# soi_event_capture

### Logic cells by family, soi_event_capture

Bar = 50 µm.
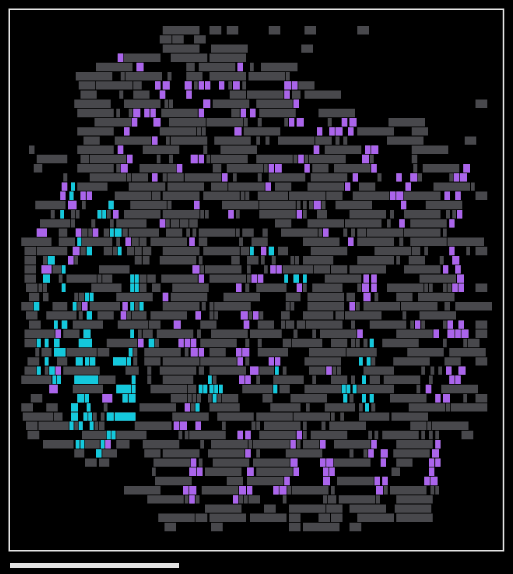
### Pin map, soi_event_capture

Pins as bars across the die edge, other pins in gray.
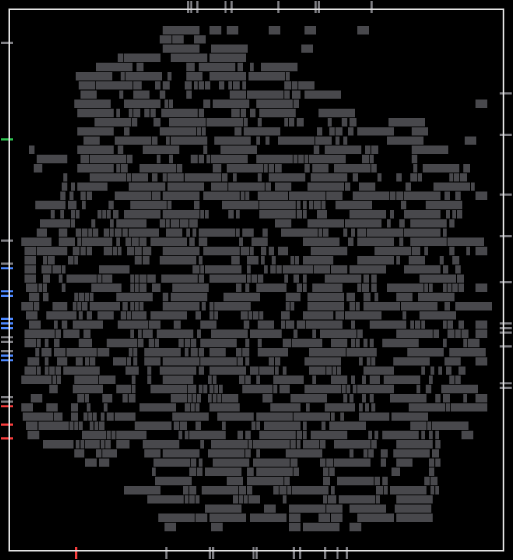
--- src/rtl/soi_event_capture.sv ---
// Records timestamped changes of a monitored signal into a first-word-fall-through event FIFO.
// Latency: an event seen in cycle N is presented at the head in cycle N+1 when the FIFO is empty.
// Backpressure: evt_valid/evt_ready handshake; events arriving while full with no pop are dropped and counted.
module soi_event_capture #(
    parameter int SOI_W = 8,
    parameter int TS_W  = 16,
    parameter int DEPTH = 8,
    parameter int CNT_W = 8
) (
    input  logic                   clk,
    input  logic                   rst_n,
    input  logic [SOI_W-1:0]       soi_in,
    input  logic                   arm,
    input  logic                   clear,
    output logic                   evt_valid,
    input  logic                   evt_ready,
    output logic [SOI_W-1:0]       evt_data,
    output logic [TS_W-1:0]        evt_ts,
    output logic [$clog2(DEPTH):0] level,
    output logic                   overflow,
    output logic [CNT_W-1:0]       drop_cnt
);
    localparam int PTR_W = $clog2(DEPTH);
    localparam int LVL_W = PTR_W + 1;

    typedef struct packed {
        logic [SOI_W-1:0] data;
        logic [TS_W-1:0]  ts;
    } evt_t;

    evt_t             mem [DEPTH];
    evt_t             head;
    logic [TS_W-1:0]  ts;
    logic [SOI_W-1:0] soi_q;
    logic [PTR_W-1:0] wr_ptr;
    logic [PTR_W-1:0] rd_ptr;
    logic             evt;
    logic             full;
    logic             pop;
    logic             push;
    logic             drop;

    assign evt  = arm && (soi_in != soi_q);
    assign full = (level == LVL_W'(DEPTH));
    assign pop  = evt_valid && evt_ready;
    // A pop in the same cycle frees the slot the new event needs, so a full FIFO still accepts it.
    assign push = evt && (!full || pop);
    assign drop = evt && full && !pop;

    // soi_q tracks the input even while disarmed or clearing, so re-arming never sees a stale sample.
    always_ff @(posedge clk or negedge rst_n) begin
        if (!rst_n) begin
            ts    <= '0;
            soi_q <= '0;
        end else begin
            soi_q <= soi_in;
            ts    <= clear ? '0 : ts + TS_W'(1);
        end
    end

    always_ff @(posedge clk or negedge rst_n) begin
        if (!rst_n) begin
            wr_ptr <= '0;
            rd_ptr <= '0;
            level  <= '0;
        end else if (clear) begin
            wr_ptr <= '0;
            rd_ptr <= '0;
            level  <= '0;
        end else begin
            if (push) wr_ptr <= wr_ptr + PTR_W'(1);
            if (pop)  rd_ptr <= rd_ptr + PTR_W'(1);
            case ({push, pop})
                2'b10:   level <= level + LVL_W'(1);
                2'b01:   level <= level - LVL_W'(1);
                default: level <= level;
            endcase
        end
    end

    always_ff @(posedge clk) begin
        if (push && !clear) mem[wr_ptr] <= {soi_in, ts};
    end

    always_ff @(posedge clk or negedge rst_n) begin
        if (!rst_n) begin
            overflow <= 1'b0;
            drop_cnt <= '0;
        end else if (clear) begin
            overflow <= 1'b0;
            drop_cnt <= '0;
        end else if (drop) begin
            overflow <= 1'b1;
            if (drop_cnt != {CNT_W{1'b1}}) drop_cnt <= drop_cnt + CNT_W'(1);
        end
    end

    assign head      = mem[rd_ptr];
    assign evt_valid = (level != '0);
    assign evt_data  = evt_valid ? head.data : '0;
    assign evt_ts    = evt_valid ? head.ts : '0;

endmodule

--- config.mk ---
export PLATFORM = sky130hd
export DESIGN_NAME = soi_event_capture
export DESIGN_NICKNAME = d
export VERILOG_FILES = /design/src/rtl/soi_event_capture.sv
export SDC_FILE = /design/constraint.sdc
export NUM_CORES = 1
export LEC_CHECK = 0
export ABC_AREA = 1
export CORE_ASPECT_RATIO = 1.1
export CORE_MARGIN = 3
export CORE_UTILIZATION = 45
export CTS_BUF_LIST = sky130_fd_sc_hd__clkbuf_4 sky130_fd_sc_hd__clkbuf_8
export CTS_CLUSTER_SIZE = 40
export DETAILED_ROUTE_END_ITERATION = 12
export MAX_ROUTING_LAYER = met4
export PLACE_DENSITY = 0.65
export SLEW_MARGIN = 20
export SYNTH_ARGS = -nofsm -noshare
export SYNTH_HDL_FRONTEND = slang
export SYNTH_SLANG_ARGS = --single-unit
export TNS_END_PERCENT = 10
--- constraint.sdc ---
create_clock -name clk -period 6.6 [get_ports clk]
set_input_delay 0.66 -clock clk [delete_from_list [all_inputs] [get_ports clk]]
set_output_delay 0.66 -clock clk [all_outputs]
set_load 0.03 [all_outputs]
==> flow_results.org <==
#+TITLE: Synthesis and PnR summary

** Global routing
- First-pass GRT wire length :: 34.47 mm
- Entering global routing, the biggest net connects 98 pins.

** Run status
- Outcome :: finished clean

** Power
- Static power due to leakage :: 4.146 nW
- Per report_power, the Sequential row totals 0.00168 W.

** STA
- Setup skew after layout :: 0.03184 ns
- The clock period could shrink to 4.136 ns.
- In the finished design, the share of the clock period the worst path needs comes to 0.6267.

** Synth
- Dominant kind of combinational cell :: simple AND/OR/NAND/NOR gates
- The cell-mix breakdown from Yosys lists the simple-gate area share as 0.1250.

** CTS
- Per the post-CTS timing run, clock transition at the registers of the reported paths is 0.06 ns.
- Number of clock sinks seen by CTS :: 235

** Worst hold path
- Min-delay worst type :: in2async

** Worst setup path
- Start-to-end type of the worst setup path :: reg2out

** Final layout
- Compared with the post-synthesis result, the final layout area differs by 16.76%.
About 'Logic cells by family' of soi_event_capture:
- inverting AOI/OAI gates: purple (cells 201; most used o21ai_0; where widely spread)
- NAND gates: cyan (cells 97; most used nand2_1)

About 'Pin map' of soi_event_capture:
- drop_cnt: blue (pins 8; direction output; edge west)
- rst_n: green (pins 1; direction input; edge west)
- level: red (pins 4; direction output; edge 3 west, 1 south)

==> area by class of cell <==
cell class	count	share of cell area
Sequential cell	235	0.6067
Multi-Input combinational cell	503	0.2228
Clock buffer	56	0.06113
Timing Repair Buffer	64	0.05325
Tap cell	285	0.03162
Inverter	40	0.01331
Clock inverter	15	0.01120
==> Yosys cell counts, drive strengths merged <==
cell,number
nor3b,2
ha,6
nand2,73
nand4,9
o21ai,135
o22ai,24
o21bai,1
clkbuf,31
dfrtp,43
inv,40
nor3,9
nand3,15
xnor2,4
fa,1
a211oi,2
a21oi,14
edfxtp,192
nor2,175
o21a,1
buf,11
a31oi,25
xor2,7

# pipe_stage_buf

### Wiring by layer, pipe_stage_buf

Only two layers are drawn.
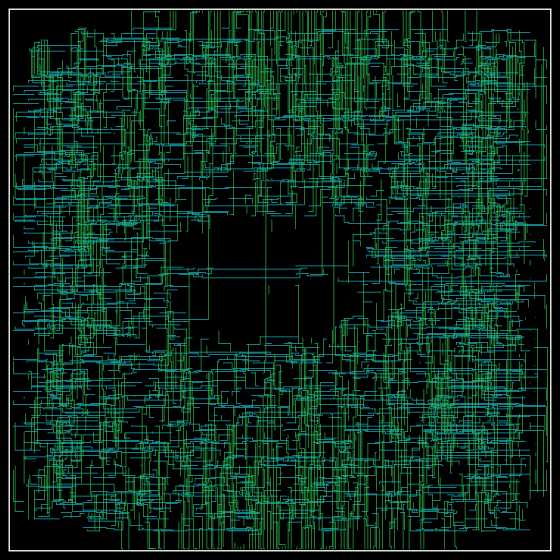
### The clock network, pipe_stage_buf

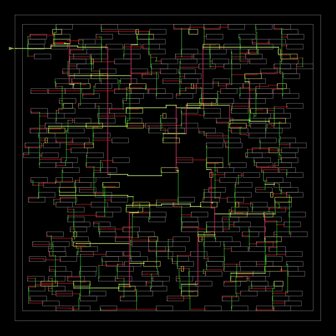
### Pin map, pipe_stage_buf

Pins as bars across the die edge, other pins in gray.
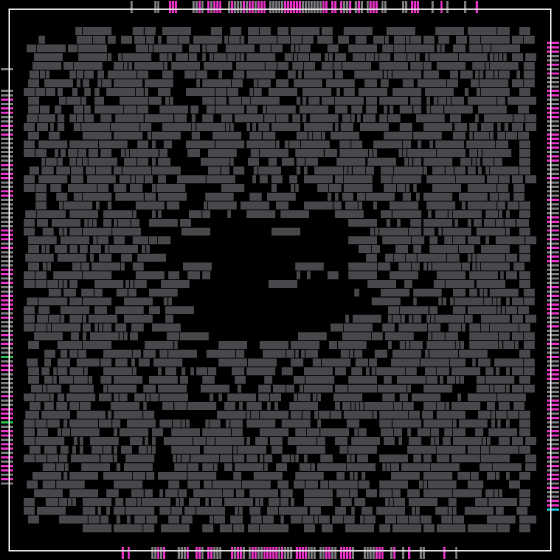
$ cat src/rtl/pipe_stage_buf_pkg.sv
// Shared CPU pipeline package: buffer state encoding, default entry
// geometry and lane index constants used by the stage buffer and the
// control unit's stall/flush handling.
package pipe_stage_buf_pkg;

  // Default geometry of one pipeline entry
  localparam int DEFAULT_WIDTH = 32;
  localparam int DEFAULT_LANES = 5;

  // Lane positions inside a packed entry
  localparam int LANE_ALU  = 0;
  localparam int LANE_MEM  = 1;
  localparam int LANE_INS  = 2;
  localparam int LANE_REG1 = 3;
  localparam int LANE_REG2 = 4;

  // Buffer fill state; the encoding doubles as the occupancy count
  typedef enum logic [1:0] {
    ST_EMPTY = 2'd0,
    ST_ONE   = 2'd1,
    ST_TWO   = 2'd2
  } buf_state_t;

endpackage

$ cat src/rtl/pipe_stage_buf_sat_counter.sv
// Saturating up-counter with asynchronous active-low clear.
module sat_counter #(
  parameter int W = 16
) (
  input  logic         clk,
  input  logic         clrn,
  input  logic         inc,
  output logic [W-1:0] count
);

  // Count up on each enabled edge, sticking at the all-ones value
  always_ff @(posedge clk or negedge clrn) begin
    if (!clrn) begin
      count <= '0;
    end else if (inc && (count != {W{1'b1}})) begin
      count <= count + 1'b1;
    end
  end

endmodule

$ cat src/rtl/pipe_stage_buf.sv
// Two-entry pipeline stage buffer (main + skid register) carrying all
// lanes of one pipeline entry as a single packed word. in_ready depends
// on state only, so there is no combinational path from out_ready.
module pipe_stage_buf
  import pipe_stage_buf_pkg::*;
#(
  parameter int WIDTH = DEFAULT_WIDTH,
  parameter int LANES = DEFAULT_LANES,
  parameter int CNT_W = 16
) (
  input  logic                   clk,
  input  logic                   clrn,
  input  logic                   in_valid,
  output logic                   in_ready,
  input  logic [LANES*WIDTH-1:0] in_data,
  input  logic                   flush,
  output logic                   out_valid,
  input  logic                   out_ready,
  output logic [LANES*WIDTH-1:0] out_data,
  output logic [1:0]             occupancy,
  output logic [CNT_W-1:0]       stall_cnt
);

  buf_state_t state;
  buf_state_t next_state;

  logic [LANES*WIDTH-1:0] main_q;
  logic [LANES*WIDTH-1:0] skid_q;

  logic in_fire;
  logic out_fire;
  logic load_main_in;
  logic load_main_skid;
  logic load_skid;

  // Handshake flags are decoded from the registered state only
  always_comb begin
    in_ready  = 1'b1;
    out_valid = 1'b0;
    occupancy = 2'd0;
    case (state)
      ST_EMPTY: begin
        in_ready  = 1'b1;
        out_valid = 1'b0;
        occupancy = 2'd0;
      end
      ST_ONE: begin
        in_ready  = 1'b1;
        out_valid = 1'b1;
        occupancy = 2'd1;
      end
      ST_TWO: begin
        in_ready  = 1'b0;
        out_valid = 1'b1;
        occupancy = 2'd2;
      end
      default: begin
        in_ready  = 1'b1;
        out_valid = 1'b0;
        occupancy = 2'd0;
      end
    endcase
  end

  assign in_fire  = in_valid & in_ready;
  assign out_fire = out_valid & out_ready;

  // Next state and data-register load enables; flush wins over any fire
  always_comb begin
    next_state     = state;
    load_main_in   = 1'b0;
    load_main_skid = 1'b0;
    load_skid      = 1'b0;
    case (state)
      ST_EMPTY: begin
        if (in_fire) begin
          load_main_in = 1'b1;
          next_state   = ST_ONE;
        end
      end
      ST_ONE: begin
        if (in_fire && out_fire) begin
          load_main_in = 1'b1;
          next_state   = ST_ONE;
        end else if (in_fire) begin
          load_skid  = 1'b1;
          next_state = ST_TWO;
        end else if (out_fire) begin
          next_state = ST_EMPTY;
        end
      end
      ST_TWO: begin
        if (out_fire) begin
          load_main_skid = 1'b1;
          next_state     = ST_ONE;
        end
      end
      default: begin
        next_state = ST_EMPTY;
      end
    endcase
    if (flush) begin
      next_state     = ST_EMPTY;
      load_main_in   = 1'b0;
      load_main_skid = 1'b0;
      load_skid      = 1'b0;
    end
  end

  // State register
  always_ff @(posedge clk or negedge clrn) begin
    if (!clrn) begin
      state <= ST_EMPTY;
    end else begin
      state <= next_state;
    end
  end

  // Entry registers only change on an accepted or forwarded entry
  always_ff @(posedge clk or negedge clrn) begin
    if (!clrn) begin
      main_q <= '0;
      skid_q <= '0;
    end else begin
      if (load_main_in) begin
        main_q <= in_data;
      end else if (load_main_skid) begin
        main_q <= skid_q;
      end
      if (load_skid) begin
        skid_q <= in_data;
      end
    end
  end

  assign out_data = main_q;

  // Downstream stall cycles: entry offered but not taken
  sat_counter #(
    .W(CNT_W)
  ) u_stall_cnt (
    .clk  (clk),
    .clrn (clrn),
    .inc  (out_valid & ~out_ready),
    .count(stall_cnt)
  );

endmodule
$ cat config.mk
export PLATFORM = sky130hd
export DESIGN_NAME = pipe_stage_buf
export DESIGN_NICKNAME = d
export VERILOG_FILES = /design/src/rtl/pipe_stage_buf_pkg.sv /design/src/rtl/pipe_stage_buf_sat_counter.sv /design/src/rtl/pipe_stage_buf.sv
export SDC_FILE = /design/constraint.sdc
export NUM_CORES = 1
export LEC_CHECK = 0
export CAP_MARGIN = 15
export CORE_MARGIN = 4
export CORE_UTILIZATION = 53
export CTS_CLUSTER_SIZE = 14
export DETAILED_ROUTE_END_ITERATION = 6
export PLACE_DENSITY_LB_ADDON = 0.3
export SYNTH_ARGS = -nofsm -noshare
export SYNTH_HDL_FRONTEND = slang
export SYNTH_SLANG_ARGS = --single-unit
$ cat constraint.sdc
create_clock -name clk -period 5.6 [get_ports clk]
set_input_delay 1.12 -clock clk [delete_from_list [all_inputs] [get_ports clk]]
set_output_delay 1.12 -clock clk [all_outputs]
set_load 0.02 [all_outputs]
==> flow_results.org <==
#+TITLE: Synthesis and PnR summary

** Detailed routing
- Highest routing layer actually used :: met4

** Die
- CORE AREA :: 25250 µm²
- Height of the die :: 168.4 µm
- Tap Cells :: 330

** Power
- Power per standard cell area :: 554.8 nW/µm²

** STA
- Worst Max-Slew Pin Slew :: 1.193 ns
- Final hold violation count :: 0
- In this run the tightest slew margin relative to its limit is 0.2048.
- Post-layout period usage of the worst path :: 0.5674
- After layout, the worst setup slack is 2.422 ns.

** Flow run
- Warnings raised by the tools during the run amount to 40.

** Final layout
- In the final layout, the share of cells above drive strength 1 is 0.09680.
- Share of cell area taken by flip-flops and latches :: 0.4607
- 2 antenna diodes ended up in the layout.
- Post-route cell area :: 18360 µm²

** CTS
- Clock tree from TritonCTS :: built
- Setup fix buffers added after clock tree synthesis :: 0

** Run status
- Outcome :: finished clean

** Synth
- Sorting the synthesized cells by area gives the leading types as sky130_fd_sc_hd__dfrtp_1 62%, sky130_fd_sc_hd__nand2_1 9.0%, sky130_fd_sc_hd__a22oi_1 8.8%.
- Per the synthesis report, the AND-OR/OR-AND share of the synthesized area is 0.09270.
- Seq/Total Area, Yosys :: 0.6205

** Worst setup path
- For this design, the slowest cell found on the critical path is sky130_fd_sc_hd__buf_4.
- WP buf/inv :: 2
- Reg-to-reg setup timing slack :: 2.87 ns
- Per STA, the highest per-stage delay on the worst path measures 0.80 ns.
About 'Wiring by layer' of pipe_stage_buf:
- metal 1: cyan (wire length 14500 µm)
- metal 2: green (wire length 17100 µm)

About 'The clock network' of pipe_stage_buf:
number of buffers created by CTS: 36
clock buffer count: 54
final sequential cell count: 338

About 'Pin map' of pipe_stage_buf:
- occupancy: green (pins 2; direction output; edge west)
- in_data: magenta (pins 160; direction input; edge 50 east, 38 west, 36 south, 36 north)
- clrn: cyan (pins 1; direction input; edge east)

-- metrics by stage --
step | instances | total power, W
5_1_grt | 1799 | 0.01076
3_5_place_dp | 1738 | 0.007949
3_3_place_gp | 1738 | 0.007788
2_1_floorplan | 1127 | 0.006140
6_report | 1799 | 0.01018
4_1_cts | 1797 | 0.01026
-- sequential cells by signal, summed over array words and instances (netlist names) --
name and count:
u_stall_cnt.count 16, skid_q 160, out_data 160, state 2
-- kinds of logic after synthesis --
group | after synthesis
simple gates | 365
flops | 338
compound gates | 166
mux | 162
buf+inv | 75
xor+xnor | 15
fa+ha+maj | 6

# hazard_ctrl

==> src/rtl/hazard_ctrl_pkg.sv <==
// Shared definitions for the DSP48E1 pipeline interlock: register address width,
// controller state encodings and the state enum built on them.
`ifndef HAZARD_CTRL_DEFINES
`define HAZARD_CTRL_DEFINES
`define REG_ADDR_WIDTH 5
`define HZ_STATE_WIDTH 2
`define HZ_RUN   2'd0
`define HZ_STALL 2'd1
`define HZ_FLUSH 2'd2
`endif

package hazard_ctrl_pkg;

  localparam int unsigned REG_AW = `REG_ADDR_WIDTH;
  localparam int unsigned HZ_SW  = `HZ_STATE_WIDTH;

  typedef enum logic [HZ_SW-1:0] {
    ST_RUN   = `HZ_RUN,
    ST_STALL = `HZ_STALL,
    ST_FLUSH = `HZ_FLUSH
  } hz_state_e;

endpackage

==> src/rtl/hazard_sb.sv <==
// Scoreboard of in-flight register writes from ex1 to writeback, with
// wrong-path kill of the younger entries and dual source-address compare.
module hazard_sb
  import hazard_ctrl_pkg::*;
#(
  parameter int unsigned SB_DEPTH = 6,
  parameter int unsigned BR_STAGE = 3
) (
  input  logic              clk,
  input  logic              rst,
  input  logic              issue,
  input  logic              kill,
  input  logic [REG_AW-1:0] addr_rd,
  input  logic [REG_AW-1:0] addr_rs,
  input  logic [REG_AW-1:0] addr_rt,
  output logic              match_rs,
  output logic              match_rt,
  output logic              busy
);

  logic [SB_DEPTH-1:0] sb_v;
  logic [REG_AW-1:0]   sb_rd [SB_DEPTH];

  // Valid bits: entries younger than the branch stage are dropped on a taken branch.
  always_ff @(posedge clk) begin
    if (rst) begin
      sb_v <= '0;
    end else begin
      sb_v[0] <= issue;
      for (int i = 1; i < int'(SB_DEPTH); i++) begin
        sb_v[i] <= (kill && (i <= int'(BR_STAGE))) ? 1'b0 : sb_v[i-1];
      end
    end
  end

  // Destination addresses are only meaningful alongside their valid bit.
  always_ff @(posedge clk) begin
    sb_rd[0] <= addr_rd;
    for (int i = 1; i < int'(SB_DEPTH); i++) begin
      sb_rd[i] <= sb_rd[i-1];
    end
  end

  always_comb begin
    match_rs = 1'b0;
    match_rt = 1'b0;
    for (int i = 0; i < int'(SB_DEPTH); i++) begin
      if (sb_v[i] && (sb_rd[i] == addr_rs)) match_rs = 1'b1;
      if (sb_v[i] && (sb_rd[i] == addr_rt)) match_rt = 1'b1;
    end
  end

  assign busy = |sb_v;

endmodule

==> src/rtl/hazard_ctrl.sv <==
// Pipeline interlock controller: stalls fetch/decode on RAW hazards and
// sequences multi-cycle flushes after a taken branch.
module hazard_ctrl
  import hazard_ctrl_pkg::*;
#(
  parameter int unsigned SB_DEPTH  = 6,
  parameter int unsigned BR_STAGE  = 3,
  parameter int unsigned FLUSH_LEN = 2,
  parameter int unsigned CNT_W     = 16
) (
  input  logic                       clk,
  input  logic                       rst,
  input  logic                       id_valid_i,
  input  logic                       rs_en_i,
  input  logic                       rt_en_i,
  input  logic [`REG_ADDR_WIDTH-1:0] addr_rs_i,
  input  logic [`REG_ADDR_WIDTH-1:0] addr_rt_i,
  input  logic                       rd_we_i,
  input  logic [`REG_ADDR_WIDTH-1:0] addr_rd_i,
  input  logic                       branch_taken_i,
  input  logic                       cnt_clr_i,
  output logic                       stall_o,
  output logic                       bubble_o,
  output logic                       flush_o,
  output logic                       busy_o,
  output logic [CNT_W-1:0]           stall_cnt_o
);

  localparam int unsigned FC_W = (FLUSH_LEN > 1) ? $clog2(FLUSH_LEN) : 1;
  localparam logic [FC_W-1:0] FC_LOAD = FC_W'(FLUSH_LEN - 1);

  hz_state_e       state;
  logic [FC_W-1:0] flush_cnt;
  logic            match_rs;
  logic            match_rt;
  logic            hazard;
  logic            issue;

  hazard_sb #(
    .SB_DEPTH (SB_DEPTH),
    .BR_STAGE (BR_STAGE)
  ) u_sb (
    .clk      (clk),
    .rst      (rst),
    .issue    (issue),
    .kill     (branch_taken_i),
    .addr_rd  (addr_rd_i),
    .addr_rs  (addr_rs_i),
    .addr_rt  (addr_rt_i),
    .match_rs (match_rs),
    .match_rt (match_rt),
    .busy     (busy_o)
  );

  // Interlock outputs act in the same cycle the hazard or branch is seen.
  assign hazard   = id_valid_i & ((rs_en_i & match_rs) | (rt_en_i & match_rt));
  assign flush_o  = branch_taken_i | (state == ST_FLUSH);
  assign stall_o  = hazard & ~flush_o;
  assign bubble_o = stall_o | flush_o;
  assign issue    = id_valid_i & rd_we_i & ~stall_o & ~flush_o;

  // A taken branch always wins; a new one during FLUSH restarts the window.
  always_ff @(posedge clk) begin
    if (rst) begin
      state     <= ST_RUN;
      flush_cnt <= '0;
    end else begin
      case (state)
        ST_RUN: begin
          if (branch_taken_i) begin
            state     <= ST_FLUSH;
            flush_cnt <= FC_LOAD;
          end else if (hazard) begin
            state <= ST_STALL;
          end
        end
        ST_STALL: begin
          if (branch_taken_i) begin
            state     <= ST_FLUSH;
            flush_cnt <= FC_LOAD;
          end else if (!hazard) begin
            state <= ST_RUN;
          end
        end
        ST_FLUSH: begin
          if (branch_taken_i) begin
            flush_cnt <= FC_LOAD;
          end else if (flush_cnt == '0) begin
            state <= ST_RUN;
          end else begin
            flush_cnt <= flush_cnt - FC_W'(1);
          end
        end
        default: begin
          state     <= ST_RUN;
          flush_cnt <= '0;
        end
      endcase
    end
  end

  // Saturating stall-cycle counter; clear beats increment.
  always_ff @(posedge clk) begin
    if (rst) begin
      stall_cnt_o <= '0;
    end else if (cnt_clr_i) begin
      stall_cnt_o <= '0;
    end else if (stall_o && (stall_cnt_o != '1)) begin
      stall_cnt_o <= stall_cnt_o + CNT_W'(1);
    end
  end

endmodule
==> config.mk <==
export PLATFORM = sky130hd
export DESIGN_NAME = hazard_ctrl
export DESIGN_NICKNAME = d
export VERILOG_FILES = /design/src/rtl/hazard_ctrl_pkg.sv /design/src/rtl/hazard_sb.sv /design/src/rtl/hazard_ctrl.sv
export SDC_FILE = /design/constraint.sdc
export NUM_CORES = 1
export LEC_CHECK = 0
export ABC_AREA = 1
export CAP_MARGIN = 20
export CORE_MARGIN = 4
export CORE_UTILIZATION = 50
export CTS_BUF_LIST = sky130_fd_sc_hd__clkbuf_16
export DETAILED_ROUTE_END_ITERATION = 16
export PLACE_DENSITY = 0.78
export SLEW_MARGIN = 20
export SYNTH_ARGS = -nofsm -noshare
export SYNTH_HDL_FRONTEND = slang
export SYNTH_SLANG_ARGS = --single-unit
export TNS_END_PERCENT = 30
==> constraint.sdc <==
create_clock -name clk -period 2.3 [get_ports clk]
set_clock_uncertainty 0.15 [all_clocks]
set_input_delay 0.46 -clock clk [delete_from_list [all_inputs] [get_ports clk]]
set_output_delay 0.46 -clock clk [all_outputs]
set_load 0.03 [all_outputs]
### The clock network, hazard_ctrl

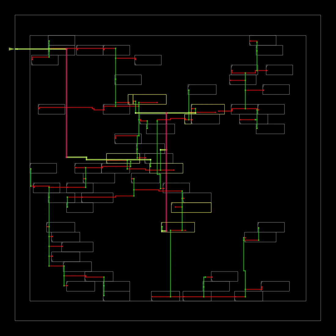
number of buffers created by CTS: 5
clock-net power: 0.000838 W
Latency at later pin: 0.29 ns
final sequential cell count: 55
number of clock sinks seen by CTS: 55

### Logic cells by family, hazard_ctrl

Bar = 20 µm.
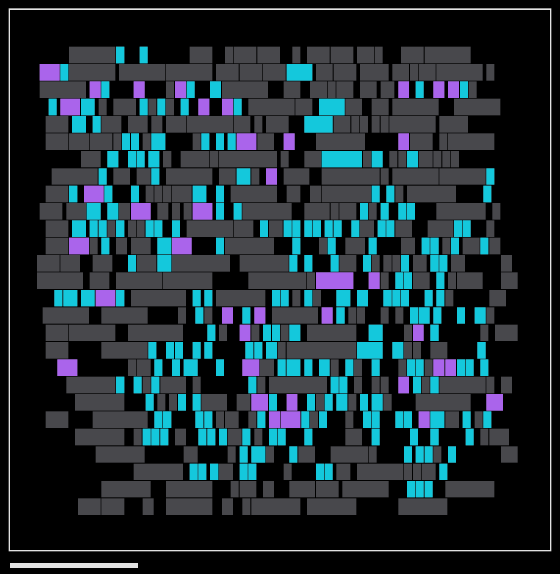
- NAND gates: cyan (cells 212; most used nand2_1)
- inverting AOI/OAI gates: purple (cells 38; most used a21oi_2)

### Pin map, hazard_ctrl

Pins as bars across the die edge, other pins in gray.
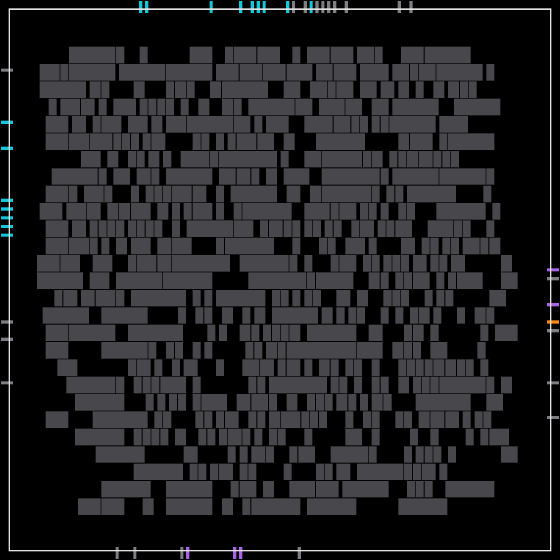
- stall_cnt_o: cyan (pins 16; direction output; edge 9 north, 7 west)
- addr_rt_i: purple (pins 5; direction input; edge 3 south, 2 east)
- rs_en_i: orange (pins 1; direction input; edge east)

==> flow_results.org <==
#+TITLE: Synthesis and PnR summary

** Synth
- Of the total synthesized cell area, the portion taken by XOR and XNOR cells is 0.04483.
- Yosys reports a chip area of 2930 µm².
- After synthesis, the largest family of logic cells by area is simple AND/OR/NAND/NOR gates.
- After synthesis, the netlist uses 29 different library cells.

** Detailed routing
- The script logs the mean routed wire length per placed instance as 14.20 µm.
- Total via count in the routed design :: 3111

** Final layout
- Clock buffer count :: 5
- Leaving out buffers and inverters, the combinational logic in the layout accounts for 1658 µm².
- Share of cell area taken by flip-flops and latches :: 0.2928
- Diode insertion count for antenna repair :: 0

** Worst setup path
- WP buf/inv :: 3
- The timing report gives the biggest stage delay along the critical path as 0.35 ns.
- Series of cell instances along the critical path :: buf_4 > nand2_1 > nand2_1 > nor2_1 > nand3_1 > nand2_1 > nor2_1 > nand2_1 > nand2_2 > nand2_4 > nand3_4 > inv_2 > buf_6
- The critical path's slowest stage uses the library cell sky130_fd_sc_hd__dfxtp_4.

** Global routing
- Routing resource usage on met3 recorded by global route was 0.05201.
- Summed over all routing layers, the global router reports a total usage of 0.2361.
- Overflow left after global routing :: 0
- The number of antenna violations at the first check in global routing was 0.
- Met2 routing resource usage after global routing :: 0.3900

** STA
- The final timing summary puts the cycle share of the worst path at 1.018.
- Setup repair after global routing missed its margin :: true
- Setup slack on the critical path of the routed design comes to -0.04182 ns.
- Final setup vio count :: 2

** Run status
- Violations in the final reports :: negative setup slack
- The flow ran to the end, but the final reports show violations.

** CTS
- Setup fix buffers added after clock tree synthesis :: 5

** Placement
- Setup slack at placement :: -0.4725 ns
- Once detailed placement completed, the half-perimeter wirelength came to 6.117 mm.
==> worst reg2reg max path: cells and delay by family (launching register included) <==
kind,cells,cell delay (ns)
and+or+nand+nor,11,0.86
buffers and inverters,6,0.75
DFF,1,0.35
==> power by group <==
part | leakage [nW] | switching [W] | total [W] | internal, W
clock network | 0.0812 | 0.000330 | 0.000838 | 0.000508
registers | 0.457 | 0.0000345 | 0.00102 | 0.000986
logic | 1.24 | 0.000157 | 0.000270 | 0.000114
total | 1.78 | 0.000521 | 0.00213 | 0.00161

# store_buffer

### Pin map, store_buffer

Pins as bars across the die edge, other pins in gray.
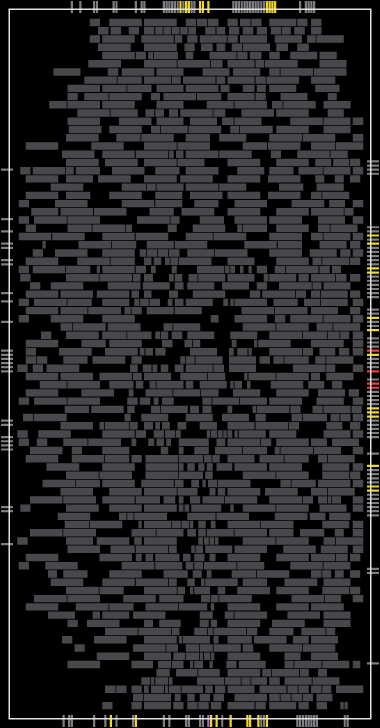
### Where the registers sit, store_buffer

Bar = 20 µm.
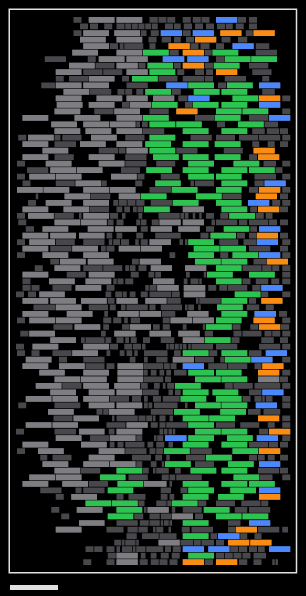
**src/rtl/store_buffer.sv**
```systemverilog
`default_nettype none
// ============================================================================
// Module      : store_buffer
// Description : DEPTH-entry store queue between the MEM stage and an
//               XLEN-wide data memory port. Each queued store is formatted
//               into lane-aligned write data and byte strobes and issued with
//               a valid/ready handshake, strictly in order. Illegal funct3
//               encodings are dropped with a one-cycle err pulse.
//               Optional macro STORE_BUFFER_SPLIT_EN: boundary-crossing stores
//               are issued as two aligned beats; without it they are dropped
//               and reported through err.
// Revision    : 1.0 - initial buffered release
// ============================================================================
module store_buffer #(
  parameter int XLEN   = 32,
  parameter int DEPTH  = 4,
  parameter int ADDR_W = 32
) (
  input  logic              clk,
  input  logic              rst_n,
  input  logic              req_valid,
  output logic              req_ready,
  input  logic [ADDR_W-1:0] req_addr,
  input  logic [XLEN-1:0]   req_data,
  input  logic [2:0]        req_funct3,
  output logic              mem_valid,
  input  logic              mem_ready,
  output logic [ADDR_W-1:0] mem_addr,
  output logic [XLEN/8-1:0] mem_we,
  output logic [XLEN-1:0]   mem_wdata,
  output logic              empty,
  output logic              err,
  output logic [ADDR_W-1:0] err_addr
);

  localparam int BYTES = XLEN / 8;
  localparam int OFF_W = $clog2(BYTES);
  localparam int PTR_W = $clog2(DEPTH);
  localparam int CNT_W = PTR_W + 1;
`ifdef STORE_BUFFER_SPLIT_EN
  localparam int NBEAT = 2;
`else
  localparam int NBEAT = 1;
`endif
  localparam int WIDE = NBEAT * XLEN;

  typedef enum logic [1:0] {
    IDLE  = 2'd0,
    BEAT0 = 2'd1
`ifdef STORE_BUFFER_SPLIT_EN
    , BEAT1 = 2'd2
`endif
  } state_t;

  // Queue storage; contents are qualified by the pointers, so no reset.
  logic [ADDR_W-1:0] addr_q [DEPTH];
  logic [XLEN-1:0]   data_q [DEPTH];
  logic [2:0]        f3_q   [DEPTH];

  logic [PTR_W-1:0]  wr_ptr, rd_ptr, sel_idx;
  logic [CNT_W-1:0]  count;
  state_t            state;

  logic              push, retire, load, beat_done, in_beat, have_next;
  logic [ADDR_W-1:0] hd_addr, hd_base;
  logic [XLEN-1:0]   hd_data;
  logic [2:0]        hd_f3;
  logic [OFF_W-1:0]  hd_off;
  logic [3:0]        hd_size;
  logic [2*BYTES-1:0] hd_we_wide;
  logic [WIDE-1:0]   hd_shift, hd_wd;
  logic              hd_cross, hd_legal, hd_ok;

`ifdef STORE_BUFFER_SPLIT_EN
  logic              b1_pend;
  logic [ADDR_W-1:0] b1_addr;
  logic [BYTES-1:0]  b1_we;
  logic [XLEN-1:0]   b1_wdata;
`endif

  assign req_ready = (count != CNT_W'(DEPTH));
  assign push      = req_valid && req_ready;
  assign empty     = (count == '0) && (state == IDLE);
  assign in_beat   = (state != IDLE);

  // While a beat is in flight the entry behind the head is decoded so the
  // next store can be loaded on the same edge the current one retires.
  assign sel_idx   = in_beat ? rd_ptr + PTR_W'(1) : rd_ptr;
  assign have_next = in_beat ? (count > CNT_W'(1)) : (count != '0);

  assign hd_addr    = addr_q[sel_idx];
  assign hd_data    = data_q[sel_idx];
  assign hd_f3      = f3_q[sel_idx];
  assign hd_off     = hd_addr[OFF_W-1:0];
  assign hd_size    = 4'd1 << hd_f3[1:0];
  assign hd_base    = {hd_addr[ADDR_W-1:OFF_W], {OFF_W{1'b0}}};
  assign hd_we_wide = (((2*BYTES)'(1) << hd_size) - (2*BYTES)'(1)) << hd_off;
  assign hd_cross   = |hd_we_wide[2*BYTES-1:BYTES];
  assign hd_legal   = !hd_f3[2] && ((XLEN == 64) || (hd_f3[1:0] != 2'b11));
  assign hd_shift   = WIDE'(hd_data) << {hd_off, 3'b000};

`ifdef STORE_BUFFER_SPLIT_EN
  assign hd_ok     = hd_legal;
  assign beat_done = mem_ready && (((state == BEAT0) && !b1_pend) || (state == BEAT1));
`else
  assign hd_ok     = hd_legal && !hd_cross;
  assign beat_done = mem_ready && (state == BEAT0);
`endif

  // An entry leaves the queue when its last beat is accepted or when it is dropped.
  assign retire = beat_done || ((state == IDLE) && have_next && !hd_ok);
  assign load   = have_next && hd_ok && ((state == IDLE) || beat_done);

  // Zero every byte lane whose strobe is off so unused lanes never carry rs2 bits.
  always_comb begin
    hd_wd = '0;
    for (int i = 0; i < NBEAT * BYTES; i++) begin
      hd_wd[8*i +: 8] = hd_we_wide[i] ? hd_shift[8*i +: 8] : 8'h00;
    end
  end

  // Capture accepted requests at the write pointer.
  always_ff @(posedge clk) begin
    if (push) begin
      addr_q[wr_ptr] <= req_addr;
      data_q[wr_ptr] <= req_data;
      f3_q[wr_ptr]   <= req_funct3;
    end
  end

  // Queue bookkeeping and the issue FSM with registered memory-side outputs.
  always_ff @(posedge clk or negedge rst_n) begin
    if (!rst_n) begin
      wr_ptr    <= '0;
      rd_ptr    <= '0;
      count     <= '0;
      state     <= IDLE;
      mem_valid <= 1'b0;
      mem_addr  <= '0;
      mem_we    <= '0;
      mem_wdata <= '0;
      err       <= 1'b0;
      err_addr  <= '0;
`ifdef STORE_BUFFER_SPLIT_EN
      b1_pend   <= 1'b0;
      b1_addr   <= '0;
      b1_we     <= '0;
      b1_wdata  <= '0;
`endif
    end else begin
      err <= 1'b0;
      if (push)   wr_ptr <= wr_ptr + PTR_W'(1);
      if (retire) rd_ptr <= rd_ptr + PTR_W'(1);
      count <= count + CNT_W'(push) - CNT_W'(retire);

      if (load) begin
        state     <= BEAT0;
        mem_valid <= 1'b1;
        mem_addr  <= hd_base;
        mem_we    <= hd_we_wide[BYTES-1:0];
        mem_wdata <= hd_wd[XLEN-1:0];
`ifdef STORE_BUFFER_SPLIT_EN
        b1_pend   <= hd_cross;
        b1_addr   <= hd_base + ADDR_W'(BYTES);
        b1_we     <= hd_we_wide[2*BYTES-1:BYTES];
        b1_wdata  <= hd_wd[2*XLEN-1:XLEN];
`endif
      end
`ifdef STORE_BUFFER_SPLIT_EN
      else if ((state == BEAT0) && mem_ready && b1_pend) begin
        state     <= BEAT1;
        mem_addr  <= b1_addr;
        mem_we    <= b1_we;
        mem_wdata <= b1_wdata;
      end
`endif
      else if (beat_done) begin
        state     <= IDLE;
        mem_valid <= 1'b0;
        mem_addr  <= '0;
        mem_we    <= '0;
        mem_wdata <= '0;
      end else if ((state == IDLE) && have_next && !hd_ok) begin
        err      <= 1'b1;
        err_addr <= hd_addr;
      end
    end
  end

endmodule
`default_nettype wire

```
**config.mk**
```make
export PLATFORM = sky130hd
export DESIGN_NAME = store_buffer
export DESIGN_NICKNAME = d
export VERILOG_FILES = /design/src/rtl/store_buffer.sv
export SDC_FILE = /design/constraint.sdc
export NUM_CORES = 1
export LEC_CHECK = 0
export CAP_MARGIN = 20
export CORE_ASPECT_RATIO = 2
export CORE_MARGIN = 2
export CORE_UTILIZATION = 55
export CTS_CLUSTER_DIAMETER = 30
export DETAILED_ROUTE_END_ITERATION = 10
export PLACE_DENSITY = 0.79
export SLEW_MARGIN = 20
export SYNTH_ARGS = -nofsm -noshare
export SYNTH_HDL_FRONTEND = slang
export SYNTH_SLANG_ARGS = --single-unit
```
**constraint.sdc**
```tcl
create_clock -name clk -period 3.6 [get_ports clk]
set_input_delay 0.72 -clock clk [delete_from_list [all_inputs] [get_ports clk]]
set_output_delay 0.72 -clock clk [all_outputs]
set_load 0.1 [all_outputs]
```
==> flow_results.org <==
#+TITLE: Synthesis and PnR summary

** Run status
- Outcome :: finished clean

** Detailed routing
- Highest routing layer actually used :: met4
- 1st-iter DRT viols :: 505
- Across all layers, the routed design uses 7446 vias.

** Final layout
- Area overhead of the layout relative to synthesis :: 24.82%
- Of the total standard cell area in the layout, the sequential portion is 0.5908.

** Global routing
- Overflow left after global routing :: 0

** Worst setup path
- Worst setup path endpoint :: count[2]$_DFF_PN0_
- Critical Path Stages :: 10
- The worst setup path is launched from a flop.
- Arrival time at the worst endpoint :: 3.75 ns

** STA
- Max Clk Rate :: 299.2 MHz
- Number of slew-limit violations in the final report :: 0

** Synth
- And+or+nand+nor area frac :: 0.02168
- Cell type with the largest total area :: sky130_fd_sc_hd__edfxtp_1
- Yosys chip area :: 14550 µm²

** Die
- The die is 119.0 µm wide.

** CTS
- Number of buffers created by CTS :: 41
Notes on 'Pin map' of store_buffer above:
- mem_we: red (pins 4; direction output; edge east)
- req_addr: yellow (pins 32; direction input; edge 13 east, 10 north, 9 south)
- req_ready: purple (pins 1; direction output; edge south)

Notes on 'Where the registers sit' of store_buffer above:
- mem_addr: orange (placed flops 30)
- err_addr: blue (placed flops 32)
- addr_q: green (placed flops 128)
- not colored: 185

## sequential cells by signal, indices dropped and copies added (netlist names)
| register | cells |
|---|---|
| mem_addr | 30 |
| mem_we | 4 |
| err | 1 |
| f3_q | 12 |
| data_q | 128 |
| mem_wdata | 32 |
| rd_ptr | 2 |
| wr_ptr | 2 |
| err_addr | 32 |
| count | 3 |
| addr_q | 128 |
| mem_valid | 1 |

# multicycle_ctrl

### The clock network, multicycle_ctrl

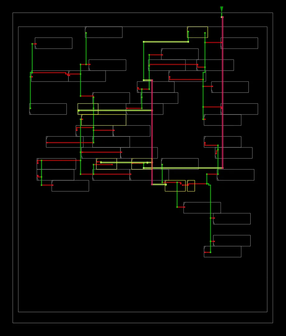
### Wiring by layer, multicycle_ctrl

Only two layers are drawn.
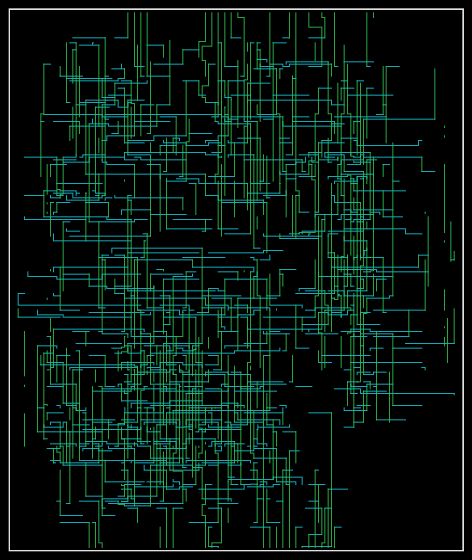
### Where the registers sit, multicycle_ctrl

Bar = 20 µm.
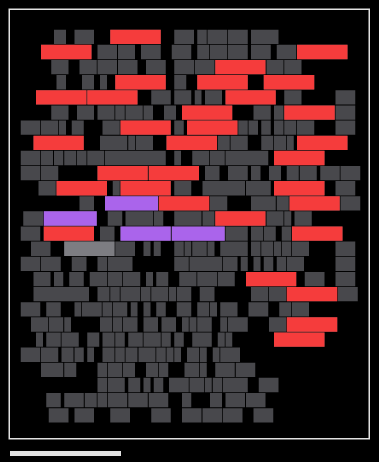
--- src/rtl/multicycle_ctrl.sv ---
// Multi-cycle MIPS control sequencer: steps each instruction through
// fetch/decode/execute/memory/write-back and drives every datapath mux/enable.
// Control outputs are decoded combinationally from the current state. In FETCH
// they also depend on mem_ready. While rst is high they are all held at 0.
module multicycle_ctrl #(
    parameter int unsigned CNT_W = 32
) (
    input  logic             clk,
    input  logic             rst,
    input  logic [5:0]       opcode,
    input  logic             zero,
    input  logic             mem_ready,
    output logic             pc_write,
    output logic             pc_write_cond,
    output logic             iord,
    output logic             mem_read,
    output logic             mem_write,
    output logic             ir_write,
    output logic             mem_to_reg,
    output logic             reg_dst,
    output logic             reg_write,
    output logic             alu_src_a,
    output logic [1:0]       alu_src_b,
    output logic [1:0]       alu_op,
    output logic [1:0]       pc_source,
    output logic             illegal_op,
    output logic [3:0]       state,
    output logic [CNT_W-1:0] instr_retired
);

    localparam logic [5:0] OPC_R    = 6'h00;
    localparam logic [5:0] OPC_LW   = 6'h23;
    localparam logic [5:0] OPC_SW   = 6'h2B;
    localparam logic [5:0] OPC_BEQ  = 6'h04;
    localparam logic [5:0] OPC_J    = 6'h02;
    localparam logic [5:0] OPC_ADDI = 6'h08;

    typedef enum logic [3:0] {
        S_FETCH    = 4'd0,
        S_DECODE   = 4'd1,
        S_MEM_ADDR = 4'd2,
        S_MEM_RD   = 4'd3,
        S_MEM_WB   = 4'd4,
        S_MEM_WR   = 4'd5,
        S_EXEC_R   = 4'd6,
        S_WB_R     = 4'd7,
        S_BRANCH   = 4'd8,
        S_JUMP     = 4'd9,
        S_EXEC_I   = 4'd10,
        S_WB_I     = 4'd11,
        S_TRAP     = 4'd12
    } state_t;

    state_t state_q;
    state_t state_d;
    logic   retire;

    // The zero flag is ANDed with pc_write_cond in the datapath, not here.
    logic unused_zero;
    assign unused_zero = zero;

    assign state = state_q;

    // State register
    always_ff @(posedge clk or posedge rst) begin
        if (rst) begin
            state_q <= S_FETCH;
        end else begin
            state_q <= state_d;
        end
    end

    // Sticky illegal-opcode flag, set on entry to TRAP
    always_ff @(posedge clk or posedge rst) begin
        if (rst) begin
            illegal_op <= 1'b0;
        end else if (state_d == S_TRAP) begin
            illegal_op <= 1'b1;
        end
    end

    // Retired-instruction counter, wraps modulo 2^CNT_W
    always_ff @(posedge clk or posedge rst) begin
        if (rst) begin
            instr_retired <= '0;
        end else if (retire) begin
            instr_retired <= instr_retired + CNT_W'(1);
        end
    end

    // Next-state and control decode; everything is held at 0 during reset
    always_comb begin
        state_d       = state_q;
        retire        = 1'b0;
        pc_write      = 1'b0;
        pc_write_cond = 1'b0;
        iord          = 1'b0;
        mem_read      = 1'b0;
        mem_write     = 1'b0;
        ir_write      = 1'b0;
        mem_to_reg    = 1'b0;
        reg_dst       = 1'b0;
        reg_write     = 1'b0;
        alu_src_a     = 1'b0;
        alu_src_b     = 2'b00;
        alu_op        = 2'b00;
        pc_source     = 2'b00;
        if (!rst) begin
            case (state_q)
                S_FETCH: begin
                    mem_read  = 1'b1;
                    alu_src_b = 2'b01;
                    ir_write  = mem_ready;
                    pc_write  = mem_ready;
                    if (mem_ready) begin
                        state_d = S_DECODE;
                    end
                end
                S_DECODE: begin
                    // Branch target PC+4+(imm<<2) is parked in ALUOut here
                    alu_src_b = 2'b11;
                    case (opcode)
                        OPC_LW, OPC_SW: state_d = S_MEM_ADDR;
                        OPC_R:          state_d = S_EXEC_R;
                        OPC_BEQ:        state_d = S_BRANCH;
                        OPC_J:          state_d = S_JUMP;
                        OPC_ADDI:       state_d = S_EXEC_I;
                        default:        state_d = S_TRAP;
                    endcase
                end
                S_MEM_ADDR: begin
                    alu_src_a = 1'b1;
                    alu_src_b = 2'b10;
                    state_d   = (opcode == OPC_LW) ? S_MEM_RD : S_MEM_WR;
                end
                S_MEM_RD: begin
                    iord     = 1'b1;
                    mem_read = 1'b1;
                    if (mem_ready) begin
                        state_d = S_MEM_WB;
                    end
                end
                S_MEM_WB: begin
                    mem_to_reg = 1'b1;
                    reg_write  = 1'b1;
                    state_d    = S_FETCH;
                    retire     = 1'b1;
                end
                S_MEM_WR: begin
                    iord      = 1'b1;
                    mem_write = 1'b1;
                    if (mem_ready) begin
                        state_d = S_FETCH;
                        retire  = 1'b1;
                    end
                end
                S_EXEC_R: begin
                    alu_src_a = 1'b1;
                    alu_op    = 2'b10;
                    state_d   = S_WB_R;
                end
                S_WB_R: begin
                    reg_dst   = 1'b1;
                    reg_write = 1'b1;
                    state_d   = S_FETCH;
                    retire    = 1'b1;
                end
                S_BRANCH: begin
                    alu_src_a     = 1'b1;
                    alu_op        = 2'b01;
                    pc_write_cond = 1'b1;
                    pc_source     = 2'b01;
                    state_d       = S_FETCH;
                    retire        = 1'b1;
                end
                S_JUMP: begin
                    pc_write  = 1'b1;
                    pc_source = 2'b10;
                    state_d   = S_FETCH;
                    retire    = 1'b1;
                end
                S_EXEC_I: begin
                    alu_src_a = 1'b1;
                    alu_src_b = 2'b10;
                    state_d   = S_WB_I;
                end
                S_WB_I: begin
                    reg_write = 1'b1;
                    state_d   = S_FETCH;
                    retire    = 1'b1;
                end
                S_TRAP: begin
                    state_d = S_TRAP;
                end
                default: begin
                    state_d = S_FETCH;
                end
            endcase
        end
    end

endmodule

--- config.mk ---
export PLATFORM = sky130hd
export DESIGN_NAME = multicycle_ctrl
export DESIGN_NICKNAME = d
export VERILOG_FILES = /design/src/rtl/multicycle_ctrl.sv
export SDC_FILE = /design/constraint.sdc
export NUM_CORES = 1
export LEC_CHECK = 0
export CAP_MARGIN = 20
export CORE_ASPECT_RATIO = 1.2
export CORE_UTILIZATION = 48
export CTS_CLUSTER_DIAMETER = 120
export DETAILED_ROUTE_END_ITERATION = 8
export PLACE_DENSITY = 0.88
export SYNTH_ARGS = -nofsm -noshare
export SYNTH_HDL_FRONTEND = slang
export SYNTH_SLANG_ARGS = --single-unit
--- constraint.sdc ---
create_clock -name clk -period 2.35 [get_ports clk]
set_input_delay 0.235 -clock clk [delete_from_list [all_inputs] [get_ports clk]]
set_output_delay 0.235 -clock clk [all_outputs]
set_load 0.01 [all_outputs]
==> flow_results.org <==
#+TITLE: Synthesis and PnR summary

** Final layout
- Between the synthesized netlist and the finished layout, the area growth was recorded as 37.35%.
- According to the cell report, the number of logic gates is 178.
- By instance count after routing, the leading logic cell type is sky130_fd_sc_hd__clkdlybuf4s50_1.

** Worst setup path
- Series of cell instances along the critical path :: nor2b_1 > nor4b_1 > a31oi_1 > nor2_1 > clkdlybuf4s50_1
- CP Launch Type :: flop
- Looking at the setup timing report, the critical path kind is reg2out.
- For this design, the slowest cell found on the critical path is sky130_fd_sc_hd__clkdlybuf4s50_1.
- Longest individual stage delay on the worst path :: 0.54 ns
- For the worst reg-to-reg path, the endpoint reported by OpenROAD is instr_retired[5]$_DFFE_PP0P_.
- The worst setup path is captured at an output port.
- Gate family responsible for the most delay along the worst path :: simple AND/OR/NAND/NOR gates

** Synth
- Dominant kind of combinational cell :: simple AND/OR/NAND/NOR gates
- Largest cells by area after synthesis :: sky130_fd_sc_hd__dfrtp_1 41%, sky130_fd_sc_hd__xnor2_1 9.8%, sky130_fd_sc_hd__nand3_1 3.1%
- By instance count, the leading cell after synthesis is sky130_fd_sc_hd__dfrtp_1.
- In the Yosys report the total cell count is 233.

** STA
- Final hold violation count :: 0

** CTS
- The clock tree synthesis step divided the H-tree into 2 levels.
- Number of clock sinks seen by CTS :: 37
- Setup fix buffers added after clock tree synthesis :: 0

** Placement
- Setup slack at placement :: 0.1323 ns

** Run status
- Outcome :: finished clean

** Detailed routing
- In the routed design, unresolved DRC markers number 0.
- The first routing iteration left 117 violations.

** Worst hold path
- In the hold report, the worst path ends at instr_retired[31]$_DFFE_PP0P_.

** Die
- CORE AREA :: 4359 µm²
Notes on 'The clock network' of multicycle_ctrl above:
Latency at later pin: 0.29 ns
clock-net power: 0.000524 W
setup skew after layout: 0.004547 ns

Notes on 'Wiring by layer' of multicycle_ctrl above:
- metal 1: cyan (wire length 2150 µm)
- metal 2: green (wire length 2630 µm)

Notes on 'Where the registers sit' of multicycle_ctrl above:
- instr_retired: red (placed flops 32)
- state: purple (placed flops 4)
- not colored: 1

## where the power goes
group	leakage, nW	internal [W]	switching [W]	total [W]
clock network	0.0540	0.000308	0.000216	0.000524
logic	0.731	0.000489	0.000447	0.000937
registers	0.501	0.000709	0.000130	0.000839
## layer usage
| layer | vias to the layer above | GRT usage | routed length (µm) |
|---|---|---|---|
| met1 | 980 | 0.2653 | 2150 |
| met2 | 72 | 0.3832 | 2627 |
| met4 | 0 | 0.08889 | 79 |
| li1 | 978 | - | - |
| met3 | 8 | 0.04018 | 229 |
| met5 | - | 0 | 0 |

# sap1_prog_loader

### Pin map, sap1_prog_loader

Pins as bars across the die edge, other pins in gray.
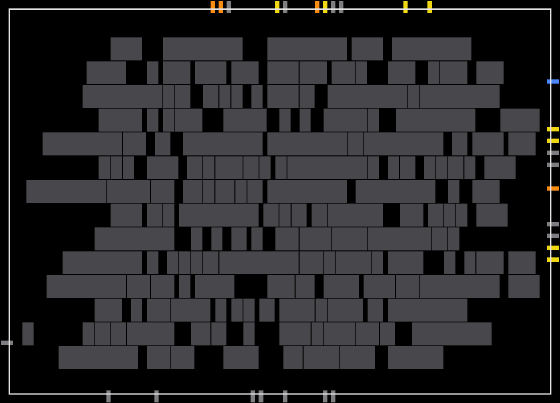
<file path="src/rtl/sap1_pkg.sv">
// Shared SAP-1 definitions: loader state encoding, bus widths and the
// opcode constants used to assemble program images.
package sap1_pkg;

    localparam int SAP1_ADDR_W = 4;
    localparam int SAP1_DATA_W = 8;

    // Loader sequencing states; CHECK and ERROR are only reachable in the
    // checksum build.
    typedef enum logic [2:0] {
        IDLE,
        LOAD,
        CHECK,
        RELEASE,
        RUN,
        ERROR
    } ldr_state_t;

    // SAP-1 opcodes (upper nibble of an instruction byte).
    localparam logic [3:0] LDA = 4'h0;
    localparam logic [3:0] ADD = 4'h1;
    localparam logic [3:0] SUB = 4'h2;
    localparam logic [3:0] OUT = 4'hE;
    localparam logic [3:0] HLT = 4'hF;

    // Pack an opcode and its 4-bit operand into one program byte.
    function automatic logic [7:0] sap1_instr(input logic [3:0] op, input logic [3:0] arg);
        return {op, arg};
    endfunction

endpackage

</file>
<file path="src/rtl/sap1_rst_pulse.sv">
// Down-counter that produces a CYCLES-wide reset pulse starting the cycle
// after 'trigger', and flags the final cycle of that pulse.
module sap1_rst_pulse #(
    parameter int CYCLES = 2
) (
    input  logic clk,
    input  logic rst,
    input  logic trigger,
    output logic pulse,
    output logic expire
);

    localparam int            CW       = $clog2(CYCLES + 1);
    localparam logic [CW-1:0] LOAD_VAL = CW'(CYCLES);
    localparam logic [CW-1:0] ONE      = CW'(1);

    logic [CW-1:0] cnt;

    // Load on trigger, then count down to zero.
    always_ff @(posedge clk or negedge rst) begin
        if (!rst) begin
            cnt <= '0;
        end else if (trigger) begin
            cnt <= LOAD_VAL;
        end else if (cnt != '0) begin
            cnt <= cnt - ONE;
        end
    end

    assign pulse  = (cnt != '0);
    assign expire = (cnt == ONE);

endmodule

</file>
<file path="src/rtl/sap1_prog_loader.sv">
// SAP-1 program loader: streams host bytes into the 16x8 program SRAM from
// address 0, holds the CPU in reset while loading, then releases it with a
// clean RST_CYCLES-wide reset pulse.
// Build option: define SAP1_LDR_CHKSUM_EN to accept a trailing checksum
// byte (8-bit sum of all bytes must be zero) and enable CHECK/ERROR states.
module sap1_prog_loader
    import sap1_pkg::*;
#(
    parameter int ADDR_W     = SAP1_ADDR_W,
    parameter int DATA_W     = SAP1_DATA_W,
    parameter int PROG_LEN   = 16,
    parameter int RST_CYCLES = 2
) (
    input  logic              clk,
    input  logic              rst,
    input  logic              ld_start,
    input  logic              ld_valid,
    input  logic [DATA_W-1:0] ld_data,
    output logic              ld_ready,
    output logic              mem_we,
    output logic [ADDR_W-1:0] mem_addr,
    output logic [DATA_W-1:0] mem_wdata,
    output logic              cpu_rst,
    output logic              done,
    output logic              err
);

    // One extra count bit so a full 2**ADDR_W image terminates cleanly.
    localparam int CNT_W = ADDR_W + 1;

`ifdef SAP1_LDR_CHKSUM_EN
    localparam int N_BYTES = PROG_LEN + 1;
`else
    localparam int N_BYTES = PROG_LEN;
`endif

    localparam logic [CNT_W-1:0] LAST_IDX = CNT_W'(N_BYTES - 1);
    localparam logic [CNT_W-1:0] WR_LIMIT = CNT_W'(PROG_LEN);
    localparam logic [CNT_W-1:0] CNT_ONE  = CNT_W'(1);

    ldr_state_t       state, state_nxt;
    logic [CNT_W-1:0] count;
    logic             accept;
    logic             wr_fire;
    logic             last_byte;
    logic             start_load;
    logic             rel_first;
    logic             rst_pulse;
    logic             rst_expire;

    // Acceptance is derived from the state directly so it never depends on
    // the combinational ld_ready output.
    assign accept     = ld_valid && (state == LOAD);
    assign wr_fire    = accept && (count < WR_LIMIT);
    assign last_byte  = accept && (count == LAST_IDX);
    assign start_load = ld_start && (state == IDLE || state == RUN || state == ERROR);

`ifdef SAP1_LDR_CHKSUM_EN
    logic [DATA_W-1:0] sum;

    // Running modular sum of every accepted byte, checksum included.
    always_ff @(posedge clk or negedge rst) begin
        if (!rst) begin
            sum <= '0;
        end else if (start_load) begin
            sum <= '0;
        end else if (accept) begin
            sum <= sum + ld_data;
        end
    end
`endif

    // State register.
    // NOTE: sequential state uses non-blocking assignments so every flop
    // samples pre-edge values, independent of block evaluation order.
    always_ff @(posedge clk or negedge rst) begin
        if (!rst) begin
            state <= IDLE;
        end else begin
            state <= state_nxt;
        end
    end

    // Next-state and Moore outputs.
    // NOTE: every output gets a default before the case so no path leaves
    // a signal unassigned, which would otherwise infer a latch.
    always_comb begin
        state_nxt = state;
        ld_ready  = 1'b0;
        cpu_rst   = 1'b1;
        done      = 1'b0;
        err       = 1'b0;
        case (state)
            IDLE: begin
                if (ld_start) state_nxt = LOAD;
            end
            LOAD: begin
                ld_ready = 1'b1;
`ifdef SAP1_LDR_CHKSUM_EN
                if (last_byte) state_nxt = CHECK;
`else
                if (last_byte) state_nxt = RELEASE;
`endif
            end
`ifdef SAP1_LDR_CHKSUM_EN
            CHECK: begin
                state_nxt = (sum == '0) ? RELEASE : ERROR;
            end
            ERROR: begin
                err = 1'b1;
                if (ld_start) state_nxt = LOAD;
            end
`endif
            RELEASE: begin
                // Held through the last-write cycle, then for the pulse.
                cpu_rst = rel_first | rst_pulse;
                if (rst_expire) state_nxt = RUN;
            end
            RUN: begin
                cpu_rst = 1'b0;
                done    = 1'b1;
                if (ld_start) state_nxt = LOAD;
            end
            default: state_nxt = IDLE;
        endcase
    end

    // Byte counter and one-cycle-delayed SRAM write port.
    always_ff @(posedge clk or negedge rst) begin
        if (!rst) begin
            count     <= '0;
            mem_we    <= 1'b0;
            mem_addr  <= '0;
            mem_wdata <= '0;
            rel_first <= 1'b0;
        end else begin
            mem_we    <= wr_fire;
            rel_first <= (state != RELEASE) && (state_nxt == RELEASE);
            if (start_load) begin
                count <= '0;
            end else if (accept) begin
                count <= count + CNT_ONE;
            end
            if (wr_fire) begin
                mem_addr  <= count[ADDR_W-1:0];
                mem_wdata <= ld_data;
            end
        end
    end

    // Pulse starts the cycle after entering RELEASE and lasts RST_CYCLES.
    sap1_rst_pulse #(
        .CYCLES (RST_CYCLES)
    ) u_rst_pulse (
        .clk     (clk),
        .rst     (rst),
        .trigger (rel_first),
        .pulse   (rst_pulse),
        .expire  (rst_expire)
    );

endmodule

</file>
<file path="config.mk">
export PLATFORM = sky130hd
export DESIGN_NAME = sap1_prog_loader
export DESIGN_NICKNAME = d
export VERILOG_FILES = /design/src/rtl/sap1_pkg.sv /design/src/rtl/sap1_rst_pulse.sv /design/src/rtl/sap1_prog_loader.sv
export SDC_FILE = /design/constraint.sdc
export NUM_CORES = 1
export LEC_CHECK = 0
export ABC_AREA = 1
export CORE_ASPECT_RATIO = 0.7
export CORE_UTILIZATION = 45
export CTS_BUF_LIST = sky130_fd_sc_hd__clkbuf_8
export CTS_CLUSTER_SIZE = 16
export DETAILED_ROUTE_END_ITERATION = 16
export PLACE_DENSITY = 0.81
export SLEW_MARGIN = 0
export SYNTH_ARGS = -nofsm -noshare
export SYNTH_HDL_FRONTEND = slang
export SYNTH_SLANG_ARGS = --single-unit
</file>
<file path="constraint.sdc">
create_clock -name clk -period 1.4 [get_ports clk]
set_input_delay 0.28 -clock clk [delete_from_list [all_inputs] [get_ports clk]]
set_output_delay 0.28 -clock clk [all_outputs]
set_load 0.01 [all_outputs]
</file>
==> flow_results.org <==
#+TITLE: Synthesis and PnR summary

** Worst setup path
- For the worst reg-to-reg path, the endpoint reported by OpenROAD is mem_addr[1]$_DFFE_PN0P_.

** Die
- Pre-Place Util :: 0.4994
- Die x size :: 61.86 µm
- I/O pin cnt :: 29

** Synth
- Post-synth cell types :: 18
- The synthesized netlist occupies a cell area of 1129 µm².

** Final layout
- Of the cells placed in the final design, the portion with a size suffix greater than 1 is 0.2353.
- Share of final layout cell area taken by clock buffers and inverters :: 0.03351
- Final Util :: 0.7270
- Area-dominant class :: sequential cells

** Detailed routing
- Summing over every cut layer, the via total after detailed routing is 1008.
- Nets still carrying antenna violations after routing amount to 0.
- Met3 Wirelength :: 97 µm

** STA
- Final setup vio count :: 2
- Min setup slack post-route :: -0.09240 ns

** Power
- Total chip power :: 0.003048 W

** Run status
- Outcome :: complete, but fails checks
- Violations in the final reports :: negative setup slack

** Global routing
- The global routing report lists met1 layer usage as 0.2695.

** CTS
- Buffers added to address setup during post-CTS repair amount to 1.
## Picture notes: 'Pin map' of sap1_prog_loader
- mem_addr: orange (pins 4; direction output; edge 3 north, 1 east)
- mem_wdata: yellow (pins 8; direction output; edge 4 east, 4 north)
- mem_we: blue (pins 1; direction output; edge east)

-- cells in the final DEF (no fill, tap or decap), drive strengths merged --
cell type       n
nand2          39
nand3          26
dfrtp          24
buf            19
inv            14
dlygate4sd2    12
clkdlybuf4s50  11
nor2            6
clkbuf          4
ha              4
o21ai           3
xor2            2
and3            1
a31oi           1
a21oi           1
nand4           1
conb            1
dlymetal6s2s    1
-- cell families after synthesis --
| group | after synthesis |
|---|---|
| and+or+nand+nor | 72 |
| adders and majority gates | 4 |
| other | 1 |
| AOI/OAI and AO/OA | 5 |
| buffers and inverters | 18 |
| DFF | 24 |
| xor gates and xnor gates | 2 |

# emp_core_flat

File: config.mk
export PLATFORM = sky130hd
export DESIGN_NAME = emp_core_flat
export DESIGN_NICKNAME = d
export VERILOG_FILES = /design/src/rtl/emp_core_if.sv /design/src/rtl/emp_core.sv /design/src/flat_wrapper.sv
export SDC_FILE = /design/constraint.sdc
export NUM_CORES = 2
export LEC_CHECK = 0
export CORE_MARGIN = 5
export CORE_UTILIZATION = 39
export CTS_CLUSTER_DIAMETER = 60
export DETAILED_ROUTE_END_ITERATION = 7
export GPL_ROUTABILITY_DRIVEN = 0
export PLACE_DENSITY_LB_ADDON = 0.2
export SLEW_MARGIN = 20
export SYNTH_ARGS = -nofsm -noshare
export SYNTH_HDL_FRONTEND = slang
export SYNTH_SLANG_ARGS = --single-unit
File: constraint.sdc
create_clock -name clk -period 23.6 [get_ports clk]
set_input_delay 4.72 -clock clk [delete_from_list [all_inputs] [get_ports clk]]
set_output_delay 4.72 -clock clk [all_outputs]
set_load 0.01 [all_outputs]
File: src/rtl/emp_core_if.sv
`default_nettype none
`timescale 1ns/1ps
// ============================================================================
// Module      : emp_core_if
// Description : Bus between the emp_core initiator and the shared
//               instruction/data memory. The memory provides phase, PC and read
//               data. The core returns next PC, data address, store data and
//               store enable.
// Revision    : 1.0  initial release
// ============================================================================
interface emp_core_if;
    logic        E;        // memory phase: 0 = fetch, 1 = execute
    logic [31:0] PCout;    // current PC held by memory
    logic [31:0] Mout;     // instruction (E=0) or data word at addr_in (E=1)
    logic [31:0] nextPC;   // next PC, sampled by memory on E rise
    logic [31:0] addr_in;  // data byte address
    logic [31:0] data_in;  // store data
    logic        S;        // store enable, honoured in execute phase only

    modport master (
        input  E, PCout, Mout,
        output nextPC, addr_in, data_in, S
    );

    modport slave (
        output E, PCout, Mout,
        input  nextPC, addr_in, data_in, S
    );
endinterface
`default_nettype wire

File: src/rtl/emp_core.sv
`default_nettype none
`timescale 1ns/1ps
// ============================================================================
// Module      : emp_core
// Description : Two-phase initiator for a shared instruction/data memory.
//               The memory fetches while E=0 and executes while E=1. The core
//               decodes the current instruction and drives next PC, the data
//               address, the store data and the store enable. Writeback into
//               the 16x32 register file retires the instruction at the end of
//               the execute phase.
// Revision    : 1.0  initial release
// ============================================================================
module emp_core #(
    parameter logic [31:0] RESET_PC = 32'h0,
    parameter int          NREG     = 16
) (
    input  logic        clk,
    input  logic        rst,        // asynchronous, active-low
    emp_core_if.master  bus,
    output logic        halted,
    output logic        illegal,
    output logic [31:0] retired,
    input  logic [3:0]  dbg_sel,
    output logic [31:0] dbg_data
);

    localparam logic [3:0] c_OP_NOP  = 4'd0;
    localparam logic [3:0] c_OP_ADD  = 4'd1;
    localparam logic [3:0] c_OP_SUB  = 4'd2;
    localparam logic [3:0] c_OP_ADDI = 4'd3;
    localparam logic [3:0] c_OP_LW   = 4'd4;
    localparam logic [3:0] c_OP_SW   = 4'd5;
    localparam logic [3:0] c_OP_BEQ  = 4'd6;
    localparam logic [3:0] c_OP_J    = 4'd7;
    localparam logic [3:0] c_OP_HALT = 4'd15;

    // ------------------------------------------------------------------
    // Architectural state
    // ------------------------------------------------------------------
    logic [31:0] r_ir;          // instruction captured during fetch
    logic        r_prev_e;      // E as sampled on the previous edge
    logic        r_halted;
    logic        r_illegal;
    logic [31:0] r_retired;
    logic [31:0] r_regs [NREG];

    // ------------------------------------------------------------------
    // Decode
    // ------------------------------------------------------------------
    logic [31:0] w_inst;
    logic [3:0]  w_op;
    logic [3:0]  w_rd;
    logic [3:0]  w_rs;
    logic [3:0]  w_rt;
    logic [15:0] w_imm;
    logic [31:0] w_simm;
    logic [31:0] w_rs_val;
    logic [31:0] w_rt_val;
    logic [31:0] w_eff_addr;
    logic        w_is_illegal;
    logic        w_exec;
    logic        w_wr_en;
    logic [31:0] w_wb_data;
    logic [31:0] w_pc_seq;
    logic [31:0] w_next_pc;

    // While fetching, the instruction is still on the memory read port.
    // During execute, the read port carries data, so the held copy is used.
    assign w_inst = bus.E ? r_ir : bus.Mout;

    assign w_op   = w_inst[31:28];
    assign w_rd   = w_inst[27:24];
    assign w_rs   = w_inst[23:20];
    assign w_rt   = w_inst[19:16];
    assign w_imm  = w_inst[15:0];
    assign w_simm = {{16{w_imm[15]}}, w_imm};

    // r0 is hardwired to zero on every read port
    assign w_rs_val = (w_rs == 4'd0) ? 32'd0 : r_regs[w_rs];
    assign w_rt_val = (w_rt == 4'd0) ? 32'd0 : r_regs[w_rt];
    assign dbg_data = (dbg_sel == 4'd0) ? 32'd0 : r_regs[dbg_sel];

    assign w_eff_addr   = w_rs_val + w_simm;
    assign w_is_illegal = w_op[3] && (w_op != c_OP_HALT);

    // Writeback fires only on an execute edge that directly follows a fetch
    // edge. This way, a memory that stalls in one phase never causes a
    // double retire.
    assign w_exec = bus.E && !r_prev_e && !r_halted;

    // Select the register-file write value for the decoded instruction
    always_comb begin
        w_wr_en   = 1'b0;
        w_wb_data = w_rs_val + w_rt_val;
        case (w_op)
            c_OP_ADD: begin
                w_wr_en   = 1'b1;
                w_wb_data = w_rs_val + w_rt_val;
            end
            c_OP_SUB: begin
                w_wr_en   = 1'b1;
                w_wb_data = w_rs_val - w_rt_val;
            end
            c_OP_ADDI: begin
                w_wr_en   = 1'b1;
                w_wb_data = w_eff_addr;
            end
            c_OP_LW: begin
                w_wr_en   = 1'b1;
                w_wb_data = bus.Mout;
            end
            default: begin
                w_wr_en   = 1'b0;
                w_wb_data = w_rs_val + w_rt_val;
            end
        endcase
    end

    // Next-PC selection. HALT and the halted state both hold the PC in place.
    always_comb begin
        w_pc_seq  = bus.PCout + 32'd4;
        w_next_pc = w_pc_seq;
        if (r_halted || (w_op == c_OP_HALT)) begin
            w_next_pc = bus.PCout;
        end else if ((w_op == c_OP_BEQ) && (w_rs_val == w_rt_val)) begin
            w_next_pc = w_pc_seq + {w_simm[29:0], 2'b00};
        end else if (w_op == c_OP_J) begin
            w_next_pc = {14'd0, w_imm, 2'b00};
        end
    end

    assign bus.nextPC  = {w_next_pc[31:2], 2'b00};
    assign bus.addr_in = w_eff_addr;
    assign bus.data_in = w_rt_val;
    assign bus.S       = (w_op == c_OP_SW) && !r_halted;

    assign halted  = r_halted;
    assign illegal = r_illegal;
    assign retired = r_retired;

    // Phase tracking, IR capture and retire/status bookkeeping
    always_ff @(posedge clk or negedge rst) begin
        if (!rst) begin
            r_ir      <= 32'd0;
            r_prev_e  <= 1'b1;
            r_halted  <= 1'b0;
            r_illegal <= 1'b0;
            r_retired <= 32'd0;
        end else begin
            assert (RESET_PC[1:0] == 2'b00);
            r_prev_e <= bus.E;
            if (!bus.E) begin
                r_ir <= bus.Mout;
            end
            if (w_exec) begin
                r_retired <= r_retired + 32'd1;
                if (w_op == c_OP_HALT) begin
                    r_halted <= 1'b1;
                end
                if (w_is_illegal) begin
                    r_illegal <= 1'b1;
                end
            end
        end
    end

    // Register file write port, with r0 writes discarded
    always_ff @(posedge clk or negedge rst) begin
        if (!rst) begin
            for (int i = 0; i < NREG; i++) begin
                r_regs[i] <= 32'd0;
            end
        end else if (w_exec && w_wr_en && (w_rd != 4'd0)) begin
            r_regs[w_rd] <= w_wb_data;
        end
    end

endmodule
`default_nettype wire

File: src/flat_wrapper.sv
// flat-port wrapper written by rule: the top's interface ports become plain ports
module emp_core_flat 
#(
    parameter logic [31:0] RESET_PC = 32'h0,
    parameter int          NREG     = 16
)
  (clk, rst, halted, illegal, retired, dbg_sel, dbg_data, bus_E, bus_PCout, bus_Mout, bus_nextPC, bus_addr_in, bus_data_in, bus_S);
  emp_core_if bus_i ();
  input  logic clk;
  input  logic rst;
  output logic halted;
  output logic illegal;
  output logic [31:0] retired;
  input  logic [3:0] dbg_sel;
  output logic [31:0] dbg_data;
  input wire logic [$bits(bus_i.E)-1:0] bus_E;
  input wire logic [$bits(bus_i.PCout)-1:0] bus_PCout;
  input wire logic [$bits(bus_i.Mout)-1:0] bus_Mout;
  output wire logic [$bits(bus_i.nextPC)-1:0] bus_nextPC;
  output wire logic [$bits(bus_i.addr_in)-1:0] bus_addr_in;
  output wire logic [$bits(bus_i.data_in)-1:0] bus_data_in;
  output wire logic [$bits(bus_i.S)-1:0] bus_S;
  assign bus_i.E = bus_E;
  assign bus_i.PCout = bus_PCout;
  assign bus_i.Mout = bus_Mout;
  assign bus_nextPC = bus_i.nextPC;
  assign bus_addr_in = bus_i.addr_in;
  assign bus_data_in = bus_i.data_in;
  assign bus_S = bus_i.S;
  emp_core #(.RESET_PC(RESET_PC), .NREG(NREG)) u_core (.clk(clk), .rst(rst), .bus(bus_i), .halted(halted), .illegal(illegal), .retired(retired), .dbg_sel(dbg_sel), .dbg_data(dbg_data));
endmodule
==> flow_results.org <==
#+TITLE: Synthesis and PnR summary

** Run status
- The flow ran to the end, and the final reports show no timing, DRC or antenna violations.

** Die
- Area of the chip :: 121100 µm²
- The floorplan has 124 rows.
- Measured along the x axis, the die boundary spans 348 µm.
- 234 I/O pins were placed.

** Synth
- For reference, the top cells by count after synthesis are 893 x sky130_fd_sc_hd__nand2_1, 578 x sky130_fd_sc_hd__dfrtp_1, 418 x sky130_fd_sc_hd__o21ai_0.
- The main area contributors are sky130_fd_sc_hd__dfrtp_1 32%, sky130_fd_sc_hd__mux4_2 11%, sky130_fd_sc_hd__nand2_1 7.5%.
- The synthesized netlist handed to floorplanning was reported with a cell count of 4983.
- Cell type with the largest total area :: sky130_fd_sc_hd__dfrtp_1
- Cell Area, Synth :: 44560 µm²
- EDFF count, synth :: 0

** Worst setup path
- The critical path ends at bus_nextPC[31].
- Reg-to-reg setup timing slack :: 14.92 ns
- Series of cell instances along the critical path :: buf_6 > mux2i_4 > inv_6 > buf_4 > buf_4 > nand2_1 > a221oi_1 > o32ai_1 > nor3_4 > ha_1 > or4b_2 > nor4_1 > nand4_1 > or4_1 > nor2_2 > buf_4 > nand2_1 > a211o_1 > o211ai_1 > mux2_2 > o31ai_1 > clkdlybuf4s50_1
- In this design, the critical path's most frequently occurring cell is sky130_fd_sc_hd__buf_4.
- The launch point of the worst register-to-register path is recorded as u_core.r_ir[20]$_DFF_PN0_.

** Global routing
- The total overflow left after global routing is 0.
- Entering global routing, the biggest net connects 106 pins.

** CTS
- Number of buffers between clock root and the deepest sink :: 3

** STA
- Final setup vio count :: 0
- Number of slew-limit violations in the final report :: 0

** Power
- Per the summary, power density relative to cell area is 89.88 nW/µm².
- Clock-net power :: 0.00115 W

** Final layout
- Final Util :: 0.4457
- Non-filler cells in the finished layout :: 6584
- Register with the most flip-flops :: u_core.r_regs

** Detailed routing
- The script parses the final routing iteration and logs DRC violations as 0.
- Met3 Wirelength :: 19.45 mm

** Worst hold path
- The endpoint of the worst hold path is reported as u_core.r_regs[494]$_DFFE_PN0P_.
-- final cells by class --
class	instances	area (µm²)	area share
tap	1512	1892	0.03727
timing repair buffer	364	3328	0.06557
clock inverter	29	301.5	0.005940
clock buffer	102	2138	0.04213
multi-input combinational	3853	28060	0.5527
antenna	6	15.01	0.0002958
sequential	579	14490	0.2855
inverter	139	534.3	0.01053
### The clock network, emp_core_flat

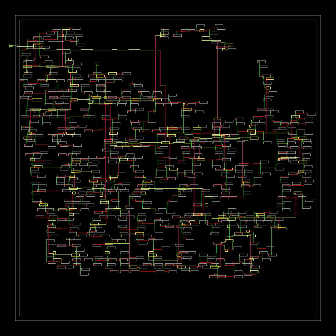
number of buffers created by CTS: 74
Latency at later pin: 0.66 ns

### Pin map, emp_core_flat

Pins as bars across the die edge, other pins in gray.
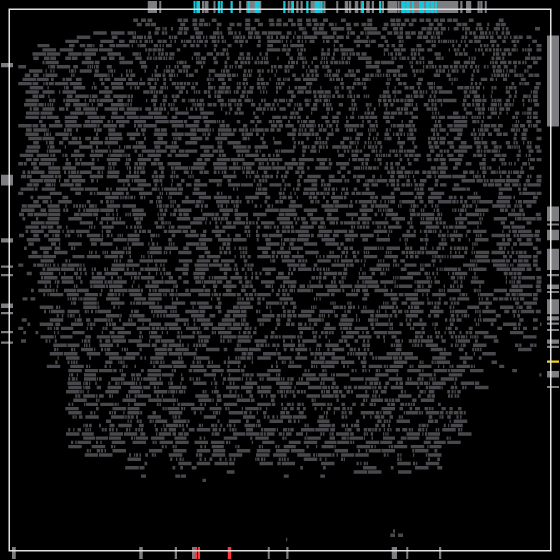
- bus_addr_in: cyan (pins 32; direction output; edge north)
- bus_E: yellow (pins 1; direction input; edge east)
- dbg_sel: red (pins 4; direction input; edge south)
- all pins by edge: 111 north, 89 east, 18 south, 16 west

### Wiring by layer, emp_core_flat

Only two layers are drawn.
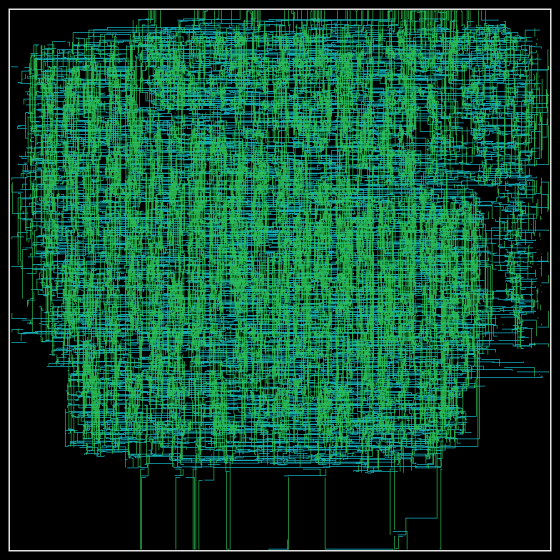
- metal 1: cyan (wire length 75.0 mm)
- metal 2: green (wire length 81.8 mm)


# usb_nrzi_tx

### config.mk
export PLATFORM = sky130hd
export DESIGN_NAME = usb_nrzi_tx
export DESIGN_NICKNAME = d
export VERILOG_FILES = /design/src/rtl/usb_nrzi_tx.sv
export SDC_FILE = /design/constraint.sdc
export NUM_CORES = 1
export LEC_CHECK = 0
export CAP_MARGIN = 20
export CORE_MARGIN = 3
export CORE_UTILIZATION = 59
export DETAILED_ROUTE_END_ITERATION = 8
export GPL_ROUTABILITY_DRIVEN = 0
export PLACE_DENSITY = 0.95
export SKIP_LAST_GASP = 1
export SYNTH_ARGS = -nofsm -noshare
export SYNTH_HDL_FRONTEND = slang
export SYNTH_SLANG_ARGS = --single-unit
### constraint.sdc
create_clock -name clk -period 4.1 [get_ports clk]
set_clock_uncertainty 0.2 [all_clocks]
set_input_delay 0.82 -clock clk [delete_from_list [all_inputs] [get_ports clk]]
set_output_delay 0.82 -clock clk [all_outputs]
set_load 0.02 [all_outputs]
### src/rtl/usb_nrzi_tx.sv
// usb_nrzi_tx
// Full-speed USB transmit line stage. Takes the packet encoder's serial,
// LSB-first bit stream over a valid/ready handshake, prepends SYNC, inserts
// a stuff bit after every six consecutive ones, NRZI-encodes the result and
// appends EOP (SE0, SE0, J). One clk cycle is one bit time.
//
// Ports
//   clk       in   bit clock, rising edge active
//   rst_L     in   asynchronous active-low reset
//   in_valid  in   upstream presents a bit on in_bit
//   in_bit    in   next unencoded packet bit (LSB-first)
//   in_last   in   in_bit is the final bit of the packet
//   in_ready  out  combinational, high only in DATA
//   dp, dm    out  registered D+/D- line values
//   out_en    out  registered, high while the host drives the bus
//   busy      out  registered, high from first SYNC symbol through EOP J
//   underrun  out  registered one-cycle pulse on a starvation abort
//
// Each state decides the symbol loaded on the edge that leaves it, so the
// symbol shows on the line during the cycle after that edge.
//
// state | meaning
// IDLE  | bus idle (J, out_en=0); in_valid loads the first SYNC symbol
// SYNC  | emitting SYNC symbols 2..8
// DATA  | consume one bit per cycle; starvation aborts to EOP2
// STUFF | emit a stuffed 0 (toggle) after six consecutive ones
// EOP1  | load first SE0
// EOP2  | load second SE0
// EOPJ  | load the closing J, then back to IDLE

module usb_nrzi_tx (
  input  logic clk,
  input  logic rst_L,
  input  logic in_valid,
  input  logic in_bit,
  input  logic in_last,
  output logic in_ready,
  output logic dp,
  output logic dm,
  output logic out_en,
  output logic busy,
  output logic underrun
);

  typedef enum logic [2:0] {
    IDLE  = 3'd0,
    SYNC  = 3'd1,
    DATA  = 3'd2,
    STUFF = 3'd3,
    EOP1  = 3'd4,
    EOP2  = 3'd5,
    EOPJ  = 3'd6
  } state_t;

  state_t     state, state_nxt;
  logic [2:0] sync_cnt, sync_cnt_nxt;
  logic [2:0] ones_cnt, ones_cnt_nxt;
  // NRZI reference: 0 = J, 1 = K (last J/K driven)
  logic       ref_k, ref_k_nxt;
  logic       last_flag, last_flag_nxt;
  logic       dp_nxt, dm_nxt, out_en_nxt, busy_nxt, underrun_nxt;
  logic       data_k;

  assign in_ready = (state == DATA);

  // Symbol for the incoming data bit: 1 holds, 0 toggles.
  assign data_k = in_bit ? ref_k : ~ref_k;

  always_comb begin
    state_nxt     = state;
    sync_cnt_nxt  = sync_cnt;
    ones_cnt_nxt  = ones_cnt;
    ref_k_nxt     = ref_k;
    last_flag_nxt = last_flag;
    dp_nxt        = dp;
    dm_nxt        = dm;
    out_en_nxt    = out_en;
    busy_nxt      = busy;
    underrun_nxt  = 1'b0;

    case (state)
      IDLE: begin
        dp_nxt       = 1'b1;
        dm_nxt       = 1'b0;
        out_en_nxt   = 1'b0;
        busy_nxt     = 1'b0;
        ref_k_nxt    = 1'b0;
        ones_cnt_nxt = 3'd0;
        if (in_valid) begin
          // First SYNC bit is a 0: toggle from J to K.
          ref_k_nxt    = 1'b1;
          dp_nxt       = 1'b0;
          dm_nxt       = 1'b1;
          out_en_nxt   = 1'b1;
          busy_nxt     = 1'b1;
          sync_cnt_nxt = 3'd1;
          state_nxt    = SYNC;
        end
      end

      SYNC: begin
        if (sync_cnt == 3'd7) begin
          // Final SYNC bit is a 1: hold, and it counts toward stuffing.
          dp_nxt       = ~ref_k;
          dm_nxt       = ref_k;
          ones_cnt_nxt = 3'd1;
          state_nxt    = DATA;
        end else begin
          ref_k_nxt    = ~ref_k;
          dp_nxt       = ref_k;
          dm_nxt       = ~ref_k;
          sync_cnt_nxt = sync_cnt + 3'd1;
        end
      end

      DATA: begin
        if (in_valid) begin
          ref_k_nxt = data_k;
          dp_nxt    = ~data_k;
          dm_nxt    = data_k;
          if (in_bit) begin
            ones_cnt_nxt = ones_cnt + 3'd1;
          end else begin
            ones_cnt_nxt = 3'd0;
          end
          if (in_bit && ones_cnt == 3'd5) begin
            last_flag_nxt = in_last;
            state_nxt     = STUFF;
          end else if (in_last) begin
            state_nxt = EOP1;
          end
        end else begin
          // Starved mid-packet: abort straight into the second half of EOP
          // so the line still sees two SE0 cycles.
          dp_nxt       = 1'b0;
          dm_nxt       = 1'b0;
          underrun_nxt = 1'b1;
          state_nxt    = EOP2;
        end
      end

      STUFF: begin
        ref_k_nxt    = ~ref_k;
        dp_nxt       = ref_k;
        dm_nxt       = ~ref_k;
        ones_cnt_nxt = 3'd0;
        state_nxt    = last_flag ? EOP1 : DATA;
      end

      EOP1: begin
        dp_nxt    = 1'b0;
        dm_nxt    = 1'b0;
        state_nxt = EOP2;
      end

      EOP2: begin
        dp_nxt    = 1'b0;
        dm_nxt    = 1'b0;
        state_nxt = EOPJ;
      end

      EOPJ: begin
        dp_nxt    = 1'b1;
        dm_nxt    = 1'b0;
        ref_k_nxt = 1'b0;
        state_nxt = IDLE;
      end

      default: begin
        state_nxt = IDLE;
      end
    endcase
  end

  always_ff @(posedge clk or negedge rst_L) begin
    if (!rst_L) begin
      state     <= IDLE;
      sync_cnt  <= 3'd0;
      ones_cnt  <= 3'd0;
      ref_k     <= 1'b0;
      last_flag <= 1'b0;
      dp        <= 1'b1;
      dm        <= 1'b0;
      out_en    <= 1'b0;
      busy      <= 1'b0;
      underrun  <= 1'b0;
    end else begin
      state     <= state_nxt;
      sync_cnt  <= sync_cnt_nxt;
      ones_cnt  <= ones_cnt_nxt;
      ref_k     <= ref_k_nxt;
      last_flag <= last_flag_nxt;
      dp        <= dp_nxt;
      dm        <= dm_nxt;
      out_en    <= out_en_nxt;
      busy      <= busy_nxt;
      underrun  <= underrun_nxt;
    end
  end

endmodule

### Clock wires, drivers and flops, usb_nrzi_tx

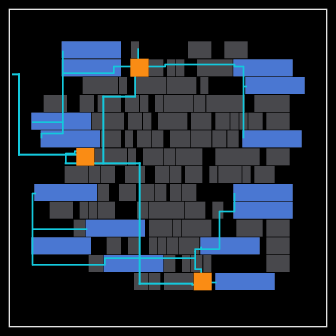
- clock drivers: orange (count 3)
- clock wires: cyan (length 218 µm)
- flip-flops: blue (count 15)
- routed clock nets: 4

### Logic cells by family, usb_nrzi_tx

Bar = 10 µm.
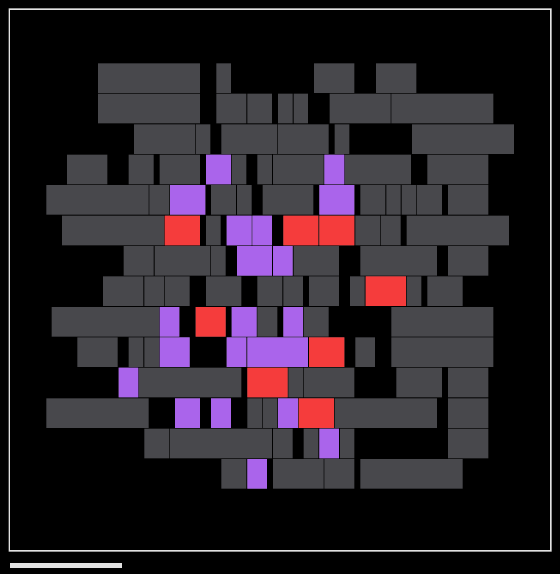
- AND-OR and OR-AND gates: red (cells 8; most used a22o_1; where center)
- inverting AOI/OAI gates: purple (cells 20; most used o21ai_0)

==> flow_results.org <==
#+TITLE: Synthesis and PnR summary

** Synth
- Largest cells by area after synthesis :: sky130_fd_sc_hd__dfrtp_1 33%, sky130_fd_sc_hd__ha_1 4.8%, sky130_fd_sc_hd__mux2_4 4.3%
- Synthesis produced a netlist with a net count of 119.
- Most used standard cell by instance count after synthesis :: sky130_fd_sc_hd__dfrtp_1
- The number of different library cells used by synthesis comes to 43.

** STA
- Setup repair after global routing left no endpoint under its margin.
- Worst Max-Slew Pin Slew :: 0.7839 ns
- Static timing analysis puts the maximum clock frequency at 335.0 MHz.
- The final timing report lists a max-slew violation count of 0.

** Placement
- Placed cell areas :: 1114 µm²
- The HPWL after detailed placement is 1.468 mm.
- In this run, placement finished with an instance count of 133.
- Number of buffers added on ports :: 10

** Run status
- The flow ran to the end, and the final reports show no timing, DRC or antenna violations.

** Die
- At the floorplan stage, the core utilization is reported as 0.6609.
- I/O pin cnt :: 11
- Per the OpenROAD floorplan log, the height of the die is 48.26 µm.

** Global routing
- Met2 routing resource usage after global routing :: 0.2969
- Grt met1 use :: 0.2982

** Worst setup path
- Counting cells, the worst reg-to-reg path comes to 6.
- The critical path endpoint has a required time of 3.08 ns.

** CTS
- Number of buffers between clock root and the deepest sink :: 2
- In the CTS report, the clock slew at the register clock pins of the worst setup and hold paths is listed as 0.09 ns.
- After clock tree synthesis, the repair step resized 0 gates.
- The report puts the hold buffer count at CTS at 0.

** Detailed routing
- Wirelength per Cell :: 15.01 µm
- Met2 WL post-DR :: 911 µm

** Final layout
- Share of final layout cell area taken by clock buffers and inverters :: 0.02305
- Per the layout report, the design carries 121 filler cells.
- Of the cells placed in the final design, the portion with a size suffix greater than 1 is 0.1504.
### Cell classes on the final placement, usb_nrzi_tx

Fill, decap, tap and diode cells in gray.
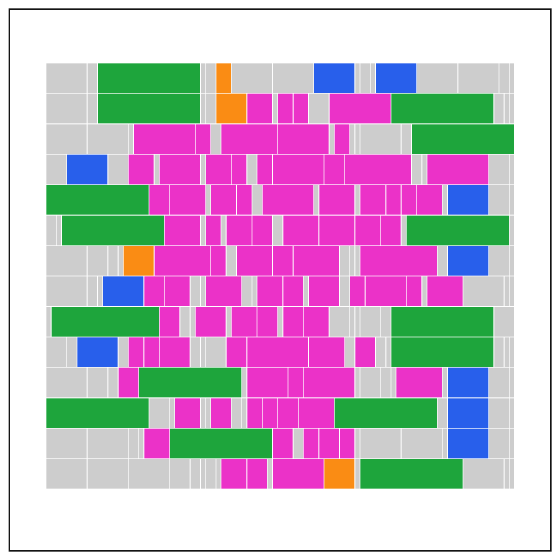
- combinational and other logic: magenta (cells 84; share of their area 55%)
- flops: green (cells 15; share of their area 34%)
- clock drivers and dummy loads: orange (cells 4; share of their area 2.4%)
- other buffers and delay cells: blue (cells 10; share of their area 9.0%)

## report_power, final
part	switching, W	internal [W]	leakage, nW
combinational	0.000199	0.000219	0.272
clock	0.0000507	0.0000381	0.0150
sequential	0.000111	0.000205	0.187
total	0.000360	0.000462	0.474
## cell families after synthesis
| family | Yosys count | synth area share |
|---|---|---|
| flip-flops | 15 | 0.3575 |
| AND/OR/NAND/NOR | 39 | 0.2375 |
| multiplexers | 5 | 0.06294 |
| buffers and inverters | 17 | 0.08788 |
| adder cells (fa/ha/maj) | 4 | 0.04751 |
| AND-OR/OR-AND | 28 | 0.1900 |
| XOR/XNOR | 2 | 0.01663 |

# debounce_pulse

### The clock network, debounce_pulse

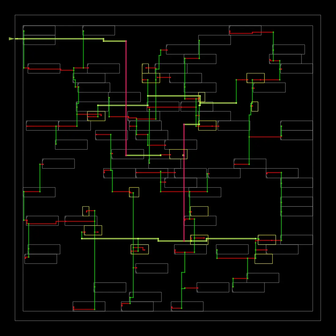
### Wiring by layer, debounce_pulse

Only two layers are drawn.
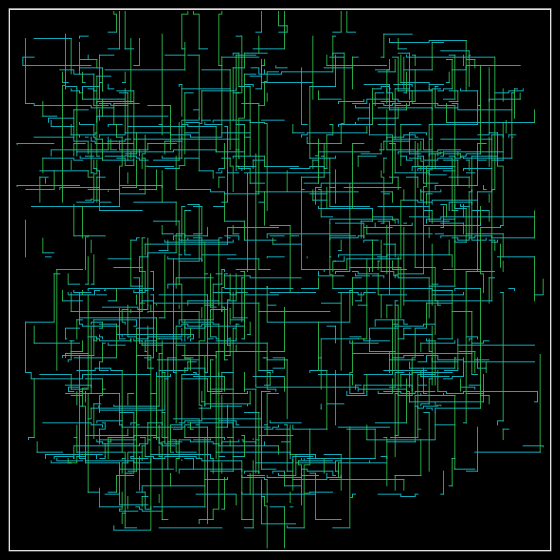
[src/rtl/debounce_pkg.sv]
// debounce_pkg: shared types and default constants for the push-button
// debouncer (state encoding, default debounce and long-press durations).
package debounce_pkg;

    typedef enum logic [1:0] {
        S_LOW      = 2'd0,
        S_RISE_CHK = 2'd1,
        S_HIGH     = 2'd2,
        S_FALL_CHK = 2'd3
    } db_state_t;

    // 10 ms and 1 s at a 50 MHz clock.
    localparam int DB_CYCLES_DEFAULT   = 500000;
    localparam int LONG_CYCLES_DEFAULT = 50000000;

endpackage

[src/rtl/debounce_pulse.sv]
// debounce_pulse: debounces a synchronized push-button level and emits
// clean single-cycle press / release / long-press events plus a press count.
//
// Ports:
//   clk         rising-edge clock
//   reset       asynchronous active-high reset, clears all state/outputs
//   din         synchronized raw button level (metastability-free)
//   level       debounced level, registered
//   press       one-cycle pulse on an accepted 0->1 transition
//   release_p   one-cycle pulse on an accepted 1->0 transition
//   long_press  one-cycle pulse after LONG_CYCLES in the accepted-high state
//   press_count accepted presses, wrapping modulo 2^COUNT_W
module debounce_pulse
    import debounce_pkg::*;
#(
    parameter int DEBOUNCE_CYCLES = DB_CYCLES_DEFAULT,
    parameter int LONG_CYCLES     = LONG_CYCLES_DEFAULT,
    parameter int COUNT_W         = 16
) (
    input  logic               clk,
    input  logic               reset,
    input  logic               din,
    output logic               level,
    output logic               press,
    output logic               release_p,
    output logic               long_press,
    output logic [COUNT_W-1:0] press_count
);

    localparam int DB_W   = $clog2(DEBOUNCE_CYCLES);
    localparam int HOLD_W = $clog2(LONG_CYCLES + 1);

    localparam logic [DB_W-1:0]   DB_LAST  = DB_W'(DEBOUNCE_CYCLES - 1);
    localparam logic [HOLD_W-1:0] HOLD_MAX = HOLD_W'(LONG_CYCLES);
    localparam logic [HOLD_W-1:0] HOLD_PRE = HOLD_W'(LONG_CYCLES - 1);

    db_state_t           state, state_n;
    logic [DB_W-1:0]     db_cnt, db_cnt_n;
    logic [HOLD_W-1:0]   hold_cnt, hold_cnt_n;
    logic                level_n;
    logic                press_n;
    logic                release_n;
    logic                long_n;
    logic [COUNT_W-1:0]  count_n;
    logic                db_done;
    logic [HOLD_W-1:0]   hold_inc;

    assign db_done  = (db_cnt == DB_LAST);
    // Hold counter saturates so long_press can fire only once per press.
    assign hold_inc = (hold_cnt == HOLD_MAX) ? hold_cnt
                                             : hold_cnt + 1'b1;

    always_comb begin
        state_n    = state;
        db_cnt_n   = db_cnt;
        hold_cnt_n = hold_cnt;
        level_n    = level;
        press_n    = 1'b0;
        release_n  = 1'b0;
        long_n     = 1'b0;
        count_n    = press_count;

        unique case (state)
            S_LOW: begin
                if (din) begin
                    state_n  = S_RISE_CHK;
                    db_cnt_n = '0;
                end
            end

            S_RISE_CHK: begin
                if (!din) begin
                    state_n  = S_LOW;
                    db_cnt_n = '0;
                end else if (db_done) begin
                    state_n    = S_HIGH;
                    db_cnt_n   = '0;
                    hold_cnt_n = '0;
                    level_n    = 1'b1;
                    press_n    = 1'b1;
                    count_n    = press_count + 1'b1;
                end else begin
                    db_cnt_n = db_cnt + 1'b1;
                end
            end

            S_HIGH: begin
                // Every cycle spent in S_HIGH counts toward the hold time,
                // including the one that leaves for S_FALL_CHK, so the
                // long-press pulse can coincide with the start of a release.
                hold_cnt_n = hold_inc;
                long_n     = (hold_cnt == HOLD_PRE);
                if (!din) begin
                    state_n  = S_FALL_CHK;
                    db_cnt_n = '0;
                end
            end

            S_FALL_CHK: begin
                // hold_cnt is frozen here; a bounce back to high resumes it.
                if (din) begin
                    state_n  = S_HIGH;
                    db_cnt_n = '0;
                end else if (db_done) begin
                    state_n   = S_LOW;
                    db_cnt_n  = '0;
                    level_n   = 1'b0;
                    release_n = 1'b1;
                end else begin
                    db_cnt_n = db_cnt + 1'b1;
                end
            end

            default: begin
                state_n  = S_LOW;
                db_cnt_n = '0;
            end
        endcase
    end

    always_ff @(posedge clk or posedge reset) begin
        if (reset) begin
            state       <= S_LOW;
            db_cnt      <= '0;
            hold_cnt    <= '0;
            level       <= 1'b0;
            press       <= 1'b0;
            release_p   <= 1'b0;
            long_press  <= 1'b0;
            press_count <= '0;
        end else begin
            state       <= state_n;
            db_cnt      <= db_cnt_n;
            hold_cnt    <= hold_cnt_n;
            level       <= level_n;
            press       <= press_n;
            release_p   <= release_n;
            long_press  <= long_n;
            press_count <= count_n;
        end
    end

endmodule

[config.mk]
export PLATFORM = sky130hd
export DESIGN_NAME = debounce_pulse
export DESIGN_NICKNAME = d
export VERILOG_FILES = /design/src/rtl/debounce_pkg.sv /design/src/rtl/debounce_pulse.sv
export SDC_FILE = /design/constraint.sdc
export NUM_CORES = 1
export LEC_CHECK = 0
export CORE_MARGIN = 2
export CORE_UTILIZATION = 50
export DETAILED_ROUTE_END_ITERATION = 8
export PLACE_DENSITY_LB_ADDON = 0.08
export SYNTH_ARGS = -nofsm -noshare
export SYNTH_HDL_FRONTEND = slang
export SYNTH_SLANG_ARGS = --single-unit
[constraint.sdc]
create_clock -name clk -period 2.5 [get_ports clk]
set_input_delay 0.5 -clock clk [delete_from_list [all_inputs] [get_ports clk]]
set_output_delay 0.5 -clock clk [all_outputs]
set_load 0.02 [all_outputs]
==> flow_results.org <==
#+TITLE: Synthesis and PnR summary

** Run status
- The flow ran to the end, and the final reports show no timing, DRC or antenna violations.

** Power
- Power Sequential :: 0.00153 W

** Final layout
- Among all cell classes, the greatest summed area belongs to sequential cells.
- Top logic cells by instance count in the layout :: 67 x sky130_fd_sc_hd__dfrtp_1, 35 x sky130_fd_sc_hd__nand2_1, 33 x sky130_fd_sc_hd__xnor2_1, 27 x sky130_fd_sc_hd__nor2_1, 24 x sky130_fd_sc_hd__nand3_1
- The non-clock inverters instantiated in the layout total 15.
- Logic share of the area :: 0.4189
- Compared with the post-synthesis result, the final layout area differs by 14.72%.

** STA
- Setup repair after global routing left no endpoint under its margin.

** CTS
- TritonCTS reports the number of clock sinks as 67.
- After clock tree synthesis, the repair step resized 0 gates.
- Clock tree from TritonCTS :: built

** Synth
- After synthesis, the mean cell area works out to 9.628 µm².
- The area fraction of the largest cell type after synthesis is 0.4824.
- Cell type with the largest total area :: sky130_fd_sc_hd__dfrtp_1
- Counting instances in the post-synthesis netlist gives the leading cell types as 67 x sky130_fd_sc_hd__dfrtp_1, 35 x sky130_fd_sc_hd__nand2_1, 33 x sky130_fd_sc_hd__xnor2_1.
- Yosys chip area :: 3476 µm²

** Detailed routing
- Summed over all nets, wire length on met2 after detailed routing comes to 3.159 mm.
- First-pass DRT Iterations :: 4
- Antenna violation net count after detailed routing :: 0
- Detailed-route DRC error count :: 0

** Global routing
- Global routing's busiest layer :: met2

** Worst setup path
- The timing report gives the worst reg2reg path a setup slack of 0.28 ns.
- Worst r2r dst :: db_cnt[16]$_DFFE_PP0P_

** Worst hold path
- Counting instances, the worst hold path has a depth of 1.
- Beginning of the worst hold path :: press_count[4]$_DFFE_PP0P_

** Placement
- As logged by OpenROAD, the buffers inserted on ports number 22.

** Die
- In this run the standard cell core region covers 6756 µm².
About 'The clock network' of debounce_pulse:
final sequential cell count: 67
setup skew after layout: 0.004944 ns
clock-net power: 0.000805 W

About 'Wiring by layer' of debounce_pulse:
- metal 2: green (wire length 3160 µm)
- metal 1: cyan (wire length 3260 µm)

-- stage by stage --
stage	total power (W)	setup TNS (ns)	instances	hold WS, ns
5_1_grt	0.003489	0	474	0.5188
4_1_cts	0.003268	0	474	0.4986
2_1_floorplan	0.002238	0	361	0.4720
6_report	0.003229	0	474	0.4928
3_3_place_gp	0.002419	0	458	0.4629
3_5_place_dp	0.002439	-0.01774	458	0.4842
-- worst max-delay path, delay by kind of cell, from the launching register on --
family | cells | cell delay, ns
flops | 1 | 0.43
simple gates | 5 | 1.48
fa+ha+maj | 1 | 0.25

# product_accumulator

### config.mk
export PLATFORM = sky130hd
export DESIGN_NAME = product_accumulator
export DESIGN_NICKNAME = d
export VERILOG_FILES = /design/src/rtl/pa_pkg.sv /design/src/rtl/pa_acc_add.sv /design/src/rtl/product_accumulator.sv
export SDC_FILE = /design/constraint.sdc
export NUM_CORES = 1
export LEC_CHECK = 0
export CAP_MARGIN = 15
export CORE_ASPECT_RATIO = 1.1
export CORE_MARGIN = 8
export CORE_UTILIZATION = 46
export DETAILED_ROUTE_END_ITERATION = 10
export PLACE_DENSITY_LB_ADDON = 0.15
export REMOVE_ABC_BUFFERS = 1
export SYNTH_ARGS = -nofsm -noshare
export SYNTH_HDL_FRONTEND = slang
export SYNTH_SLANG_ARGS = --single-unit
export TNS_END_PERCENT = 10
### constraint.sdc
create_clock -name clk -period 2.6 [get_ports clk]
set_clock_uncertainty 0.1 [all_clocks]
set_input_delay 0.26 -clock clk [delete_from_list [all_inputs] [get_ports clk]]
set_output_delay 0.26 -clock clk [all_outputs]
set_load 0.01 [all_outputs]
### src/rtl/pa_pkg.sv
// rtl/pa_pkg.sv - shared state encoding and default widths for the product accumulator
package pa_pkg;

    localparam int PA_PROD_W = 32;
    localparam int PA_ACC_W  = 40;
    localparam int PA_LEN_W  = 8;

    typedef enum logic [1:0] {
        ST_IDLE  = 2'd0,
        ST_ACCUM = 2'd1,
        ST_OUT   = 2'd2
    } pa_state_e;

endpackage

### src/rtl/pa_acc_add.sv
// rtl/pa_acc_add.sv - ACC_W adder of accumulator and zero-extended product with carry out
module pa_acc_add #(
    parameter int PROD_W = 32,
    parameter int ACC_W  = 40
) (
    input  logic [ACC_W-1:0]  acc,
    input  logic [PROD_W-1:0] product,
    output logic [ACC_W-1:0]  sum,
    output logic              carry
);

    logic [ACC_W:0] wide_sum;

    assign wide_sum = {1'b0, acc} + {{(ACC_W + 1 - PROD_W){1'b0}}, product};
    assign sum      = wide_sum[ACC_W-1:0];
    assign carry    = wide_sum[ACC_W];

endmodule

### src/rtl/product_accumulator.sv
// rtl/product_accumulator.sv - burst product accumulator (IDLE/ACCUM/OUT)
// Define PA_SATURATE_EN to clamp on overflow instead of wrapping.
module product_accumulator
    import pa_pkg::*;
#(
    parameter int PROD_W = PA_PROD_W,
    parameter int ACC_W  = PA_ACC_W,
    parameter int LEN_W  = PA_LEN_W
) (
    input  logic              clk,
    input  logic              rst_n,
    input  logic              start,
    input  logic [LEN_W-1:0]  cfg_len,
    input  logic              in_valid,
    output logic              in_ready,
    input  logic [PROD_W-1:0] in_product,
    output logic              out_valid,
    input  logic              out_ready,
    output logic [ACC_W-1:0]  out_acc,
    output logic              out_ovf,
    output logic              busy
);

    // Counter is one bit wider so cfg_len==0 can load the full 2^LEN_W burst.
    localparam logic [LEN_W:0] CNT_ONE  = (LEN_W + 1)'(1);
    localparam logic [LEN_W:0] CNT_FULL = {1'b1, {LEN_W{1'b0}}};

    pa_state_e        state;
    pa_state_e        state_next;
    logic [ACC_W-1:0] acc;
    logic [ACC_W-1:0] sum;
    logic             carry;
    logic             ovf;
    logic [LEN_W:0]   remaining;
    logic             accept;
    logic             last_accept;

    pa_acc_add #(
        .PROD_W (PROD_W),
        .ACC_W  (ACC_W)
    ) u_add (
        .acc     (acc),
        .product (in_product),
        .sum     (sum),
        .carry   (carry)
    );

    assign in_ready    = (state == ST_ACCUM);
    assign out_valid   = (state == ST_OUT);
    assign busy        = (state != ST_IDLE);
    assign out_acc     = acc;
    assign out_ovf     = ovf;
    assign accept      = in_valid && in_ready;
    assign last_accept = accept && (remaining == CNT_ONE);

    always_ff @(posedge clk) begin
        if (!rst_n) begin
            state <= ST_IDLE;
        end else begin
            state <= state_next;
        end
    end

    always_comb begin
        state_next = state;
        case (state)
            ST_IDLE:  if (start)       state_next = ST_ACCUM;
            ST_ACCUM: if (last_accept) state_next = ST_OUT;
            ST_OUT:   if (out_ready)   state_next = ST_IDLE;
            default:                   state_next = ST_IDLE;
        endcase
    end

    always_ff @(posedge clk) begin
        if (!rst_n) begin
            acc       <= '0;
            ovf       <= 1'b0;
            remaining <= '0;
        end else if (state == ST_IDLE && start) begin
            acc       <= '0;
            ovf       <= 1'b0;
            remaining <= (cfg_len == '0) ? CNT_FULL : {1'b0, cfg_len};
        end else if (accept) begin
            remaining <= remaining - CNT_ONE;
`ifdef PA_SATURATE_EN
            // Once clamped, the sum stays pinned at all-ones until the next burst.
            if (carry || ovf) begin
                acc <= '1;
                ovf <= 1'b1;
            end else begin
                acc <= sum;
            end
`else
            acc <= sum;
            ovf <= ovf | carry;
`endif
        end
    end

endmodule

### Logic cells by family, product_accumulator

Bar = 20 µm.
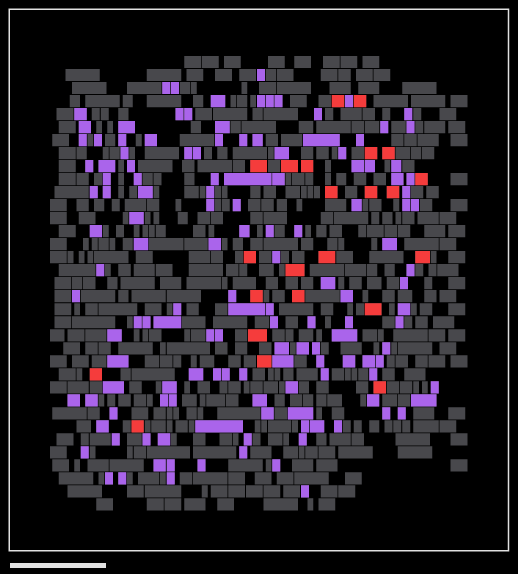
- inverting AOI/OAI gates: purple (cells 138; most used a21oi_1)
- AND-OR and OR-AND gates: red (cells 23; most used a21o_1)

### Where the registers sit, product_accumulator

Bar = 20 µm.
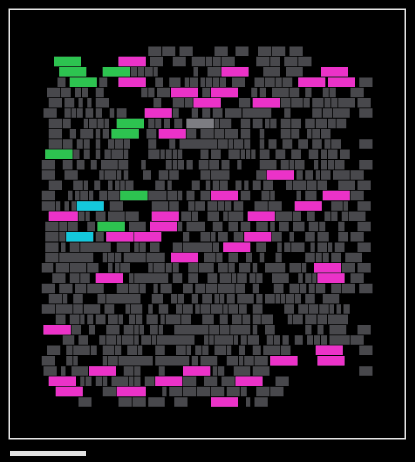
- out_acc: magenta (placed flops 40)
- remaining: green (placed flops 9)
- state: cyan (placed flops 2)
- not colored: 1

### The clock network, product_accumulator

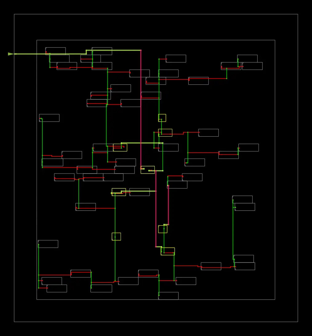
final sequential cell count: 52
clock buffer count: 5
number of clock sinks seen by CTS: 52
clock-net power: 0.000514 W

==> flow_results.org <==
#+TITLE: Synthesis and PnR summary

** Run status
- Outcome :: complete, but fails checks
- Violations in the final reports :: negative setup slack

** STA
- Final setup vio count :: 4
- Across all setup checks in the final design, the least slack found is -0.03776 ns.
- Final worst hold slack :: 0.3773 ns

** Synth
- After synthesis, the cell types taking the most area are sky130_fd_sc_hd__dfxtp_1 27%, sky130_fd_sc_hd__ha_1 11%, sky130_fd_sc_hd__a21oi_1 7.0%.
- Mean post-synth cell area :: 7.801 µm²
- Predominant post-synthesis flop cell :: sky130_fd_sc_hd__dfxtp_1

** Worst setup path
- Reg-to-reg setup timing slack :: -0.04 ns
- The capture point of the worst register-to-register path is recorded as out_acc[34]$_SDFFE_PP0P_.
- The arrival time of data at the worst endpoint is listed as 2.75 ns.

** Worst hold path
- The most critical min-delay path falls under reg2reg.

** Detailed routing
- The routed layout has 4286 vias.

** Final layout
- Measured on the final layout, the clock distribution area share stands at 0.01627.

** Power
- The script extracted a total leakage power of 2.385 nW.

** CTS
- Number of gates given a new drive strength after cts :: 12
## per-layer routing
metal  global-route usage  vias to the layer above
met4              0.05990                        0
met5                    0                        -
li1                     -                     2172
met2               0.3536                      115
met1               0.2191                     1986
met3              0.04321                       13
## power by group
part	switching, W	internal, W	leakage (nW)
combinational	0.000358	0.000359	1.92
sequential	0.0000333	0.000835	0.423
clock	0.000316	0.000197	0.0452
total	0.000707	0.00139	2.38

# chan_512_swat_le_ctrl_flat

==> config.mk <==
export PLATFORM = sky130hd
export DESIGN_NAME = chan_512_swat_le_ctrl_flat
export DESIGN_NICKNAME = d
export VERILOG_FILES = /design/src/rtl/chan_512_swat_le_ctrl_if.sv /design/src/rtl/chan_512_swat_le_ctrl.sv /design/src/flat_wrapper.sv
export SDC_FILE = /design/constraint.sdc
export NUM_CORES = 1
export LEC_CHECK = 0
export CAP_MARGIN = 20
export CELL_PAD_IN_SITES_DETAIL_PLACEMENT = 1
export CELL_PAD_IN_SITES_GLOBAL_PLACEMENT = 1
export CORE_UTILIZATION = 37
export CTS_BUF_LIST = sky130_fd_sc_hd__clkbuf_4
export DETAILED_ROUTE_END_ITERATION = 16
export PLACE_DENSITY_LB_ADDON = 0.15
export SYNTH_ARGS = -nofsm -noshare
export SYNTH_HDL_FRONTEND = slang
export SYNTH_SLANG_ARGS = --single-unit
==> constraint.sdc <==
create_clock -name user_clk -period 2.7 [get_ports user_clk]
set_input_delay 0.27 -clock user_clk [delete_from_list [all_inputs] [get_ports user_clk]]
set_output_delay 0.27 -clock user_clk [all_outputs]
set_load 0.02 [all_outputs]
==> src/rtl/chan_512_swat_le_ctrl_if.sv <==
// Register-side and table-side signals of the SWAT_LE consumer.
// The master drives the software register; the slave drives the channel table port and counters.
interface chan_512_swat_le_ctrl_if #(
   parameter int ADDR_W = 9,
   parameter int DATA_W = 16,
   parameter int DROP_W = 8
);
   logic [31:0]       sw_reg;
   logic              tbl_we;
   logic [ADDR_W-1:0] tbl_addr;
   logic [DATA_W-1:0] tbl_data;
   logic              busy;
   logic [15:0]       wr_count;
   logic [DROP_W-1:0] drop_count;

   modport master (
      output sw_reg,
      input  tbl_we, tbl_addr, tbl_data, busy, wr_count, drop_count
   );

   modport slave (
      input  sw_reg,
      output tbl_we, tbl_addr, tbl_data, busy, wr_count, drop_count
   );
endinterface

==> src/rtl/chan_512_swat_le_ctrl.sv <==
// Turns SWAT_LE register bit toggles into single channel-table writes or a full-table clear sweep,
// and keeps write / dropped-request counters for software readback.
module chan_512_swat_le_ctrl #(
   parameter int ADDR_W = 9,
   parameter int DATA_W = 16,
   parameter int DROP_W = 8
) (
   input  logic                     user_clk,
   input  logic                     user_rst_n,
   chan_512_swat_le_ctrl_if.slave   bus
);

   localparam int FLD_W = ADDR_W + DATA_W;

   typedef enum logic {IDLE, CLEAR} state_t;

   function automatic logic [DROP_W-1:0] sat_inc(input logic [DROP_W-1:0] v);
      return (v == {DROP_W{1'b1}}) ? v : v + DROP_W'(1);
   endfunction

   state_t              state, state_nxt;
   logic                le_p1, le_p2, clr_p1, clr_p2;
   logic [FLD_W-1:0]    fld_p1;
   logic [1:0]          arm_q;
   logic                armed, le_rise, clr_rise;

   logic                we_q, we_nxt;
   logic [ADDR_W-1:0]   addr_q, addr_nxt;
   logic [DATA_W-1:0]   data_q, data_nxt;
   logic                busy_q, busy_nxt;
   logic [15:0]         wr_q, wr_nxt;
   logic [DROP_W-1:0]   drop_q, drop_nxt;

   // Register bits between the field section and the two command bits carry no meaning here.
   logic unused_sw_bits;
   assign unused_sw_bits = ^bus.sw_reg[29:FLD_W];

   // p1/p2: two-deep sample of the register; fields travel with the p1 sample that carries the edge.
   always_ff @(posedge user_clk) begin
      if (!user_rst_n) begin
         le_p1  <= 1'b0;
         le_p2  <= 1'b0;
         clr_p1 <= 1'b0;
         clr_p2 <= 1'b0;
         fld_p1 <= '0;
         arm_q  <= 2'd0;
      end else begin
         le_p1  <= bus.sw_reg[31];
         clr_p1 <= bus.sw_reg[30];
         fld_p1 <= bus.sw_reg[FLD_W-1:0];
         le_p2  <= le_p1;
         clr_p2 <= clr_p1;
         if (!arm_q[1])
            arm_q <= arm_q + 2'd1;
      end
   end

   // Edges stay masked until the sample pipe holds two post-reset values.
   assign armed    = arm_q[1];
   assign le_rise  = armed & le_p1 & ~le_p2;
   assign clr_rise = armed & clr_p1 & ~clr_p2;

   always_ff @(posedge user_clk) begin
      if (!user_rst_n) begin
         state  <= IDLE;
         we_q   <= 1'b0;
         addr_q <= '0;
         data_q <= '0;
         busy_q <= 1'b0;
         wr_q   <= '0;
         drop_q <= '0;
      end else begin
         state  <= state_nxt;
         we_q   <= we_nxt;
         addr_q <= addr_nxt;
         data_q <= data_nxt;
         busy_q <= busy_nxt;
         wr_q   <= wr_nxt;
         drop_q <= drop_nxt;
      end
   end

   always_comb begin
      state_nxt = state;
      we_nxt    = 1'b0;
      addr_nxt  = addr_q;
      data_nxt  = data_q;
      busy_nxt  = 1'b0;
      wr_nxt    = wr_q;
      drop_nxt  = drop_q;
      case (state)
         IDLE: begin
            if (clr_rise) begin
               // A clear arriving with an LE edge wins; the LE request is lost.
               state_nxt = CLEAR;
               we_nxt    = 1'b1;
               busy_nxt  = 1'b1;
               addr_nxt  = '0;
               data_nxt  = '0;
               if (le_rise)
                  drop_nxt = sat_inc(drop_q);
            end else if (le_rise) begin
               we_nxt   = 1'b1;
               addr_nxt = fld_p1[ADDR_W-1:0];
               data_nxt = fld_p1[FLD_W-1:ADDR_W];
               wr_nxt   = wr_q + 16'd1;
            end
         end
         CLEAR: begin
            if (le_rise)
               drop_nxt = sat_inc(drop_q);
            if (addr_q == {ADDR_W{1'b1}}) begin
               state_nxt = IDLE;
            end else begin
               we_nxt   = 1'b1;
               busy_nxt = 1'b1;
               addr_nxt = addr_q + ADDR_W'(1);
               data_nxt = '0;
            end
         end
         default: state_nxt = IDLE;
      endcase
   end

   assign bus.tbl_we     = we_q;
   assign bus.tbl_addr   = addr_q;
   assign bus.tbl_data   = data_q;
   assign bus.busy       = busy_q;
   assign bus.wr_count   = wr_q;
   assign bus.drop_count = drop_q;

endmodule

==> src/flat_wrapper.sv <==
// flat-port wrapper written by rule: the top's interface ports become plain ports
module chan_512_swat_le_ctrl_flat 
#(
   parameter int ADDR_W = 9,
   parameter int DATA_W = 16,
   parameter int DROP_W = 8
)
  (user_clk, user_rst_n, bus_sw_reg, bus_tbl_we, bus_tbl_addr, bus_tbl_data, bus_busy, bus_wr_count, bus_drop_count);
  chan_512_swat_le_ctrl_if #(.ADDR_W(ADDR_W), .DATA_W(DATA_W), .DROP_W(DROP_W)) bus_i ();
  input  logic user_clk;
  input  logic user_rst_n;
  input wire logic [$bits(bus_i.sw_reg)-1:0] bus_sw_reg;
  output wire logic [$bits(bus_i.tbl_we)-1:0] bus_tbl_we;
  output wire logic [$bits(bus_i.tbl_addr)-1:0] bus_tbl_addr;
  output wire logic [$bits(bus_i.tbl_data)-1:0] bus_tbl_data;
  output wire logic [$bits(bus_i.busy)-1:0] bus_busy;
  output wire logic [$bits(bus_i.wr_count)-1:0] bus_wr_count;
  output wire logic [$bits(bus_i.drop_count)-1:0] bus_drop_count;
  assign bus_i.sw_reg = bus_sw_reg;
  assign bus_tbl_we = bus_i.tbl_we;
  assign bus_tbl_addr = bus_i.tbl_addr;
  assign bus_tbl_data = bus_i.tbl_data;
  assign bus_busy = bus_i.busy;
  assign bus_wr_count = bus_i.wr_count;
  assign bus_drop_count = bus_i.drop_count;
  chan_512_swat_le_ctrl #(.ADDR_W(ADDR_W), .DATA_W(DATA_W), .DROP_W(DROP_W)) u_core (.user_clk(user_clk), .user_rst_n(user_rst_n), .bus(bus_i));
endmodule
### Pin map, chan_512_swat_le_ctrl_flat

Pins as bars across the die edge, other pins in gray.
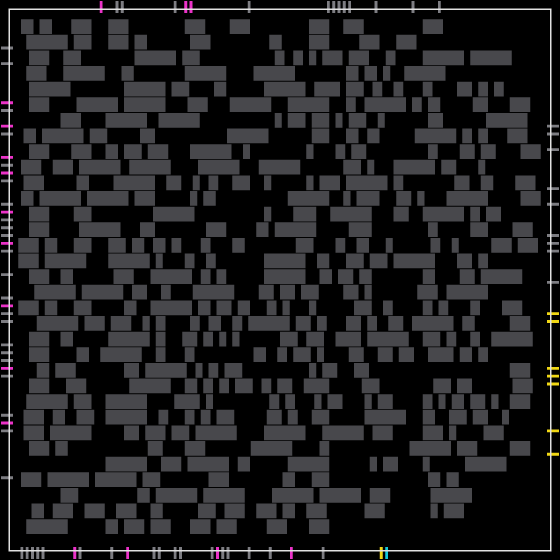
- bus_tbl_data: magenta (pins 16; direction output; edge 9 west, 4 south, 3 north)
- user_rst_n: cyan (pins 1; direction input; edge south)
- bus_drop_count: yellow (pins 8; direction output; edge 7 east, 1 south)

==> flow_results.org <==
#+TITLE: Synthesis and PnR summary

** STA
- Setup skew after layout :: 0.01622 ns
- Final critical path time including I/O delays and setup :: 2.299 ns
- Setup repair after global routing missed its margin :: false
- The final timing report lists a max-slew violation count of 0.

** Worst setup path
- At the worst endpoint, the arrival time is 2.67 ns.
- STA classifies the critical path endpoint as a flop.

** Synth
- Counting instances in the post-synthesis netlist gives the leading cell types as 82 x sky130_fd_sc_hd__dfxtp_1, 29 x sky130_fd_sc_hd__and2_1, 23 x sky130_fd_sc_hd__a21oi_1.
- Cell type with the largest total area :: sky130_fd_sc_hd__dfxtp_1
- Seq/Total Area, Yosys :: 0.5242
- Of the total synthesized cell area, the portion taken by full adders, half adders and majority gates is 0.01598.

** Detailed routing
- In the detailed route, the total length drawn on met3 is 355 µm.
- Total via count in the routed design :: 2688
- The script logs the mean routed wire length per placed instance as 14.98 µm.

** CTS
- Number of buffers between clock root and the deepest sink :: 2
- Clock tree from TritonCTS :: built

** Run status
- The flow ran to the end, and the final reports show no timing, DRC or antenna violations.

** Worst hold path
- In the hold timing report, the worst path depth is 2.

** Global routing
- In the global route stage, met1 resource usage came out at 0.2320.

** Final layout
- Per the layout area report, the sequential fraction of cell area is 0.3957.
- Registers take 1642 µm².

** Flow run
- Stage-log warning count :: 31

** Die
- The die is 94 µm wide.

** Power
- Of the total power, the share spent switching nets is 0.2723.
### Where the registers sit, chan_512_swat_le_ctrl_flat

Bar = 20 µm.
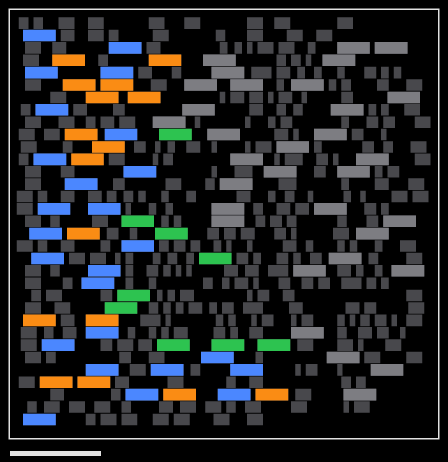
- u_core.bus.tbl_addr: green (placed flops 9)
- u_core.fld_p1: blue (placed flops 25)
- u_core.bus.tbl_data: orange (placed flops 16)
- not colored: 32

## power by group through the flow
stage	clock (W)	combinational (W)	sequential, W
floorplan	0	0.0000982	0.00132
global placement	0	0.000207	0.00131
detailed placement	0	0.000213	0.00132
CTS	0.000667	0.000215	0.00129
global route	0.000709	0.000235	0.00130
finish	0.000635	0.000211	0.00129
## through the flow
| step | setup WS, ns | util |
|---|---|---|
| after global placement | 0.4590 | 0.4896 |
| after detailed placement | 0.4569 | 0.4896 |
| after CTS | 0.4077 | 0.5043 |
| final | 0.4013 | 0.5049 |
| after floorplan | 0.5133 | - |
| after global routing | 0.2240 | 0.5049 |

# fc_layer_par_flat

### Logic cells by family, fc_layer_par_flat

Bar = 20 µm.
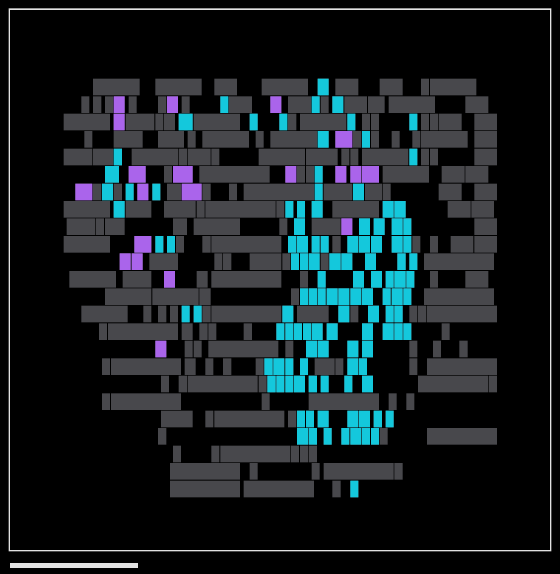
===== src/rtl/fc_layer_pkg.sv =====
// Shared types and arithmetic helpers for the parallel FC layer.
// State encoding, width helpers and output saturation/ReLU.
package fc_layer_pkg;

    typedef enum logic [1:0] {
        LOAD,
        COMPUTE,
        OUTPUT
    } state_t;

    localparam int MAXW = 64;

    function automatic int groups(input int m, input int p);
        return m / p;
    endfunction

    function automatic int acc_width(input int t, input int n);
        return 2 * t + $clog2(n) + 1;
    endfunction

    function automatic logic signed [MAXW-1:0] sat_relu(
        input logic signed [MAXW-1:0] acc,
        input int                     t,
        input bit                     relu
    );
        logic signed [MAXW-1:0] hi;
        logic signed [MAXW-1:0] lo;
        logic signed [MAXW-1:0] r;
        hi = (64'sd1 <<< (t - 1)) - 64'sd1;
        lo = -hi - 64'sd1;
        r  = acc;
        if (acc > hi) r = hi;
        else if (acc < lo) r = lo;
        if (relu && r < 0) r = '0;
        return r;
    endfunction

endpackage


===== src/rtl/fc_layer_par_if.sv =====
// Valid/ready stream bundle for the FC layer ports.
// master drives valid/data, slave drives ready.
interface fc_layer_par_if #(
    parameter int T = 16
);
    logic         valid;
    logic         ready;
    logic [T-1:0] data;

    modport master (output valid, output data, input ready);
    modport slave  (input valid, input data, output ready);
endinterface


===== src/rtl/fc_mac_lane.sv =====
// One MAC lane: weight/bias ROM slice, product register, wide accumulator.
// Lane L owns rows L, L+P, L+2P, ...; result is saturated (and ReLU'd).
module fc_mac_lane
    import fc_layer_pkg::*;
#(
    parameter int M    = 8,
    parameter int N    = 8,
    parameter int P    = 1,
    parameter int T    = 16,
    parameter int L    = 0,
    parameter int RELU = 1,
    parameter logic [M*N*T-1:0] W_INIT = '0,
    parameter logic [M*T-1:0]   B_INIT = '0,
    localparam int G  = groups(M, P),
    localparam int GW = (G > 1) ? $clog2(G) : 1,
    localparam int JW = $clog2(N)
) (
    input  logic                clk,
    input  logic [GW-1:0]       g,
    input  logic [JW-1:0]       j,
    input  logic signed [T-1:0] x,
    input  logic                clr,
    input  logic                en,
    output logic signed [T-1:0] res
);
    localparam int AW = acc_width(T, N);
    localparam int WA = $clog2(G * N);

    logic signed [T-1:0]    w_rom [G*N];
    logic signed [T-1:0]    b_rom [G];
    logic [WA-1:0]          wa;
    logic signed [T-1:0]    w_q;
    logic signed [2*T-1:0]  prod_q;
    logic signed [AW-1:0]   acc_q;
    logic signed [T-1:0]    b;

    for (genvar gi = 0; gi < G; gi++) begin : g_rom
        for (genvar ji = 0; ji < N; ji++) begin : g_col
            assign w_rom[gi*N+ji] = W_INIT[((gi*P+L)*N+ji)*T +: T];
        end
        assign b_rom[gi] = B_INIT[(gi*P+L)*T +: T];
    end

    assign wa = WA'(int'(g) * N + int'(j));
    assign b  = b_rom[g];

    // ROM read, product and accumulate pipeline
    always_ff @(posedge clk) begin
        w_q    <= w_rom[wa];
        prod_q <= (2*T)'(w_q) * (2*T)'(x);
        if (clr) acc_q <= {{(AW-T){b[T-1]}}, b};
        else if (en) acc_q <= acc_q + {{(AW-2*T){prod_q[2*T-1]}}, prod_q};
    end

    assign res = T'(sat_relu({{(MAXW-AW){acc_q[AW-1]}}, acc_q}, T, RELU != 0));

endmodule


===== src/rtl/fc_layer_par.sv =====
// Parametrised fully-connected layer y = act(W*x + b) with P MAC lanes.
// Streams x in, computes M/P groups of N+3 cycles, streams y out.
module fc_layer_par
    import fc_layer_pkg::*;
#(
    parameter int M    = 8,
    parameter int N    = 8,
    parameter int P    = 1,
    parameter int T    = 16,
    parameter int RELU = 1,
    parameter logic [M*N*T-1:0] W_INIT = '0,
    parameter logic [M*T-1:0]   B_INIT = '0
) (
    input  logic        clk,
    input  logic        reset,
    fc_layer_par_if.slave  s,
    fc_layer_par_if.master m
);
    localparam int G  = groups(M, P);
    localparam int GW = (G > 1) ? $clog2(G) : 1;
    localparam int JW = $clog2(N);
    localparam int CW = $clog2(N + 3);
    localparam int OW = (M > 1) ? $clog2(M) : 1;

    localparam logic [CW-1:0] C_NX   = CW'(N);
    localparam logic [CW-1:0] C_EN1  = CW'(N + 1);
    localparam logic [CW-1:0] C_WB   = CW'(N + 2);
    localparam logic [JW-1:0] K_LAST = JW'(N - 1);
    localparam logic [GW-1:0] G_LAST = GW'(G - 1);
    localparam logic [OW-1:0] O_LAST = OW'(M - 1);

    state_t              state_q, state_d;
    logic                sr_q, mv_q;
    logic [T-1:0]        dout_q;
    logic [JW-1:0]       k_q;
    logic [CW-1:0]       c_q;
    logic [GW-1:0]       g_q;
    logic [OW-1:0]       o_q;
    logic [T-1:0]        xmem [N];
    logic [T-1:0]        ybuf [M];
    logic signed [T-1:0] x_q;
    logic [JW-1:0]       xa;
    logic signed [T-1:0] res [P];
    logic                s_fire, m_fire, busy, clr, en, wb;

    assign s_fire  = s.valid && sr_q;
    assign m_fire  = mv_q && m.ready;
    assign busy    = (state_q == COMPUTE);
    assign clr     = busy && (c_q == '0);
    assign en      = busy && (c_q >= CW'(2)) && (c_q <= C_EN1);
    assign wb      = busy && (c_q == C_WB);
    assign xa      = (c_q < C_NX) ? c_q[JW-1:0] : '0;
    assign s.ready = sr_q;
    assign m.valid = mv_q;
    assign m.data  = dout_q;

    // Next-state: load x, compute all groups, drain y
    always_comb begin
        state_d = state_q;
        unique case (state_q)
            LOAD:    if (s_fire && k_q == K_LAST) state_d = COMPUTE;
            COMPUTE: if (wb && g_q == G_LAST) state_d = OUTPUT;
            OUTPUT:  if (m_fire && o_q == O_LAST) state_d = LOAD;
            default: state_d = LOAD;
        endcase
    end

    // State register
    always_ff @(posedge clk) begin
        if (reset) state_q <= LOAD;
        else state_q <= state_d;
    end

    // Handshake flags, counters and registered y output
    always_ff @(posedge clk) begin
        if (reset) begin
            sr_q   <= 1'b0;
            mv_q   <= 1'b0;
            dout_q <= '0;
            k_q    <= '0;
            c_q    <= '0;
            g_q    <= '0;
            o_q    <= '0;
        end else begin
            sr_q <= (state_d == LOAD);
            if (s_fire) k_q <= (k_q == K_LAST) ? '0 : k_q + 1'b1;
            if (busy) begin
                if (wb) begin
                    c_q <= '0;
                    g_q <= (g_q == G_LAST) ? '0 : g_q + 1'b1;
                end else begin
                    c_q <= c_q + 1'b1;
                end
            end
            if (state_q == OUTPUT) begin
                if (!mv_q) begin
                    mv_q   <= 1'b1;
                    dout_q <= ybuf[o_q];
                end else if (m_fire) begin
                    if (o_q == O_LAST) begin
                        mv_q <= 1'b0;
                        o_q  <= '0;
                    end else begin
                        o_q    <= o_q + 1'b1;
                        dout_q <= ybuf[o_q + 1'b1];
                    end
                end
            end
        end
    end

    // X capture, broadcast X read, Y write-back
    always_ff @(posedge clk) begin
        if (s_fire) xmem[k_q] <= s.data;
        x_q <= $signed(xmem[xa]);
        if (wb) begin
            for (int l = 0; l < P; l++) ybuf[OW'(int'(g_q) * P + l)] <= res[l];
        end
    end

    for (genvar l = 0; l < P; l++) begin : g_lane
        fc_mac_lane #(
            .M(M), .N(N), .P(P), .T(T), .L(l), .RELU(RELU),
            .W_INIT(W_INIT), .B_INIT(B_INIT)
        ) u_lane (
            .clk(clk),
            .g(g_q),
            .j(xa),
            .x(x_q),
            .clr(clr),
            .en(en),
            .res(res[l])
        );
    end

endmodule


===== src/flat_wrapper.sv =====
// flat-port wrapper written by rule: the top's interface ports become plain ports
module fc_layer_par_flat import fc_layer_pkg::*;
#(
    parameter int M    = 8,
    parameter int N    = 8,
    parameter int P    = 1,
    parameter int T    = 16,
    parameter int RELU = 1,
    parameter logic [M*N*T-1:0] W_INIT = '0,
    parameter logic [M*T-1:0]   B_INIT = '0
)
  (clk, reset, s_valid, s_data, s_ready, m_valid, m_data, m_ready);
  fc_layer_par_if #(.T(T)) s_i ();
  fc_layer_par_if #(.T(T)) m_i ();
  input  logic clk;
  input  logic reset;
  input wire logic [$bits(s_i.valid)-1:0] s_valid;
  input wire logic [$bits(s_i.data)-1:0] s_data;
  output wire logic [$bits(s_i.ready)-1:0] s_ready;
  output wire logic [$bits(m_i.valid)-1:0] m_valid;
  output wire logic [$bits(m_i.data)-1:0] m_data;
  input wire logic [$bits(m_i.ready)-1:0] m_ready;
  assign s_i.valid = s_valid;
  assign s_i.data = s_data;
  assign s_ready = s_i.ready;
  assign m_valid = m_i.valid;
  assign m_data = m_i.data;
  assign m_i.ready = m_ready;
  fc_layer_par #(.M(M), .N(N), .P(P), .T(T), .RELU(RELU), .W_INIT(W_INIT), .B_INIT(B_INIT)) u_core (.clk(clk), .reset(reset), .s(s_i), .m(m_i));
endmodule

===== config.mk =====
export PLATFORM = sky130hd
export DESIGN_NAME = fc_layer_par_flat
export DESIGN_NICKNAME = d
export VERILOG_FILES = /design/src/rtl/fc_layer_pkg.sv /design/src/rtl/fc_layer_par_if.sv /design/src/rtl/fc_mac_lane.sv /design/src/rtl/fc_layer_par.sv /design/src/flat_wrapper.sv
export SDC_FILE = /design/constraint.sdc
export NUM_CORES = 1
export LEC_CHECK = 0
export ABC_AREA = 1
export ABC_CLOCK_PERIOD_IN_PS = 2330
export CORE_MARGIN = 8
export CORE_UTILIZATION = 52
export DETAILED_ROUTE_END_ITERATION = 6
export PLACE_DENSITY = 0.78
export SETUP_SLACK_MARGIN = 0.05
export SYNTH_ARGS = -nofsm -noshare
export SYNTH_HDL_FRONTEND = slang
export SYNTH_SLANG_ARGS = --single-unit
export TNS_END_PERCENT = 1

===== constraint.sdc =====
create_clock -name clk -period 2.33 [get_ports clk]
set_clock_uncertainty 0.1 [all_clocks]
set_input_delay 0.5825 -clock clk [delete_from_list [all_inputs] [get_ports clk]]
set_output_delay 0.5825 -clock clk [all_outputs]
set_load 0.005 [all_outputs]

==> flow_results.org <==
#+TITLE: Synthesis and PnR summary

** Final layout
- Post-route cell area :: 2720 µm²
- Share of final layout cell area taken by clock buffers and inverters :: 0.03128
- The largest registers in the layout are u_core.ybuf: 24 flops, u_core.c_q: 4 flops.

** Die
- In this run the full chip footprint comes out at 7069 µm².
- CORE AREA :: 4414 µm²

** Power
- The share of total power dissipated in combinational logic is 0.023.

** Placement
- Setup slack at placement :: 0.4583 ns
- HPWL after DPL :: 3.649 mm

** Run status
- The run finished with clean final reports.

** CTS
- Number of gates given a new drive strength after cts :: 0

** Detailed routing
- Summed over all layers, the routed wires come to 4.816 mm.

** STA
- Final critical path time including I/O delays and setup :: 2.135 ns
- Of the available clock period, the critical path in the final layout requires 0.9162.

** Global routing
- First-pass GRT wire length :: 8.176 mm

** Worst hold path
- The number of cells on the worst hold path is listed as 2.
## Picture notes: 'Logic cells by family' of fc_layer_par_flat
- NAND gates: cyan (cells 116; most used nand2_1)
- inverting AOI/OAI gates: purple (cells 20; most used a21oi_1)

cells in the final DEF, fill, tap and decap left out, drive strengths merged:
| cell type | count |
|---|---|
| conb | 24 |
| a211oi | 3 |
| nor2 | 22 |
| clkinv | 2 |
| nor3 | 6 |
| dfxtp | 23 |
| ha | 8 |
| o31ai | 1 |
| edfxtp | 24 |
| a21oi | 8 |
| clkdlybuf4s50 | 21 |
| nand3 | 50 |
| nand2 | 64 |
| xor2 | 2 |
| buf | 2 |
| o21ai | 7 |
| inv | 52 |
| o211ai | 1 |
| clkbuf | 6 |
| nand4 | 2 |

# demux

[config.mk]
export PLATFORM = sky130hd
export DESIGN_NAME = demux
export DESIGN_NICKNAME = d
export VERILOG_FILES = /design/src/rtl/demux.sv
export SDC_FILE = /design/constraint.sdc
export NUM_CORES = 1
export LEC_CHECK = 0
export CORE_ASPECT_RATIO = 0.8
export CORE_UTILIZATION = 43
export CTS_BUF_LIST = sky130_fd_sc_hd__clkbuf_4
export CTS_CLUSTER_SIZE = 14
export DETAILED_ROUTE_END_ITERATION = 12
export PLACE_DENSITY = 0.79
export SLEW_MARGIN = 20
export SYNTH_ARGS = -nofsm -noshare
export SYNTH_HDL_FRONTEND = slang
export SYNTH_SLANG_ARGS = --single-unit
[constraint.sdc]
create_clock -name clk -period 1.5 [get_ports clk]
set_input_delay 0.45 -clock clk [delete_from_list [all_inputs] [get_ports clk]]
set_output_delay 0.45 -clock clk [all_outputs]
set_load 0.01 [all_outputs]
[src/rtl/demux.sv]
// Receive end of a 4-slot time-multiplexed link: collects LARGURA-bit slots
// sampled on en pulses and presents each complete frame as one parallel word.
module demux #(
  parameter int LARGURA = 4
) (
  input  logic                   clk,
  input  logic                   reset,
  input  logic                   en,
  input  logic                   sync,
  input  logic [LARGURA-1:0]     entrada,
  output logic [4*LARGURA-1:0]   saida,
  output logic                   valido,
  output logic                   erro,
  output logic [1:0]             slot
);

  typedef enum logic {
    OCIOSO,
    RECEBE
  } state_t;

  state_t             state;
  state_t             state_next;
  logic [1:0]         slot_next;
  logic [LARGURA-1:0] slot_buf [0:2];

  logic store0;
  logic store1;
  logic store2;
  logic frame_done;
  logic frame_err;

  // State register.
  // NOTE: sequential state uses non-blocking (<=) so every flop samples
  // pre-edge values regardless of process evaluation order.
  always_ff @(posedge clk or posedge reset) begin
    if (reset) begin
      state <= OCIOSO;
    end else begin
      state <= state_next;
    end
  end

  // Next-state logic.
  // NOTE: every combinational output gets a default first so no path leaves
  // it unassigned, which would infer a latch.
  always_comb begin
    state_next = state;
    if (en) begin
      unique case (state)
        OCIOSO: if (sync)                state_next = RECEBE;
        RECEBE: if (!sync && slot == 2'd3) state_next = OCIOSO;
        default:                          state_next = OCIOSO;
      endcase
    end
  end

  // Datapath decode: a sync pulse always restarts the frame at slot 0, so
  // the premature-sync case reuses the same slot-0 store as a normal start.
  always_comb begin
    store0     = 1'b0;
    store1     = 1'b0;
    store2     = 1'b0;
    frame_done = 1'b0;
    frame_err  = 1'b0;
    slot_next  = slot;
    if (en) begin
      if (sync) begin
        store0    = 1'b1;
        slot_next = 2'd1;
        frame_err = (state == RECEBE);
      end else if (state == RECEBE) begin
        unique case (slot)
          2'd1: begin store1 = 1'b1; slot_next = 2'd2; end
          2'd2: begin store2 = 1'b1; slot_next = 2'd3; end
          2'd3: begin frame_done = 1'b1; slot_next = 2'd0; end
          default: slot_next = 2'd0;
        endcase
      end
    end
  end

  // Slot counter, slot buffer and registered outputs.
  // NOTE: the slot buffer is small and its contents are observable through
  // the reset-to-zero requirement, so it is reset like any other register.
  always_ff @(posedge clk or posedge reset) begin
    if (reset) begin
      slot        <= 2'd0;
      slot_buf[0] <= '0;
      slot_buf[1] <= '0;
      slot_buf[2] <= '0;
      saida       <= '0;
      valido      <= 1'b0;
      erro        <= 1'b0;
    end else begin
      slot   <= slot_next;
      valido <= frame_done;
      erro   <= frame_err;
      if (store0) slot_buf[0] <= entrada;
      if (store1) slot_buf[1] <= entrada;
      if (store2) slot_buf[2] <= entrada;
      // Slot 3 goes straight to the output so the frame appears one edge later.
      if (frame_done) saida <= {entrada, slot_buf[2], slot_buf[1], slot_buf[0]};
    end
  end

endmodule

### The clock network, demux

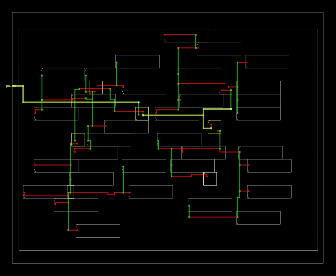
final sequential cell count: 33
clock-net power: 0.000450 W
number of buffers created by CTS: 5

==> flow_results.org <==
#+TITLE: Synthesis and PnR summary

** Synth
- In this run, the synthesized area fraction spent on adder and majority cells is recorded as 0.02740.
- List of most frequent post-synthesis cells :: 33 x sky130_fd_sc_hd__dfrtp_1, 19 x sky130_fd_sc_hd__mux2_2, 9 x sky130_fd_sc_hd__mux2_4
- FFs w/ async S/R, synth :: 1.000
- Largest cells by area after synthesis :: sky130_fd_sc_hd__dfrtp_1 60%, sky130_fd_sc_hd__mux2_2 16%, sky130_fd_sc_hd__mux2_4 9.9%
- By area, the combinational part of the netlist is dominated by multiplexers.
- Most used standard cell by instance count after synthesis :: sky130_fd_sc_hd__dfrtp_1

** Placement
- The count of buffers added on input and output ports is 27.
- Setup slack at placement :: -0.3353 ns
- HPWL after DPL :: 1.812 mm

** Power
- The report lists the power per cell area as 1676 nW/µm².
- Static power due to leakage :: 0.8970 nW
- For the combinational group, total power comes out at 0.00106 W.
- Proportion of power drawn by flip-flops and latches :: 0.488

** Die
- I/O pin cnt :: 28

** Run status
- Outcome :: finished clean

** Global routing
- Routing resource usage on met3 recorded by global route was 0.05217.
- The via count of the first global-routing pass came to 798.
- The first global-routing pass estimated 3.795 mm of wire.

** STA
- Setup repair after global routing missed its margin :: true

** Detailed routing
- Met1 Routed Length :: 1.144 mm
- Highest routing layer actually used :: met3
- Summed over all layers, the routed wires come to 2.436 mm.
- Ratio of routed vias to standard cells :: 5.173

** Worst setup path
- Longest individual stage delay on the worst path :: 0.60 ns

** Final layout
- Summing all non-filler instances in the final layout gives an area of 1758 µm².
- In the final layout, the share of cells above drive strength 1 is 0.3548.
- The library cells used most frequently in the layout, excluding fill and tap cells, are 33 x sky130_fd_sc_hd__dfrtp_1, 19 x sky130_fd_sc_hd__mux2_2, 19 x sky130_fd_sc_hd__dlygate4sd2_1, 9 x sky130_fd_sc_hd__mux2_4, 8 x sky130_fd_sc_hd__buf_4.

** Flow run
- Across the run, the number of max-cap violations was 0.
### Wiring by layer, demux

Only two layers are drawn.
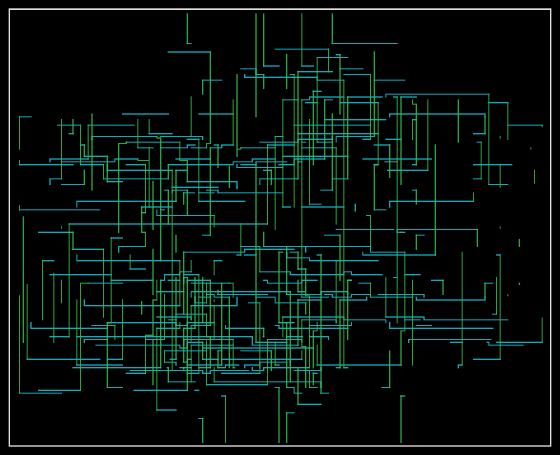
- metal 2: green (wire length 1170 µm)
- metal 1: cyan (wire length 1140 µm)

==> final cells by class <==
| cell class | instances | area, µm² |
|---|---|---|
| clock buffers | 6 | 45.04 |
| multi-input cells | 44 | 494.2 |
| inverters | 4 | 15.01 |
| clock inverters | 1 | 3.754 |
| repair buffers | 36 | 326.6 |
| flip-flops and latches | 33 | 825.8 |
| well taps | 38 | 47.55 |
| fillers | 251 | 1135 |
==> cells by family after synthesis <==
family          after synthesis
mux                          28
buf+inv                       8
fa+ha+maj                     3
simple gates                  9
compound gates                4
flops                        33

# backbone_j_collect

### Where the registers sit, backbone_j_collect

Bar = 100 µm.
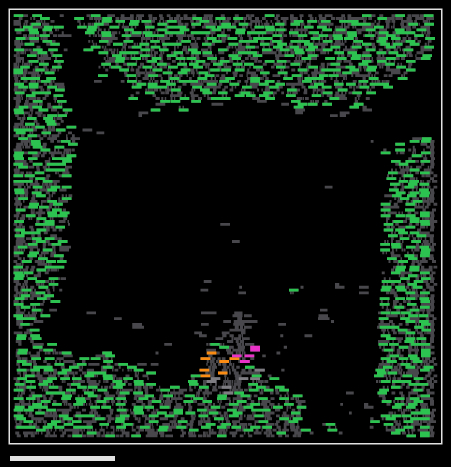
[config.mk]
export PLATFORM = sky130hd
export DESIGN_NAME = backbone_j_collect
export DESIGN_NICKNAME = d
export VERILOG_FILES = /design/src/rtl/backbone_j_collect.sv
export SDC_FILE = /design/constraint.sdc
export NUM_CORES = 1
export LEC_CHECK = 0
export ABC_AREA = 1
export CAP_MARGIN = 10
export CORE_AREA = 3 3 407 409
export CTS_BUF_LIST = sky130_fd_sc_hd__clkbuf_16
export CTS_CLUSTER_DIAMETER = 120
export DETAILED_ROUTE_END_ITERATION = 16
export DIE_AREA = 0 0 410 412
export SLEW_MARGIN = 30
export SYNTH_ARGS = -nofsm -noshare
export SYNTH_HDL_FRONTEND = slang
export SYNTH_SLANG_ARGS = --single-unit
[constraint.sdc]
create_clock -name clk -period 2.7 [get_ports clk]
set_input_delay 0.54 -clock clk [delete_from_list [all_inputs] [get_ports clk]]
set_output_delay 0.54 -clock clk [all_outputs]
set_load 0.05 [all_outputs]
[src/rtl/backbone_j_collect.sv]
// Receive side of the backbone_J stream: packs J-1 serial doubles plus the backbone
// value into one J-slot vector and presents it with valid/ready handshake.
module backbone_j_collect #(
  parameter int J       = 14,
  parameter int TIMEOUT = 64
) (
  input  logic              clk,
  input  logic              rst_n,
  input  logic [63:0]       backbone,
  input  logic              backbone_tvalid,
  input  logic [63:0]       backbone_J,
  input  logic              backbone_J_tvalid,
  input  logic              vec_tready,
  output logic [J*64-1:0]   backbone_J_vec,
  output logic              vec_tvalid,
  output logic [$clog2(J):0] beat_count,
  output logic              busy,
  output logic              err_orphan,
  output logic              err_overrun,
  output logic              err_timeout
);

  localparam int DATA_W   = 64;
  localparam int J_WIDTH  = $clog2(J) + 1;
  localparam int TO_WIDTH = $clog2(TIMEOUT) + 1;

  typedef enum logic [1:0] {IDLE, COLLECT, HOLD} state_t;

  state_t              state, state_nxt;
  logic [TO_WIDTH-1:0] idle_cnt;
  logic                arm, take_beat, last_beat, orphan, overrun, timeout, release_vec;

  always_ff @(posedge clk or negedge rst_n) begin
    if (!rst_n) state <= IDLE;
    else        state <= state_nxt;
  end

  // Restart (backbone_tvalid) outranks beats in COLLECT; beats only land while collecting.
  always_comb begin
    state_nxt   = state;
    arm         = 1'b0;
    take_beat   = 1'b0;
    last_beat   = 1'b0;
    orphan      = 1'b0;
    overrun     = 1'b0;
    timeout     = 1'b0;
    release_vec = 1'b0;
    case (state)
      IDLE: begin
        orphan = backbone_J_tvalid;
        if (backbone_tvalid) begin
          arm       = 1'b1;
          state_nxt = COLLECT;
        end
      end
      COLLECT: begin
        if (backbone_tvalid) begin
          arm    = 1'b1;
          orphan = backbone_J_tvalid;
        end else if (backbone_J_tvalid) begin
          take_beat = 1'b1;
          if (beat_count == J_WIDTH'(J-1)) begin
            last_beat = 1'b1;
            state_nxt = HOLD;
          end
        end else if (idle_cnt == TO_WIDTH'(TIMEOUT-1)) begin
          timeout   = 1'b1;
          state_nxt = IDLE;
        end
      end
      HOLD: begin
        orphan = backbone_J_tvalid;
        if (vec_tready) begin
          release_vec = 1'b1;
          if (backbone_tvalid) begin
            arm       = 1'b1;
            state_nxt = COLLECT;
          end else begin
            state_nxt = IDLE;
          end
        end else if (backbone_tvalid) begin
          overrun = 1'b1;
        end
      end
      default: state_nxt = IDLE;
    endcase
  end

  // Registered outputs and payload; slots 1..J-1 are never cleared on restart or timeout.
  always_ff @(posedge clk or negedge rst_n) begin
    if (!rst_n) begin
      backbone_J_vec <= '0;
      vec_tvalid     <= 1'b0;
      beat_count     <= '0;
      busy           <= 1'b0;
      err_orphan     <= 1'b0;
      err_overrun    <= 1'b0;
      err_timeout    <= 1'b0;
      idle_cnt       <= '0;
    end else begin
      err_orphan  <= orphan;
      err_overrun <= overrun;
      err_timeout <= timeout;
      busy        <= (state_nxt != IDLE);

      if (arm) begin
        backbone_J_vec[0 +: DATA_W] <= backbone;
        beat_count                  <= J_WIDTH'(1);
        idle_cnt                    <= '0;
      end else if (take_beat) begin
        for (int j = 1; j < J; j++) begin
          if (beat_count == J_WIDTH'(j)) backbone_J_vec[j*DATA_W +: DATA_W] <= backbone_J;
        end
        beat_count <= beat_count + J_WIDTH'(1);
        idle_cnt   <= '0;
      end else if (timeout || release_vec) begin
        beat_count <= '0;
      end else if (state == COLLECT) begin
        idle_cnt <= idle_cnt + TO_WIDTH'(1);
      end

      if (last_beat)        vec_tvalid <= 1'b1;
      else if (release_vec) vec_tvalid <= 1'b0;
    end
  end

endmodule

==> flow_results.org <==
#+TITLE: Synthesis and PnR summary

** CTS
- Clock tree from TritonCTS :: built
- Clock transition at the registers of the reported paths :: 0.06 ns

** Final layout
- According to the finish report, the design has a final net count of 4364.
- Final sequential cell count :: 915
- Of the cells placed in the final design, the portion with a size suffix greater than 1 is 0.06462.
- Per the cell usage report, the commonest logic cells after layout are 1031 x sky130_fd_sc_hd__clkdlybuf4s50_1, 915 x sky130_fd_sc_hd__dfrtp_1, 866 x sky130_fd_sc_hd__nand2_1, 603 x sky130_fd_sc_hd__o21ai_0, 206 x sky130_fd_sc_hd__nor2_1.

** Detailed routing
- Antenna violation net count after detailed routing :: 0
- Per the detailed-route log, wirelength across all metal layers totals 135.8 mm.

** Synth
- Looking at the gate-level netlist, the highest instance count belongs to sky130_fd_sc_hd__dfrtp_1.
- Dominant kind of combinational cell :: simple AND/OR/NAND/NOR gates
- Cell Area, Synth :: 33310 µm²

** STA
- Hold-check failures listed in the final report amount to 0.

** Flow run
- Summing over the stages, the warning tally comes to 29.

** Die
- The design received a total of 2175 well taps at floorplan.
- Height of the die :: 412 µm

** Run status
- The run finished with clean final reports.

** Power
- Sequential cells consume a total of 0.0172 W.
- Switching share of total power :: 0.3921

** Global routing
- Grt met1 use :: 0.1899
## Picture notes: 'Where the registers sit' of backbone_j_collect
- idle_cnt: orange (placed flops 7; where south)
- beat_count: magenta (placed flops 5; where south)
- backbone_J_vec: green (placed flops 896; where widely spread)
- not colored: 7

## flip-flops by register name (all words and copies together), names as in the netlist
name and flops:
err_timeout 1, err_orphan 1, backbone_J_vec 896, busy 1, vec_tvalid 1, state 2
err_overrun 1, idle_cnt 7, beat_count 5
## routing by layer
| metal | part of all wire | routed length, µm |
|---|---|---|
| met3 | 0.068 | 9221 |
| met1 | 0.41 | 55020 |
| met5 | 0.000066 | 9 |
| met4 | 0.033 | 4462 |
| met2 | 0.49 | 67070 |

# seg_to_binary_capture

### Pin map, seg_to_binary_capture

Pins as bars across the die edge, other pins in gray.
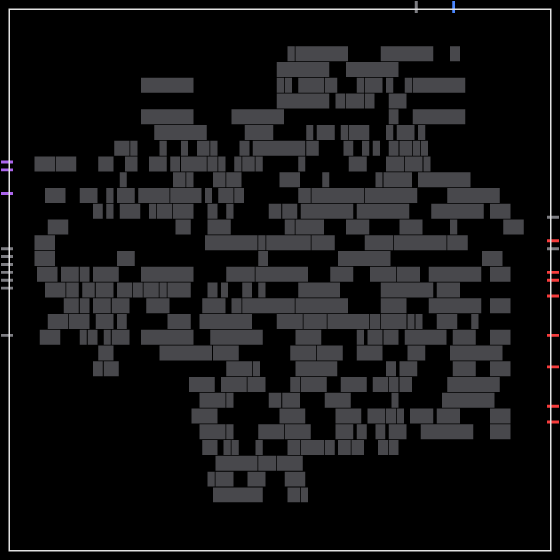
### Where the registers sit, seg_to_binary_capture

Bar = 20 µm.
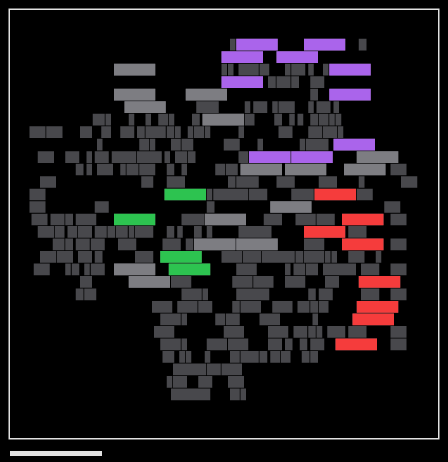
===== config.mk =====
export PLATFORM = sky130hd
export DESIGN_NAME = seg_to_binary_capture
export DESIGN_NICKNAME = d
export VERILOG_FILES = /design/src/rtl/seg_to_binary_capture.sv
export SDC_FILE = /design/constraint.sdc
export NUM_CORES = 1
export LEC_CHECK = 0
export CORE_MARGIN = 4
export CORE_UTILIZATION = 35
export DETAILED_ROUTE_END_ITERATION = 8
export PLACE_DENSITY = 0.59
export SLEW_MARGIN = 5
export SYNTH_ARGS = -nofsm -noshare
export SYNTH_HDL_FRONTEND = slang
export SYNTH_SLANG_ARGS = --single-unit

===== constraint.sdc =====
create_clock -name Clock -period 8.9 [get_ports Clock]
set_input_delay 1.78 -clock Clock [delete_from_list [all_inputs] [get_ports Clock]]
set_output_delay 1.78 -clock Clock [all_outputs]
set_load 0.02 [all_outputs]

===== src/rtl/seg_to_binary_capture.sv =====
// -----------------------------------------------------------------------------
// seg_to_binary_capture
//
// Captures a three-digit 7-segment display that is scanned one digit at a time
// and turns the displayed decimal number into an unsigned 8-bit value.
//
// A frame starts with the first valid digit sample. It completes once the ones,
// tens and hundreds positions have all been seen, in any order. The decimal
// value is then range-checked. Values 0..255 are published on Value with a
// one-cycle Valid pulse. Any abort produces a one-cycle Error pulse. A frame is
// aborted by an out-of-range value, an undecodable segment pattern, or a frame
// that does not complete within TIMEOUT cycles.
//
// Ports:
//   Clock          in   1  sole clock, rising edge
//   Resetn         in   1  asynchronous active-low reset
//   A..G           in   1  segment lines of the selected digit, active-low
//   Dig            in   3  one-hot digit select: [0]=ones [1]=tens [2]=hundreds
//   Value          out  8  last published binary value
//   Valid          out  1  one-cycle pulse when Value is updated
//   Error          out  1  one-cycle pulse when a frame is aborted
//
// Parameter:
//   TIMEOUT  maximum number of cycles from the first capture to frame completion
//
// Optional feature (macro SEG_CAPTURE_CONFIRM_EN):
//   When the macro is defined, a value is published only when two consecutive
//   in-range frames agree. A frame that does not match the previous one is
//   kept as the candidate, and nothing is published for it.
// -----------------------------------------------------------------------------
module seg_to_binary_capture #(
    parameter int TIMEOUT = 1000
) (
    input  logic       Clock,
    input  logic       Resetn,
    input  logic       A,
    input  logic       B,
    input  logic       C,
    input  logic       D,
    input  logic       E,
    input  logic       F,
    input  logic       G,
    input  logic [2:0] Dig,
    output logic [7:0] Value,
    output logic       Valid,
    output logic       Error
);

    localparam int CW = $clog2(TIMEOUT + 1);
    localparam logic [CW-1:0] CNT_LAST = CW'(TIMEOUT - 1);

    typedef enum logic [1:0] {
        IDLE    = 2'd0,
        COLLECT = 2'd1,
        CHECK   = 2'd2,
        PUBLISH = 2'd3
    } state_t;

    // Returns {valid, digit}; valid is 0 for any pattern that is not 0..9.
    function automatic logic [4:0] seg_decode(input logic [6:0] seg);
        logic [4:0] dec;
        case (seg)
            7'b0000001: dec = {1'b1, 4'd0};
            7'b1001111: dec = {1'b1, 4'd1};
            7'b0010010: dec = {1'b1, 4'd2};
            7'b0000110: dec = {1'b1, 4'd3};
            7'b1001100: dec = {1'b1, 4'd4};
            7'b0100100: dec = {1'b1, 4'd5};
            7'b0100000: dec = {1'b1, 4'd6};
            7'b0001111: dec = {1'b1, 4'd7};
            7'b0000000: dec = {1'b1, 4'd8};
            7'b0001100: dec = {1'b1, 4'd9};
            default:    dec = {1'b0, 4'd0};
        endcase
        return dec;
    endfunction

    state_t        r_state;
    state_t        w_state_nxt;
    logic [3:0]    r_one;
    logic [3:0]    r_ten;
    logic [3:0]    r_hun;
    logic [2:0]    r_mask;
    logic [CW-1:0] r_cnt;
    logic [7:0]    r_value;
    logic          r_valid;
    logic          r_error;

    logic [6:0]    w_seg;
    logic [4:0]    w_dec;
    logic          w_onehot;
    logic          w_sample_ok;
    logic          w_sample_bad;
    logic          w_accept;
    logic [2:0]    w_mask_cap;
    logic          w_timeout;
    logic [9:0]    w_sum;
    logic          w_in_range;
    logic          w_frame_ok;
    logic          w_publish;
    logic [7:0]    w_value_nxt;
    logic          w_valid_nxt;
    logic          w_error_nxt;

`ifdef SEG_CAPTURE_CONFIRM_EN
    logic [7:0]    r_cand;
    logic          r_cand_vld;
`endif

    assign w_seg    = {A, B, C, D, E, F, G};
    assign w_dec    = seg_decode(w_seg);
    assign w_onehot = (Dig == 3'b001) || (Dig == 3'b010) || (Dig == 3'b100);

    // Samples with zero or several Dig bits set are ignored entirely.
    assign w_sample_ok  = w_onehot && w_dec[4];
    assign w_sample_bad = w_onehot && !w_dec[4];

    // Digits are only taken while a frame can still be assembled.
    assign w_accept   = w_sample_ok && ((r_state == IDLE) || (r_state == COLLECT));
    assign w_mask_cap = w_accept ? (r_mask | Dig) : r_mask;

    // A sample that completes the mask on the last allowed cycle still counts.
    assign w_timeout = (r_state == COLLECT) && (r_cnt == CNT_LAST) && (w_mask_cap != 3'b111);

    assign w_sum      = (10'(r_hun) * 10'd100) + (10'(r_ten) * 10'd10) + 10'(r_one);
    assign w_in_range = (w_sum <= 10'd255);

    // A completed in-range frame leaves CHECK; an invalid sample takes precedence.
    assign w_frame_ok = (r_state == CHECK) && !w_sample_bad && w_in_range;

`ifdef SEG_CAPTURE_CONFIRM_EN
    assign w_publish = w_frame_ok && r_cand_vld && (r_cand == w_sum[7:0]);
`else
    assign w_publish = w_frame_ok;
`endif

    // State register.
    always_ff @(posedge Clock or negedge Resetn) begin
        if (!Resetn) begin
            r_state <= IDLE;
        end else begin
            r_state <= w_state_nxt;
        end
    end

    // Next-state logic.
    always_comb begin
        w_state_nxt = r_state;
        case (r_state)
            IDLE: begin
                if (w_sample_ok) begin
                    w_state_nxt = COLLECT;
                end else begin
                    w_state_nxt = IDLE;
                end
            end
            COLLECT: begin
                if (w_sample_bad) begin
                    w_state_nxt = IDLE;
                end else if (r_mask == 3'b111) begin
                    w_state_nxt = CHECK;
                end else if (w_timeout) begin
                    w_state_nxt = IDLE;
                end else begin
                    w_state_nxt = COLLECT;
                end
            end
            CHECK: begin
                if (w_frame_ok) begin
                    w_state_nxt = PUBLISH;
                end else begin
                    w_state_nxt = IDLE;
                end
            end
            PUBLISH: begin
                w_state_nxt = IDLE;
            end
            default: begin
                w_state_nxt = IDLE;
            end
        endcase
    end

    // Output logic: next values of the registered Value/Valid/Error.
    // Valid is registered on the CHECK->PUBLISH edge, two edges after the mask completes.
    always_comb begin
        w_value_nxt = r_value;
        w_valid_nxt = 1'b0;
        w_error_nxt = 1'b0;
        if (w_sample_bad || w_timeout) begin
            w_error_nxt = 1'b1;
        end else if ((r_state == CHECK) && !w_in_range) begin
            w_error_nxt = 1'b1;
        end else if (w_publish) begin
            w_value_nxt = w_sum[7:0];
            w_valid_nxt = 1'b1;
        end else begin
            w_error_nxt = 1'b0;
        end
    end

    // Output registers.
    always_ff @(posedge Clock or negedge Resetn) begin
        if (!Resetn) begin
            r_value <= 8'd0;
            r_valid <= 1'b0;
            r_error <= 1'b0;
        end else begin
            r_value <= w_value_nxt;
            r_valid <= w_valid_nxt;
            r_error <= w_error_nxt;
        end
    end

    // Digit registers, captured mask and frame timeout counter.
    always_ff @(posedge Clock or negedge Resetn) begin
        if (!Resetn) begin
            r_one  <= 4'd0;
            r_ten  <= 4'd0;
            r_hun  <= 4'd0;
            r_mask <= 3'b000;
            r_cnt  <= '0;
        end else begin
            if (w_accept) begin
                case (Dig)
                    3'b001:  r_one <= w_dec[3:0];
                    3'b010:  r_ten <= w_dec[3:0];
                    3'b100:  r_hun <= w_dec[3:0];
                    default: r_one <= r_one;
                endcase
            end
            // Every return to IDLE (publish, abort, timeout) discards the mask.
            if (w_state_nxt == IDLE) begin
                r_mask <= 3'b000;
            end else begin
                r_mask <= w_mask_cap;
            end
            // Counter starts at 0 on the first capture and advances while collecting.
            if ((r_state == COLLECT) && (w_state_nxt == COLLECT)) begin
                r_cnt <= r_cnt + CW'(1);
            end else begin
                r_cnt <= '0;
            end
        end
    end

`ifdef SEG_CAPTURE_CONFIRM_EN
    // Candidate holds the sum of the most recent completed in-range frame.
    always_ff @(posedge Clock or negedge Resetn) begin
        if (!Resetn) begin
            r_cand     <= 8'd0;
            r_cand_vld <= 1'b0;
        end else if (w_frame_ok) begin
            r_cand     <= w_sum[7:0];
            r_cand_vld <= 1'b1;
        end else begin
            r_cand     <= r_cand;
            r_cand_vld <= r_cand_vld;
        end
    end
`endif

    assign Value = r_value;
    assign Valid = r_valid;
    assign Error = r_error;

endmodule


==> flow_results.org <==
#+TITLE: Synthesis and PnR summary

** STA
- On the final layout, the worst hold slack is 0.4550 ns.
- Final critical path time including I/O delays and setup :: 4.384 ns
- Max Clk Rate :: 228.1 MHz
- Worst Max-Slew Pin Slew :: 0.7938 ns

** CTS
- Clock tree from TritonCTS :: built
- CTS reports a maximum clock tree buffer depth of 2.
- H-Tree Depth :: 2

** Detailed routing
- Total via count in the routed design :: 1817
- The highest metal layer carrying signal wires in the routed design is met4.

** Synth
- The synthesis report gives the async set-or-reset register share as 1.000.
- Counting every instance in the synthesized netlist gives 245.
- The mapped netlist covers 2542 µm².
- And+or+nand+nor area frac :: 0.1727
- In the synthesized netlist the dominant register cell turns out to be sky130_fd_sc_hd__dfrtp_1.
- The synthesis log from Yosys contains 0 warnings.
- Among all cell types in the netlist, the one instantiated most often is sky130_fd_sc_hd__dfrtp_1.
- Cell type with the largest total area :: sky130_fd_sc_hd__dfrtp_1

** Final layout
- Layout cell share with drive strength beyond 1 :: 0.1338
- Final Util :: 0.4226
- Counting only logic cells after layout, the most numerous master is sky130_fd_sc_hd__dfrtp_1.
- Ranked by flip-flop count, first place goes to r_cnt.

** Worst setup path
- WP buf/inv :: 1
- At the worst endpoint, the required time is 9.06 ns.
- Counting buffers and inverters, the worst setup path is 6 cells deep.

** Worst hold path
- Beginning of the worst hold path :: r_cnt[0]$_DFF_PN0_

** Run status
- Outcome :: finished clean

** Placement
- Port buffering added 21 buffers.

** Die
- Area of the chip :: 8692 µm²
## Picture notes: 'Pin map' of seg_to_binary_capture
- Resetn: blue (pins 1; direction input; edge north)
- Dig: purple (pins 3; direction input; edge west)
- Value: red (pins 8; direction output; edge east)
- all pins by edge: 10 west, 10 east, 2 north

## Picture notes: 'Where the registers sit' of seg_to_binary_capture
- r_cnt: purple (placed flops 10)
- r_hun: green (placed flops 4; where center)
- Value: red (placed flops 8; where east)
- not colored: 15

[through the flow]
step	area [µm²]	total power, W
after floorplan	2542	0.0002398
after global placement	2836	0.0002659
after detailed placement	2836	0.0002660
after CTS	2919	0.0003778
after global routing	2919	0.0003975
final	2919	0.0003733
[cell type report]
type | instances | area [µm²] | area share
Clock inverter | 2 | 10.01 | 0.003429
Timing Repair Buffer | 21 | 205.2 | 0.07030
Sequential cell | 37 | 925.9 | 0.3172
Inverter | 14 | 52.55 | 0.01800
Multi-Input combinational cell | 189 | 1533 | 0.5251
Tap cell | 96 | 120.1 | 0.04115
Clock buffer | 6 | 72.57 | 0.02486

# axi_rd_slave

===== src/rtl/axi_rd_slave.sv =====
// AXI-style read responder: splits AR bursts into single-word backend reads and
// streams the returned words on R through a small first-word-fall-through FIFO.
module axi_rd_slave #(
    parameter int unsigned ADDR_WIDTH = 26,
    parameter int unsigned DATA_WIDTH = 32,
    parameter int unsigned FIFO_DEPTH = 8,
    parameter int unsigned ADDR_INC   = 1
) (
    input  logic                  clk,
    input  logic                  rst,
    input  logic                  init_end,
    input  logic                  axi_arvalid,
    output logic                  axi_arready,
    input  logic [ADDR_WIDTH-1:0] axi_araddr,
    input  logic [7:0]            axi_arlen,
    output logic                  axi_rvalid,
    input  logic                  axi_rready,
    output logic                  axi_rlast,
    output logic [DATA_WIDTH-1:0] axi_rdata,
    output logic                  mem_rd_req,
    input  logic                  mem_rd_ack,
    output logic [ADDR_WIDTH-1:0] mem_rd_addr,
    input  logic                  mem_rd_valid,
    input  logic [DATA_WIDTH-1:0] mem_rd_data,
    output logic                  busy,
    output logic                  rd_err
);
    localparam int unsigned PTR_W = $clog2(FIFO_DEPTH);
    localparam int unsigned CNT_W = PTR_W + 1;
    localparam int unsigned LEN_W = 9;

    typedef enum logic {IDLE, BURST} state_t;

    state_t                state_q, state_d;
    logic                  arready_q;
    logic [ADDR_WIDTH-1:0] addr_q;
    logic [LEN_W-1:0]      issue_left_q, rcv_left_q;
    logic [CNT_W-1:0]      outstanding_q, fifo_count_q;
    logic [PTR_W-1:0]      wr_ptr_q, rd_ptr_q;
    logic                  rd_err_q;
    logic [DATA_WIDTH-1:0] fifo_mem [FIFO_DEPTH];

    logic                  ar_hs, issue, push, discard, pop;
    logic [CNT_W:0]        credit_used;
    logic [LEN_W-1:0]      burst_len;

    // Next state, credit-limited issue, FIFO head presentation
    always_comb begin
        state_d     = state_q;
        ar_hs       = axi_arvalid && arready_q;
        burst_len   = (axi_arlen == 8'd0) ? LEN_W'(256) : LEN_W'(axi_arlen);
        credit_used = (CNT_W+1)'(fifo_count_q) + (CNT_W+1)'(outstanding_q);
        mem_rd_req  = (state_q == BURST) && (issue_left_q != '0)
                      && (credit_used < (CNT_W+1)'(FIFO_DEPTH));
        issue       = mem_rd_req && mem_rd_ack;
        push        = mem_rd_valid && (outstanding_q != '0);
        discard     = mem_rd_valid && (outstanding_q == '0);
        axi_rvalid  = (state_q == BURST) && (fifo_count_q != '0);
        axi_rdata   = axi_rvalid ? fifo_mem[rd_ptr_q] : '0;
        axi_rlast   = axi_rvalid && (rcv_left_q == LEN_W'(1));
        pop         = axi_rvalid && axi_rready;
        case (state_q)
            IDLE:    if (ar_hs) state_d = BURST;
            BURST:   if (pop && axi_rlast) state_d = IDLE;
            default: state_d = IDLE;
        endcase
    end

    always_ff @(posedge clk) begin
        if (rst) begin
            state_q       <= IDLE;
            arready_q     <= 1'b0;
            addr_q        <= '0;
            issue_left_q  <= '0;
            rcv_left_q    <= '0;
            outstanding_q <= '0;
            fifo_count_q  <= '0;
            wr_ptr_q      <= '0;
            rd_ptr_q      <= '0;
            rd_err_q      <= 1'b0;
        end else begin
            state_q <= state_d;
            // Held low for the first IDLE cycle after a burst: one AR per two cycles
            arready_q <= (state_q == IDLE) && (state_d == IDLE) && init_end;
            if (ar_hs) begin
                addr_q       <= axi_araddr;
                issue_left_q <= burst_len;
                rcv_left_q   <= burst_len;
            end else begin
                if (issue) begin
                    addr_q       <= addr_q + ADDR_WIDTH'(ADDR_INC);
                    issue_left_q <= issue_left_q - LEN_W'(1);
                end
                if (pop) rcv_left_q <= rcv_left_q - LEN_W'(1);
            end
            case ({issue, push})
                2'b10:   outstanding_q <= outstanding_q + CNT_W'(1);
                2'b01:   outstanding_q <= outstanding_q - CNT_W'(1);
                default: outstanding_q <= outstanding_q;
            endcase
            case ({push, pop})
                2'b10:   fifo_count_q <= fifo_count_q + CNT_W'(1);
                2'b01:   fifo_count_q <= fifo_count_q - CNT_W'(1);
                default: fifo_count_q <= fifo_count_q;
            endcase
            if (push) wr_ptr_q <= wr_ptr_q + PTR_W'(1);
            if (pop)  rd_ptr_q <= rd_ptr_q + PTR_W'(1);
            if (discard) rd_err_q <= 1'b1;
        end
    end

    // Storage needs no reset; pointers and count define validity
    always_ff @(posedge clk) begin
        if (push) fifo_mem[wr_ptr_q] <= mem_rd_data;
    end

    assign axi_arready = arready_q;
    assign mem_rd_addr = addr_q;
    assign busy        = (state_q == BURST);
    assign rd_err      = rd_err_q;

endmodule


===== config.mk =====
export PLATFORM = sky130hd
export DESIGN_NAME = axi_rd_slave
export DESIGN_NICKNAME = d
export VERILOG_FILES = /design/src/rtl/axi_rd_slave.sv
export SDC_FILE = /design/constraint.sdc
export NUM_CORES = 1
export LEC_CHECK = 0
export CORE_ASPECT_RATIO = 0.5
export CORE_MARGIN = 2
export CORE_UTILIZATION = 57
export CTS_CLUSTER_DIAMETER = 150
export CTS_CLUSTER_SIZE = 14
export DETAILED_ROUTE_END_ITERATION = 7
export HOLD_SLACK_MARGIN = 0.12
export PLACE_DENSITY = 0.8
export SYNTH_ARGS = -nofsm -noshare
export SYNTH_HDL_FRONTEND = slang
export SYNTH_SLANG_ARGS = --single-unit

===== constraint.sdc =====
create_clock -name clk -period 4.64 [get_ports clk]
set_clock_uncertainty 0.2 [all_clocks]
set_input_delay 0.464 -clock clk [delete_from_list [all_inputs] [get_ports clk]]
set_output_delay 0.464 -clock clk [all_outputs]
set_load 0.03 [all_outputs]

### Where the registers sit, axi_rd_slave

Bar = 50 µm.
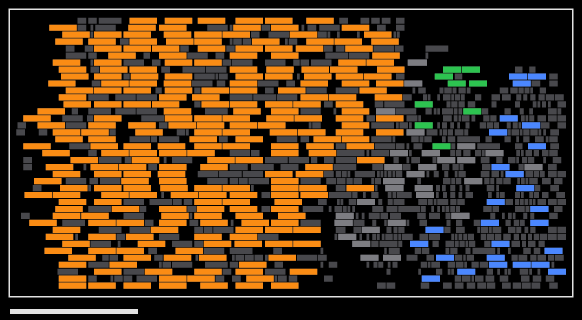
- mem_rd_addr: blue (placed flops 26)
- rcv_left_q: green (placed flops 9; where north-east)
- fifo_mem: orange (placed flops 256)
- not colored: 29

### Logic cells by family, axi_rd_slave

Bar = 50 µm.
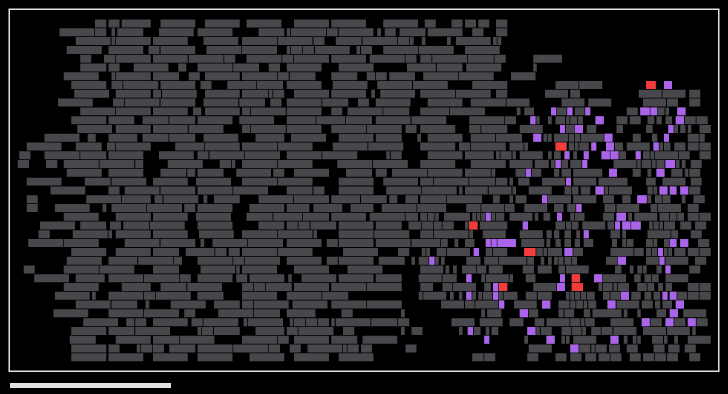
- inverting AOI/OAI gates: purple (cells 83; most used a21oi_1)
- AND-OR and OR-AND gates: red (cells 7; most used a21o_1)

==> flow_results.org <==
#+TITLE: Synthesis and PnR summary

** Global routing
- The via count of the first global-routing pass was 7963.

** Die
- Pre-Place Util :: 0.5796
- Die x size :: 219.3 µm

** CTS
- Latency at later pin :: 0.54 ns
- TritonCTS built the clock tree.
- Buffers inserted to repair hold after CTS numbered 0.

** Placement
- Placed cell areas :: 15020 µm²
- HPWL after DPL :: 18.24 mm
- During placement, the flow inserted port buffers numbering 136.

** STA
- For reference, the final report shows the hold violation count at 0.

** Synth
- EDFF count, synth :: 256
- Of the total synthesized cell area, the portion taken by AND-OR and OR-AND cells is 0.04462.
- For reference, the top cells by count after synthesis are 256 x sky130_fd_sc_hd__edfxtp_1, 93 x sky130_fd_sc_hd__nor2_1, 64 x sky130_fd_sc_hd__dfxtp_1, 64 x sky130_fd_sc_hd__mux4_2, 34 x sky130_fd_sc_hd__mux2i_1.

** Run status
- Outcome :: finished clean

** Final layout
- The register with the most flip-flops in the layout has 256 of them.
- At the end of the flow the core is filled with cells to 0.6902.
- Per the layout report, the design carries 1471 filler cells.
- More flip-flops sit in one register than any other, and that register is fifo_mem.

** Power
- The script computed the net switching share of total power as 0.2146.
- The flow reports power dissipated in sequential cells as 0.00317 W.

** Worst setup path
- Slowest cell on the critical path :: sky130_fd_sc_hd__dfxtp_2
- The worst setup path is captured at an output port.

** Detailed routing
- Ratio of routed vias to standard cells :: 6.040

** Worst hold path
- Endpoint, Worst Hold :: rd_err$_SDFFE_PP0P_
### Pin map, axi_rd_slave

Pins as bars across the die edge, other pins in gray.
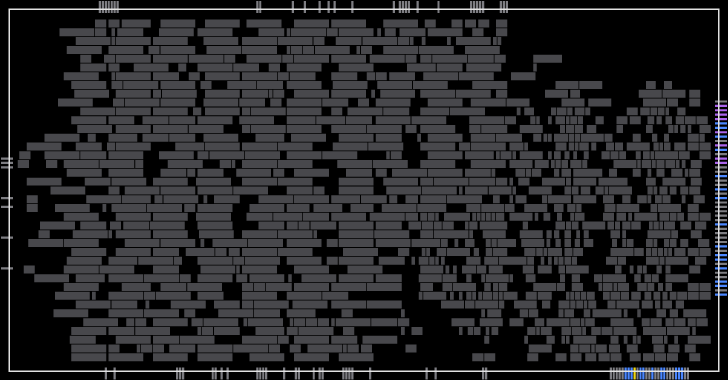
- mem_rd_addr: blue (pins 26; direction output; edge 15 east, 11 south)
- axi_arlen: purple (pins 8; direction input; edge east)
- mem_rd_ack: yellow (pins 1; direction input; edge south)
- all pins by edge: 55 south, 45 east, 30 north, 7 west

-- area by class of cell --
class                           instances  area (µm²)  area share
Sequential cell                       320        8975      0.5706
Timing Repair Buffer                  155        1524     0.09690
Multi-Input combinational cell        459        4081      0.2595
Tap cell                              307       384.1     0.02442
Inverter                               14       52.55    0.003341
Clock buffer                           33       676.9     0.04304
Clock inverter                          2       33.78    0.002148
-- layer usage --
layer  vias up  global-route usage  part of all wire
met3        48             0.03224             0.064
met5         -                   0                 0
met4         0             0.05811             0.021
li1       3534                   -                 -
met2       312              0.4200              0.50
met1      3897              0.3279              0.41

# id_pipe_flat

### Wiring by layer, id_pipe_flat

Only two layers are drawn.
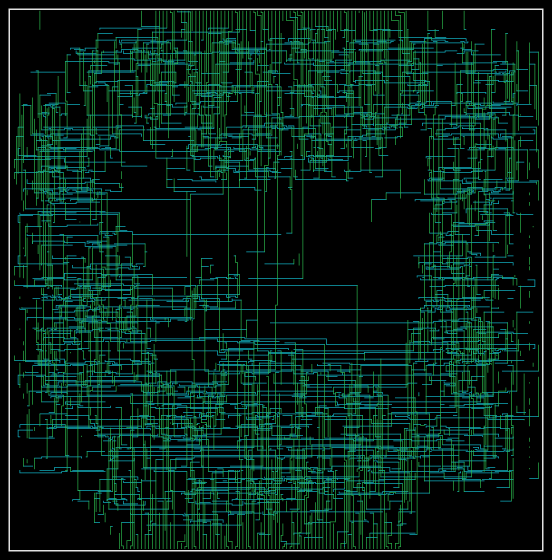
--- config.mk ---
export PLATFORM = sky130hd
export DESIGN_NAME = id_pipe_flat
export DESIGN_NICKNAME = d
export VERILOG_FILES = /design/src/rtl/id_pipe_if.sv /design/src/rtl/id_pipe.sv /design/src/flat_wrapper.sv
export SDC_FILE = /design/constraint.sdc
export NUM_CORES = 1
export LEC_CHECK = 0
export CAP_MARGIN = 40
export CORE_AREA = 2 2 133 135
export CTS_CLUSTER_SIZE = 14
export DETAILED_ROUTE_END_ITERATION = 12
export DIE_AREA = 0 0 135 137
export PLACE_DENSITY = 0.69
export SLEW_MARGIN = 20
export SYNTH_ARGS = -nofsm -noshare
export SYNTH_HDL_FRONTEND = slang
export SYNTH_SLANG_ARGS = --single-unit
--- constraint.sdc ---
create_clock -name clock -period 3.65 [get_ports clock]
set_input_delay 0.365 -clock clock [delete_from_list [all_inputs] [get_ports clock]]
set_output_delay 0.365 -clock clock [all_outputs]
set_load 0.1 [all_outputs]
--- src/rtl/id_pipe_if.sv ---
// rtl/id_pipe_if.sv - decode-stage handshake, regfile and result-bus signal bundle with ALU code macros
`ifndef INST_ALU_CODES
`define INST_ALU_CODES
`define ALU_OP_W              8
`define ALU_CAT_W             3
`define INST_NOP_OPERATOR     8'h00
`define INST_AND_OPERATOR     8'h01
`define INST_OR_OPERATOR      8'h02
`define INST_XOR_OPERATOR     8'h03
`define INST_NOR_OPERATOR     8'h04
`define INST_LUI_OPERATOR     8'h05
`define INST_SLL_OPERATOR     8'h06
`define INST_SRL_OPERATOR     8'h07
`define INST_SRA_OPERATOR     8'h08
`define INST_NOP_CATEGORY     3'h0
`define INST_LOGIC_CATEGORY   3'h1
`define INST_SHIFT_CATEGORY   3'h2
`endif

interface id_pipe_if #(
    parameter int DATA_W     = 32,
    parameter int REG_ADDR_W = 5,
    parameter int INST_W     = 32,
    parameter int ADDR_W     = 32
);
    logic                    in_valid;
    logic                    in_ready;
    logic [ADDR_W-1:0]       program_counter;
    logic [INST_W-1:0]       instruction;
    logic                    read_enable1;
    logic                    read_enable2;
    logic [REG_ADDR_W-1:0]   read_addr1;
    logic [REG_ADDR_W-1:0]   read_addr2;
    logic [DATA_W-1:0]       read_result1;
    logic [DATA_W-1:0]       read_result2;
    logic                    ex_write_enable;
    logic [REG_ADDR_W-1:0]   ex_write_addr;
    logic [DATA_W-1:0]       ex_write_data;
    logic                    ex_is_load;
    logic                    mem_write_enable;
    logic [REG_ADDR_W-1:0]   mem_write_addr;
    logic [DATA_W-1:0]       mem_write_data;
    logic                    flush;
    logic                    out_valid;
    logic                    out_ready;
    logic [`ALU_OP_W-1:0]    alu_operator;
    logic [`ALU_CAT_W-1:0]   alu_category;
    logic [DATA_W-1:0]       alu_operand1;
    logic [DATA_W-1:0]       alu_operand2;
    logic                    write_enable;
    logic [REG_ADDR_W-1:0]   write_addr;
    logic [ADDR_W-1:0]       out_pc;
    logic                    illegal;

    modport slave (
        input  in_valid, program_counter, instruction,
        input  read_result1, read_result2,
        input  ex_write_enable, ex_write_addr, ex_write_data, ex_is_load,
        input  mem_write_enable, mem_write_addr, mem_write_data,
        input  flush, out_ready,
        output in_ready, read_enable1, read_enable2, read_addr1, read_addr2,
        output out_valid, alu_operator, alu_category, alu_operand1, alu_operand2,
        output write_enable, write_addr, out_pc, illegal
    );

    modport master (
        output in_valid, program_counter, instruction,
        output read_result1, read_result2,
        output ex_write_enable, ex_write_addr, ex_write_data, ex_is_load,
        output mem_write_enable, mem_write_addr, mem_write_data,
        output flush, out_ready,
        input  in_ready, read_enable1, read_enable2, read_addr1, read_addr2,
        input  out_valid, alu_operator, alu_category, alu_operand1, alu_operand2,
        input  write_enable, write_addr, out_pc, illegal
    );
endinterface

--- src/rtl/id_pipe.sv ---
// rtl/id_pipe.sv - registered MIPS logic/shift decode stage with hazard handling; ID_FORWARD_EN enables EX/MEM forwarding
module id_pipe #(
    parameter int DATA_W     = 32,
    parameter int REG_ADDR_W = 5,
    parameter int INST_W     = 32,
    parameter int ADDR_W     = 32
) (
    input  logic        clock,
    input  logic        reset,
    id_pipe_if.slave    bus
);
    localparam logic [5:0] OP_SPECIAL = 6'h00;
    localparam logic [5:0] OP_ANDI    = 6'h0C;
    localparam logic [5:0] OP_ORI     = 6'h0D;
    localparam logic [5:0] OP_XORI    = 6'h0E;
    localparam logic [5:0] OP_LUI     = 6'h0F;
    localparam logic [5:0] FN_SLL     = 6'h00;
    localparam logic [5:0] FN_SRL     = 6'h02;
    localparam logic [5:0] FN_SRA     = 6'h03;
    localparam logic [5:0] FN_AND     = 6'h24;
    localparam logic [5:0] FN_OR      = 6'h25;
    localparam logic [5:0] FN_XOR     = 6'h26;
    localparam logic [5:0] FN_NOR     = 6'h27;

    // operand source selectors
    typedef enum logic [1:0] {SRC1_ZERO, SRC1_REG, SRC1_SA, SRC1_LUI} src1_e;
    typedef enum logic [1:0] {SRC2_ZERO, SRC2_REG, SRC2_IMM}          src2_e;

    logic [5:0]             opcode;
    logic [5:0]             funct;
    logic [REG_ADDR_W-1:0]  rs;
    logic [REG_ADDR_W-1:0]  rt;
    logic [REG_ADDR_W-1:0]  rd;
    logic [4:0]             sa;
    logic [15:0]            imm;

    assign opcode = bus.instruction[31:26];
    assign rs     = bus.instruction[25:21];
    assign rt     = bus.instruction[20:16];
    assign rd     = bus.instruction[15:11];
    assign sa     = bus.instruction[10:6];
    assign funct  = bus.instruction[5:0];
    assign imm    = bus.instruction[15:0];

    logic                   re1_d;
    logic                   re2_d;
    logic                   we_d;
    logic [REG_ADDR_W-1:0]  waddr_d;
    logic [`ALU_OP_W-1:0]   op_d;
    logic [`ALU_CAT_W-1:0]  cat_d;
    logic                   illegal_d;
    src1_e                  src1_d;
    src2_e                  src2_d;

    // instruction decode: read ports, destination, ALU codes and operand sources
    always_comb begin
        re1_d     = 1'b0;
        re2_d     = 1'b0;
        we_d      = 1'b0;
        waddr_d   = '0;
        op_d      = `INST_NOP_OPERATOR;
        cat_d     = `INST_NOP_CATEGORY;
        illegal_d = 1'b0;
        src1_d    = SRC1_ZERO;
        src2_d    = SRC2_ZERO;
        unique case (opcode)
            OP_ANDI, OP_ORI, OP_XORI: begin
                re1_d   = 1'b1;
                we_d    = 1'b1;
                waddr_d = rt;
                cat_d   = `INST_LOGIC_CATEGORY;
                src1_d  = SRC1_REG;
                src2_d  = SRC2_IMM;
                op_d    = (opcode == OP_ANDI) ? `INST_AND_OPERATOR :
                          (opcode == OP_ORI)  ? `INST_OR_OPERATOR  : `INST_XOR_OPERATOR;
            end
            OP_LUI: begin
                // LUI's rs field carries no operand, so no read and no hazard
                we_d    = 1'b1;
                waddr_d = rt;
                cat_d   = `INST_LOGIC_CATEGORY;
                op_d    = `INST_LUI_OPERATOR;
                src1_d  = SRC1_LUI;
            end
            OP_SPECIAL: begin
                unique case (funct)
                    FN_AND, FN_OR, FN_XOR, FN_NOR: begin
                        re1_d   = 1'b1;
                        re2_d   = 1'b1;
                        we_d    = 1'b1;
                        waddr_d = rd;
                        cat_d   = `INST_LOGIC_CATEGORY;
                        src1_d  = SRC1_REG;
                        src2_d  = SRC2_REG;
                        op_d    = (funct == FN_AND) ? `INST_AND_OPERATOR :
                                  (funct == FN_OR)  ? `INST_OR_OPERATOR  :
                                  (funct == FN_XOR) ? `INST_XOR_OPERATOR : `INST_NOR_OPERATOR;
                    end
                    FN_SLL, FN_SRL, FN_SRA: begin
                        re2_d   = 1'b1;
                        we_d    = 1'b1;
                        waddr_d = rd;
                        cat_d   = `INST_SHIFT_CATEGORY;
                        src1_d  = SRC1_SA;
                        src2_d  = SRC2_REG;
                        op_d    = (funct == FN_SLL) ? `INST_SLL_OPERATOR :
                                  (funct == FN_SRL) ? `INST_SRL_OPERATOR : `INST_SRA_OPERATOR;
                    end
                    default: illegal_d = 1'b1;
                endcase
            end
            default: illegal_d = 1'b1;
        endcase
    end

    logic re1;
    logic re2;
    assign re1 = bus.in_valid && re1_d;
    assign re2 = bus.in_valid && re2_d;

    assign bus.read_enable1 = re1;
    assign bus.read_enable2 = re2;
    assign bus.read_addr1   = rs;
    assign bus.read_addr2   = rt;

    logic [DATA_W-1:0] reg1_val;
    logic [DATA_W-1:0] reg2_val;
    logic              stall;

`ifdef ID_FORWARD_EN
    // operand bypass: $0 reads zero, EX result beats MEM result beats regfile
    always_comb begin
        reg1_val = bus.read_result1;
        reg2_val = bus.read_result2;
        if (rs == '0)
            reg1_val = '0;
        else if (bus.ex_write_enable && bus.ex_write_addr == rs)
            reg1_val = bus.ex_write_data;
        else if (bus.mem_write_enable && bus.mem_write_addr == rs)
            reg1_val = bus.mem_write_data;
        if (rt == '0)
            reg2_val = '0;
        else if (bus.ex_write_enable && bus.ex_write_addr == rt)
            reg2_val = bus.ex_write_data;
        else if (bus.mem_write_enable && bus.mem_write_addr == rt)
            reg2_val = bus.mem_write_data;
    end

    // only a load in EX cannot be bypassed yet
    always_comb begin
        stall = 1'b0;
        if (bus.ex_is_load && bus.ex_write_enable && bus.ex_write_addr != '0) begin
            if ((re1 && bus.ex_write_addr == rs) || (re2 && bus.ex_write_addr == rt))
                stall = 1'b1;
        end
    end
`else
    logic unused_fwd;
    assign unused_fwd = ^{bus.ex_write_data, bus.mem_write_data, bus.ex_is_load};

    // without bypass every operand comes straight from the regfile
    always_comb begin
        reg1_val = bus.read_result1;
        reg2_val = bus.read_result2;
    end

    // any pending EX/MEM write to a source register must drain first
    always_comb begin
        stall = 1'b0;
        if (re1 && rs != '0 &&
            ((bus.ex_write_enable && bus.ex_write_addr == rs) ||
             (bus.mem_write_enable && bus.mem_write_addr == rs)))
            stall = 1'b1;
        if (re2 && rt != '0 &&
            ((bus.ex_write_enable && bus.ex_write_addr == rt) ||
             (bus.mem_write_enable && bus.mem_write_addr == rt)))
            stall = 1'b1;
    end
`endif

    logic [DATA_W-1:0] op1_d;
    logic [DATA_W-1:0] op2_d;

    // final operand muxes from the decoded sources
    always_comb begin
        op1_d = '0;
        op2_d = '0;
        unique case (src1_d)
            SRC1_REG: op1_d = reg1_val;
            SRC1_SA:  op1_d = {{(DATA_W-5){1'b0}}, sa};
            SRC1_LUI: op1_d = {imm, {(DATA_W-16){1'b0}}};
            default:  op1_d = '0;
        endcase
        unique case (src2_d)
            SRC2_REG: op2_d = reg2_val;
            SRC2_IMM: op2_d = {{(DATA_W-16){1'b0}}, imm};
            default:  op2_d = '0;
        endcase
    end

    logic                   out_valid_q;
    logic [`ALU_OP_W-1:0]   op_q;
    logic [`ALU_CAT_W-1:0]  cat_q;
    logic [DATA_W-1:0]      op1_q;
    logic [DATA_W-1:0]      op2_q;
    logic                   we_q;
    logic [REG_ADDR_W-1:0]  waddr_q;
    logic [ADDR_W-1:0]      pc_q;
    logic                   illegal_q;

    logic advance;
    logic transfer;
    assign advance      = !out_valid_q || bus.out_ready;
    assign transfer     = bus.in_valid && !stall && advance;
    assign bus.in_ready = !reset && (bus.flush || (!stall && advance));

    // ID/EX register: reset, then flush, then advance; otherwise hold
    always_ff @(posedge clock) begin
        if (reset) begin
            out_valid_q <= 1'b0;
            op_q        <= `INST_NOP_OPERATOR;
            cat_q       <= `INST_NOP_CATEGORY;
            op1_q       <= '0;
            op2_q       <= '0;
            we_q        <= 1'b0;
            waddr_q     <= '0;
            pc_q        <= '0;
            illegal_q   <= 1'b0;
        end else if (bus.flush) begin
            out_valid_q <= 1'b0;
        end else if (advance) begin
            out_valid_q <= transfer;
            if (transfer) begin
                op_q      <= op_d;
                cat_q     <= cat_d;
                op1_q     <= op1_d;
                op2_q     <= op2_d;
                we_q      <= we_d;
                waddr_q   <= waddr_d;
                pc_q      <= bus.program_counter;
                illegal_q <= illegal_d;
            end
        end
    end

    assign bus.out_valid    = out_valid_q;
    assign bus.alu_operator = op_q;
    assign bus.alu_category = cat_q;
    assign bus.alu_operand1 = op1_q;
    assign bus.alu_operand2 = op2_q;
    assign bus.write_enable = we_q;
    assign bus.write_addr   = waddr_q;
    assign bus.out_pc       = pc_q;
    assign bus.illegal      = illegal_q;
endmodule
--- src/flat_wrapper.sv ---
// flat-port wrapper written by rule: the top's interface ports become plain ports
module id_pipe_flat 
#(
    parameter int DATA_W     = 32,
    parameter int REG_ADDR_W = 5,
    parameter int INST_W     = 32,
    parameter int ADDR_W     = 32
)
  (clock, reset, bus_in_valid, bus_program_counter, bus_instruction, bus_read_result1, bus_read_result2, bus_ex_write_enable, bus_ex_write_addr, bus_ex_write_data, bus_ex_is_load, bus_mem_write_enable, bus_mem_write_addr, bus_mem_write_data, bus_flush, bus_out_ready, bus_in_ready, bus_read_enable1, bus_read_enable2, bus_read_addr1, bus_read_addr2, bus_out_valid, bus_alu_operator, bus_alu_category, bus_alu_operand1, bus_alu_operand2, bus_write_enable, bus_write_addr, bus_out_pc, bus_illegal);
  id_pipe_if #(.DATA_W(DATA_W), .REG_ADDR_W(REG_ADDR_W), .INST_W(INST_W), .ADDR_W(ADDR_W)) bus_i ();
  input  logic clock;
  input  logic reset;
  input wire logic [$bits(bus_i.in_valid)-1:0] bus_in_valid;
  input wire logic [$bits(bus_i.program_counter)-1:0] bus_program_counter;
  input wire logic [$bits(bus_i.instruction)-1:0] bus_instruction;
  input wire logic [$bits(bus_i.read_result1)-1:0] bus_read_result1;
  input wire logic [$bits(bus_i.read_result2)-1:0] bus_read_result2;
  input wire logic [$bits(bus_i.ex_write_enable)-1:0] bus_ex_write_enable;
  input wire logic [$bits(bus_i.ex_write_addr)-1:0] bus_ex_write_addr;
  input wire logic [$bits(bus_i.ex_write_data)-1:0] bus_ex_write_data;
  input wire logic [$bits(bus_i.ex_is_load)-1:0] bus_ex_is_load;
  input wire logic [$bits(bus_i.mem_write_enable)-1:0] bus_mem_write_enable;
  input wire logic [$bits(bus_i.mem_write_addr)-1:0] bus_mem_write_addr;
  input wire logic [$bits(bus_i.mem_write_data)-1:0] bus_mem_write_data;
  input wire logic [$bits(bus_i.flush)-1:0] bus_flush;
  input wire logic [$bits(bus_i.out_ready)-1:0] bus_out_ready;
  output wire logic [$bits(bus_i.in_ready)-1:0] bus_in_ready;
  output wire logic [$bits(bus_i.read_enable1)-1:0] bus_read_enable1;
  output wire logic [$bits(bus_i.read_enable2)-1:0] bus_read_enable2;
  output wire logic [$bits(bus_i.read_addr1)-1:0] bus_read_addr1;
  output wire logic [$bits(bus_i.read_addr2)-1:0] bus_read_addr2;
  output wire logic [$bits(bus_i.out_valid)-1:0] bus_out_valid;
  output wire logic [$bits(bus_i.alu_operator)-1:0] bus_alu_operator;
  output wire logic [$bits(bus_i.alu_category)-1:0] bus_alu_category;
  output wire logic [$bits(bus_i.alu_operand1)-1:0] bus_alu_operand1;
  output wire logic [$bits(bus_i.alu_operand2)-1:0] bus_alu_operand2;
  output wire logic [$bits(bus_i.write_enable)-1:0] bus_write_enable;
  output wire logic [$bits(bus_i.write_addr)-1:0] bus_write_addr;
  output wire logic [$bits(bus_i.out_pc)-1:0] bus_out_pc;
  output wire logic [$bits(bus_i.illegal)-1:0] bus_illegal;
  assign bus_i.in_valid = bus_in_valid;
  assign bus_i.program_counter = bus_program_counter;
  assign bus_i.instruction = bus_instruction;
  assign bus_i.read_result1 = bus_read_result1;
  assign bus_i.read_result2 = bus_read_result2;
  assign bus_i.ex_write_enable = bus_ex_write_enable;
  assign bus_i.ex_write_addr = bus_ex_write_addr;
  assign bus_i.ex_write_data = bus_ex_write_data;
  assign bus_i.ex_is_load = bus_ex_is_load;
  assign bus_i.mem_write_enable = bus_mem_write_enable;
  assign bus_i.mem_write_addr = bus_mem_write_addr;
  assign bus_i.mem_write_data = bus_mem_write_data;
  assign bus_i.flush = bus_flush;
  assign bus_i.out_ready = bus_out_ready;
  assign bus_in_ready = bus_i.in_ready;
  assign bus_read_enable1 = bus_i.read_enable1;
  assign bus_read_enable2 = bus_i.read_enable2;
  assign bus_read_addr1 = bus_i.read_addr1;
  assign bus_read_addr2 = bus_i.read_addr2;
  assign bus_out_valid = bus_i.out_valid;
  assign bus_alu_operator = bus_i.alu_operator;
  assign bus_alu_category = bus_i.alu_category;
  assign bus_alu_operand1 = bus_i.alu_operand1;
  assign bus_alu_operand2 = bus_i.alu_operand2;
  assign bus_write_enable = bus_i.write_enable;
  assign bus_write_addr = bus_i.write_addr;
  assign bus_out_pc = bus_i.out_pc;
  assign bus_illegal = bus_i.illegal;
  id_pipe #(.DATA_W(DATA_W), .REG_ADDR_W(REG_ADDR_W), .INST_W(INST_W), .ADDR_W(ADDR_W)) u_core (.clock(clock), .reset(reset), .bus(bus_i));
endmodule
==> flow_results.org <==
#+TITLE: Synthesis and PnR summary

** Run status
- The run finished with clean final reports.

** Detailed routing
- Wirelength per Cell :: 18.78 µm
- Routed wire length :: 22.02 mm

** Final layout
- Top logic cells by instance count in the layout :: 253 x sky130_fd_sc_hd__clkdlybuf4s50_1, 110 x sky130_fd_sc_hd__dfxtp_1, 108 x sky130_fd_sc_hd__a21oi_1, 80 x sky130_fd_sc_hd__o21ai_0, 64 x sky130_fd_sc_hd__buf_8
- Final Util :: 0.6106
- Final sequential cell count :: 110
- Area-dominant class :: buffers
- The fraction of final cell area spent on non-clock buffers in this run is 0.4829.

** STA
- Max Clk Rate :: 313.6 MHz
- Setup tns final :: 0 ns

** Flow run
- Stage-log warning count :: 92

** Synth
- In this run the mean area of a mapped cell was 8.343 µm².
- Largest cells by area after synthesis :: sky130_fd_sc_hd__dfxtp_1 43%, sky130_fd_sc_hd__a21oi_1 10%, sky130_fd_sc_hd__o21ai_0 7.7%

** Global routing
- Maximum number of pins on one net before global-route repair :: 96

** CTS
- Clock tree from TritonCTS :: built
- In this run, post-CTS hold repair placed 0 buffers.

** Die
- Tap Cells :: 225

** Worst setup path
- The worst setup path is of the in2out kind.
About 'Wiring by layer' of id_pipe_flat:
- metal 2: green (wire length 10900 µm)
- metal 1: cyan (wire length 9190 µm)

==> flip-flops by register name, summed over array words and instances, names as in the netlist <==
name                     count
u_core.bus.write_addr        5
u_core.bus.illegal           1
u_core.bus.alu_operand2     32
u_core.bus.alu_operator      4
u_core.bus.alu_category      2
u_core.bus.write_enable      1
u_core.bus.out_valid         1
u_core.bus.out_pc           32
u_core.bus.alu_operand1     32
==> worst max-delay path, delay by kind of cell <==
kind | cells | cell delay (ns)
compound gates | 2 | 0.28
buf+inv | 3 | 0.94
simple gates | 4 | 1.22

# huff_table_loader

**src/rtl/huff_pkg.sv**
```systemverilog
// Shared types and sizing for the Huffman table loader and the decoder-side lookup.
package huff_pkg;

  localparam int TABLE_DEPTH = 256;
  localparam int ADDR_W      = $clog2(TABLE_DEPTH);
  localparam int CHAR_W      = 8;
  localparam int PATH_W      = 12;
  localparam int LEN_W       = 4;
  localparam int MAX_LEN     = 12;
  // Entry counter must hold 0..TABLE_DEPTH inclusive.
  localparam int CNT_W       = ADDR_W + 1;

  typedef enum logic [2:0] {
    ST_IDLE,
    ST_CLEAR,
    ST_LOAD,
    ST_DONE,
    ST_ERROR
  } loader_state_t;

  typedef enum logic [1:0] {
    ERR_NONE = 2'b00,
    ERR_LEN  = 2'b01,
    ERR_COLL = 2'b10
  } err_code_t;

  // One registered table write.
  typedef struct packed {
    logic              we;
    logic [ADDR_W-1:0] addr;
    logic [CHAR_W-1:0] data;
  } tbl_wr_t;

  // Legal code lengths are 1..MAX_LEN.
  function automatic logic len_legal(input logic [LEN_W-1:0] len);
    return (len != '0) && (len <= LEN_W'(MAX_LEN));
  endfunction

endpackage

```
**src/rtl/huff_hash.sv**
```systemverilog
// Maps (code length, code path) to a lookup-table slot. Short codes index the
// lower half directly; each longer length owns a progressively smaller block at
// the top of the table, indexed by the path's most significant bits.
module huff_hash
  import huff_pkg::*;
(
  input  logic [LEN_W-1:0]  length,
  input  logic [PATH_W-1:0] path,
  output logic [ADDR_W-1:0] addr,
  output logic              len_ok
);

  // Region select by length; blocks never overlap so the sums cannot wrap.
  always_comb begin
    len_ok = len_legal(length);
    addr   = {1'b0, path[6:0]};
    case (length)
      4'd8:    addr = 8'd128 + {2'b00, path[8:3]};
      4'd9:    addr = 8'd192 + {3'b000, path[9:5]};
      4'd10:   addr = 8'd224 + {4'b0000, path[10:7]};
      4'd11:   addr = 8'd240 + {5'b00000, path[11:9]};
      4'd12:   addr = 8'd248 + {6'b000000, path[11:10]};
      default: addr = {1'b0, path[6:0]};
    endcase
  end

endmodule

```
**src/rtl/huff_table_loader.sv**
```systemverilog
// Sequences a Huffman lookup-table load: wipe every slot, then accept entries
// over valid/ready, hash each to a slot and write it one cycle later. Bad
// lengths and slot collisions stop the load with an error code.
module huff_table_loader
  import huff_pkg::*;
(
  input  logic              clk,
  input  logic              rst,
  input  logic              start,
  input  logic              abort,
  input  logic [ADDR_W:0]   num_entries,
  input  logic              in_valid,
  output logic              in_ready,
  input  logic [CHAR_W-1:0] in_char,
  input  logic [LEN_W-1:0]  in_length,
  input  logic [PATH_W-1:0] in_path,
  output logic              tbl_we,
  output logic [ADDR_W-1:0] tbl_addr,
  output logic [CHAR_W-1:0] tbl_data,
  output logic              busy,
  output logic              done,
  output logic              error,
  output logic [1:0]        err_code
);

  loader_state_t          state, state_nxt;
  err_code_t              err_q, err_nxt;
  tbl_wr_t                wr_q, wr_nxt;
  logic [CNT_W-1:0]       num_q, num_nxt;
  logic [CNT_W-1:0]       cnt_q, cnt_nxt;
  logic [TABLE_DEPTH-1:0] occ;
  logic                   occ_clr, occ_set;
  logic [ADDR_W-1:0]      hash_addr;
  logic                   hash_len_ok;
  logic                   accept;

  huff_hash u_hash (
    .length (in_length),
    .path   (in_path),
    .addr   (hash_addr),
    .len_ok (hash_len_ok)
  );

  // Ready only while entries remain; abort withdraws ready so a beat is never
  // considered taken in the cycle it is discarded.
  assign in_ready = (state == ST_LOAD) && (cnt_q < num_q) && !abort;
  assign accept   = in_valid && in_ready;

  // State, counters, pending write and error code.
  always_ff @(posedge clk) begin
    if (rst) begin
      state <= ST_IDLE;
      err_q <= ERR_NONE;
      wr_q  <= '0;
      num_q <= '0;
      cnt_q <= '0;
    end else begin
      state <= state_nxt;
      err_q <= err_nxt;
      wr_q  <= wr_nxt;
      num_q <= num_nxt;
      cnt_q <= cnt_nxt;
    end
  end

  // Occupancy bitmap: one bit per slot, set on each legal accept so the very
  // next beat already sees it.
  always_ff @(posedge clk) begin
    if (rst || occ_clr) begin
      occ <= '0;
    end else if (occ_set) begin
      occ[hash_addr] <= 1'b1;
    end
  end

  // Next-state, write issue and error capture.
  always_comb begin
    state_nxt = state;
    err_nxt   = err_q;
    num_nxt   = num_q;
    cnt_nxt   = cnt_q;
    occ_clr   = 1'b0;
    occ_set   = 1'b0;
    // Address/data hold their last value; only the enable pulses.
    wr_nxt    = '{we: 1'b0, addr: wr_q.addr, data: wr_q.data};

    if (abort) begin
      state_nxt = ST_IDLE;
      err_nxt   = ERR_NONE;
    end else begin
      case (state)
        ST_IDLE, ST_DONE, ST_ERROR: begin
          if (start) begin
            state_nxt = ST_CLEAR;
            err_nxt   = ERR_NONE;
            num_nxt   = num_entries;
            cnt_nxt   = '0;
            occ_clr   = 1'b1;
            // First wipe write goes out in the first CLEAR cycle.
            wr_nxt    = '{we: 1'b1, addr: '0, data: '0};
          end
        end

        ST_CLEAR: begin
          // The write register doubles as the wipe address counter.
          if (wr_q.addr == '1) begin
            state_nxt = (num_q == '0) ? ST_DONE : ST_LOAD;
          end else begin
            wr_nxt = '{we: 1'b1, addr: wr_q.addr + 1'b1, data: '0};
          end
        end

        ST_LOAD: begin
          if (accept) begin
            if (!hash_len_ok) begin
              state_nxt = ST_ERROR;
              err_nxt   = ERR_LEN;
            end else if (occ[hash_addr]) begin
              state_nxt = ST_ERROR;
              err_nxt   = ERR_COLL;
            end else begin
              occ_set = 1'b1;
              cnt_nxt = cnt_q + CNT_W'(1);
              wr_nxt  = '{we: 1'b1, addr: hash_addr, data: in_char};
              // Last entry's write trails into the first DONE cycle.
              if ((cnt_q + CNT_W'(1)) == num_q) begin
                state_nxt = ST_DONE;
              end
            end
          end
        end

        default: state_nxt = ST_IDLE;
      endcase
    end
  end

  assign tbl_we   = wr_q.we;
  assign tbl_addr = wr_q.addr;
  assign tbl_data = wr_q.data;
  assign busy     = (state == ST_CLEAR) || (state == ST_LOAD);
  assign done     = (state == ST_DONE);
  assign error    = (state == ST_ERROR);
  assign err_code = err_q;

endmodule

```
**config.mk**
```make
export PLATFORM = sky130hd
export DESIGN_NAME = huff_table_loader
export DESIGN_NICKNAME = d
export VERILOG_FILES = /design/src/rtl/huff_pkg.sv /design/src/rtl/huff_hash.sv /design/src/rtl/huff_table_loader.sv
export SDC_FILE = /design/constraint.sdc
export NUM_CORES = 1
export LEC_CHECK = 0
export CAP_MARGIN = 30
export CELL_PAD_IN_SITES_DETAIL_PLACEMENT = 0
export CELL_PAD_IN_SITES_GLOBAL_PLACEMENT = 1
export CORE_MARGIN = 4
export CORE_UTILIZATION = 51
export DETAILED_ROUTE_END_ITERATION = 12
export GPL_TIMING_DRIVEN = 0
export MAX_ROUTING_LAYER = met4
export PLACE_DENSITY = 0.91
export SLEW_MARGIN = 20
export SYNTH_ARGS = -nofsm -noshare
export SYNTH_HDL_FRONTEND = slang
export SYNTH_SLANG_ARGS = --single-unit
```
**constraint.sdc**
```tcl
create_clock -name clk -period 12.8 [get_ports clk]
set_clock_uncertainty 0.05 [all_clocks]
set_input_delay 2.56 -clock clk [delete_from_list [all_inputs] [get_ports clk]]
set_output_delay 2.56 -clock clk [all_outputs]
set_load 0.01 [all_outputs]
```
### Where the registers sit, huff_table_loader

Bar = 50 µm.
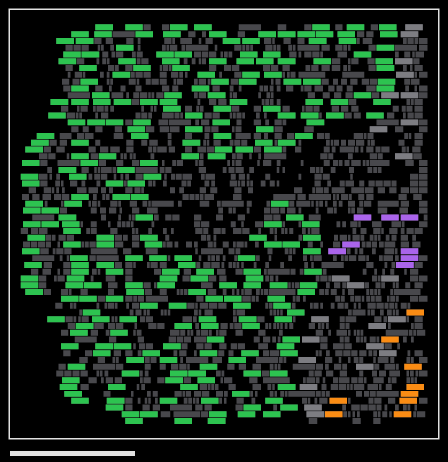
- tbl_addr: purple (placed flops 8; where east)
- occ: green (placed flops 252)
- num_q: orange (placed flops 9; where south-east)

### The clock network, huff_table_loader

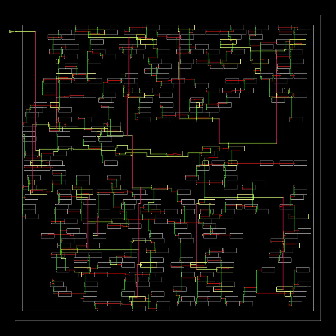
final sequential cell count: 292
clock-net power: 0.00102 W
number of buffers created by CTS: 31
number of clock sinks seen by CTS: 292

==> flow_results.org <==
#+TITLE: Synthesis and PnR summary

** Detailed routing
- 1st-iter DRT viols :: 1792
- Before antenna repair, the detailed router went through 6 iterations.
- The detailed router placed 12847 vias in this run.

** Die
- The horizontal die dimension reported for this design is 171.5 µm.
- The floorplan step defined a die boundary enclosing 29420 µm².

** Global routing
- The first global-routing pass estimated 73.96 mm of wire.
- Entering global routing, the biggest net connects 16 pins.

** Worst setup path
- The most numerous cell type found on the critical path is sky130_fd_sc_hd__buf_2.
- Worst r2r dst :: occ[131]$_SDFFE_PP0P_
- The most critical setup path has its startpoint at in_length[2].
- For this design, the slowest cell found on the critical path is sky130_fd_sc_hd__nor2_1.

** STA
- Per the timing report, the achievable frequency comes out to 116.2 MHz.
- The slew check shows that the tightest pin keeps a relative margin of 0.2862.
- Final hold violation count :: 0

** Run status
- Outcome :: finished clean

** Placement
- Placed cell areas :: 14660 µm²
- In this run, placement finished with an instance count of 1893.

** Final layout
- Most frequently placed logic cell in the final layout :: sky130_fd_sc_hd__dfxtp_1
[sequential cells by signal, indices dropped and copies added, names as in the netlist]
name	count
cnt_q	9
num_q	9
err_code	2
tbl_we	1
occ	252
tbl_addr	8
state	3
tbl_data	8
[where the power goes]
part           leakage, nW  total [W]  switching, W  internal (W)
Sequential            2.35   0.000918    0.00000537      0.000913
Combinational         2.88   0.000274      0.000196     0.0000785
Clock                0.571    0.00102      0.000385      0.000632
[per-layer routing]
layer	up-vias	track usage	wire (µm)
li1	5824	-	-
met1	6156	0.4376	20280
met2	722	0.5078	21480
met3	145	0.07653	5156
met4	0	0.1340	2275
met5	-	-	0

# fetch_sequencer_rv

### Logic cells by family, fetch_sequencer_rv

Bar = 50 µm.
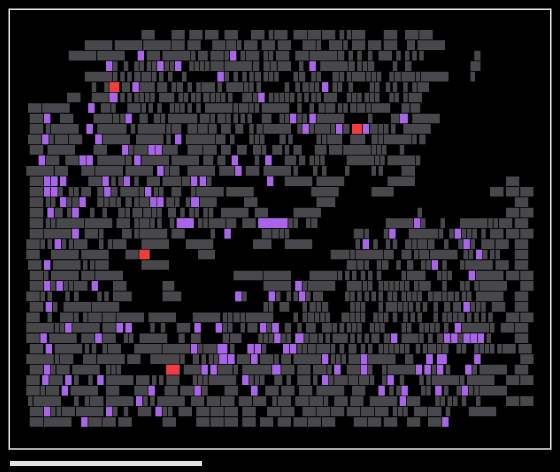
### Where the registers sit, fetch_sequencer_rv

Bar = 50 µm.
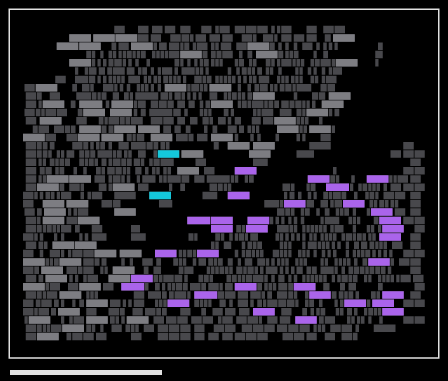
### The clock network, fetch_sequencer_rv

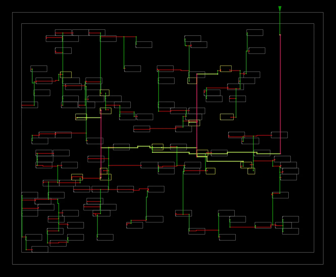
`src/rtl/fetch_sequencer_rv.sv`:
```
// Single-issue fetch and sequencing stage feeding the ALU execute block.
// Owns the architectural PC. Fetches one instruction word over a valid/ready
// request and valid-only response interface, then classifies the opcode.
// It presents the instruction to execute and holds it until alu_done.
// On alu_done it advances to next_pc (redirect) or pc+4.
// An unsupported opcode or a misaligned next PC parks the block in HALT.
// Only reset leaves HALT.
//
// All outputs come straight from registers. The request valid is a register
// too, so it reads 0 in the cycle after reset, like every other valid. The
// first request appears one cycle later. A handshake is therefore only taken
// when the registered valid and imem_req_ready are both high.

module fetch_sequencer_rv #(
  parameter logic [31:0] RESET_PC      = 32'h0000_0000,
  parameter int unsigned INSTRET_WIDTH = 32
) (
  input  logic                     clock,
  input  logic                     reset,
  // instruction memory request
  output logic                     imem_req_valid,
  input  logic                     imem_req_ready,
  output logic [31:0]              imem_addr,
  // instruction memory response
  input  logic                     imem_resp_valid,
  input  logic [31:0]              imem_resp_data,
  // execute stage interface
  output logic [31:0]              instruction,
  output logic                     instruction_valid,
  output logic [31:0]              pc,
  output logic                     register_type_alu,
  output logic                     immediate_type_alu,
  output logic                     control_type,
  input  logic                     alu_done,
  input  logic                     next_pc_valid,
  input  logic [31:0]              next_pc,
  // status
  output logic                     illegal_instruction,
  output logic                     misaligned_fault,
  output logic [INSTRET_WIDTH-1:0] instret,
  output logic                     halted
);

  typedef enum logic [1:0] {
    FETCH_REQ,
    FETCH_WAIT,
    EXECUTE,
    HALT
  } state_t;

  typedef enum logic [1:0] {
    CLASS_NONE,
    CLASS_REG,
    CLASS_IMM,
    CLASS_CTRL
  } op_class_t;

  localparam logic [6:0] OP_REG    = 7'b0110011;
  localparam logic [6:0] OP_IMM    = 7'b0010011;
  localparam logic [6:0] OP_BRANCH = 7'b1100011;
  localparam logic [6:0] OP_JAL    = 7'b1101111;
  localparam logic [6:0] OP_JALR   = 7'b1100111;
  localparam logic [6:0] OP_LUI    = 7'b0110111;
  localparam logic [6:0] OP_AUIPC  = 7'b0010111;

  // Every piece of architectural state lives in one record. The FSM is then
  // a single register process plus a single next-value process.
  typedef struct packed {
    state_t                   state;
    logic                     req_valid;
    logic [31:0]              pc;
    logic [31:0]              instruction;
    logic                     instr_valid;
    logic                     reg_alu;
    logic                     imm_alu;
    logic                     ctrl;
    logic                     illegal;
    logic                     misaligned;
    logic                     halted;
    logic [INSTRET_WIDTH-1:0] instret;
  } seq_regs_t;

  seq_regs_t cur;
  seq_regs_t nxt;

  op_class_t   resp_class;
  logic [31:0] seq_pc;
  logic [31:0] target_pc;

  // Map an opcode onto the execute-stage class it belongs to.
  function automatic op_class_t classify(input logic [6:0] opcode);
    op_class_t cls;
    case (opcode)
      OP_REG:    cls = CLASS_REG;
      OP_IMM:    cls = CLASS_IMM;
      OP_BRANCH,
      OP_JAL,
      OP_JALR,
      OP_LUI,
      OP_AUIPC:  cls = CLASS_CTRL;
      default:   cls = CLASS_NONE;
    endcase
    return cls;
  endfunction

  assign resp_class = classify(imem_resp_data[6:0]);
  // The 32-bit sum wraps naturally, so 32'hFFFF_FFFC advances to 0.
  assign seq_pc     = cur.pc + 32'd4;
  assign target_pc  = next_pc_valid ? next_pc : seq_pc;

  // State register: a synchronous reset wins in every state and drops any
  // transaction that is still in flight.
  always_ff @(posedge clock) begin
    // NOTE: sequential state uses non-blocking assignments only. Every
    // register then samples pre-edge values, whatever the statement order.
    if (reset) begin
      cur       <= '0;
      cur.state <= FETCH_REQ;
      cur.pc    <= RESET_PC;
    end else begin
      cur <= nxt;
    end
  end

  // Next-state and next-output logic for the four sequencing states.
  always_comb begin
    // NOTE: start from the current record so that every field has a value on
    // every path. A field missed in some branch would otherwise infer a latch.
    nxt = cur;

    unique case (cur.state)
      FETCH_REQ: begin
        // Keep the request and address stable until it is accepted.
        nxt.req_valid = 1'b1;
        if (cur.req_valid && imem_req_ready) begin
          nxt.req_valid = 1'b0;
          nxt.state     = FETCH_WAIT;
        end
      end

      FETCH_WAIT: begin
        if (imem_resp_valid) begin
          nxt.instruction = imem_resp_data;
          if (resp_class == CLASS_NONE) begin
            nxt.illegal = 1'b1;
            nxt.halted  = 1'b1;
            nxt.state   = HALT;
          end else begin
            nxt.reg_alu     = (resp_class == CLASS_REG);
            nxt.imm_alu     = (resp_class == CLASS_IMM);
            nxt.ctrl        = (resp_class == CLASS_CTRL);
            nxt.instr_valid = 1'b1;
            nxt.state       = EXECUTE;
          end
        end
      end

      EXECUTE: begin
        if (alu_done) begin
          // A retire counts even when it then faults on its next PC.
          nxt.instret     = cur.instret + INSTRET_WIDTH'(1);
          nxt.instr_valid = 1'b0;
          nxt.reg_alu     = 1'b0;
          nxt.imm_alu     = 1'b0;
          nxt.ctrl        = 1'b0;
          if (target_pc[1:0] != 2'b00) begin
            // The PC keeps the faulting instruction's address for debug.
            nxt.misaligned = 1'b1;
            nxt.halted     = 1'b1;
            nxt.state      = HALT;
          end else begin
            nxt.pc        = target_pc;
            nxt.req_valid = 1'b1;
            nxt.state     = FETCH_REQ;
          end
        end
      end

      HALT: begin
        // Parked until reset; every input is ignored.
      end

      default: begin
        nxt.state = HALT;
      end
    endcase
  end

  assign imem_req_valid      = cur.req_valid;
  assign imem_addr           = cur.pc;
  assign instruction         = cur.instruction;
  assign instruction_valid   = cur.instr_valid;
  assign pc                  = cur.pc;
  assign register_type_alu   = cur.reg_alu;
  assign immediate_type_alu  = cur.imm_alu;
  assign control_type        = cur.ctrl;
  assign illegal_instruction = cur.illegal;
  assign misaligned_fault    = cur.misaligned;
  assign instret             = cur.instret;
  assign halted              = cur.halted;

endmodule
```
`config.mk`:
```
export PLATFORM = sky130hd
export DESIGN_NAME = fetch_sequencer_rv
export DESIGN_NICKNAME = d
export VERILOG_FILES = /design/src/rtl/fetch_sequencer_rv.sv
export SDC_FILE = /design/constraint.sdc
export NUM_CORES = 1
export LEC_CHECK = 0
export ABC_AREA = 1
export CAP_MARGIN = 10
export CORE_ASPECT_RATIO = 0.8
export CORE_MARGIN = 4
export CORE_UTILIZATION = 49
export CTS_BUF_LIST = sky130_fd_sc_hd__clkbuf_8
export DETAILED_ROUTE_END_ITERATION = 7
export PLACE_DENSITY = 0.9
export REMOVE_ABC_BUFFERS = 1
export SLEW_MARGIN = 20
export SYNTH_ARGS = -nofsm -noshare
export SYNTH_HDL_FRONTEND = slang
export SYNTH_SLANG_ARGS = --single-unit
export TNS_END_PERCENT = 100
```
`constraint.sdc`:
```
create_clock -name clock -period 2 [get_ports clock]
set_input_delay 0.4 -clock clock [delete_from_list [all_inputs] [get_ports clock]]
set_output_delay 0.4 -clock clock [all_outputs]
set_load 0.02 [all_outputs]
```
==> flow_results.org <==
#+TITLE: Synthesis and PnR summary

** CTS
- Gates resized during post-CTS repair numbered 2.

** Synth
- Cell type with the largest total area :: sky130_fd_sc_hd__dfxtp_1
- A synthesized cell averages 6.489 µm².
- For reference, the top cells by area after synthesis are sky130_fd_sc_hd__dfxtp_1 31%, sky130_fd_sc_hd__buf_4 14%, sky130_fd_sc_hd__nand2_1 14%.
- In this run, the synthesized area fraction spent on and/or/nand/nor cells is recorded as 0.3567.
- Yosys chip area :: 6865 µm²
- For this run, asynchronously set or reset flops after synthesis account for 0.

** Worst setup path
- WP buf/inv :: 1
- The arrival time of data at the worst endpoint is listed as 1.55 ns.
- Crit path DRT :: 1.60 ns

** Placement
- Detailed placement reports a standard cell area of 8319 µm².

** Die
- Tap Cells :: 180

** Final layout
- The layout has 239 buffers outside the clock class.
- The layout has 78 inverters outside the clock class.

** Global routing
- The via count of the first global-routing pass came to 6336.

** Run status
- Outcome :: finished clean

** Detailed routing
- The first TritonRoute pass finished after 6 iterations.

** Power
- Dividing total power by cell area gives a power density of 611.1 nW/µm².

** STA
- Per the final report, max-transition violations number 0.
## Picture notes: 'Logic cells by family' of fetch_sequencer_rv
- AND-OR and OR-AND gates: red (cells 4; most used o21a_1)
- inverting AOI/OAI gates: purple (cells 141; most used a21oi_1; where widely spread)

## Picture notes: 'Where the registers sit' of fetch_sequencer_rv
- imem_addr: purple (placed flops 32)
- cur: cyan (placed flops 2)

## Picture notes: 'The clock network' of fetch_sequencer_rv
setup skew after layout: 0.01768 ns
clock buffer count: 10
number of buffers created by CTS: 9
Latency at later pin: 0.38 ns

## layer usage
metal | track usage | routed length (µm)
met4 | 0.06585 | 368
met1 | 0.2910 | 8099
met2 | 0.3791 | 8811
met5 | 0 | 0
met3 | 0.08131 | 2132
## state kept, by name, indices dropped and copies added, names as in the netlist
signal,count
cur,2
immediate_type_alu,1
misaligned_fault,1
instruction_valid,1
instruction,32
illegal_instruction,1
imem_req_valid,1
instret,32
halted,1
control_type,1
register_type_alu,1
imem_addr,32

# acia_rx_flat

### Where the registers sit, acia_rx_flat

Bar = 20 µm.
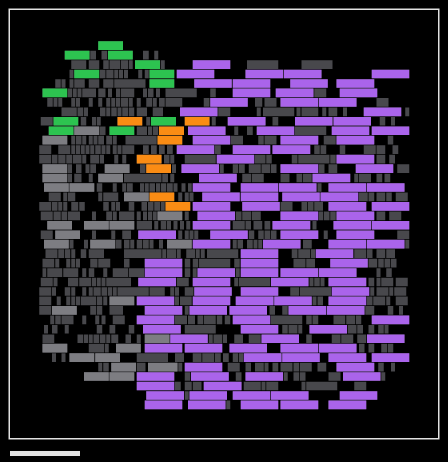
### Pin map, acia_rx_flat

Pins as bars across the die edge, other pins in gray.
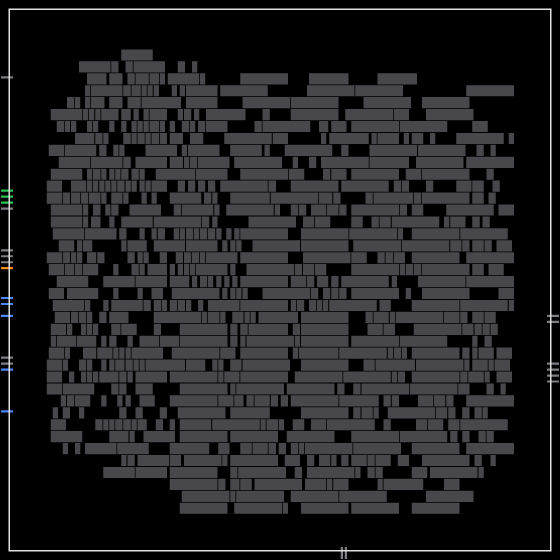
### Wiring by layer, acia_rx_flat

Only two layers are drawn.
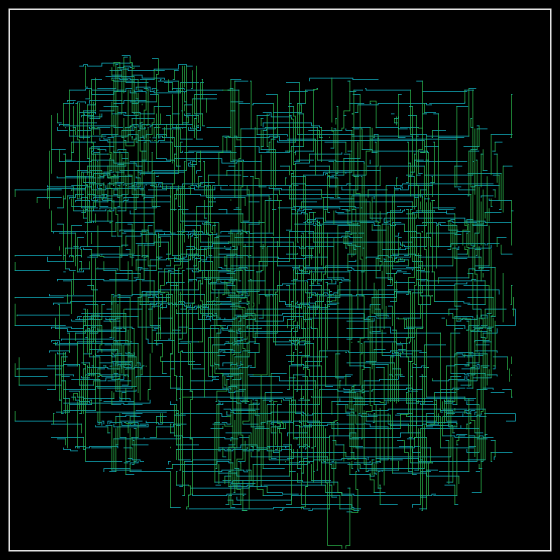
[config.mk]
export PLATFORM = sky130hd
export DESIGN_NAME = acia_rx_flat
export DESIGN_NICKNAME = d
export VERILOG_FILES = /design/src/rtl/acia_pkg.sv /design/src/rtl/acia_rx_if.sv /design/src/rtl/sync_fifo.sv /design/src/rtl/acia_rx.sv /design/src/flat_wrapper.sv
export SDC_FILE = /design/constraint.sdc
export NUM_CORES = 1
export LEC_CHECK = 0
export ABC_AREA = 1
export CORE_MARGIN = 8
export CORE_UTILIZATION = 65
export CTS_CLUSTER_DIAMETER = 120
export DETAILED_ROUTE_END_ITERATION = 12
export PLACE_DENSITY = 0.84
export RECOVER_POWER = 50
export SLEW_MARGIN = 20
export SYNTH_ARGS = -nofsm -noshare
export SYNTH_HDL_FRONTEND = slang
export SYNTH_SLANG_ARGS = --single-unit
[constraint.sdc]
create_clock -name clk -period 4.7 [get_ports clk]
set_clock_uncertainty 0.1 [all_clocks]
set_input_delay 0.705 -clock clk [delete_from_list [all_inputs] [get_ports clk]]
set_output_delay 0.705 -clock clk [all_outputs]
set_load 0.02 [all_outputs]
[src/rtl/acia_pkg.sv]
// Shared ACIA definitions: FSM state encodings and default baud/FIFO sizing,
// common to the receiver and the future transmitter.
package acia_pkg;

  localparam int ACIA_BAUD_DIV_DEF   = 87;  // 10 MHz clk / 115200 baud
  localparam int ACIA_FIFO_DEPTH_DEF = 16;

  typedef enum logic [2:0] {
    ST_IDLE  = 3'd0,
    ST_START = 3'd1,
    ST_DATA  = 3'd2,
    ST_STOP  = 3'd3,
    ST_BREAK = 3'd4
  } acia_state_e;

endpackage

[src/rtl/acia_rx_if.sv]
// Receiver bus: serial line in, FIFO pop/flags out, plus the FSM state for observation.
// Handshake: rx_valid means rx_data holds the oldest byte; a one-clk rd while
// rx_valid is high consumes it, and rd while rx_valid is low has no effect.
interface acia_rx_if
  import acia_pkg::*;
#(
  parameter int FIFO_DEPTH = ACIA_FIFO_DEPTH_DEF
) ();

  logic                          rx_in;
  logic                          rd;
  logic                          clr_err;
  logic [7:0]                    rx_data;
  logic                          rx_valid;
  logic [$clog2(FIFO_DEPTH):0]   rx_count;
  logic                          overrun;
  logic                          frame_err;
  acia_state_e                   state;

  modport master (
    output rx_in, rd, clr_err,
    input  rx_data, rx_valid, rx_count, overrun, frame_err, state
  );

  modport slave (
    input  rx_in, rd, clr_err,
    output rx_data, rx_valid, rx_count, overrun, frame_err, state
  );

endinterface

[src/rtl/sync_fifo.sv]
// First-word fall-through FIFO: data_o always shows the oldest entry.
// A push while full is accepted only when a pop happens in the same clk.
module sync_fifo #(
  parameter int WIDTH = 8,
  parameter int DEPTH = 16
) (
  input  logic                   clk,
  input  logic                   reset,
  input  logic                   push_i,
  input  logic [WIDTH-1:0]       data_i,
  input  logic                   pop_i,
  output logic [WIDTH-1:0]       data_o,
  output logic                   empty_o,
  output logic                   full_o,
  output logic [$clog2(DEPTH):0] count_o
);

  localparam int AW = $clog2(DEPTH);
  localparam int CW = AW + 1;

  logic [WIDTH-1:0] mem_q [DEPTH];
  logic [AW-1:0]    wr_ptr_q, rd_ptr_q;
  logic [CW-1:0]    count_q;
  logic             do_push, do_pop;

  assign empty_o = (count_q == '0);
  assign full_o  = (count_q == CW'(DEPTH));
  assign do_pop  = pop_i && !empty_o;
  assign do_push = push_i && (!full_o || do_pop);

  // Storage carries no reset so it can map onto block RAM.
  always_ff @(posedge clk) begin
    if (do_push) mem_q[wr_ptr_q] <= data_i;
  end

  always_ff @(posedge clk) begin
    if (reset) begin
      wr_ptr_q <= '0;
      rd_ptr_q <= '0;
      count_q  <= '0;
    end else begin
      if (do_push) wr_ptr_q <= wr_ptr_q + AW'(1);
      if (do_pop)  rd_ptr_q <= rd_ptr_q + AW'(1);
      case ({do_push, do_pop})
        2'b10:   count_q <= count_q + CW'(1);
        2'b01:   count_q <= count_q - CW'(1);
        default: count_q <= count_q;
      endcase
    end
  end

  assign data_o  = mem_q[rd_ptr_q];
  assign count_o = count_q;

endmodule

[src/rtl/acia_rx.sv]
// 8N1 asynchronous receiver: synchronizer, mid-bit sampling FSM with break
// handling, receive FIFO and sticky overrun/framing flags.
module acia_rx
  import acia_pkg::*;
#(
  parameter int BAUD_DIV   = ACIA_BAUD_DIV_DEF,
  parameter int FIFO_DEPTH = ACIA_FIFO_DEPTH_DEF
) (
  input logic       clk,
  input logic       reset,
  acia_rx_if.slave  bus
);

  localparam int              CNT_W     = 12;
  localparam logic [CNT_W-1:0] BIT_TIME  = CNT_W'(BAUD_DIV);
  localparam logic [CNT_W-1:0] HALF_TIME = CNT_W'(BAUD_DIV / 2);

  logic [2:0]       sync_q;
  logic             rx_s, fall;
  acia_state_e      state_q, state_d;
  logic [CNT_W-1:0] cnt_q, cnt_d;
  logic [2:0]       bit_q, bit_d;
  logic [7:0]       shift_q, shift_d;
  logic             push, frame_set, expired;
  logic             overrun_q, overrun_d, frame_err_q, frame_err_d;
  logic             fifo_empty, fifo_full;

  // sync_q[1] is the synchronized line; sync_q[2] is its previous value.
  assign rx_s    = sync_q[1];
  assign fall    = sync_q[2] & ~sync_q[1];
  assign expired = (cnt_q == CNT_W'(1));

  always_ff @(posedge clk) begin
    if (reset) begin
      sync_q      <= 3'b111;
      state_q     <= ST_IDLE;
      cnt_q       <= '0;
      bit_q       <= '0;
      shift_q     <= '0;
      overrun_q   <= 1'b0;
      frame_err_q <= 1'b0;
    end else begin
      sync_q      <= {sync_q[1:0], bus.rx_in};
      state_q     <= state_d;
      cnt_q       <= cnt_d;
      bit_q       <= bit_d;
      shift_q     <= shift_d;
      overrun_q   <= overrun_d;
      frame_err_q <= frame_err_d;
    end
  end

  always_comb begin
    state_d   = state_q;
    cnt_d     = cnt_q;
    bit_d     = bit_q;
    shift_d   = shift_q;
    push      = 1'b0;
    frame_set = 1'b0;
    case (state_q)
      ST_IDLE: begin
        cnt_d = '0;
        bit_d = '0;
        if (fall) begin
          state_d = ST_START;
          cnt_d   = HALF_TIME;
        end
      end
      ST_START: begin
        if (!expired) begin
          cnt_d = cnt_q - CNT_W'(1);
        end else if (!rx_s) begin
          state_d = ST_DATA;
          cnt_d   = BIT_TIME;
        end else begin
          state_d = ST_IDLE;  // start bit vanished: treat as a glitch
          cnt_d   = '0;
        end
      end
      ST_DATA: begin
        if (!expired) begin
          cnt_d = cnt_q - CNT_W'(1);
        end else begin
          shift_d = {rx_s, shift_q[7:1]};
          bit_d   = bit_q + 3'd1;
          cnt_d   = BIT_TIME;
          if (bit_q == 3'd7) state_d = ST_STOP;
        end
      end
      ST_STOP: begin
        if (!expired) begin
          cnt_d = cnt_q - CNT_W'(1);
        end else begin
          cnt_d = '0;
          if (rx_s) begin
            push    = 1'b1;
            state_d = ST_IDLE;
          end else begin
            frame_set = 1'b1;
            state_d   = ST_BREAK;
          end
        end
      end
      ST_BREAK: begin
        cnt_d = '0;
        if (rx_s) state_d = ST_IDLE;
      end
      default: begin
        state_d = ST_IDLE;
        cnt_d   = '0;
      end
    endcase
  end

  // A set event takes priority over a coincident clear.
  always_comb begin
    overrun_d   = (push && fifo_full && !bus.rd) || (overrun_q && !bus.clr_err);
    frame_err_d = frame_set || (frame_err_q && !bus.clr_err);
  end

  sync_fifo #(
    .WIDTH (8),
    .DEPTH (FIFO_DEPTH)
  ) u_fifo (
    .clk     (clk),
    .reset   (reset),
    .push_i  (push),
    .data_i  (shift_q),
    .pop_i   (bus.rd),
    .data_o  (bus.rx_data),
    .empty_o (fifo_empty),
    .full_o  (fifo_full),
    .count_o (bus.rx_count)
  );

  assign bus.rx_valid  = ~fifo_empty;
  assign bus.overrun   = overrun_q;
  assign bus.frame_err = frame_err_q;
  assign bus.state     = state_q;

endmodule

[src/flat_wrapper.sv]
// flat-port wrapper written by rule: the top's interface ports become plain ports
module acia_rx_flat import acia_pkg::*;
#(
  parameter int BAUD_DIV   = ACIA_BAUD_DIV_DEF,
  parameter int FIFO_DEPTH = ACIA_FIFO_DEPTH_DEF
)
  (clk, reset, bus_rx_in, bus_rd, bus_clr_err, bus_rx_data, bus_rx_valid, bus_rx_count, bus_overrun, bus_frame_err, bus_state);
  acia_rx_if #(.FIFO_DEPTH(FIFO_DEPTH)) bus_i ();
  input logic clk;
  input logic reset;
  input wire logic [$bits(bus_i.rx_in)-1:0] bus_rx_in;
  input wire logic [$bits(bus_i.rd)-1:0] bus_rd;
  input wire logic [$bits(bus_i.clr_err)-1:0] bus_clr_err;
  output wire logic [$bits(bus_i.rx_data)-1:0] bus_rx_data;
  output wire logic [$bits(bus_i.rx_valid)-1:0] bus_rx_valid;
  output wire logic [$bits(bus_i.rx_count)-1:0] bus_rx_count;
  output wire logic [$bits(bus_i.overrun)-1:0] bus_overrun;
  output wire logic [$bits(bus_i.frame_err)-1:0] bus_frame_err;
  output wire logic [$bits(bus_i.state)-1:0] bus_state;
  assign bus_i.rx_in = bus_rx_in;
  assign bus_i.rd = bus_rd;
  assign bus_i.clr_err = bus_clr_err;
  assign bus_rx_data = bus_i.rx_data;
  assign bus_rx_valid = bus_i.rx_valid;
  assign bus_rx_count = bus_i.rx_count;
  assign bus_overrun = bus_i.overrun;
  assign bus_frame_err = bus_i.frame_err;
  assign bus_state = bus_i.state;
  acia_rx #(.BAUD_DIV(BAUD_DIV), .FIFO_DEPTH(FIFO_DEPTH)) u_core (.clk(clk), .reset(reset), .bus(bus_i));
endmodule
==> flow_results.org <==
#+TITLE: Synthesis and PnR summary

** STA
- For reference, the final report shows the hold violation count at 0.
- The smallest clock period supported by the final layout is computed as 3.544 ns.

** Detailed routing
- In the routed design, unresolved DRC markers number 0.
- The script logs the ratio of routed vias to standard cells as 5.924.

** Global routing
- Met3 track demand over resource in global routing :: 0.06256
- Gr usage total :: 0.2249
- Met2 routing resource usage after global routing :: 0.3674
- Antenna violations before repair :: 0
- The via count of the first global-routing pass is 5139.

** Power
- Clock-net power :: 0.00142 W
- Per the OpenROAD power report, switching power amounts to 0.001620 W.

** Run status
- The run finished with clean final reports.

** Final layout
- Register with the most flip-flops :: u_core.u_fifo.mem_q
- Of the total standard cell area in the layout, the sequential portion is 0.5758.

** Synth
- After synthesis the cells add up to 7461 µm².
- sky130_fd_sc_hd__edfxtp_1 takes more of the synthesized area than any other cell.
- Yosys mapped a number of flops with a built-in enable equal to 128.

** Flow run
- Stage-log warning count :: 30
- Max-cap violations in this run came to 0.

** Worst setup path
- The required time at the worst endpoint is listed as 3.89 ns.

** Die
- For this configuration, the core starts out at a cell density of 0.6590.
Notes on 'Where the registers sit' of acia_rx_flat above:
- u_core.cnt_q: green (placed flops 12; where north-west)
- u_core.shift_q: orange (placed flops 8)
- u_core.u_fifo.mem_q: purple (placed flops 128)

Notes on 'Pin map' of acia_rx_flat above:
- bus_state: green (pins 3; direction output; edge west)
- bus_rx_count: blue (pins 5; direction output; edge west)
- bus_overrun: orange (pins 1; direction output; edge west)

Notes on 'Wiring by layer' of acia_rx_flat above:
- metal 1: cyan (wire length 6260 µm)
- metal 2: green (wire length 7710 µm)

-- path summary, 6_finish.rpt --
path	start	endpoint	slack, ns	cells past startpoint
worst max register to register	u_core.cnt_q[1]$_SDFF_PP0_	u_core.u_fifo.mem_q[5][1]$_DFFE_PP_	1.50	10
worst min register to register	u_core.sync_q[0]$_SDFF_PP1_	u_core.sync_q[1]$_SDFF_PP1_	0.32	1
worst max-delay path	flop	bus_rx_data[5]	1.16	6
worst min-delay path	u_core.sync_q[0]$_SDFF_PP1_	u_core.sync_q[1]$_SDFF_PP1_	0.32	1

# surf_wb_arbiter

### Where the registers sit, surf_wb_arbiter

Bar = 20 µm.
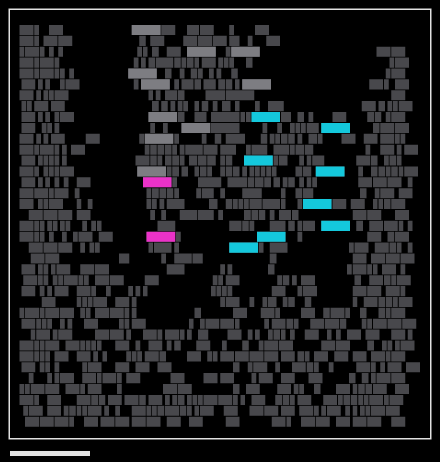
### Pin map, surf_wb_arbiter

Pins as bars across the die edge, other pins in gray.
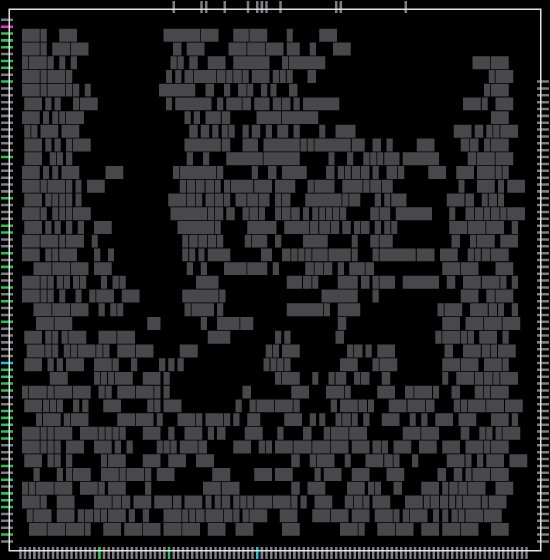
### The clock network, surf_wb_arbiter

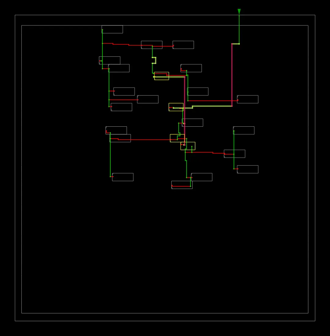
`config.mk`:
```
export PLATFORM = sky130hd
export DESIGN_NAME = surf_wb_arbiter
export DESIGN_NICKNAME = d
export VERILOG_FILES = /design/src/rtl/surf_wb_arbiter.sv
export SDC_FILE = /design/constraint.sdc
export NUM_CORES = 1
export LEC_CHECK = 0
export ABC_AREA = 1
export CAP_MARGIN = 5
export CORE_AREA = 2 2 103 105
export DETAILED_ROUTE_END_ITERATION = 6
export DIE_AREA = 0 0 105 107
export GPL_TIMING_DRIVEN = 0
export PLACE_DENSITY = 0.72
export SYNTH_ARGS = -nofsm -noshare
export SYNTH_HDL_FRONTEND = slang
export SYNTH_SLANG_ARGS = --single-unit
export TNS_END_PERCENT = 30
```
`constraint.sdc`:
```
create_clock -name wb_clk_i -period 3.3 [get_ports wb_clk_i]
set_clock_uncertainty 0.05 [all_clocks]
set_input_delay 0.495 -clock wb_clk_i [delete_from_list [all_inputs] [get_ports wb_clk_i]]
set_output_delay 0.495 -clock wb_clk_i [all_outputs]
set_load 0.01 [all_outputs]
```
`src/rtl/surf_wb_arbiter.sv`:
```
// 2:1 round-robin Wishbone arbiter in front of the SURF ID/control target.
// A per-transaction timeout turns a silent target into an error so no master can hold the bus.
module surf_wb_arbiter #(
  parameter int unsigned ADR_BITS       = 11,
  parameter int unsigned TIMEOUT_CYCLES = 255,
  parameter int unsigned TO_CNT_BITS    = 8
) (
  input  logic                   wb_clk_i,
  input  logic                   wb_rst_n_i,
  input  logic                   m0_cyc_i,
  input  logic                   m0_stb_i,
  input  logic                   m0_we_i,
  input  logic [ADR_BITS-1:0]    m0_adr_i,
  input  logic [31:0]            m0_dat_i,
  input  logic [3:0]             m0_sel_i,
  output logic [31:0]            m0_dat_o,
  output logic                   m0_ack_o,
  output logic                   m0_err_o,
  output logic                   m0_rty_o,
  input  logic                   m1_cyc_i,
  input  logic                   m1_stb_i,
  input  logic                   m1_we_i,
  input  logic [ADR_BITS-1:0]    m1_adr_i,
  input  logic [31:0]            m1_dat_i,
  input  logic [3:0]             m1_sel_i,
  output logic [31:0]            m1_dat_o,
  output logic                   m1_ack_o,
  output logic                   m1_err_o,
  output logic                   m1_rty_o,
  output logic                   s_cyc_o,
  output logic                   s_stb_o,
  output logic                   s_we_o,
  output logic [ADR_BITS-1:0]    s_adr_o,
  output logic [31:0]            s_dat_o,
  output logic [3:0]             s_sel_o,
  input  logic [31:0]            s_dat_i,
  input  logic                   s_ack_i,
  input  logic                   s_err_i,
  input  logic                   s_rty_i,
  output logic [1:0]             grant_o,
  output logic [TO_CNT_BITS-1:0] timeout_count_o
);

  localparam int unsigned CntW = (TIMEOUT_CYCLES > 1) ? $clog2(TIMEOUT_CYCLES + 1) : 1;

  typedef enum logic [1:0] {StIdle, StGnt0, StGnt1, StAbort} state_e;

  state_e                 state_q, state_d;
  logic                   last_q, last_d;   // 0: m0 granted last, 1: m1 granted last
  logic [CntW-1:0]        cnt_q, cnt_d;
  logic                   abort_q, abort_d;
  logic [TO_CNT_BITS-1:0] to_q, to_d;

  logic gnt0, gnt1, gnt_any, g_cyc, g_stb, resp, timeout_hit, own_cyc;

  assign gnt0    = (state_q == StGnt0);
  assign gnt1    = (state_q == StGnt1);
  assign gnt_any = gnt0 | gnt1;
  assign g_cyc   = gnt1 ? m1_cyc_i : m0_cyc_i;
  assign g_stb   = gnt1 ? m1_stb_i : m0_stb_i;
  assign resp    = s_ack_i | s_err_i | s_rty_i;
  assign own_cyc = last_q ? m1_cyc_i : m0_cyc_i;

  assign timeout_hit = (TIMEOUT_CYCLES != 0) && (cnt_q == CntW'(TIMEOUT_CYCLES - 1));

  always_comb begin
    state_d = state_q;
    last_d  = last_q;
    cnt_d   = cnt_q;
    abort_d = 1'b0;
    to_d    = to_q;
    unique case (state_q)
      StIdle: begin
        if (m0_cyc_i && (!m1_cyc_i || last_q)) begin
          state_d = StGnt0;
          last_d  = 1'b0;
          cnt_d   = '0;
        end else if (m1_cyc_i) begin
          state_d = StGnt1;
          last_d  = 1'b1;
          cnt_d   = '0;
        end
      end
      StGnt0, StGnt1: begin
        if (!g_cyc) begin
          state_d = StIdle;
        end else if (resp) begin
          cnt_d = '0;
        end else if (g_stb) begin
          if (timeout_hit) begin
            state_d = StAbort;
            abort_d = 1'b1;
            to_d    = (&to_q) ? to_q : to_q + TO_CNT_BITS'(1);
          end else begin
            cnt_d = cnt_q + CntW'(1);
          end
        end
      end
      StAbort: begin
        if (!own_cyc) state_d = StIdle;
      end
      default: state_d = StIdle;
    endcase
  end

  always_ff @(posedge wb_clk_i) begin
    if (!wb_rst_n_i) begin
      state_q <= StIdle;
      last_q  <= 1'b1;
      cnt_q   <= '0;
      abort_q <= 1'b0;
      to_q    <= '0;
    end else begin
      state_q <= state_d;
      last_q  <= last_d;
      cnt_q   <= cnt_d;
      abort_q <= abort_d;
      to_q    <= to_d;
    end
  end

  always_comb begin
    s_cyc_o  = gnt_any & g_cyc;
    s_stb_o  = gnt_any & g_stb;
    s_we_o   = gnt_any & (gnt1 ? m1_we_i : m0_we_i);
    s_adr_o  = gnt_any ? (gnt1 ? m1_adr_i : m0_adr_i) : '0;
    s_dat_o  = gnt_any ? (gnt1 ? m1_dat_i : m0_dat_i) : '0;
    s_sel_o  = gnt_any ? (gnt1 ? m1_sel_i : m0_sel_i) : '0;
    m0_dat_o = gnt0 ? s_dat_i : '0;
    m0_ack_o = gnt0 & s_ack_i;
    m0_rty_o = gnt0 & s_rty_i;
    // The abort error is a one-cycle pulse to whichever master was last granted.
    m0_err_o = (gnt0 & s_err_i) | ((state_q == StAbort) & abort_q & ~last_q);
    m1_dat_o = gnt1 ? s_dat_i : '0;
    m1_ack_o = gnt1 & s_ack_i;
    m1_rty_o = gnt1 & s_rty_i;
    m1_err_o = (gnt1 & s_err_i) | ((state_q == StAbort) & abort_q & last_q);
    grant_o  = {gnt1, gnt0};
    timeout_count_o = to_q;
  end

endmodule
```
==> flow_results.org <==
#+TITLE: Synthesis and PnR summary

** Run status
- Outcome :: finished clean

** Worst setup path
- Worst setup path startpoint :: state_q[0]$_SDFFE_PN0P_

** Final layout
- Diode insertion count for antenna repair :: 1
- Combinational Gates :: 383
- Of all the cell area in the finished design, non-clock buffers hold 0.4967.

** STA
- Final critical path time including I/O delays and setup :: 3.103 ns
- The highest clock rate this design can be run at is 322.2 MHz.
- Endpoints with negative setup slack in the final report add up to 0.

** Global routing
- Entering global routing, the biggest net connects 12 pins.

** Synth
- Top cell area share :: 0.1654

** Power
- Sequential cells consume a total of 0.000282 W.
- In this run, power in the clock network comes to 0.000198 W.

** CTS
- Clock tree from TritonCTS :: built
- According to the CTS report, the clock sink count is 20.

** Placement
- Summed over all nets, the half-perimeter wirelength after detailed placement is 10.92 mm.
Notes on 'Where the registers sit' of surf_wb_arbiter above:
- cnt_q: cyan (placed flops 8)
- state_q: magenta (placed flops 2)

Notes on 'Pin map' of surf_wb_arbiter above:
- grant_o: cyan (pins 2; direction output; edge 1 west, 1 south)
- m0_err_o: magenta (pins 1; direction output; edge west)
- m1_dat_o: green (pins 32; direction output; edge 30 west, 2 south)
- all pins by edge: 110 south, 77 west, 68 east, 12 north

Notes on 'The clock network' of surf_wb_arbiter above:
number of buffers created by CTS: 3
Latency at later pin: 0.27 ns
final sequential cell count: 20

-- stage by stage --
stage	util	hold WS, ns	worst slack [ns]	std cells
after floorplan	-	0.4139	1.252	522
after global placement	0.5496	0.4285	0.4521	923
after detailed placement	0.5496	0.4370	0.4131	923
after CTS	0.5550	0.4496	0.1114	927
after global routing	0.5557	0.4819	0.01091	928
final	0.5557	0.4559	0.1967	928
-- sequential cells by signal, summed over array words and instances (netlist names) --
name             cells
timeout_count_o      8
state_q              2
last_q               1
cnt_q                8
abort_q              1

# ticket_vendor_ctrl

### Pin map, ticket_vendor_ctrl

Pins as bars across the die edge, other pins in gray.
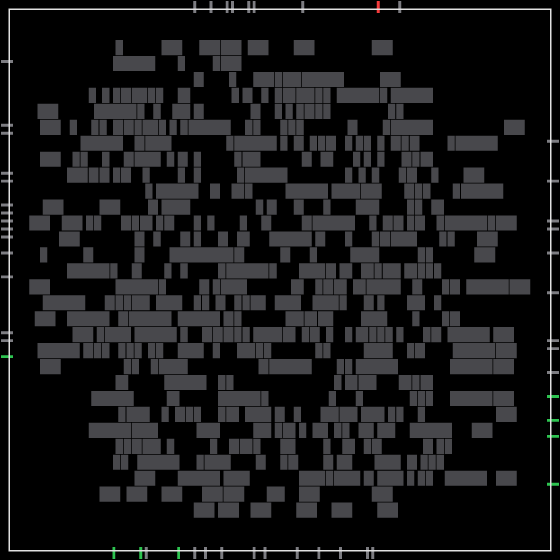
### The clock network, ticket_vendor_ctrl

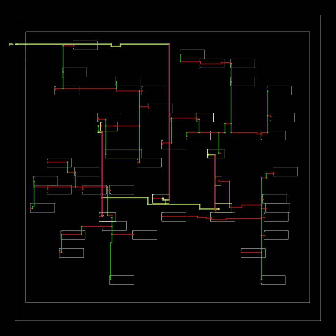
### src/rtl/ticket_vendor_ctrl_pkg.sv
// rtl/ticket_vendor_ctrl_pkg.sv - shared state encoding and limits for the ticket vendor
package ticket_vendor_ctrl_pkg;

    localparam int DW_DEFAULT  = 8;
    localparam int MAX_TICKETS = 4;

    typedef enum logic [2:0] {
        ST_IDLE     = 3'd0,
        ST_PAY      = 3'd1,
        ST_DISPENSE = 3'd2,
        ST_CHANGE   = 3'd3,
        ST_REFUND   = 3'd4
    } state_t;

endpackage

### src/rtl/ticket_vendor_ctrl_coin_accumulator.sv
// rtl/ticket_vendor_ctrl_coin_accumulator.sv - running coin total with overflow refusal and reject pulse
module ticket_vendor_ctrl_coin_accumulator
    import ticket_vendor_ctrl_pkg::*;
#(
    parameter int DW = DW_DEFAULT
) (
    input  logic          clk,
    input  logic          rst,
    input  logic          i_clear,
    input  logic          i_accept,
    input  logic          i_coin_valid,
    input  logic [DW-1:0] i_coin_value,
    output logic [DW-1:0] o_paid,
    output logic          o_coin_reject
);

    logic [DW-1:0] r_paid;
    logic          r_coin_reject;
    logic [DW:0]   w_sum;
    logic          w_overflow;

    assign w_sum      = {1'b0, r_paid} + {1'b0, i_coin_value};
    assign w_overflow = w_sum[DW];

    // Any coin not accepted into the total is physically returned one cycle later.
    always_ff @(posedge clk) begin
        if (rst) begin
            r_paid        <= '0;
            r_coin_reject <= 1'b0;
        end else begin
            r_coin_reject <= i_coin_valid && !(i_accept && !w_overflow);
            if (i_clear) begin
                r_paid <= '0;
            end else if (i_coin_valid && i_accept && !w_overflow) begin
                r_paid <= w_sum[DW-1:0];
            end
        end
    end

    assign o_paid        = r_paid;
    assign o_coin_reject = r_coin_reject;

endmodule

### src/rtl/ticket_vendor_ctrl.sv
// rtl/ticket_vendor_ctrl.sv - payment, ticket dispense and change/refund controller
module ticket_vendor_ctrl
    import ticket_vendor_ctrl_pkg::*;
#(
    parameter int DW = DW_DEFAULT
) (
    input  logic          clk,
    input  logic          rst,
    input  logic [DW-1:0] total,
    input  logic [DW-1:0] ticket,
    input  logic          order_load,
    input  logic          coin_valid,
    input  logic [DW-1:0] coin_value,
    input  logic          cancel,
    output logic          coin_reject,
    output logic          tkt_valid,
    input  logic          tkt_ready,
    output logic          chg_valid,
    output logic [DW-1:0] chg_amount,
    input  logic          chg_ready,
    output logic [DW-1:0] paid,
    output logic          busy
);

    state_t        r_state, w_state_next;
    logic [DW-1:0] r_price, r_tkts, r_chg_amount;
    logic          r_tkt_valid, r_chg_valid, r_busy;
    logic [DW-1:0] w_paid, w_chg_amount_next;
    logic          w_tkt_valid_next, w_chg_valid_next, w_busy_next;
    logic          w_load_ok, w_tkt_hs, w_chg_hs, w_paid_enough, w_clear, w_accept;

    assign w_load_ok     = order_load && (total != '0) && (ticket != '0);
    assign w_tkt_hs      = r_tkt_valid && tkt_ready;
    assign w_chg_hs      = r_chg_valid && chg_ready;
    assign w_paid_enough = (w_paid >= r_price);
    assign w_clear       = ((r_state == ST_IDLE) && w_load_ok) || w_chg_hs;
    assign w_accept      = (r_state == ST_PAY) && !cancel && !w_paid_enough;

    ticket_vendor_ctrl_coin_accumulator #(.DW(DW)) u_coin_acc (
        .clk           (clk),
        .rst           (rst),
        .i_clear       (w_clear),
        .i_accept      (w_accept),
        .i_coin_valid  (coin_valid),
        .i_coin_value  (coin_value),
        .o_paid        (w_paid),
        .o_coin_reject (coin_reject)
    );

    // Outputs are registered from the next state so they line up with r_state.
    always_ff @(posedge clk) begin
        if (rst) begin
            r_state      <= ST_IDLE;
            r_tkt_valid  <= 1'b0;
            r_chg_valid  <= 1'b0;
            r_chg_amount <= '0;
            r_busy       <= 1'b0;
        end else begin
            r_state      <= w_state_next;
            r_tkt_valid  <= w_tkt_valid_next;
            r_chg_valid  <= w_chg_valid_next;
            r_chg_amount <= w_chg_amount_next;
            r_busy       <= w_busy_next;
        end
    end

    always_ff @(posedge clk) begin
        if (rst) begin
            r_price <= '0;
            r_tkts  <= '0;
        end else if ((r_state == ST_IDLE) && w_load_ok) begin
            r_price <= total;
            r_tkts  <= ticket;
        end else if ((r_state == ST_DISPENSE) && w_tkt_hs) begin
            r_tkts  <= r_tkts - DW'(1);
        end
    end

    always_comb begin
        w_state_next = r_state;
        case (r_state)
            ST_IDLE: begin
                if (w_load_ok) w_state_next = ST_PAY;
            end
            ST_PAY: begin
                if (cancel)             w_state_next = (w_paid != '0) ? ST_REFUND : ST_IDLE;
                else if (w_paid_enough) w_state_next = ST_DISPENSE;
            end
            ST_DISPENSE: begin
                if (w_tkt_hs && (r_tkts == DW'(1)))
                    w_state_next = (w_paid > r_price) ? ST_CHANGE : ST_IDLE;
            end
            ST_CHANGE, ST_REFUND: begin
                if (w_chg_hs) w_state_next = ST_IDLE;
            end
            default: w_state_next = ST_IDLE;
        endcase
    end

    always_comb begin
        w_tkt_valid_next  = (w_state_next == ST_DISPENSE);
        w_chg_valid_next  = (w_state_next == ST_CHANGE) || (w_state_next == ST_REFUND);
        w_busy_next       = (w_state_next != ST_IDLE);
        w_chg_amount_next = '0;
        if (w_state_next == ST_CHANGE)      w_chg_amount_next = w_paid - r_price;
        else if (w_state_next == ST_REFUND) w_chg_amount_next = w_paid;
    end

    assign tkt_valid  = r_tkt_valid;
    assign chg_valid  = r_chg_valid;
    assign chg_amount = r_chg_amount;
    assign paid       = w_paid;
    assign busy       = r_busy;

endmodule

### config.mk
export PLATFORM = sky130hd
export DESIGN_NAME = ticket_vendor_ctrl
export DESIGN_NICKNAME = d
export VERILOG_FILES = /design/src/rtl/ticket_vendor_ctrl_pkg.sv /design/src/rtl/ticket_vendor_ctrl_coin_accumulator.sv /design/src/rtl/ticket_vendor_ctrl.sv
export SDC_FILE = /design/constraint.sdc
export NUM_CORES = 1
export LEC_CHECK = 0
export ABC_AREA = 1
export CORE_MARGIN = 3
export CORE_UTILIZATION = 35
export CTS_CLUSTER_DIAMETER = 150
export DETAILED_ROUTE_END_ITERATION = 7
export GPL_TIMING_DRIVEN = 0
export PLACE_DENSITY_LB_ADDON = 0.12
export SLEW_MARGIN = 20
export SYNTH_ARGS = -nofsm -noshare
export SYNTH_HDL_FRONTEND = slang
export SYNTH_SLANG_ARGS = --single-unit
### constraint.sdc
create_clock -name clk -period 3 [get_ports clk]
set_input_delay 0.6 -clock clk [delete_from_list [all_inputs] [get_ports clk]]
set_output_delay 0.6 -clock clk [all_outputs]
set_load 0.05 [all_outputs]
==> flow_results.org <==
#+TITLE: Synthesis and PnR summary

** Detailed routing
- Highest routing layer actually used :: met4
- In the per-layer breakdown of the detailed-route log, met1 shows 3.479 mm.

** Final layout
- Net count of the finished layout :: 492
- Non-Clock Buffer Area Fraction :: 0.1574

** Worst setup path
- According to the timing report, the data required time at the worst endpoint equals 3.20 ns.
- For the worst reg-to-reg path, the startpoint reported by OpenROAD is u_coin_acc.o_paid[0]$_SDFFE_PP0P_.
- The timing report gives the biggest stage delay along the critical path as 0.46 ns.

** Synth
- Cell Area, Synth :: 2594 µm²
- In this run, the synthesized area fraction spent on xor and xnor cells is recorded as 0.04727.
- Dominant kind of combinational cell :: simple AND/OR/NAND/NOR gates
- The area fraction of the largest cell type after synthesis is 0.3010.
- In the synthesized netlist, the number of instances is 385.

** Placement
- The placement report lists the number of port buffers as 49.
- After detailed placement, the design holds a cell count of 530.

** Run status
- The flow ran to the end, and the final reports show no timing, DRC or antenna violations.

** Flow run
- Warnings raised by the tools during the run amount to 27.
- MaxCap Viol Count :: 0

** CTS
- Setup fix buffers added after clock tree synthesis :: 0
- The H-tree was split into 2 levels.

** Worst hold path
- Checking hold timing, the worst path is listed with class reg2reg.
About 'Pin map' of ticket_vendor_ctrl:
- tkt_ready: red (pins 1; direction input; edge north)
- paid: green (pins 8; direction output; edge 4 east, 3 south, 1 west)
- all pins by edge: 15 west, 14 south, 13 east, 9 north

About 'The clock network' of ticket_vendor_ctrl:
number of clock sinks seen by CTS: 39
number of buffers created by CTS: 5
setup skew after layout: 0.006677 ns

==> power breakdown <==
group,switching [W],internal [W],leakage (nW),total (W)
logic,0.000261,0.000164,1.20,0.000425
registers,0.0000217,0.000548,0.318,0.000570
clock network,0.000198,0.000269,0.0612,0.000467
total,0.000480,0.000982,1.58,0.00146
==> flip-flops by register name (all words and copies together), names as in the netlist <==
name and count:
chg_amount 8, r_price 8, r_tkts 8, u_coin_acc.o_paid 8
r_state 3, busy 1, chg_valid 1, tkt_valid 1
u_coin_acc.o_coin_reject 1

# pipe_btb

[config.mk]
export PLATFORM = sky130hd
export DESIGN_NAME = pipe_btb
export DESIGN_NICKNAME = d
export VERILOG_FILES = /design/src/rtl/pipe_btb.sv
export SDC_FILE = /design/constraint.sdc
export NUM_CORES = 2
export LEC_CHECK = 0
export ABC_AREA = 0
export CORE_ASPECT_RATIO = 0.75
export CORE_UTILIZATION = 35
export DETAILED_ROUTE_END_ITERATION = 12
export GPL_TIMING_DRIVEN = 0
export HOLD_SLACK_MARGIN = 0.12
export MAX_ROUTING_LAYER = met4
export PLACE_DENSITY_LB_ADDON = 0.08
export SYNTH_ARGS = -nofsm -noshare
export SYNTH_HDL_FRONTEND = slang
export SYNTH_SLANG_ARGS = --single-unit
[constraint.sdc]
create_clock -name clock -period 4.93 [get_ports clock]
set_input_delay 0.7395 -clock clock [delete_from_list [all_inputs] [get_ports clock]]
set_output_delay 0.7395 -clock clock [all_outputs]
set_load 0.02 [all_outputs]
[src/rtl/pipe_btb.sv]
// Direct-mapped branch target buffer with 2-bit saturating predictors and perf counters.
// Ports: clock/resetn; IF lookup (pc -> pred_hit/pred_taken/pred_npc, combinational);
//        ID update (upd_*) -> mispredict; flush; clr_stats; br_cnt/mis_cnt counters.
module pipe_btb #(
  parameter int ENTRIES = 16,
  parameter int IDX_W   = 4,
  parameter int ADDR_W  = 32,
  parameter int STAT_W  = 16
) (
  input  logic              clock,
  input  logic              resetn,
  input  logic [ADDR_W-1:0] pc,
  output logic              pred_hit,
  output logic              pred_taken,
  output logic [ADDR_W-1:0] pred_npc,
  input  logic              upd_en,
  input  logic [ADDR_W-1:0] upd_pc,
  input  logic              upd_taken,
  input  logic [ADDR_W-1:0] upd_target,
  input  logic              upd_is_jump,
  input  logic              upd_pred_taken,
  input  logic [ADDR_W-1:0] upd_pred_npc,
  output logic              mispredict,
  input  logic              flush,
  input  logic              clr_stats,
  output logic [STAT_W-1:0] br_cnt,
  output logic [STAT_W-1:0] mis_cnt
);

  localparam int TAG_W = ADDR_W - IDX_W - 2;
  localparam logic [ADDR_W-1:0] PC_STEP  = ADDR_W'(4);
  localparam logic [STAT_W-1:0] STAT_ONE = STAT_W'(1);
  localparam logic [STAT_W-1:0] STAT_MAX = '1;

  logic              valid_q  [ENTRIES];
  logic [TAG_W-1:0]  tag_q    [ENTRIES];
  logic [ADDR_W-1:0] target_q [ENTRIES];
  logic [1:0]        cnt_q    [ENTRIES];

  logic [IDX_W-1:0]  rd_idx, wr_idx;
  logic [TAG_W-1:0]  rd_tag, wr_tag;
  logic              wr_hit;
  logic [1:0]        wr_cnt, cnt_next;

  // Low two PC bits are always zero for word-aligned instructions.
  logic unused_pc_bits;
  assign unused_pc_bits = ^{pc[1:0], upd_pc[1:0]};

  assign rd_idx = pc[IDX_W+1:2];
  assign rd_tag = pc[ADDR_W-1:IDX_W+2];
  assign wr_idx = upd_pc[IDX_W+1:2];
  assign wr_tag = upd_pc[ADDR_W-1:IDX_W+2];

  // Lookup reads registered state only; no bypass from a same-cycle update.
  always_comb begin
    pred_hit   = valid_q[rd_idx] && (tag_q[rd_idx] == rd_tag);
    pred_taken = pred_hit && cnt_q[rd_idx][1];
    pred_npc   = pred_taken ? target_q[rd_idx] : pc + PC_STEP;
  end

  // A correct direction is not enough when taken: the carried target must match too.
  assign mispredict = upd_en && ((upd_pred_taken != upd_taken) ||
                                 (upd_taken && (upd_pred_npc != upd_target)));

  assign wr_hit = valid_q[wr_idx] && (tag_q[wr_idx] == wr_tag);
  assign wr_cnt = cnt_q[wr_idx];

  always_comb begin
    cnt_next = wr_cnt;
    if (upd_is_jump) begin
      cnt_next = 2'b11;
    end else if (upd_taken) begin
      if (wr_cnt != 2'b11) cnt_next = wr_cnt + 2'b01;
    end else begin
      if (wr_cnt != 2'b00) cnt_next = wr_cnt - 2'b01;
    end
  end

  always_ff @(posedge clock or negedge resetn) begin
    if (!resetn) begin
      for (int i = 0; i < ENTRIES; i++) begin
        valid_q[i]  <= 1'b0;
        tag_q[i]    <= '0;
        target_q[i] <= '0;
        cnt_q[i]    <= 2'b01;
      end
    end else if (flush) begin
      // Flush wins over a same-cycle update; stale tags/targets are masked by valid.
      for (int i = 0; i < ENTRIES; i++) begin
        valid_q[i] <= 1'b0;
      end
    end else if (upd_en) begin
      if (wr_hit) begin
        cnt_q[wr_idx] <= cnt_next;
        if (upd_taken) target_q[wr_idx] <= upd_target;
      end else if (upd_taken) begin
        valid_q[wr_idx]  <= 1'b1;
        tag_q[wr_idx]    <= wr_tag;
        target_q[wr_idx] <= upd_target;
        cnt_q[wr_idx]    <= upd_is_jump ? 2'b11 : 2'b10;
      end
    end
  end

  always_ff @(posedge clock or negedge resetn) begin
    if (!resetn) begin
      br_cnt  <= '0;
      mis_cnt <= '0;
    end else if (clr_stats) begin
      br_cnt  <= '0;
      mis_cnt <= '0;
    end else begin
      if (upd_en && (br_cnt != STAT_MAX))      br_cnt  <= br_cnt + STAT_ONE;
      if (mispredict && (mis_cnt != STAT_MAX)) mis_cnt <= mis_cnt + STAT_ONE;
    end
  end

endmodule

### Pin map, pipe_btb

Pins as bars across the die edge, other pins in gray.
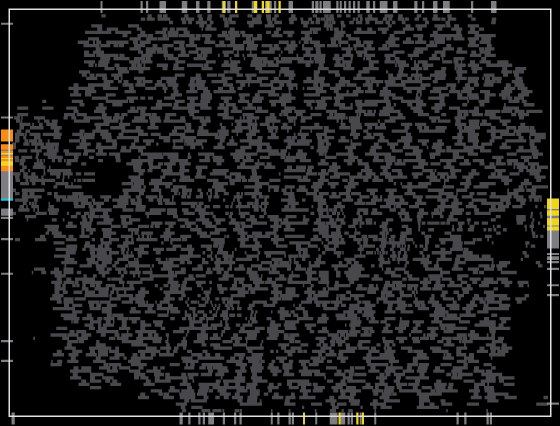
- upd_en: cyan (pins 1; direction input; edge west)
- pred_npc: yellow (pins 32; direction output; edge 15 east, 8 north, 5 west, 4 south)
- mis_cnt: orange (pins 16; direction output; edge west)
- all pins by edge: 75 north, 52 west, 38 south, 38 east

### Where the registers sit, pipe_btb

Bar = 100 µm.
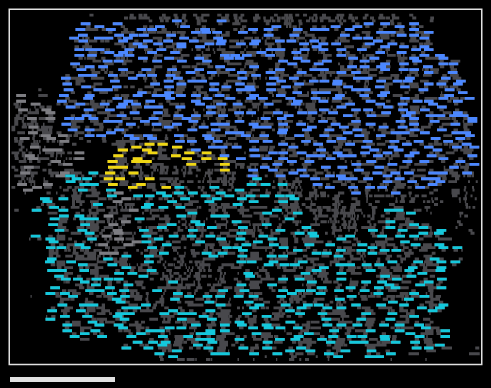
- cnt_q: yellow (placed flops 32)
- target_q: blue (placed flops 512)
- tag_q: cyan (placed flops 416)
- not colored: 48

==> flow_results.org <==
#+TITLE: Synthesis and PnR summary

** Synth
- And+or+nand+nor area frac :: 0.03187
- Once synthesis finished, the tally of register bits stood at 1008.

** STA
- Final hold violation count :: 0
- Min setup slack post-route :: -0.1554 ns
- For reference, the final report shows the max-slew violation count at 0.
- Max-slew headroom at the worst pin :: 0.05680
- Final setup vio count :: 70

** Worst setup path
- Crit path DRT :: 4.19 ns
- The largest single stage delay on the critical path is 0.39 ns.
- The slowest stage of the critical path is the sky130_fd_sc_hd__nor3_1 cell.
- Number of cells on the worst reg-to-reg path :: 10

** Run status
- Violations in the final reports :: negative setup slack
- The flow ran to the end, but the final reports show violations.

** Final layout
- The register with the most flip-flops in the final layout is target_q.
- The layout report gives the multi-input gate share of total cell area as 0.4148.

** Worst hold path
- According to the hold report, the worst path is of the in2reg type.

** Flow run
- Warnings raised by the tools during the run amount to 53.

** Power
- Dividing total power by cell area gives a power density of 372.7 nW/µm².
-- power breakdown --
part	internal (W)	total, W	switching [W]
Clock	0.00518	0.00892	0.00374
Sequential	0.00935	0.00999	0.000649
Combinational	0.00210	0.00400	0.00190
Total	0.0166	0.0229	0.00629
-- worst max-delay path, delay by kind of cell --
family,cells,cell delay (ns)
xor+xnor,1,0.33
buf+inv,6,1.42
mux,1,0.26
simple gates,5,1.46

# qtree_stream_guard

### Where the registers sit, qtree_stream_guard

Bar = 50 µm.
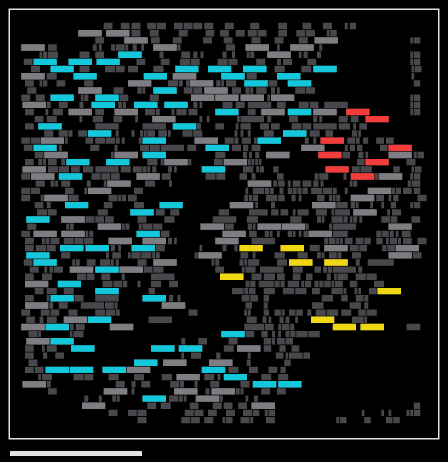
### Pin map, qtree_stream_guard

Pins as bars across the die edge, other pins in gray.
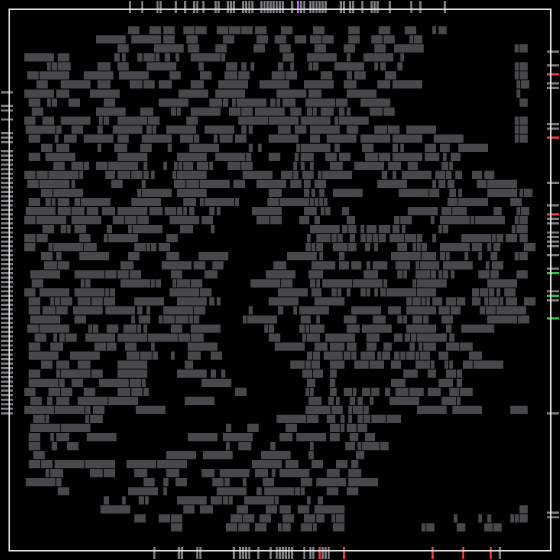
### The clock network, qtree_stream_guard

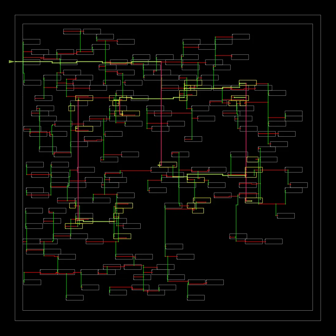
### src/rtl/qtree_stream_guard.sv
// rtl/qtree_stream_guard.sv - 2-entry skid slice that validates post-order QTree token streams.
// Optional stats counters are built when QTREE_GUARD_STATS_EN is defined.
module qtree_stream_guard #(
  parameter int DATA_W      = 67,
  parameter int N_TREES     = 2,
  parameter int TAG3_LEGAL  = 1,
  parameter int STACK_DEPTH = 256
) (
  input  logic              clk,
  input  logic              aresetn,
  input  logic [DATA_W-1:0] s_tdata,
  input  logic              s_tlast,
  input  logic              s_tvalid,
  output logic              s_tready,
  output logic [DATA_W-1:0] m_tdata,
  output logic              m_tlast,
  output logic              m_tvalid,
  input  logic              m_tready,
  output logic              done,
  output logic              err,
  output logic [2:0]        err_code,
  output logic [15:0]       tok_cnt,
  output logic [7:0]        tree_cnt
);

  logic              live;
  logic [1:0]        cnt;
  logic [DATA_W-1:0] tail_data;
  logic              tail_last;
  logic [8:0]        depth;
  logic [8:0]        base;
  logic [8:0]        depth_next;
  logic [8:0]        occ;
  logic [7:0]        tcnt;
  logic [2:0]        code;
  logic [1:0]        tag;
  logic              is_node;
  logic              illegal;
  logic              is_leaf;
  logic              push;
  logic              pop;

  // live holds s_tready low until the first edge after reset release
  assign s_tready = live && (cnt != 2'd2) && !done;
  assign m_tvalid = (cnt != 2'd0);
  assign push     = s_tvalid && s_tready;
  assign pop      = m_tvalid && m_tready;

  assign tag     = s_tdata[2:1];
  assign is_node = (tag == 2'd2);
  assign illegal = (tag == 2'd3) && (TAG3_LEGAL == 0);
  assign is_leaf = !is_node && !illegal;
  assign occ     = depth - base;

  always_comb begin
    code       = 3'd0;
    depth_next = depth;
    if (illegal) begin
      code = 3'd3;
    end else if (is_node && (occ < 9'd4)) begin
      code = 3'd1;
    end else if (is_leaf && (depth == 9'(STACK_DEPTH))) begin
      code = 3'd2;
    end else begin
      depth_next = is_node ? (depth - 9'd3) : (depth + 9'd1);
    end
    if ((code == 3'd0) && s_tlast && ((depth_next - base) != 9'd1)) begin
      code = 3'd4;
    end
  end

  always_ff @(posedge clk or negedge aresetn) begin
    if (!aresetn) begin
      live      <= 1'b0;
      cnt       <= 2'd0;
      m_tdata   <= '0;
      m_tlast   <= 1'b0;
      tail_data <= '0;
      tail_last <= 1'b0;
    end else begin
      live <= 1'b1;
      case (cnt)
        2'd0: if (push) begin
          m_tdata <= s_tdata;
          m_tlast <= s_tlast;
          cnt     <= 2'd1;
        end
        2'd1: if (push && pop) begin
          m_tdata <= s_tdata;
          m_tlast <= s_tlast;
        end else if (push) begin
          tail_data <= s_tdata;
          tail_last <= s_tlast;
          cnt       <= 2'd2;
        end else if (pop) begin
          cnt <= 2'd0;
        end
        default: if (pop) begin
          m_tdata <= tail_data;
          m_tlast <= tail_last;
          cnt     <= 2'd1;
        end
      endcase
    end
  end

  // Shape tracking; only the first error is latched
  always_ff @(posedge clk or negedge aresetn) begin
    if (!aresetn) begin
      depth    <= 9'd0;
      base     <= 9'd0;
      tcnt     <= 8'd0;
      done     <= 1'b0;
      err      <= 1'b0;
      err_code <= 3'd0;
    end else if (push) begin
      depth <= depth_next;
      if ((code != 3'd0) && !err) begin
        err      <= 1'b1;
        err_code <= code;
      end
      if (s_tlast) begin
        base <= depth_next;
        tcnt <= tcnt + 8'd1;
        if (tcnt == 8'(N_TREES - 1)) done <= 1'b1;
      end
    end
  end

`ifdef QTREE_GUARD_STATS_EN
  logic [15:0] tok_q;
  always_ff @(posedge clk or negedge aresetn) begin
    if (!aresetn) tok_q <= 16'd0;
    else if (push && (tok_q != 16'hFFFF)) tok_q <= tok_q + 16'd1;
  end
  assign tok_cnt  = tok_q;
  assign tree_cnt = tcnt;
`else
  assign tok_cnt  = 16'd0;
  assign tree_cnt = 8'd0;
`endif

endmodule
### config.mk
export PLATFORM = sky130hd
export DESIGN_NAME = qtree_stream_guard
export DESIGN_NICKNAME = d
export VERILOG_FILES = /design/src/rtl/qtree_stream_guard.sv
export SDC_FILE = /design/constraint.sdc
export NUM_CORES = 1
export LEC_CHECK = 0
export CORE_MARGIN = 4
export CORE_UTILIZATION = 35
export CTS_CLUSTER_SIZE = 30
export DETAILED_ROUTE_END_ITERATION = 6
export GPL_TIMING_DRIVEN = 0
export SYNTH_ARGS = -nofsm -noshare
export SYNTH_HDL_FRONTEND = slang
export SYNTH_SLANG_ARGS = --single-unit
### constraint.sdc
create_clock -name clk -period 5.9 [get_ports clk]
set_input_delay 1.18 -clock clk [delete_from_list [all_inputs] [get_ports clk]]
set_output_delay 1.18 -clock clk [all_outputs]
set_load 0.01 [all_outputs]
==> flow_results.org <==
#+TITLE: Synthesis and PnR summary

** Run status
- Outcome :: finished clean

** STA
- Worst Max-Slew Pin Slew :: 0.9153 ns
- The max-slew check reports its worst relative slack as 0.3898.
- Min setup slack post-route :: 0.4744 ns

** Final layout
- Final Util :: 0.4658
- For the completed layout, the total cell area is recorded as 10930 µm².
- Inverter count :: 22

** Global routing
- First-pass GRT wire length :: 33.04 mm
- Global routing's busiest layer :: met2

** Die
- 171 I/O pins were placed.

** Synth
- Synthesis-stage register bit count :: 170
- Yosys chip area :: 8354 µm²
- Yosys synthesis warning count :: 0
- Area share of xor/xnor cells in the synthesized design :: 0.02411

** Power
- Total power normalized to cell area comes to 527.1 nW/µm².
- Per report_power, the top consumer among the power groups is combinational logic.
- Power comes to 0.005763 W.

** Worst setup path
- Slowest cell on the critical path :: sky130_fd_sc_hd__or4_4
- According to the timing report, the data required time at the worst endpoint equals 6.22 ns.
- The worst setup path is launched from an input pin.

** Placement
- Summed over all nets, the half-perimeter wirelength after detailed placement is 14.60 mm.

** Detailed routing
- The post-route report lists met1 wire length as 8.968 mm.
Notes on 'Where the registers sit' of qtree_stream_guard above:
- tail_data: cyan (placed flops 67)
- depth: yellow (placed flops 9)
- tcnt: red (placed flops 8)

Notes on 'Pin map' of qtree_stream_guard above:
- m_tvalid: purple (pins 1; direction output; edge north)
- err_code: green (pins 3; direction output; edge east)
- tree_cnt: red (pins 8; direction output; edge 5 south, 3 east)
- all pins by edge: 66 west, 48 north, 30 south, 27 east

Notes on 'The clock network' of qtree_stream_guard above:
setup skew after layout: 0.01628 ns
Latency at later pin: 0.44 ns

## repair_timing
item,4_1_cts,5_1_grt
resized,0,2
buffers inserted,0,1
setup endpoints to repair,0,4
## state kept, by name (all words and copies together), names as in the netlist, 2 cells and up
register and flops:
err_code 3, tail_data 67, base 9, tcnt 8, depth 9, cnt 2
m_tdata 67


==> notes/layouts.md <==
Pictures saved along the way, in no particular order.

Logic cells by family.
shot_01.png
Bar = 20 µm.
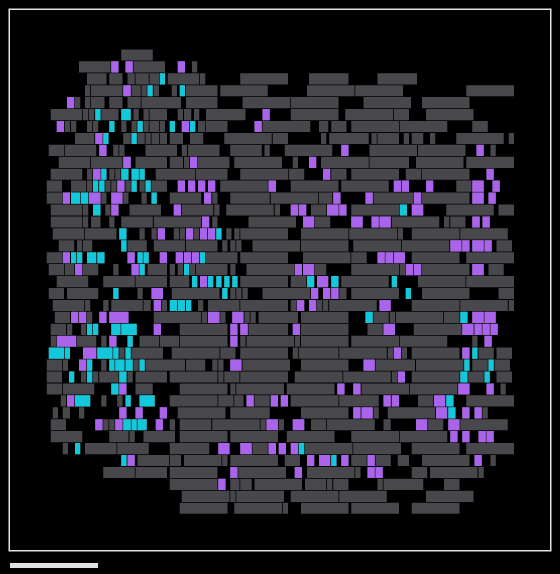
shot_02.png
Bar = 100 µm.
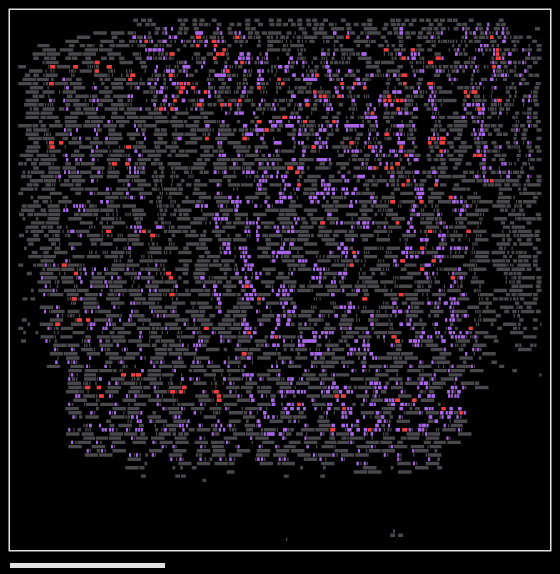
shot_03.png
Bar = 20 µm.
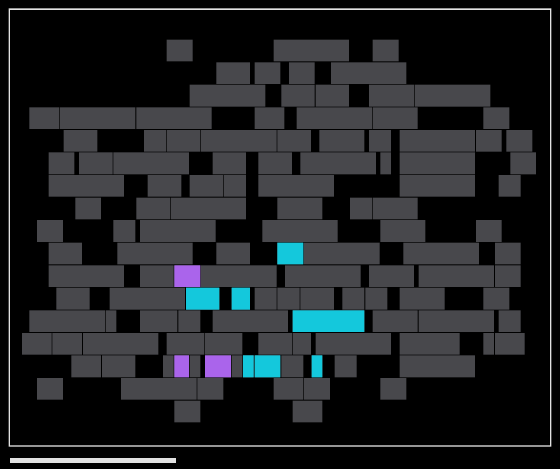
shot_04.png
Bar = 50 µm.
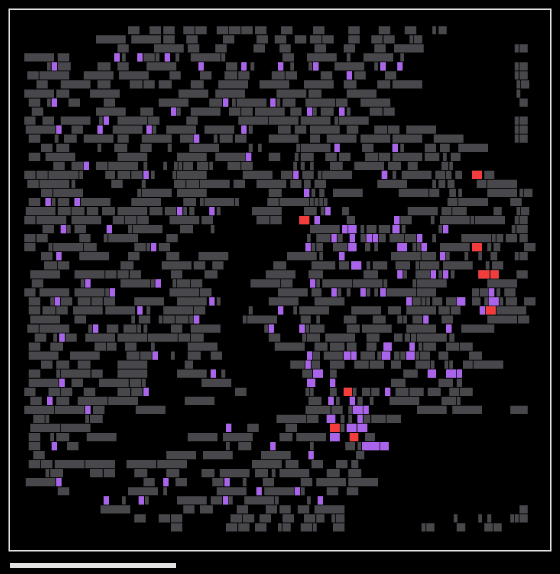
shot_05.png
Bar = 20 µm.
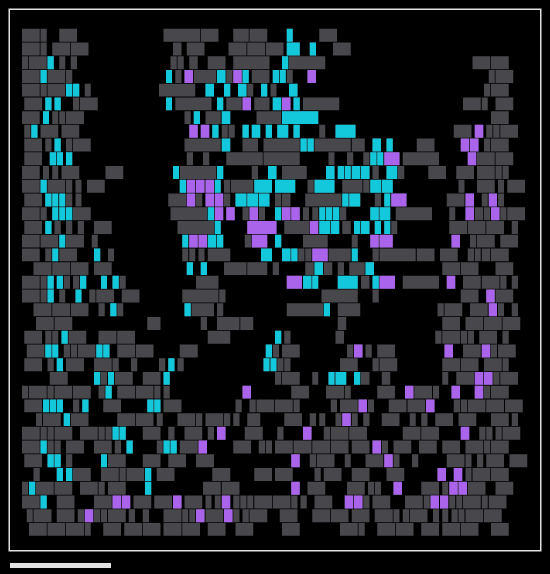
shot_06.png
Bar = 20 µm.
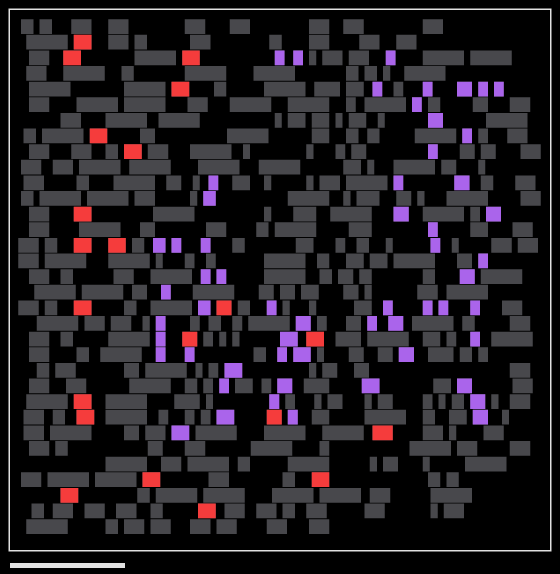
Of these, smallest die: shot_03.png
| picture | from |
|---|---|
| shot_01.png | acia_rx_flat |
| shot_03.png | demux |
| shot_04.png | qtree_stream_guard |
| shot_06.png | chan_512_swat_le_ctrl_flat |
| shot_05.png | surf_wb_arbiter |
| shot_02.png | emp_core_flat |


## Gallery

Wiring by layer.
Only two layers are drawn.
panel A
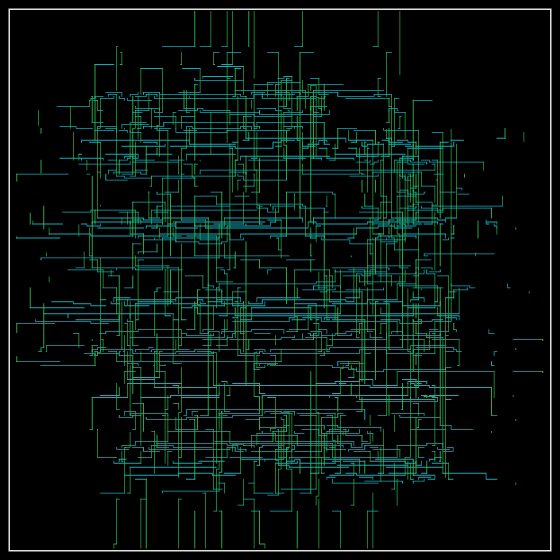
panel B
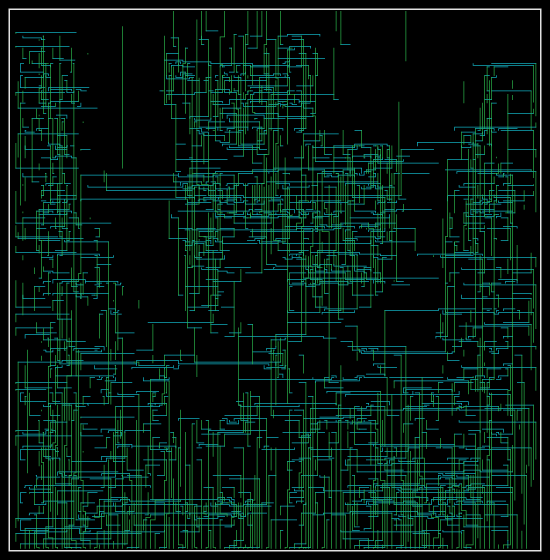
panel C
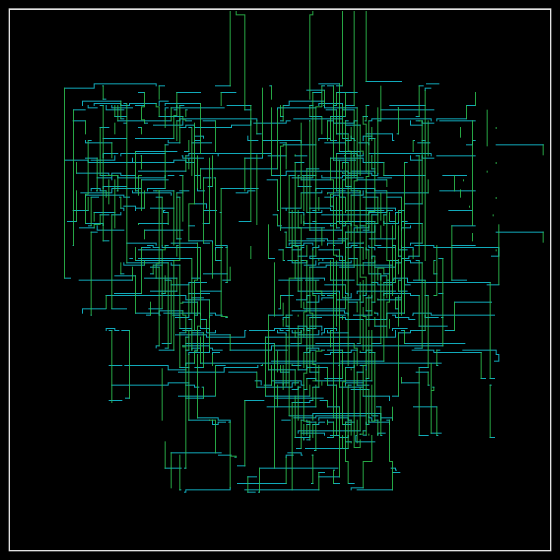
| from | picture |
|---|---|
| ticket_vendor_ctrl | panel A |
| surf_wb_arbiter | panel B |
| fc_layer_par_flat | panel C |

Key to panel B:
- metal 2: green (wire length 6370 µm)
- metal 1: cyan (wire length 4930 µm)

Power is estimated from default activity; no workload was simulated.
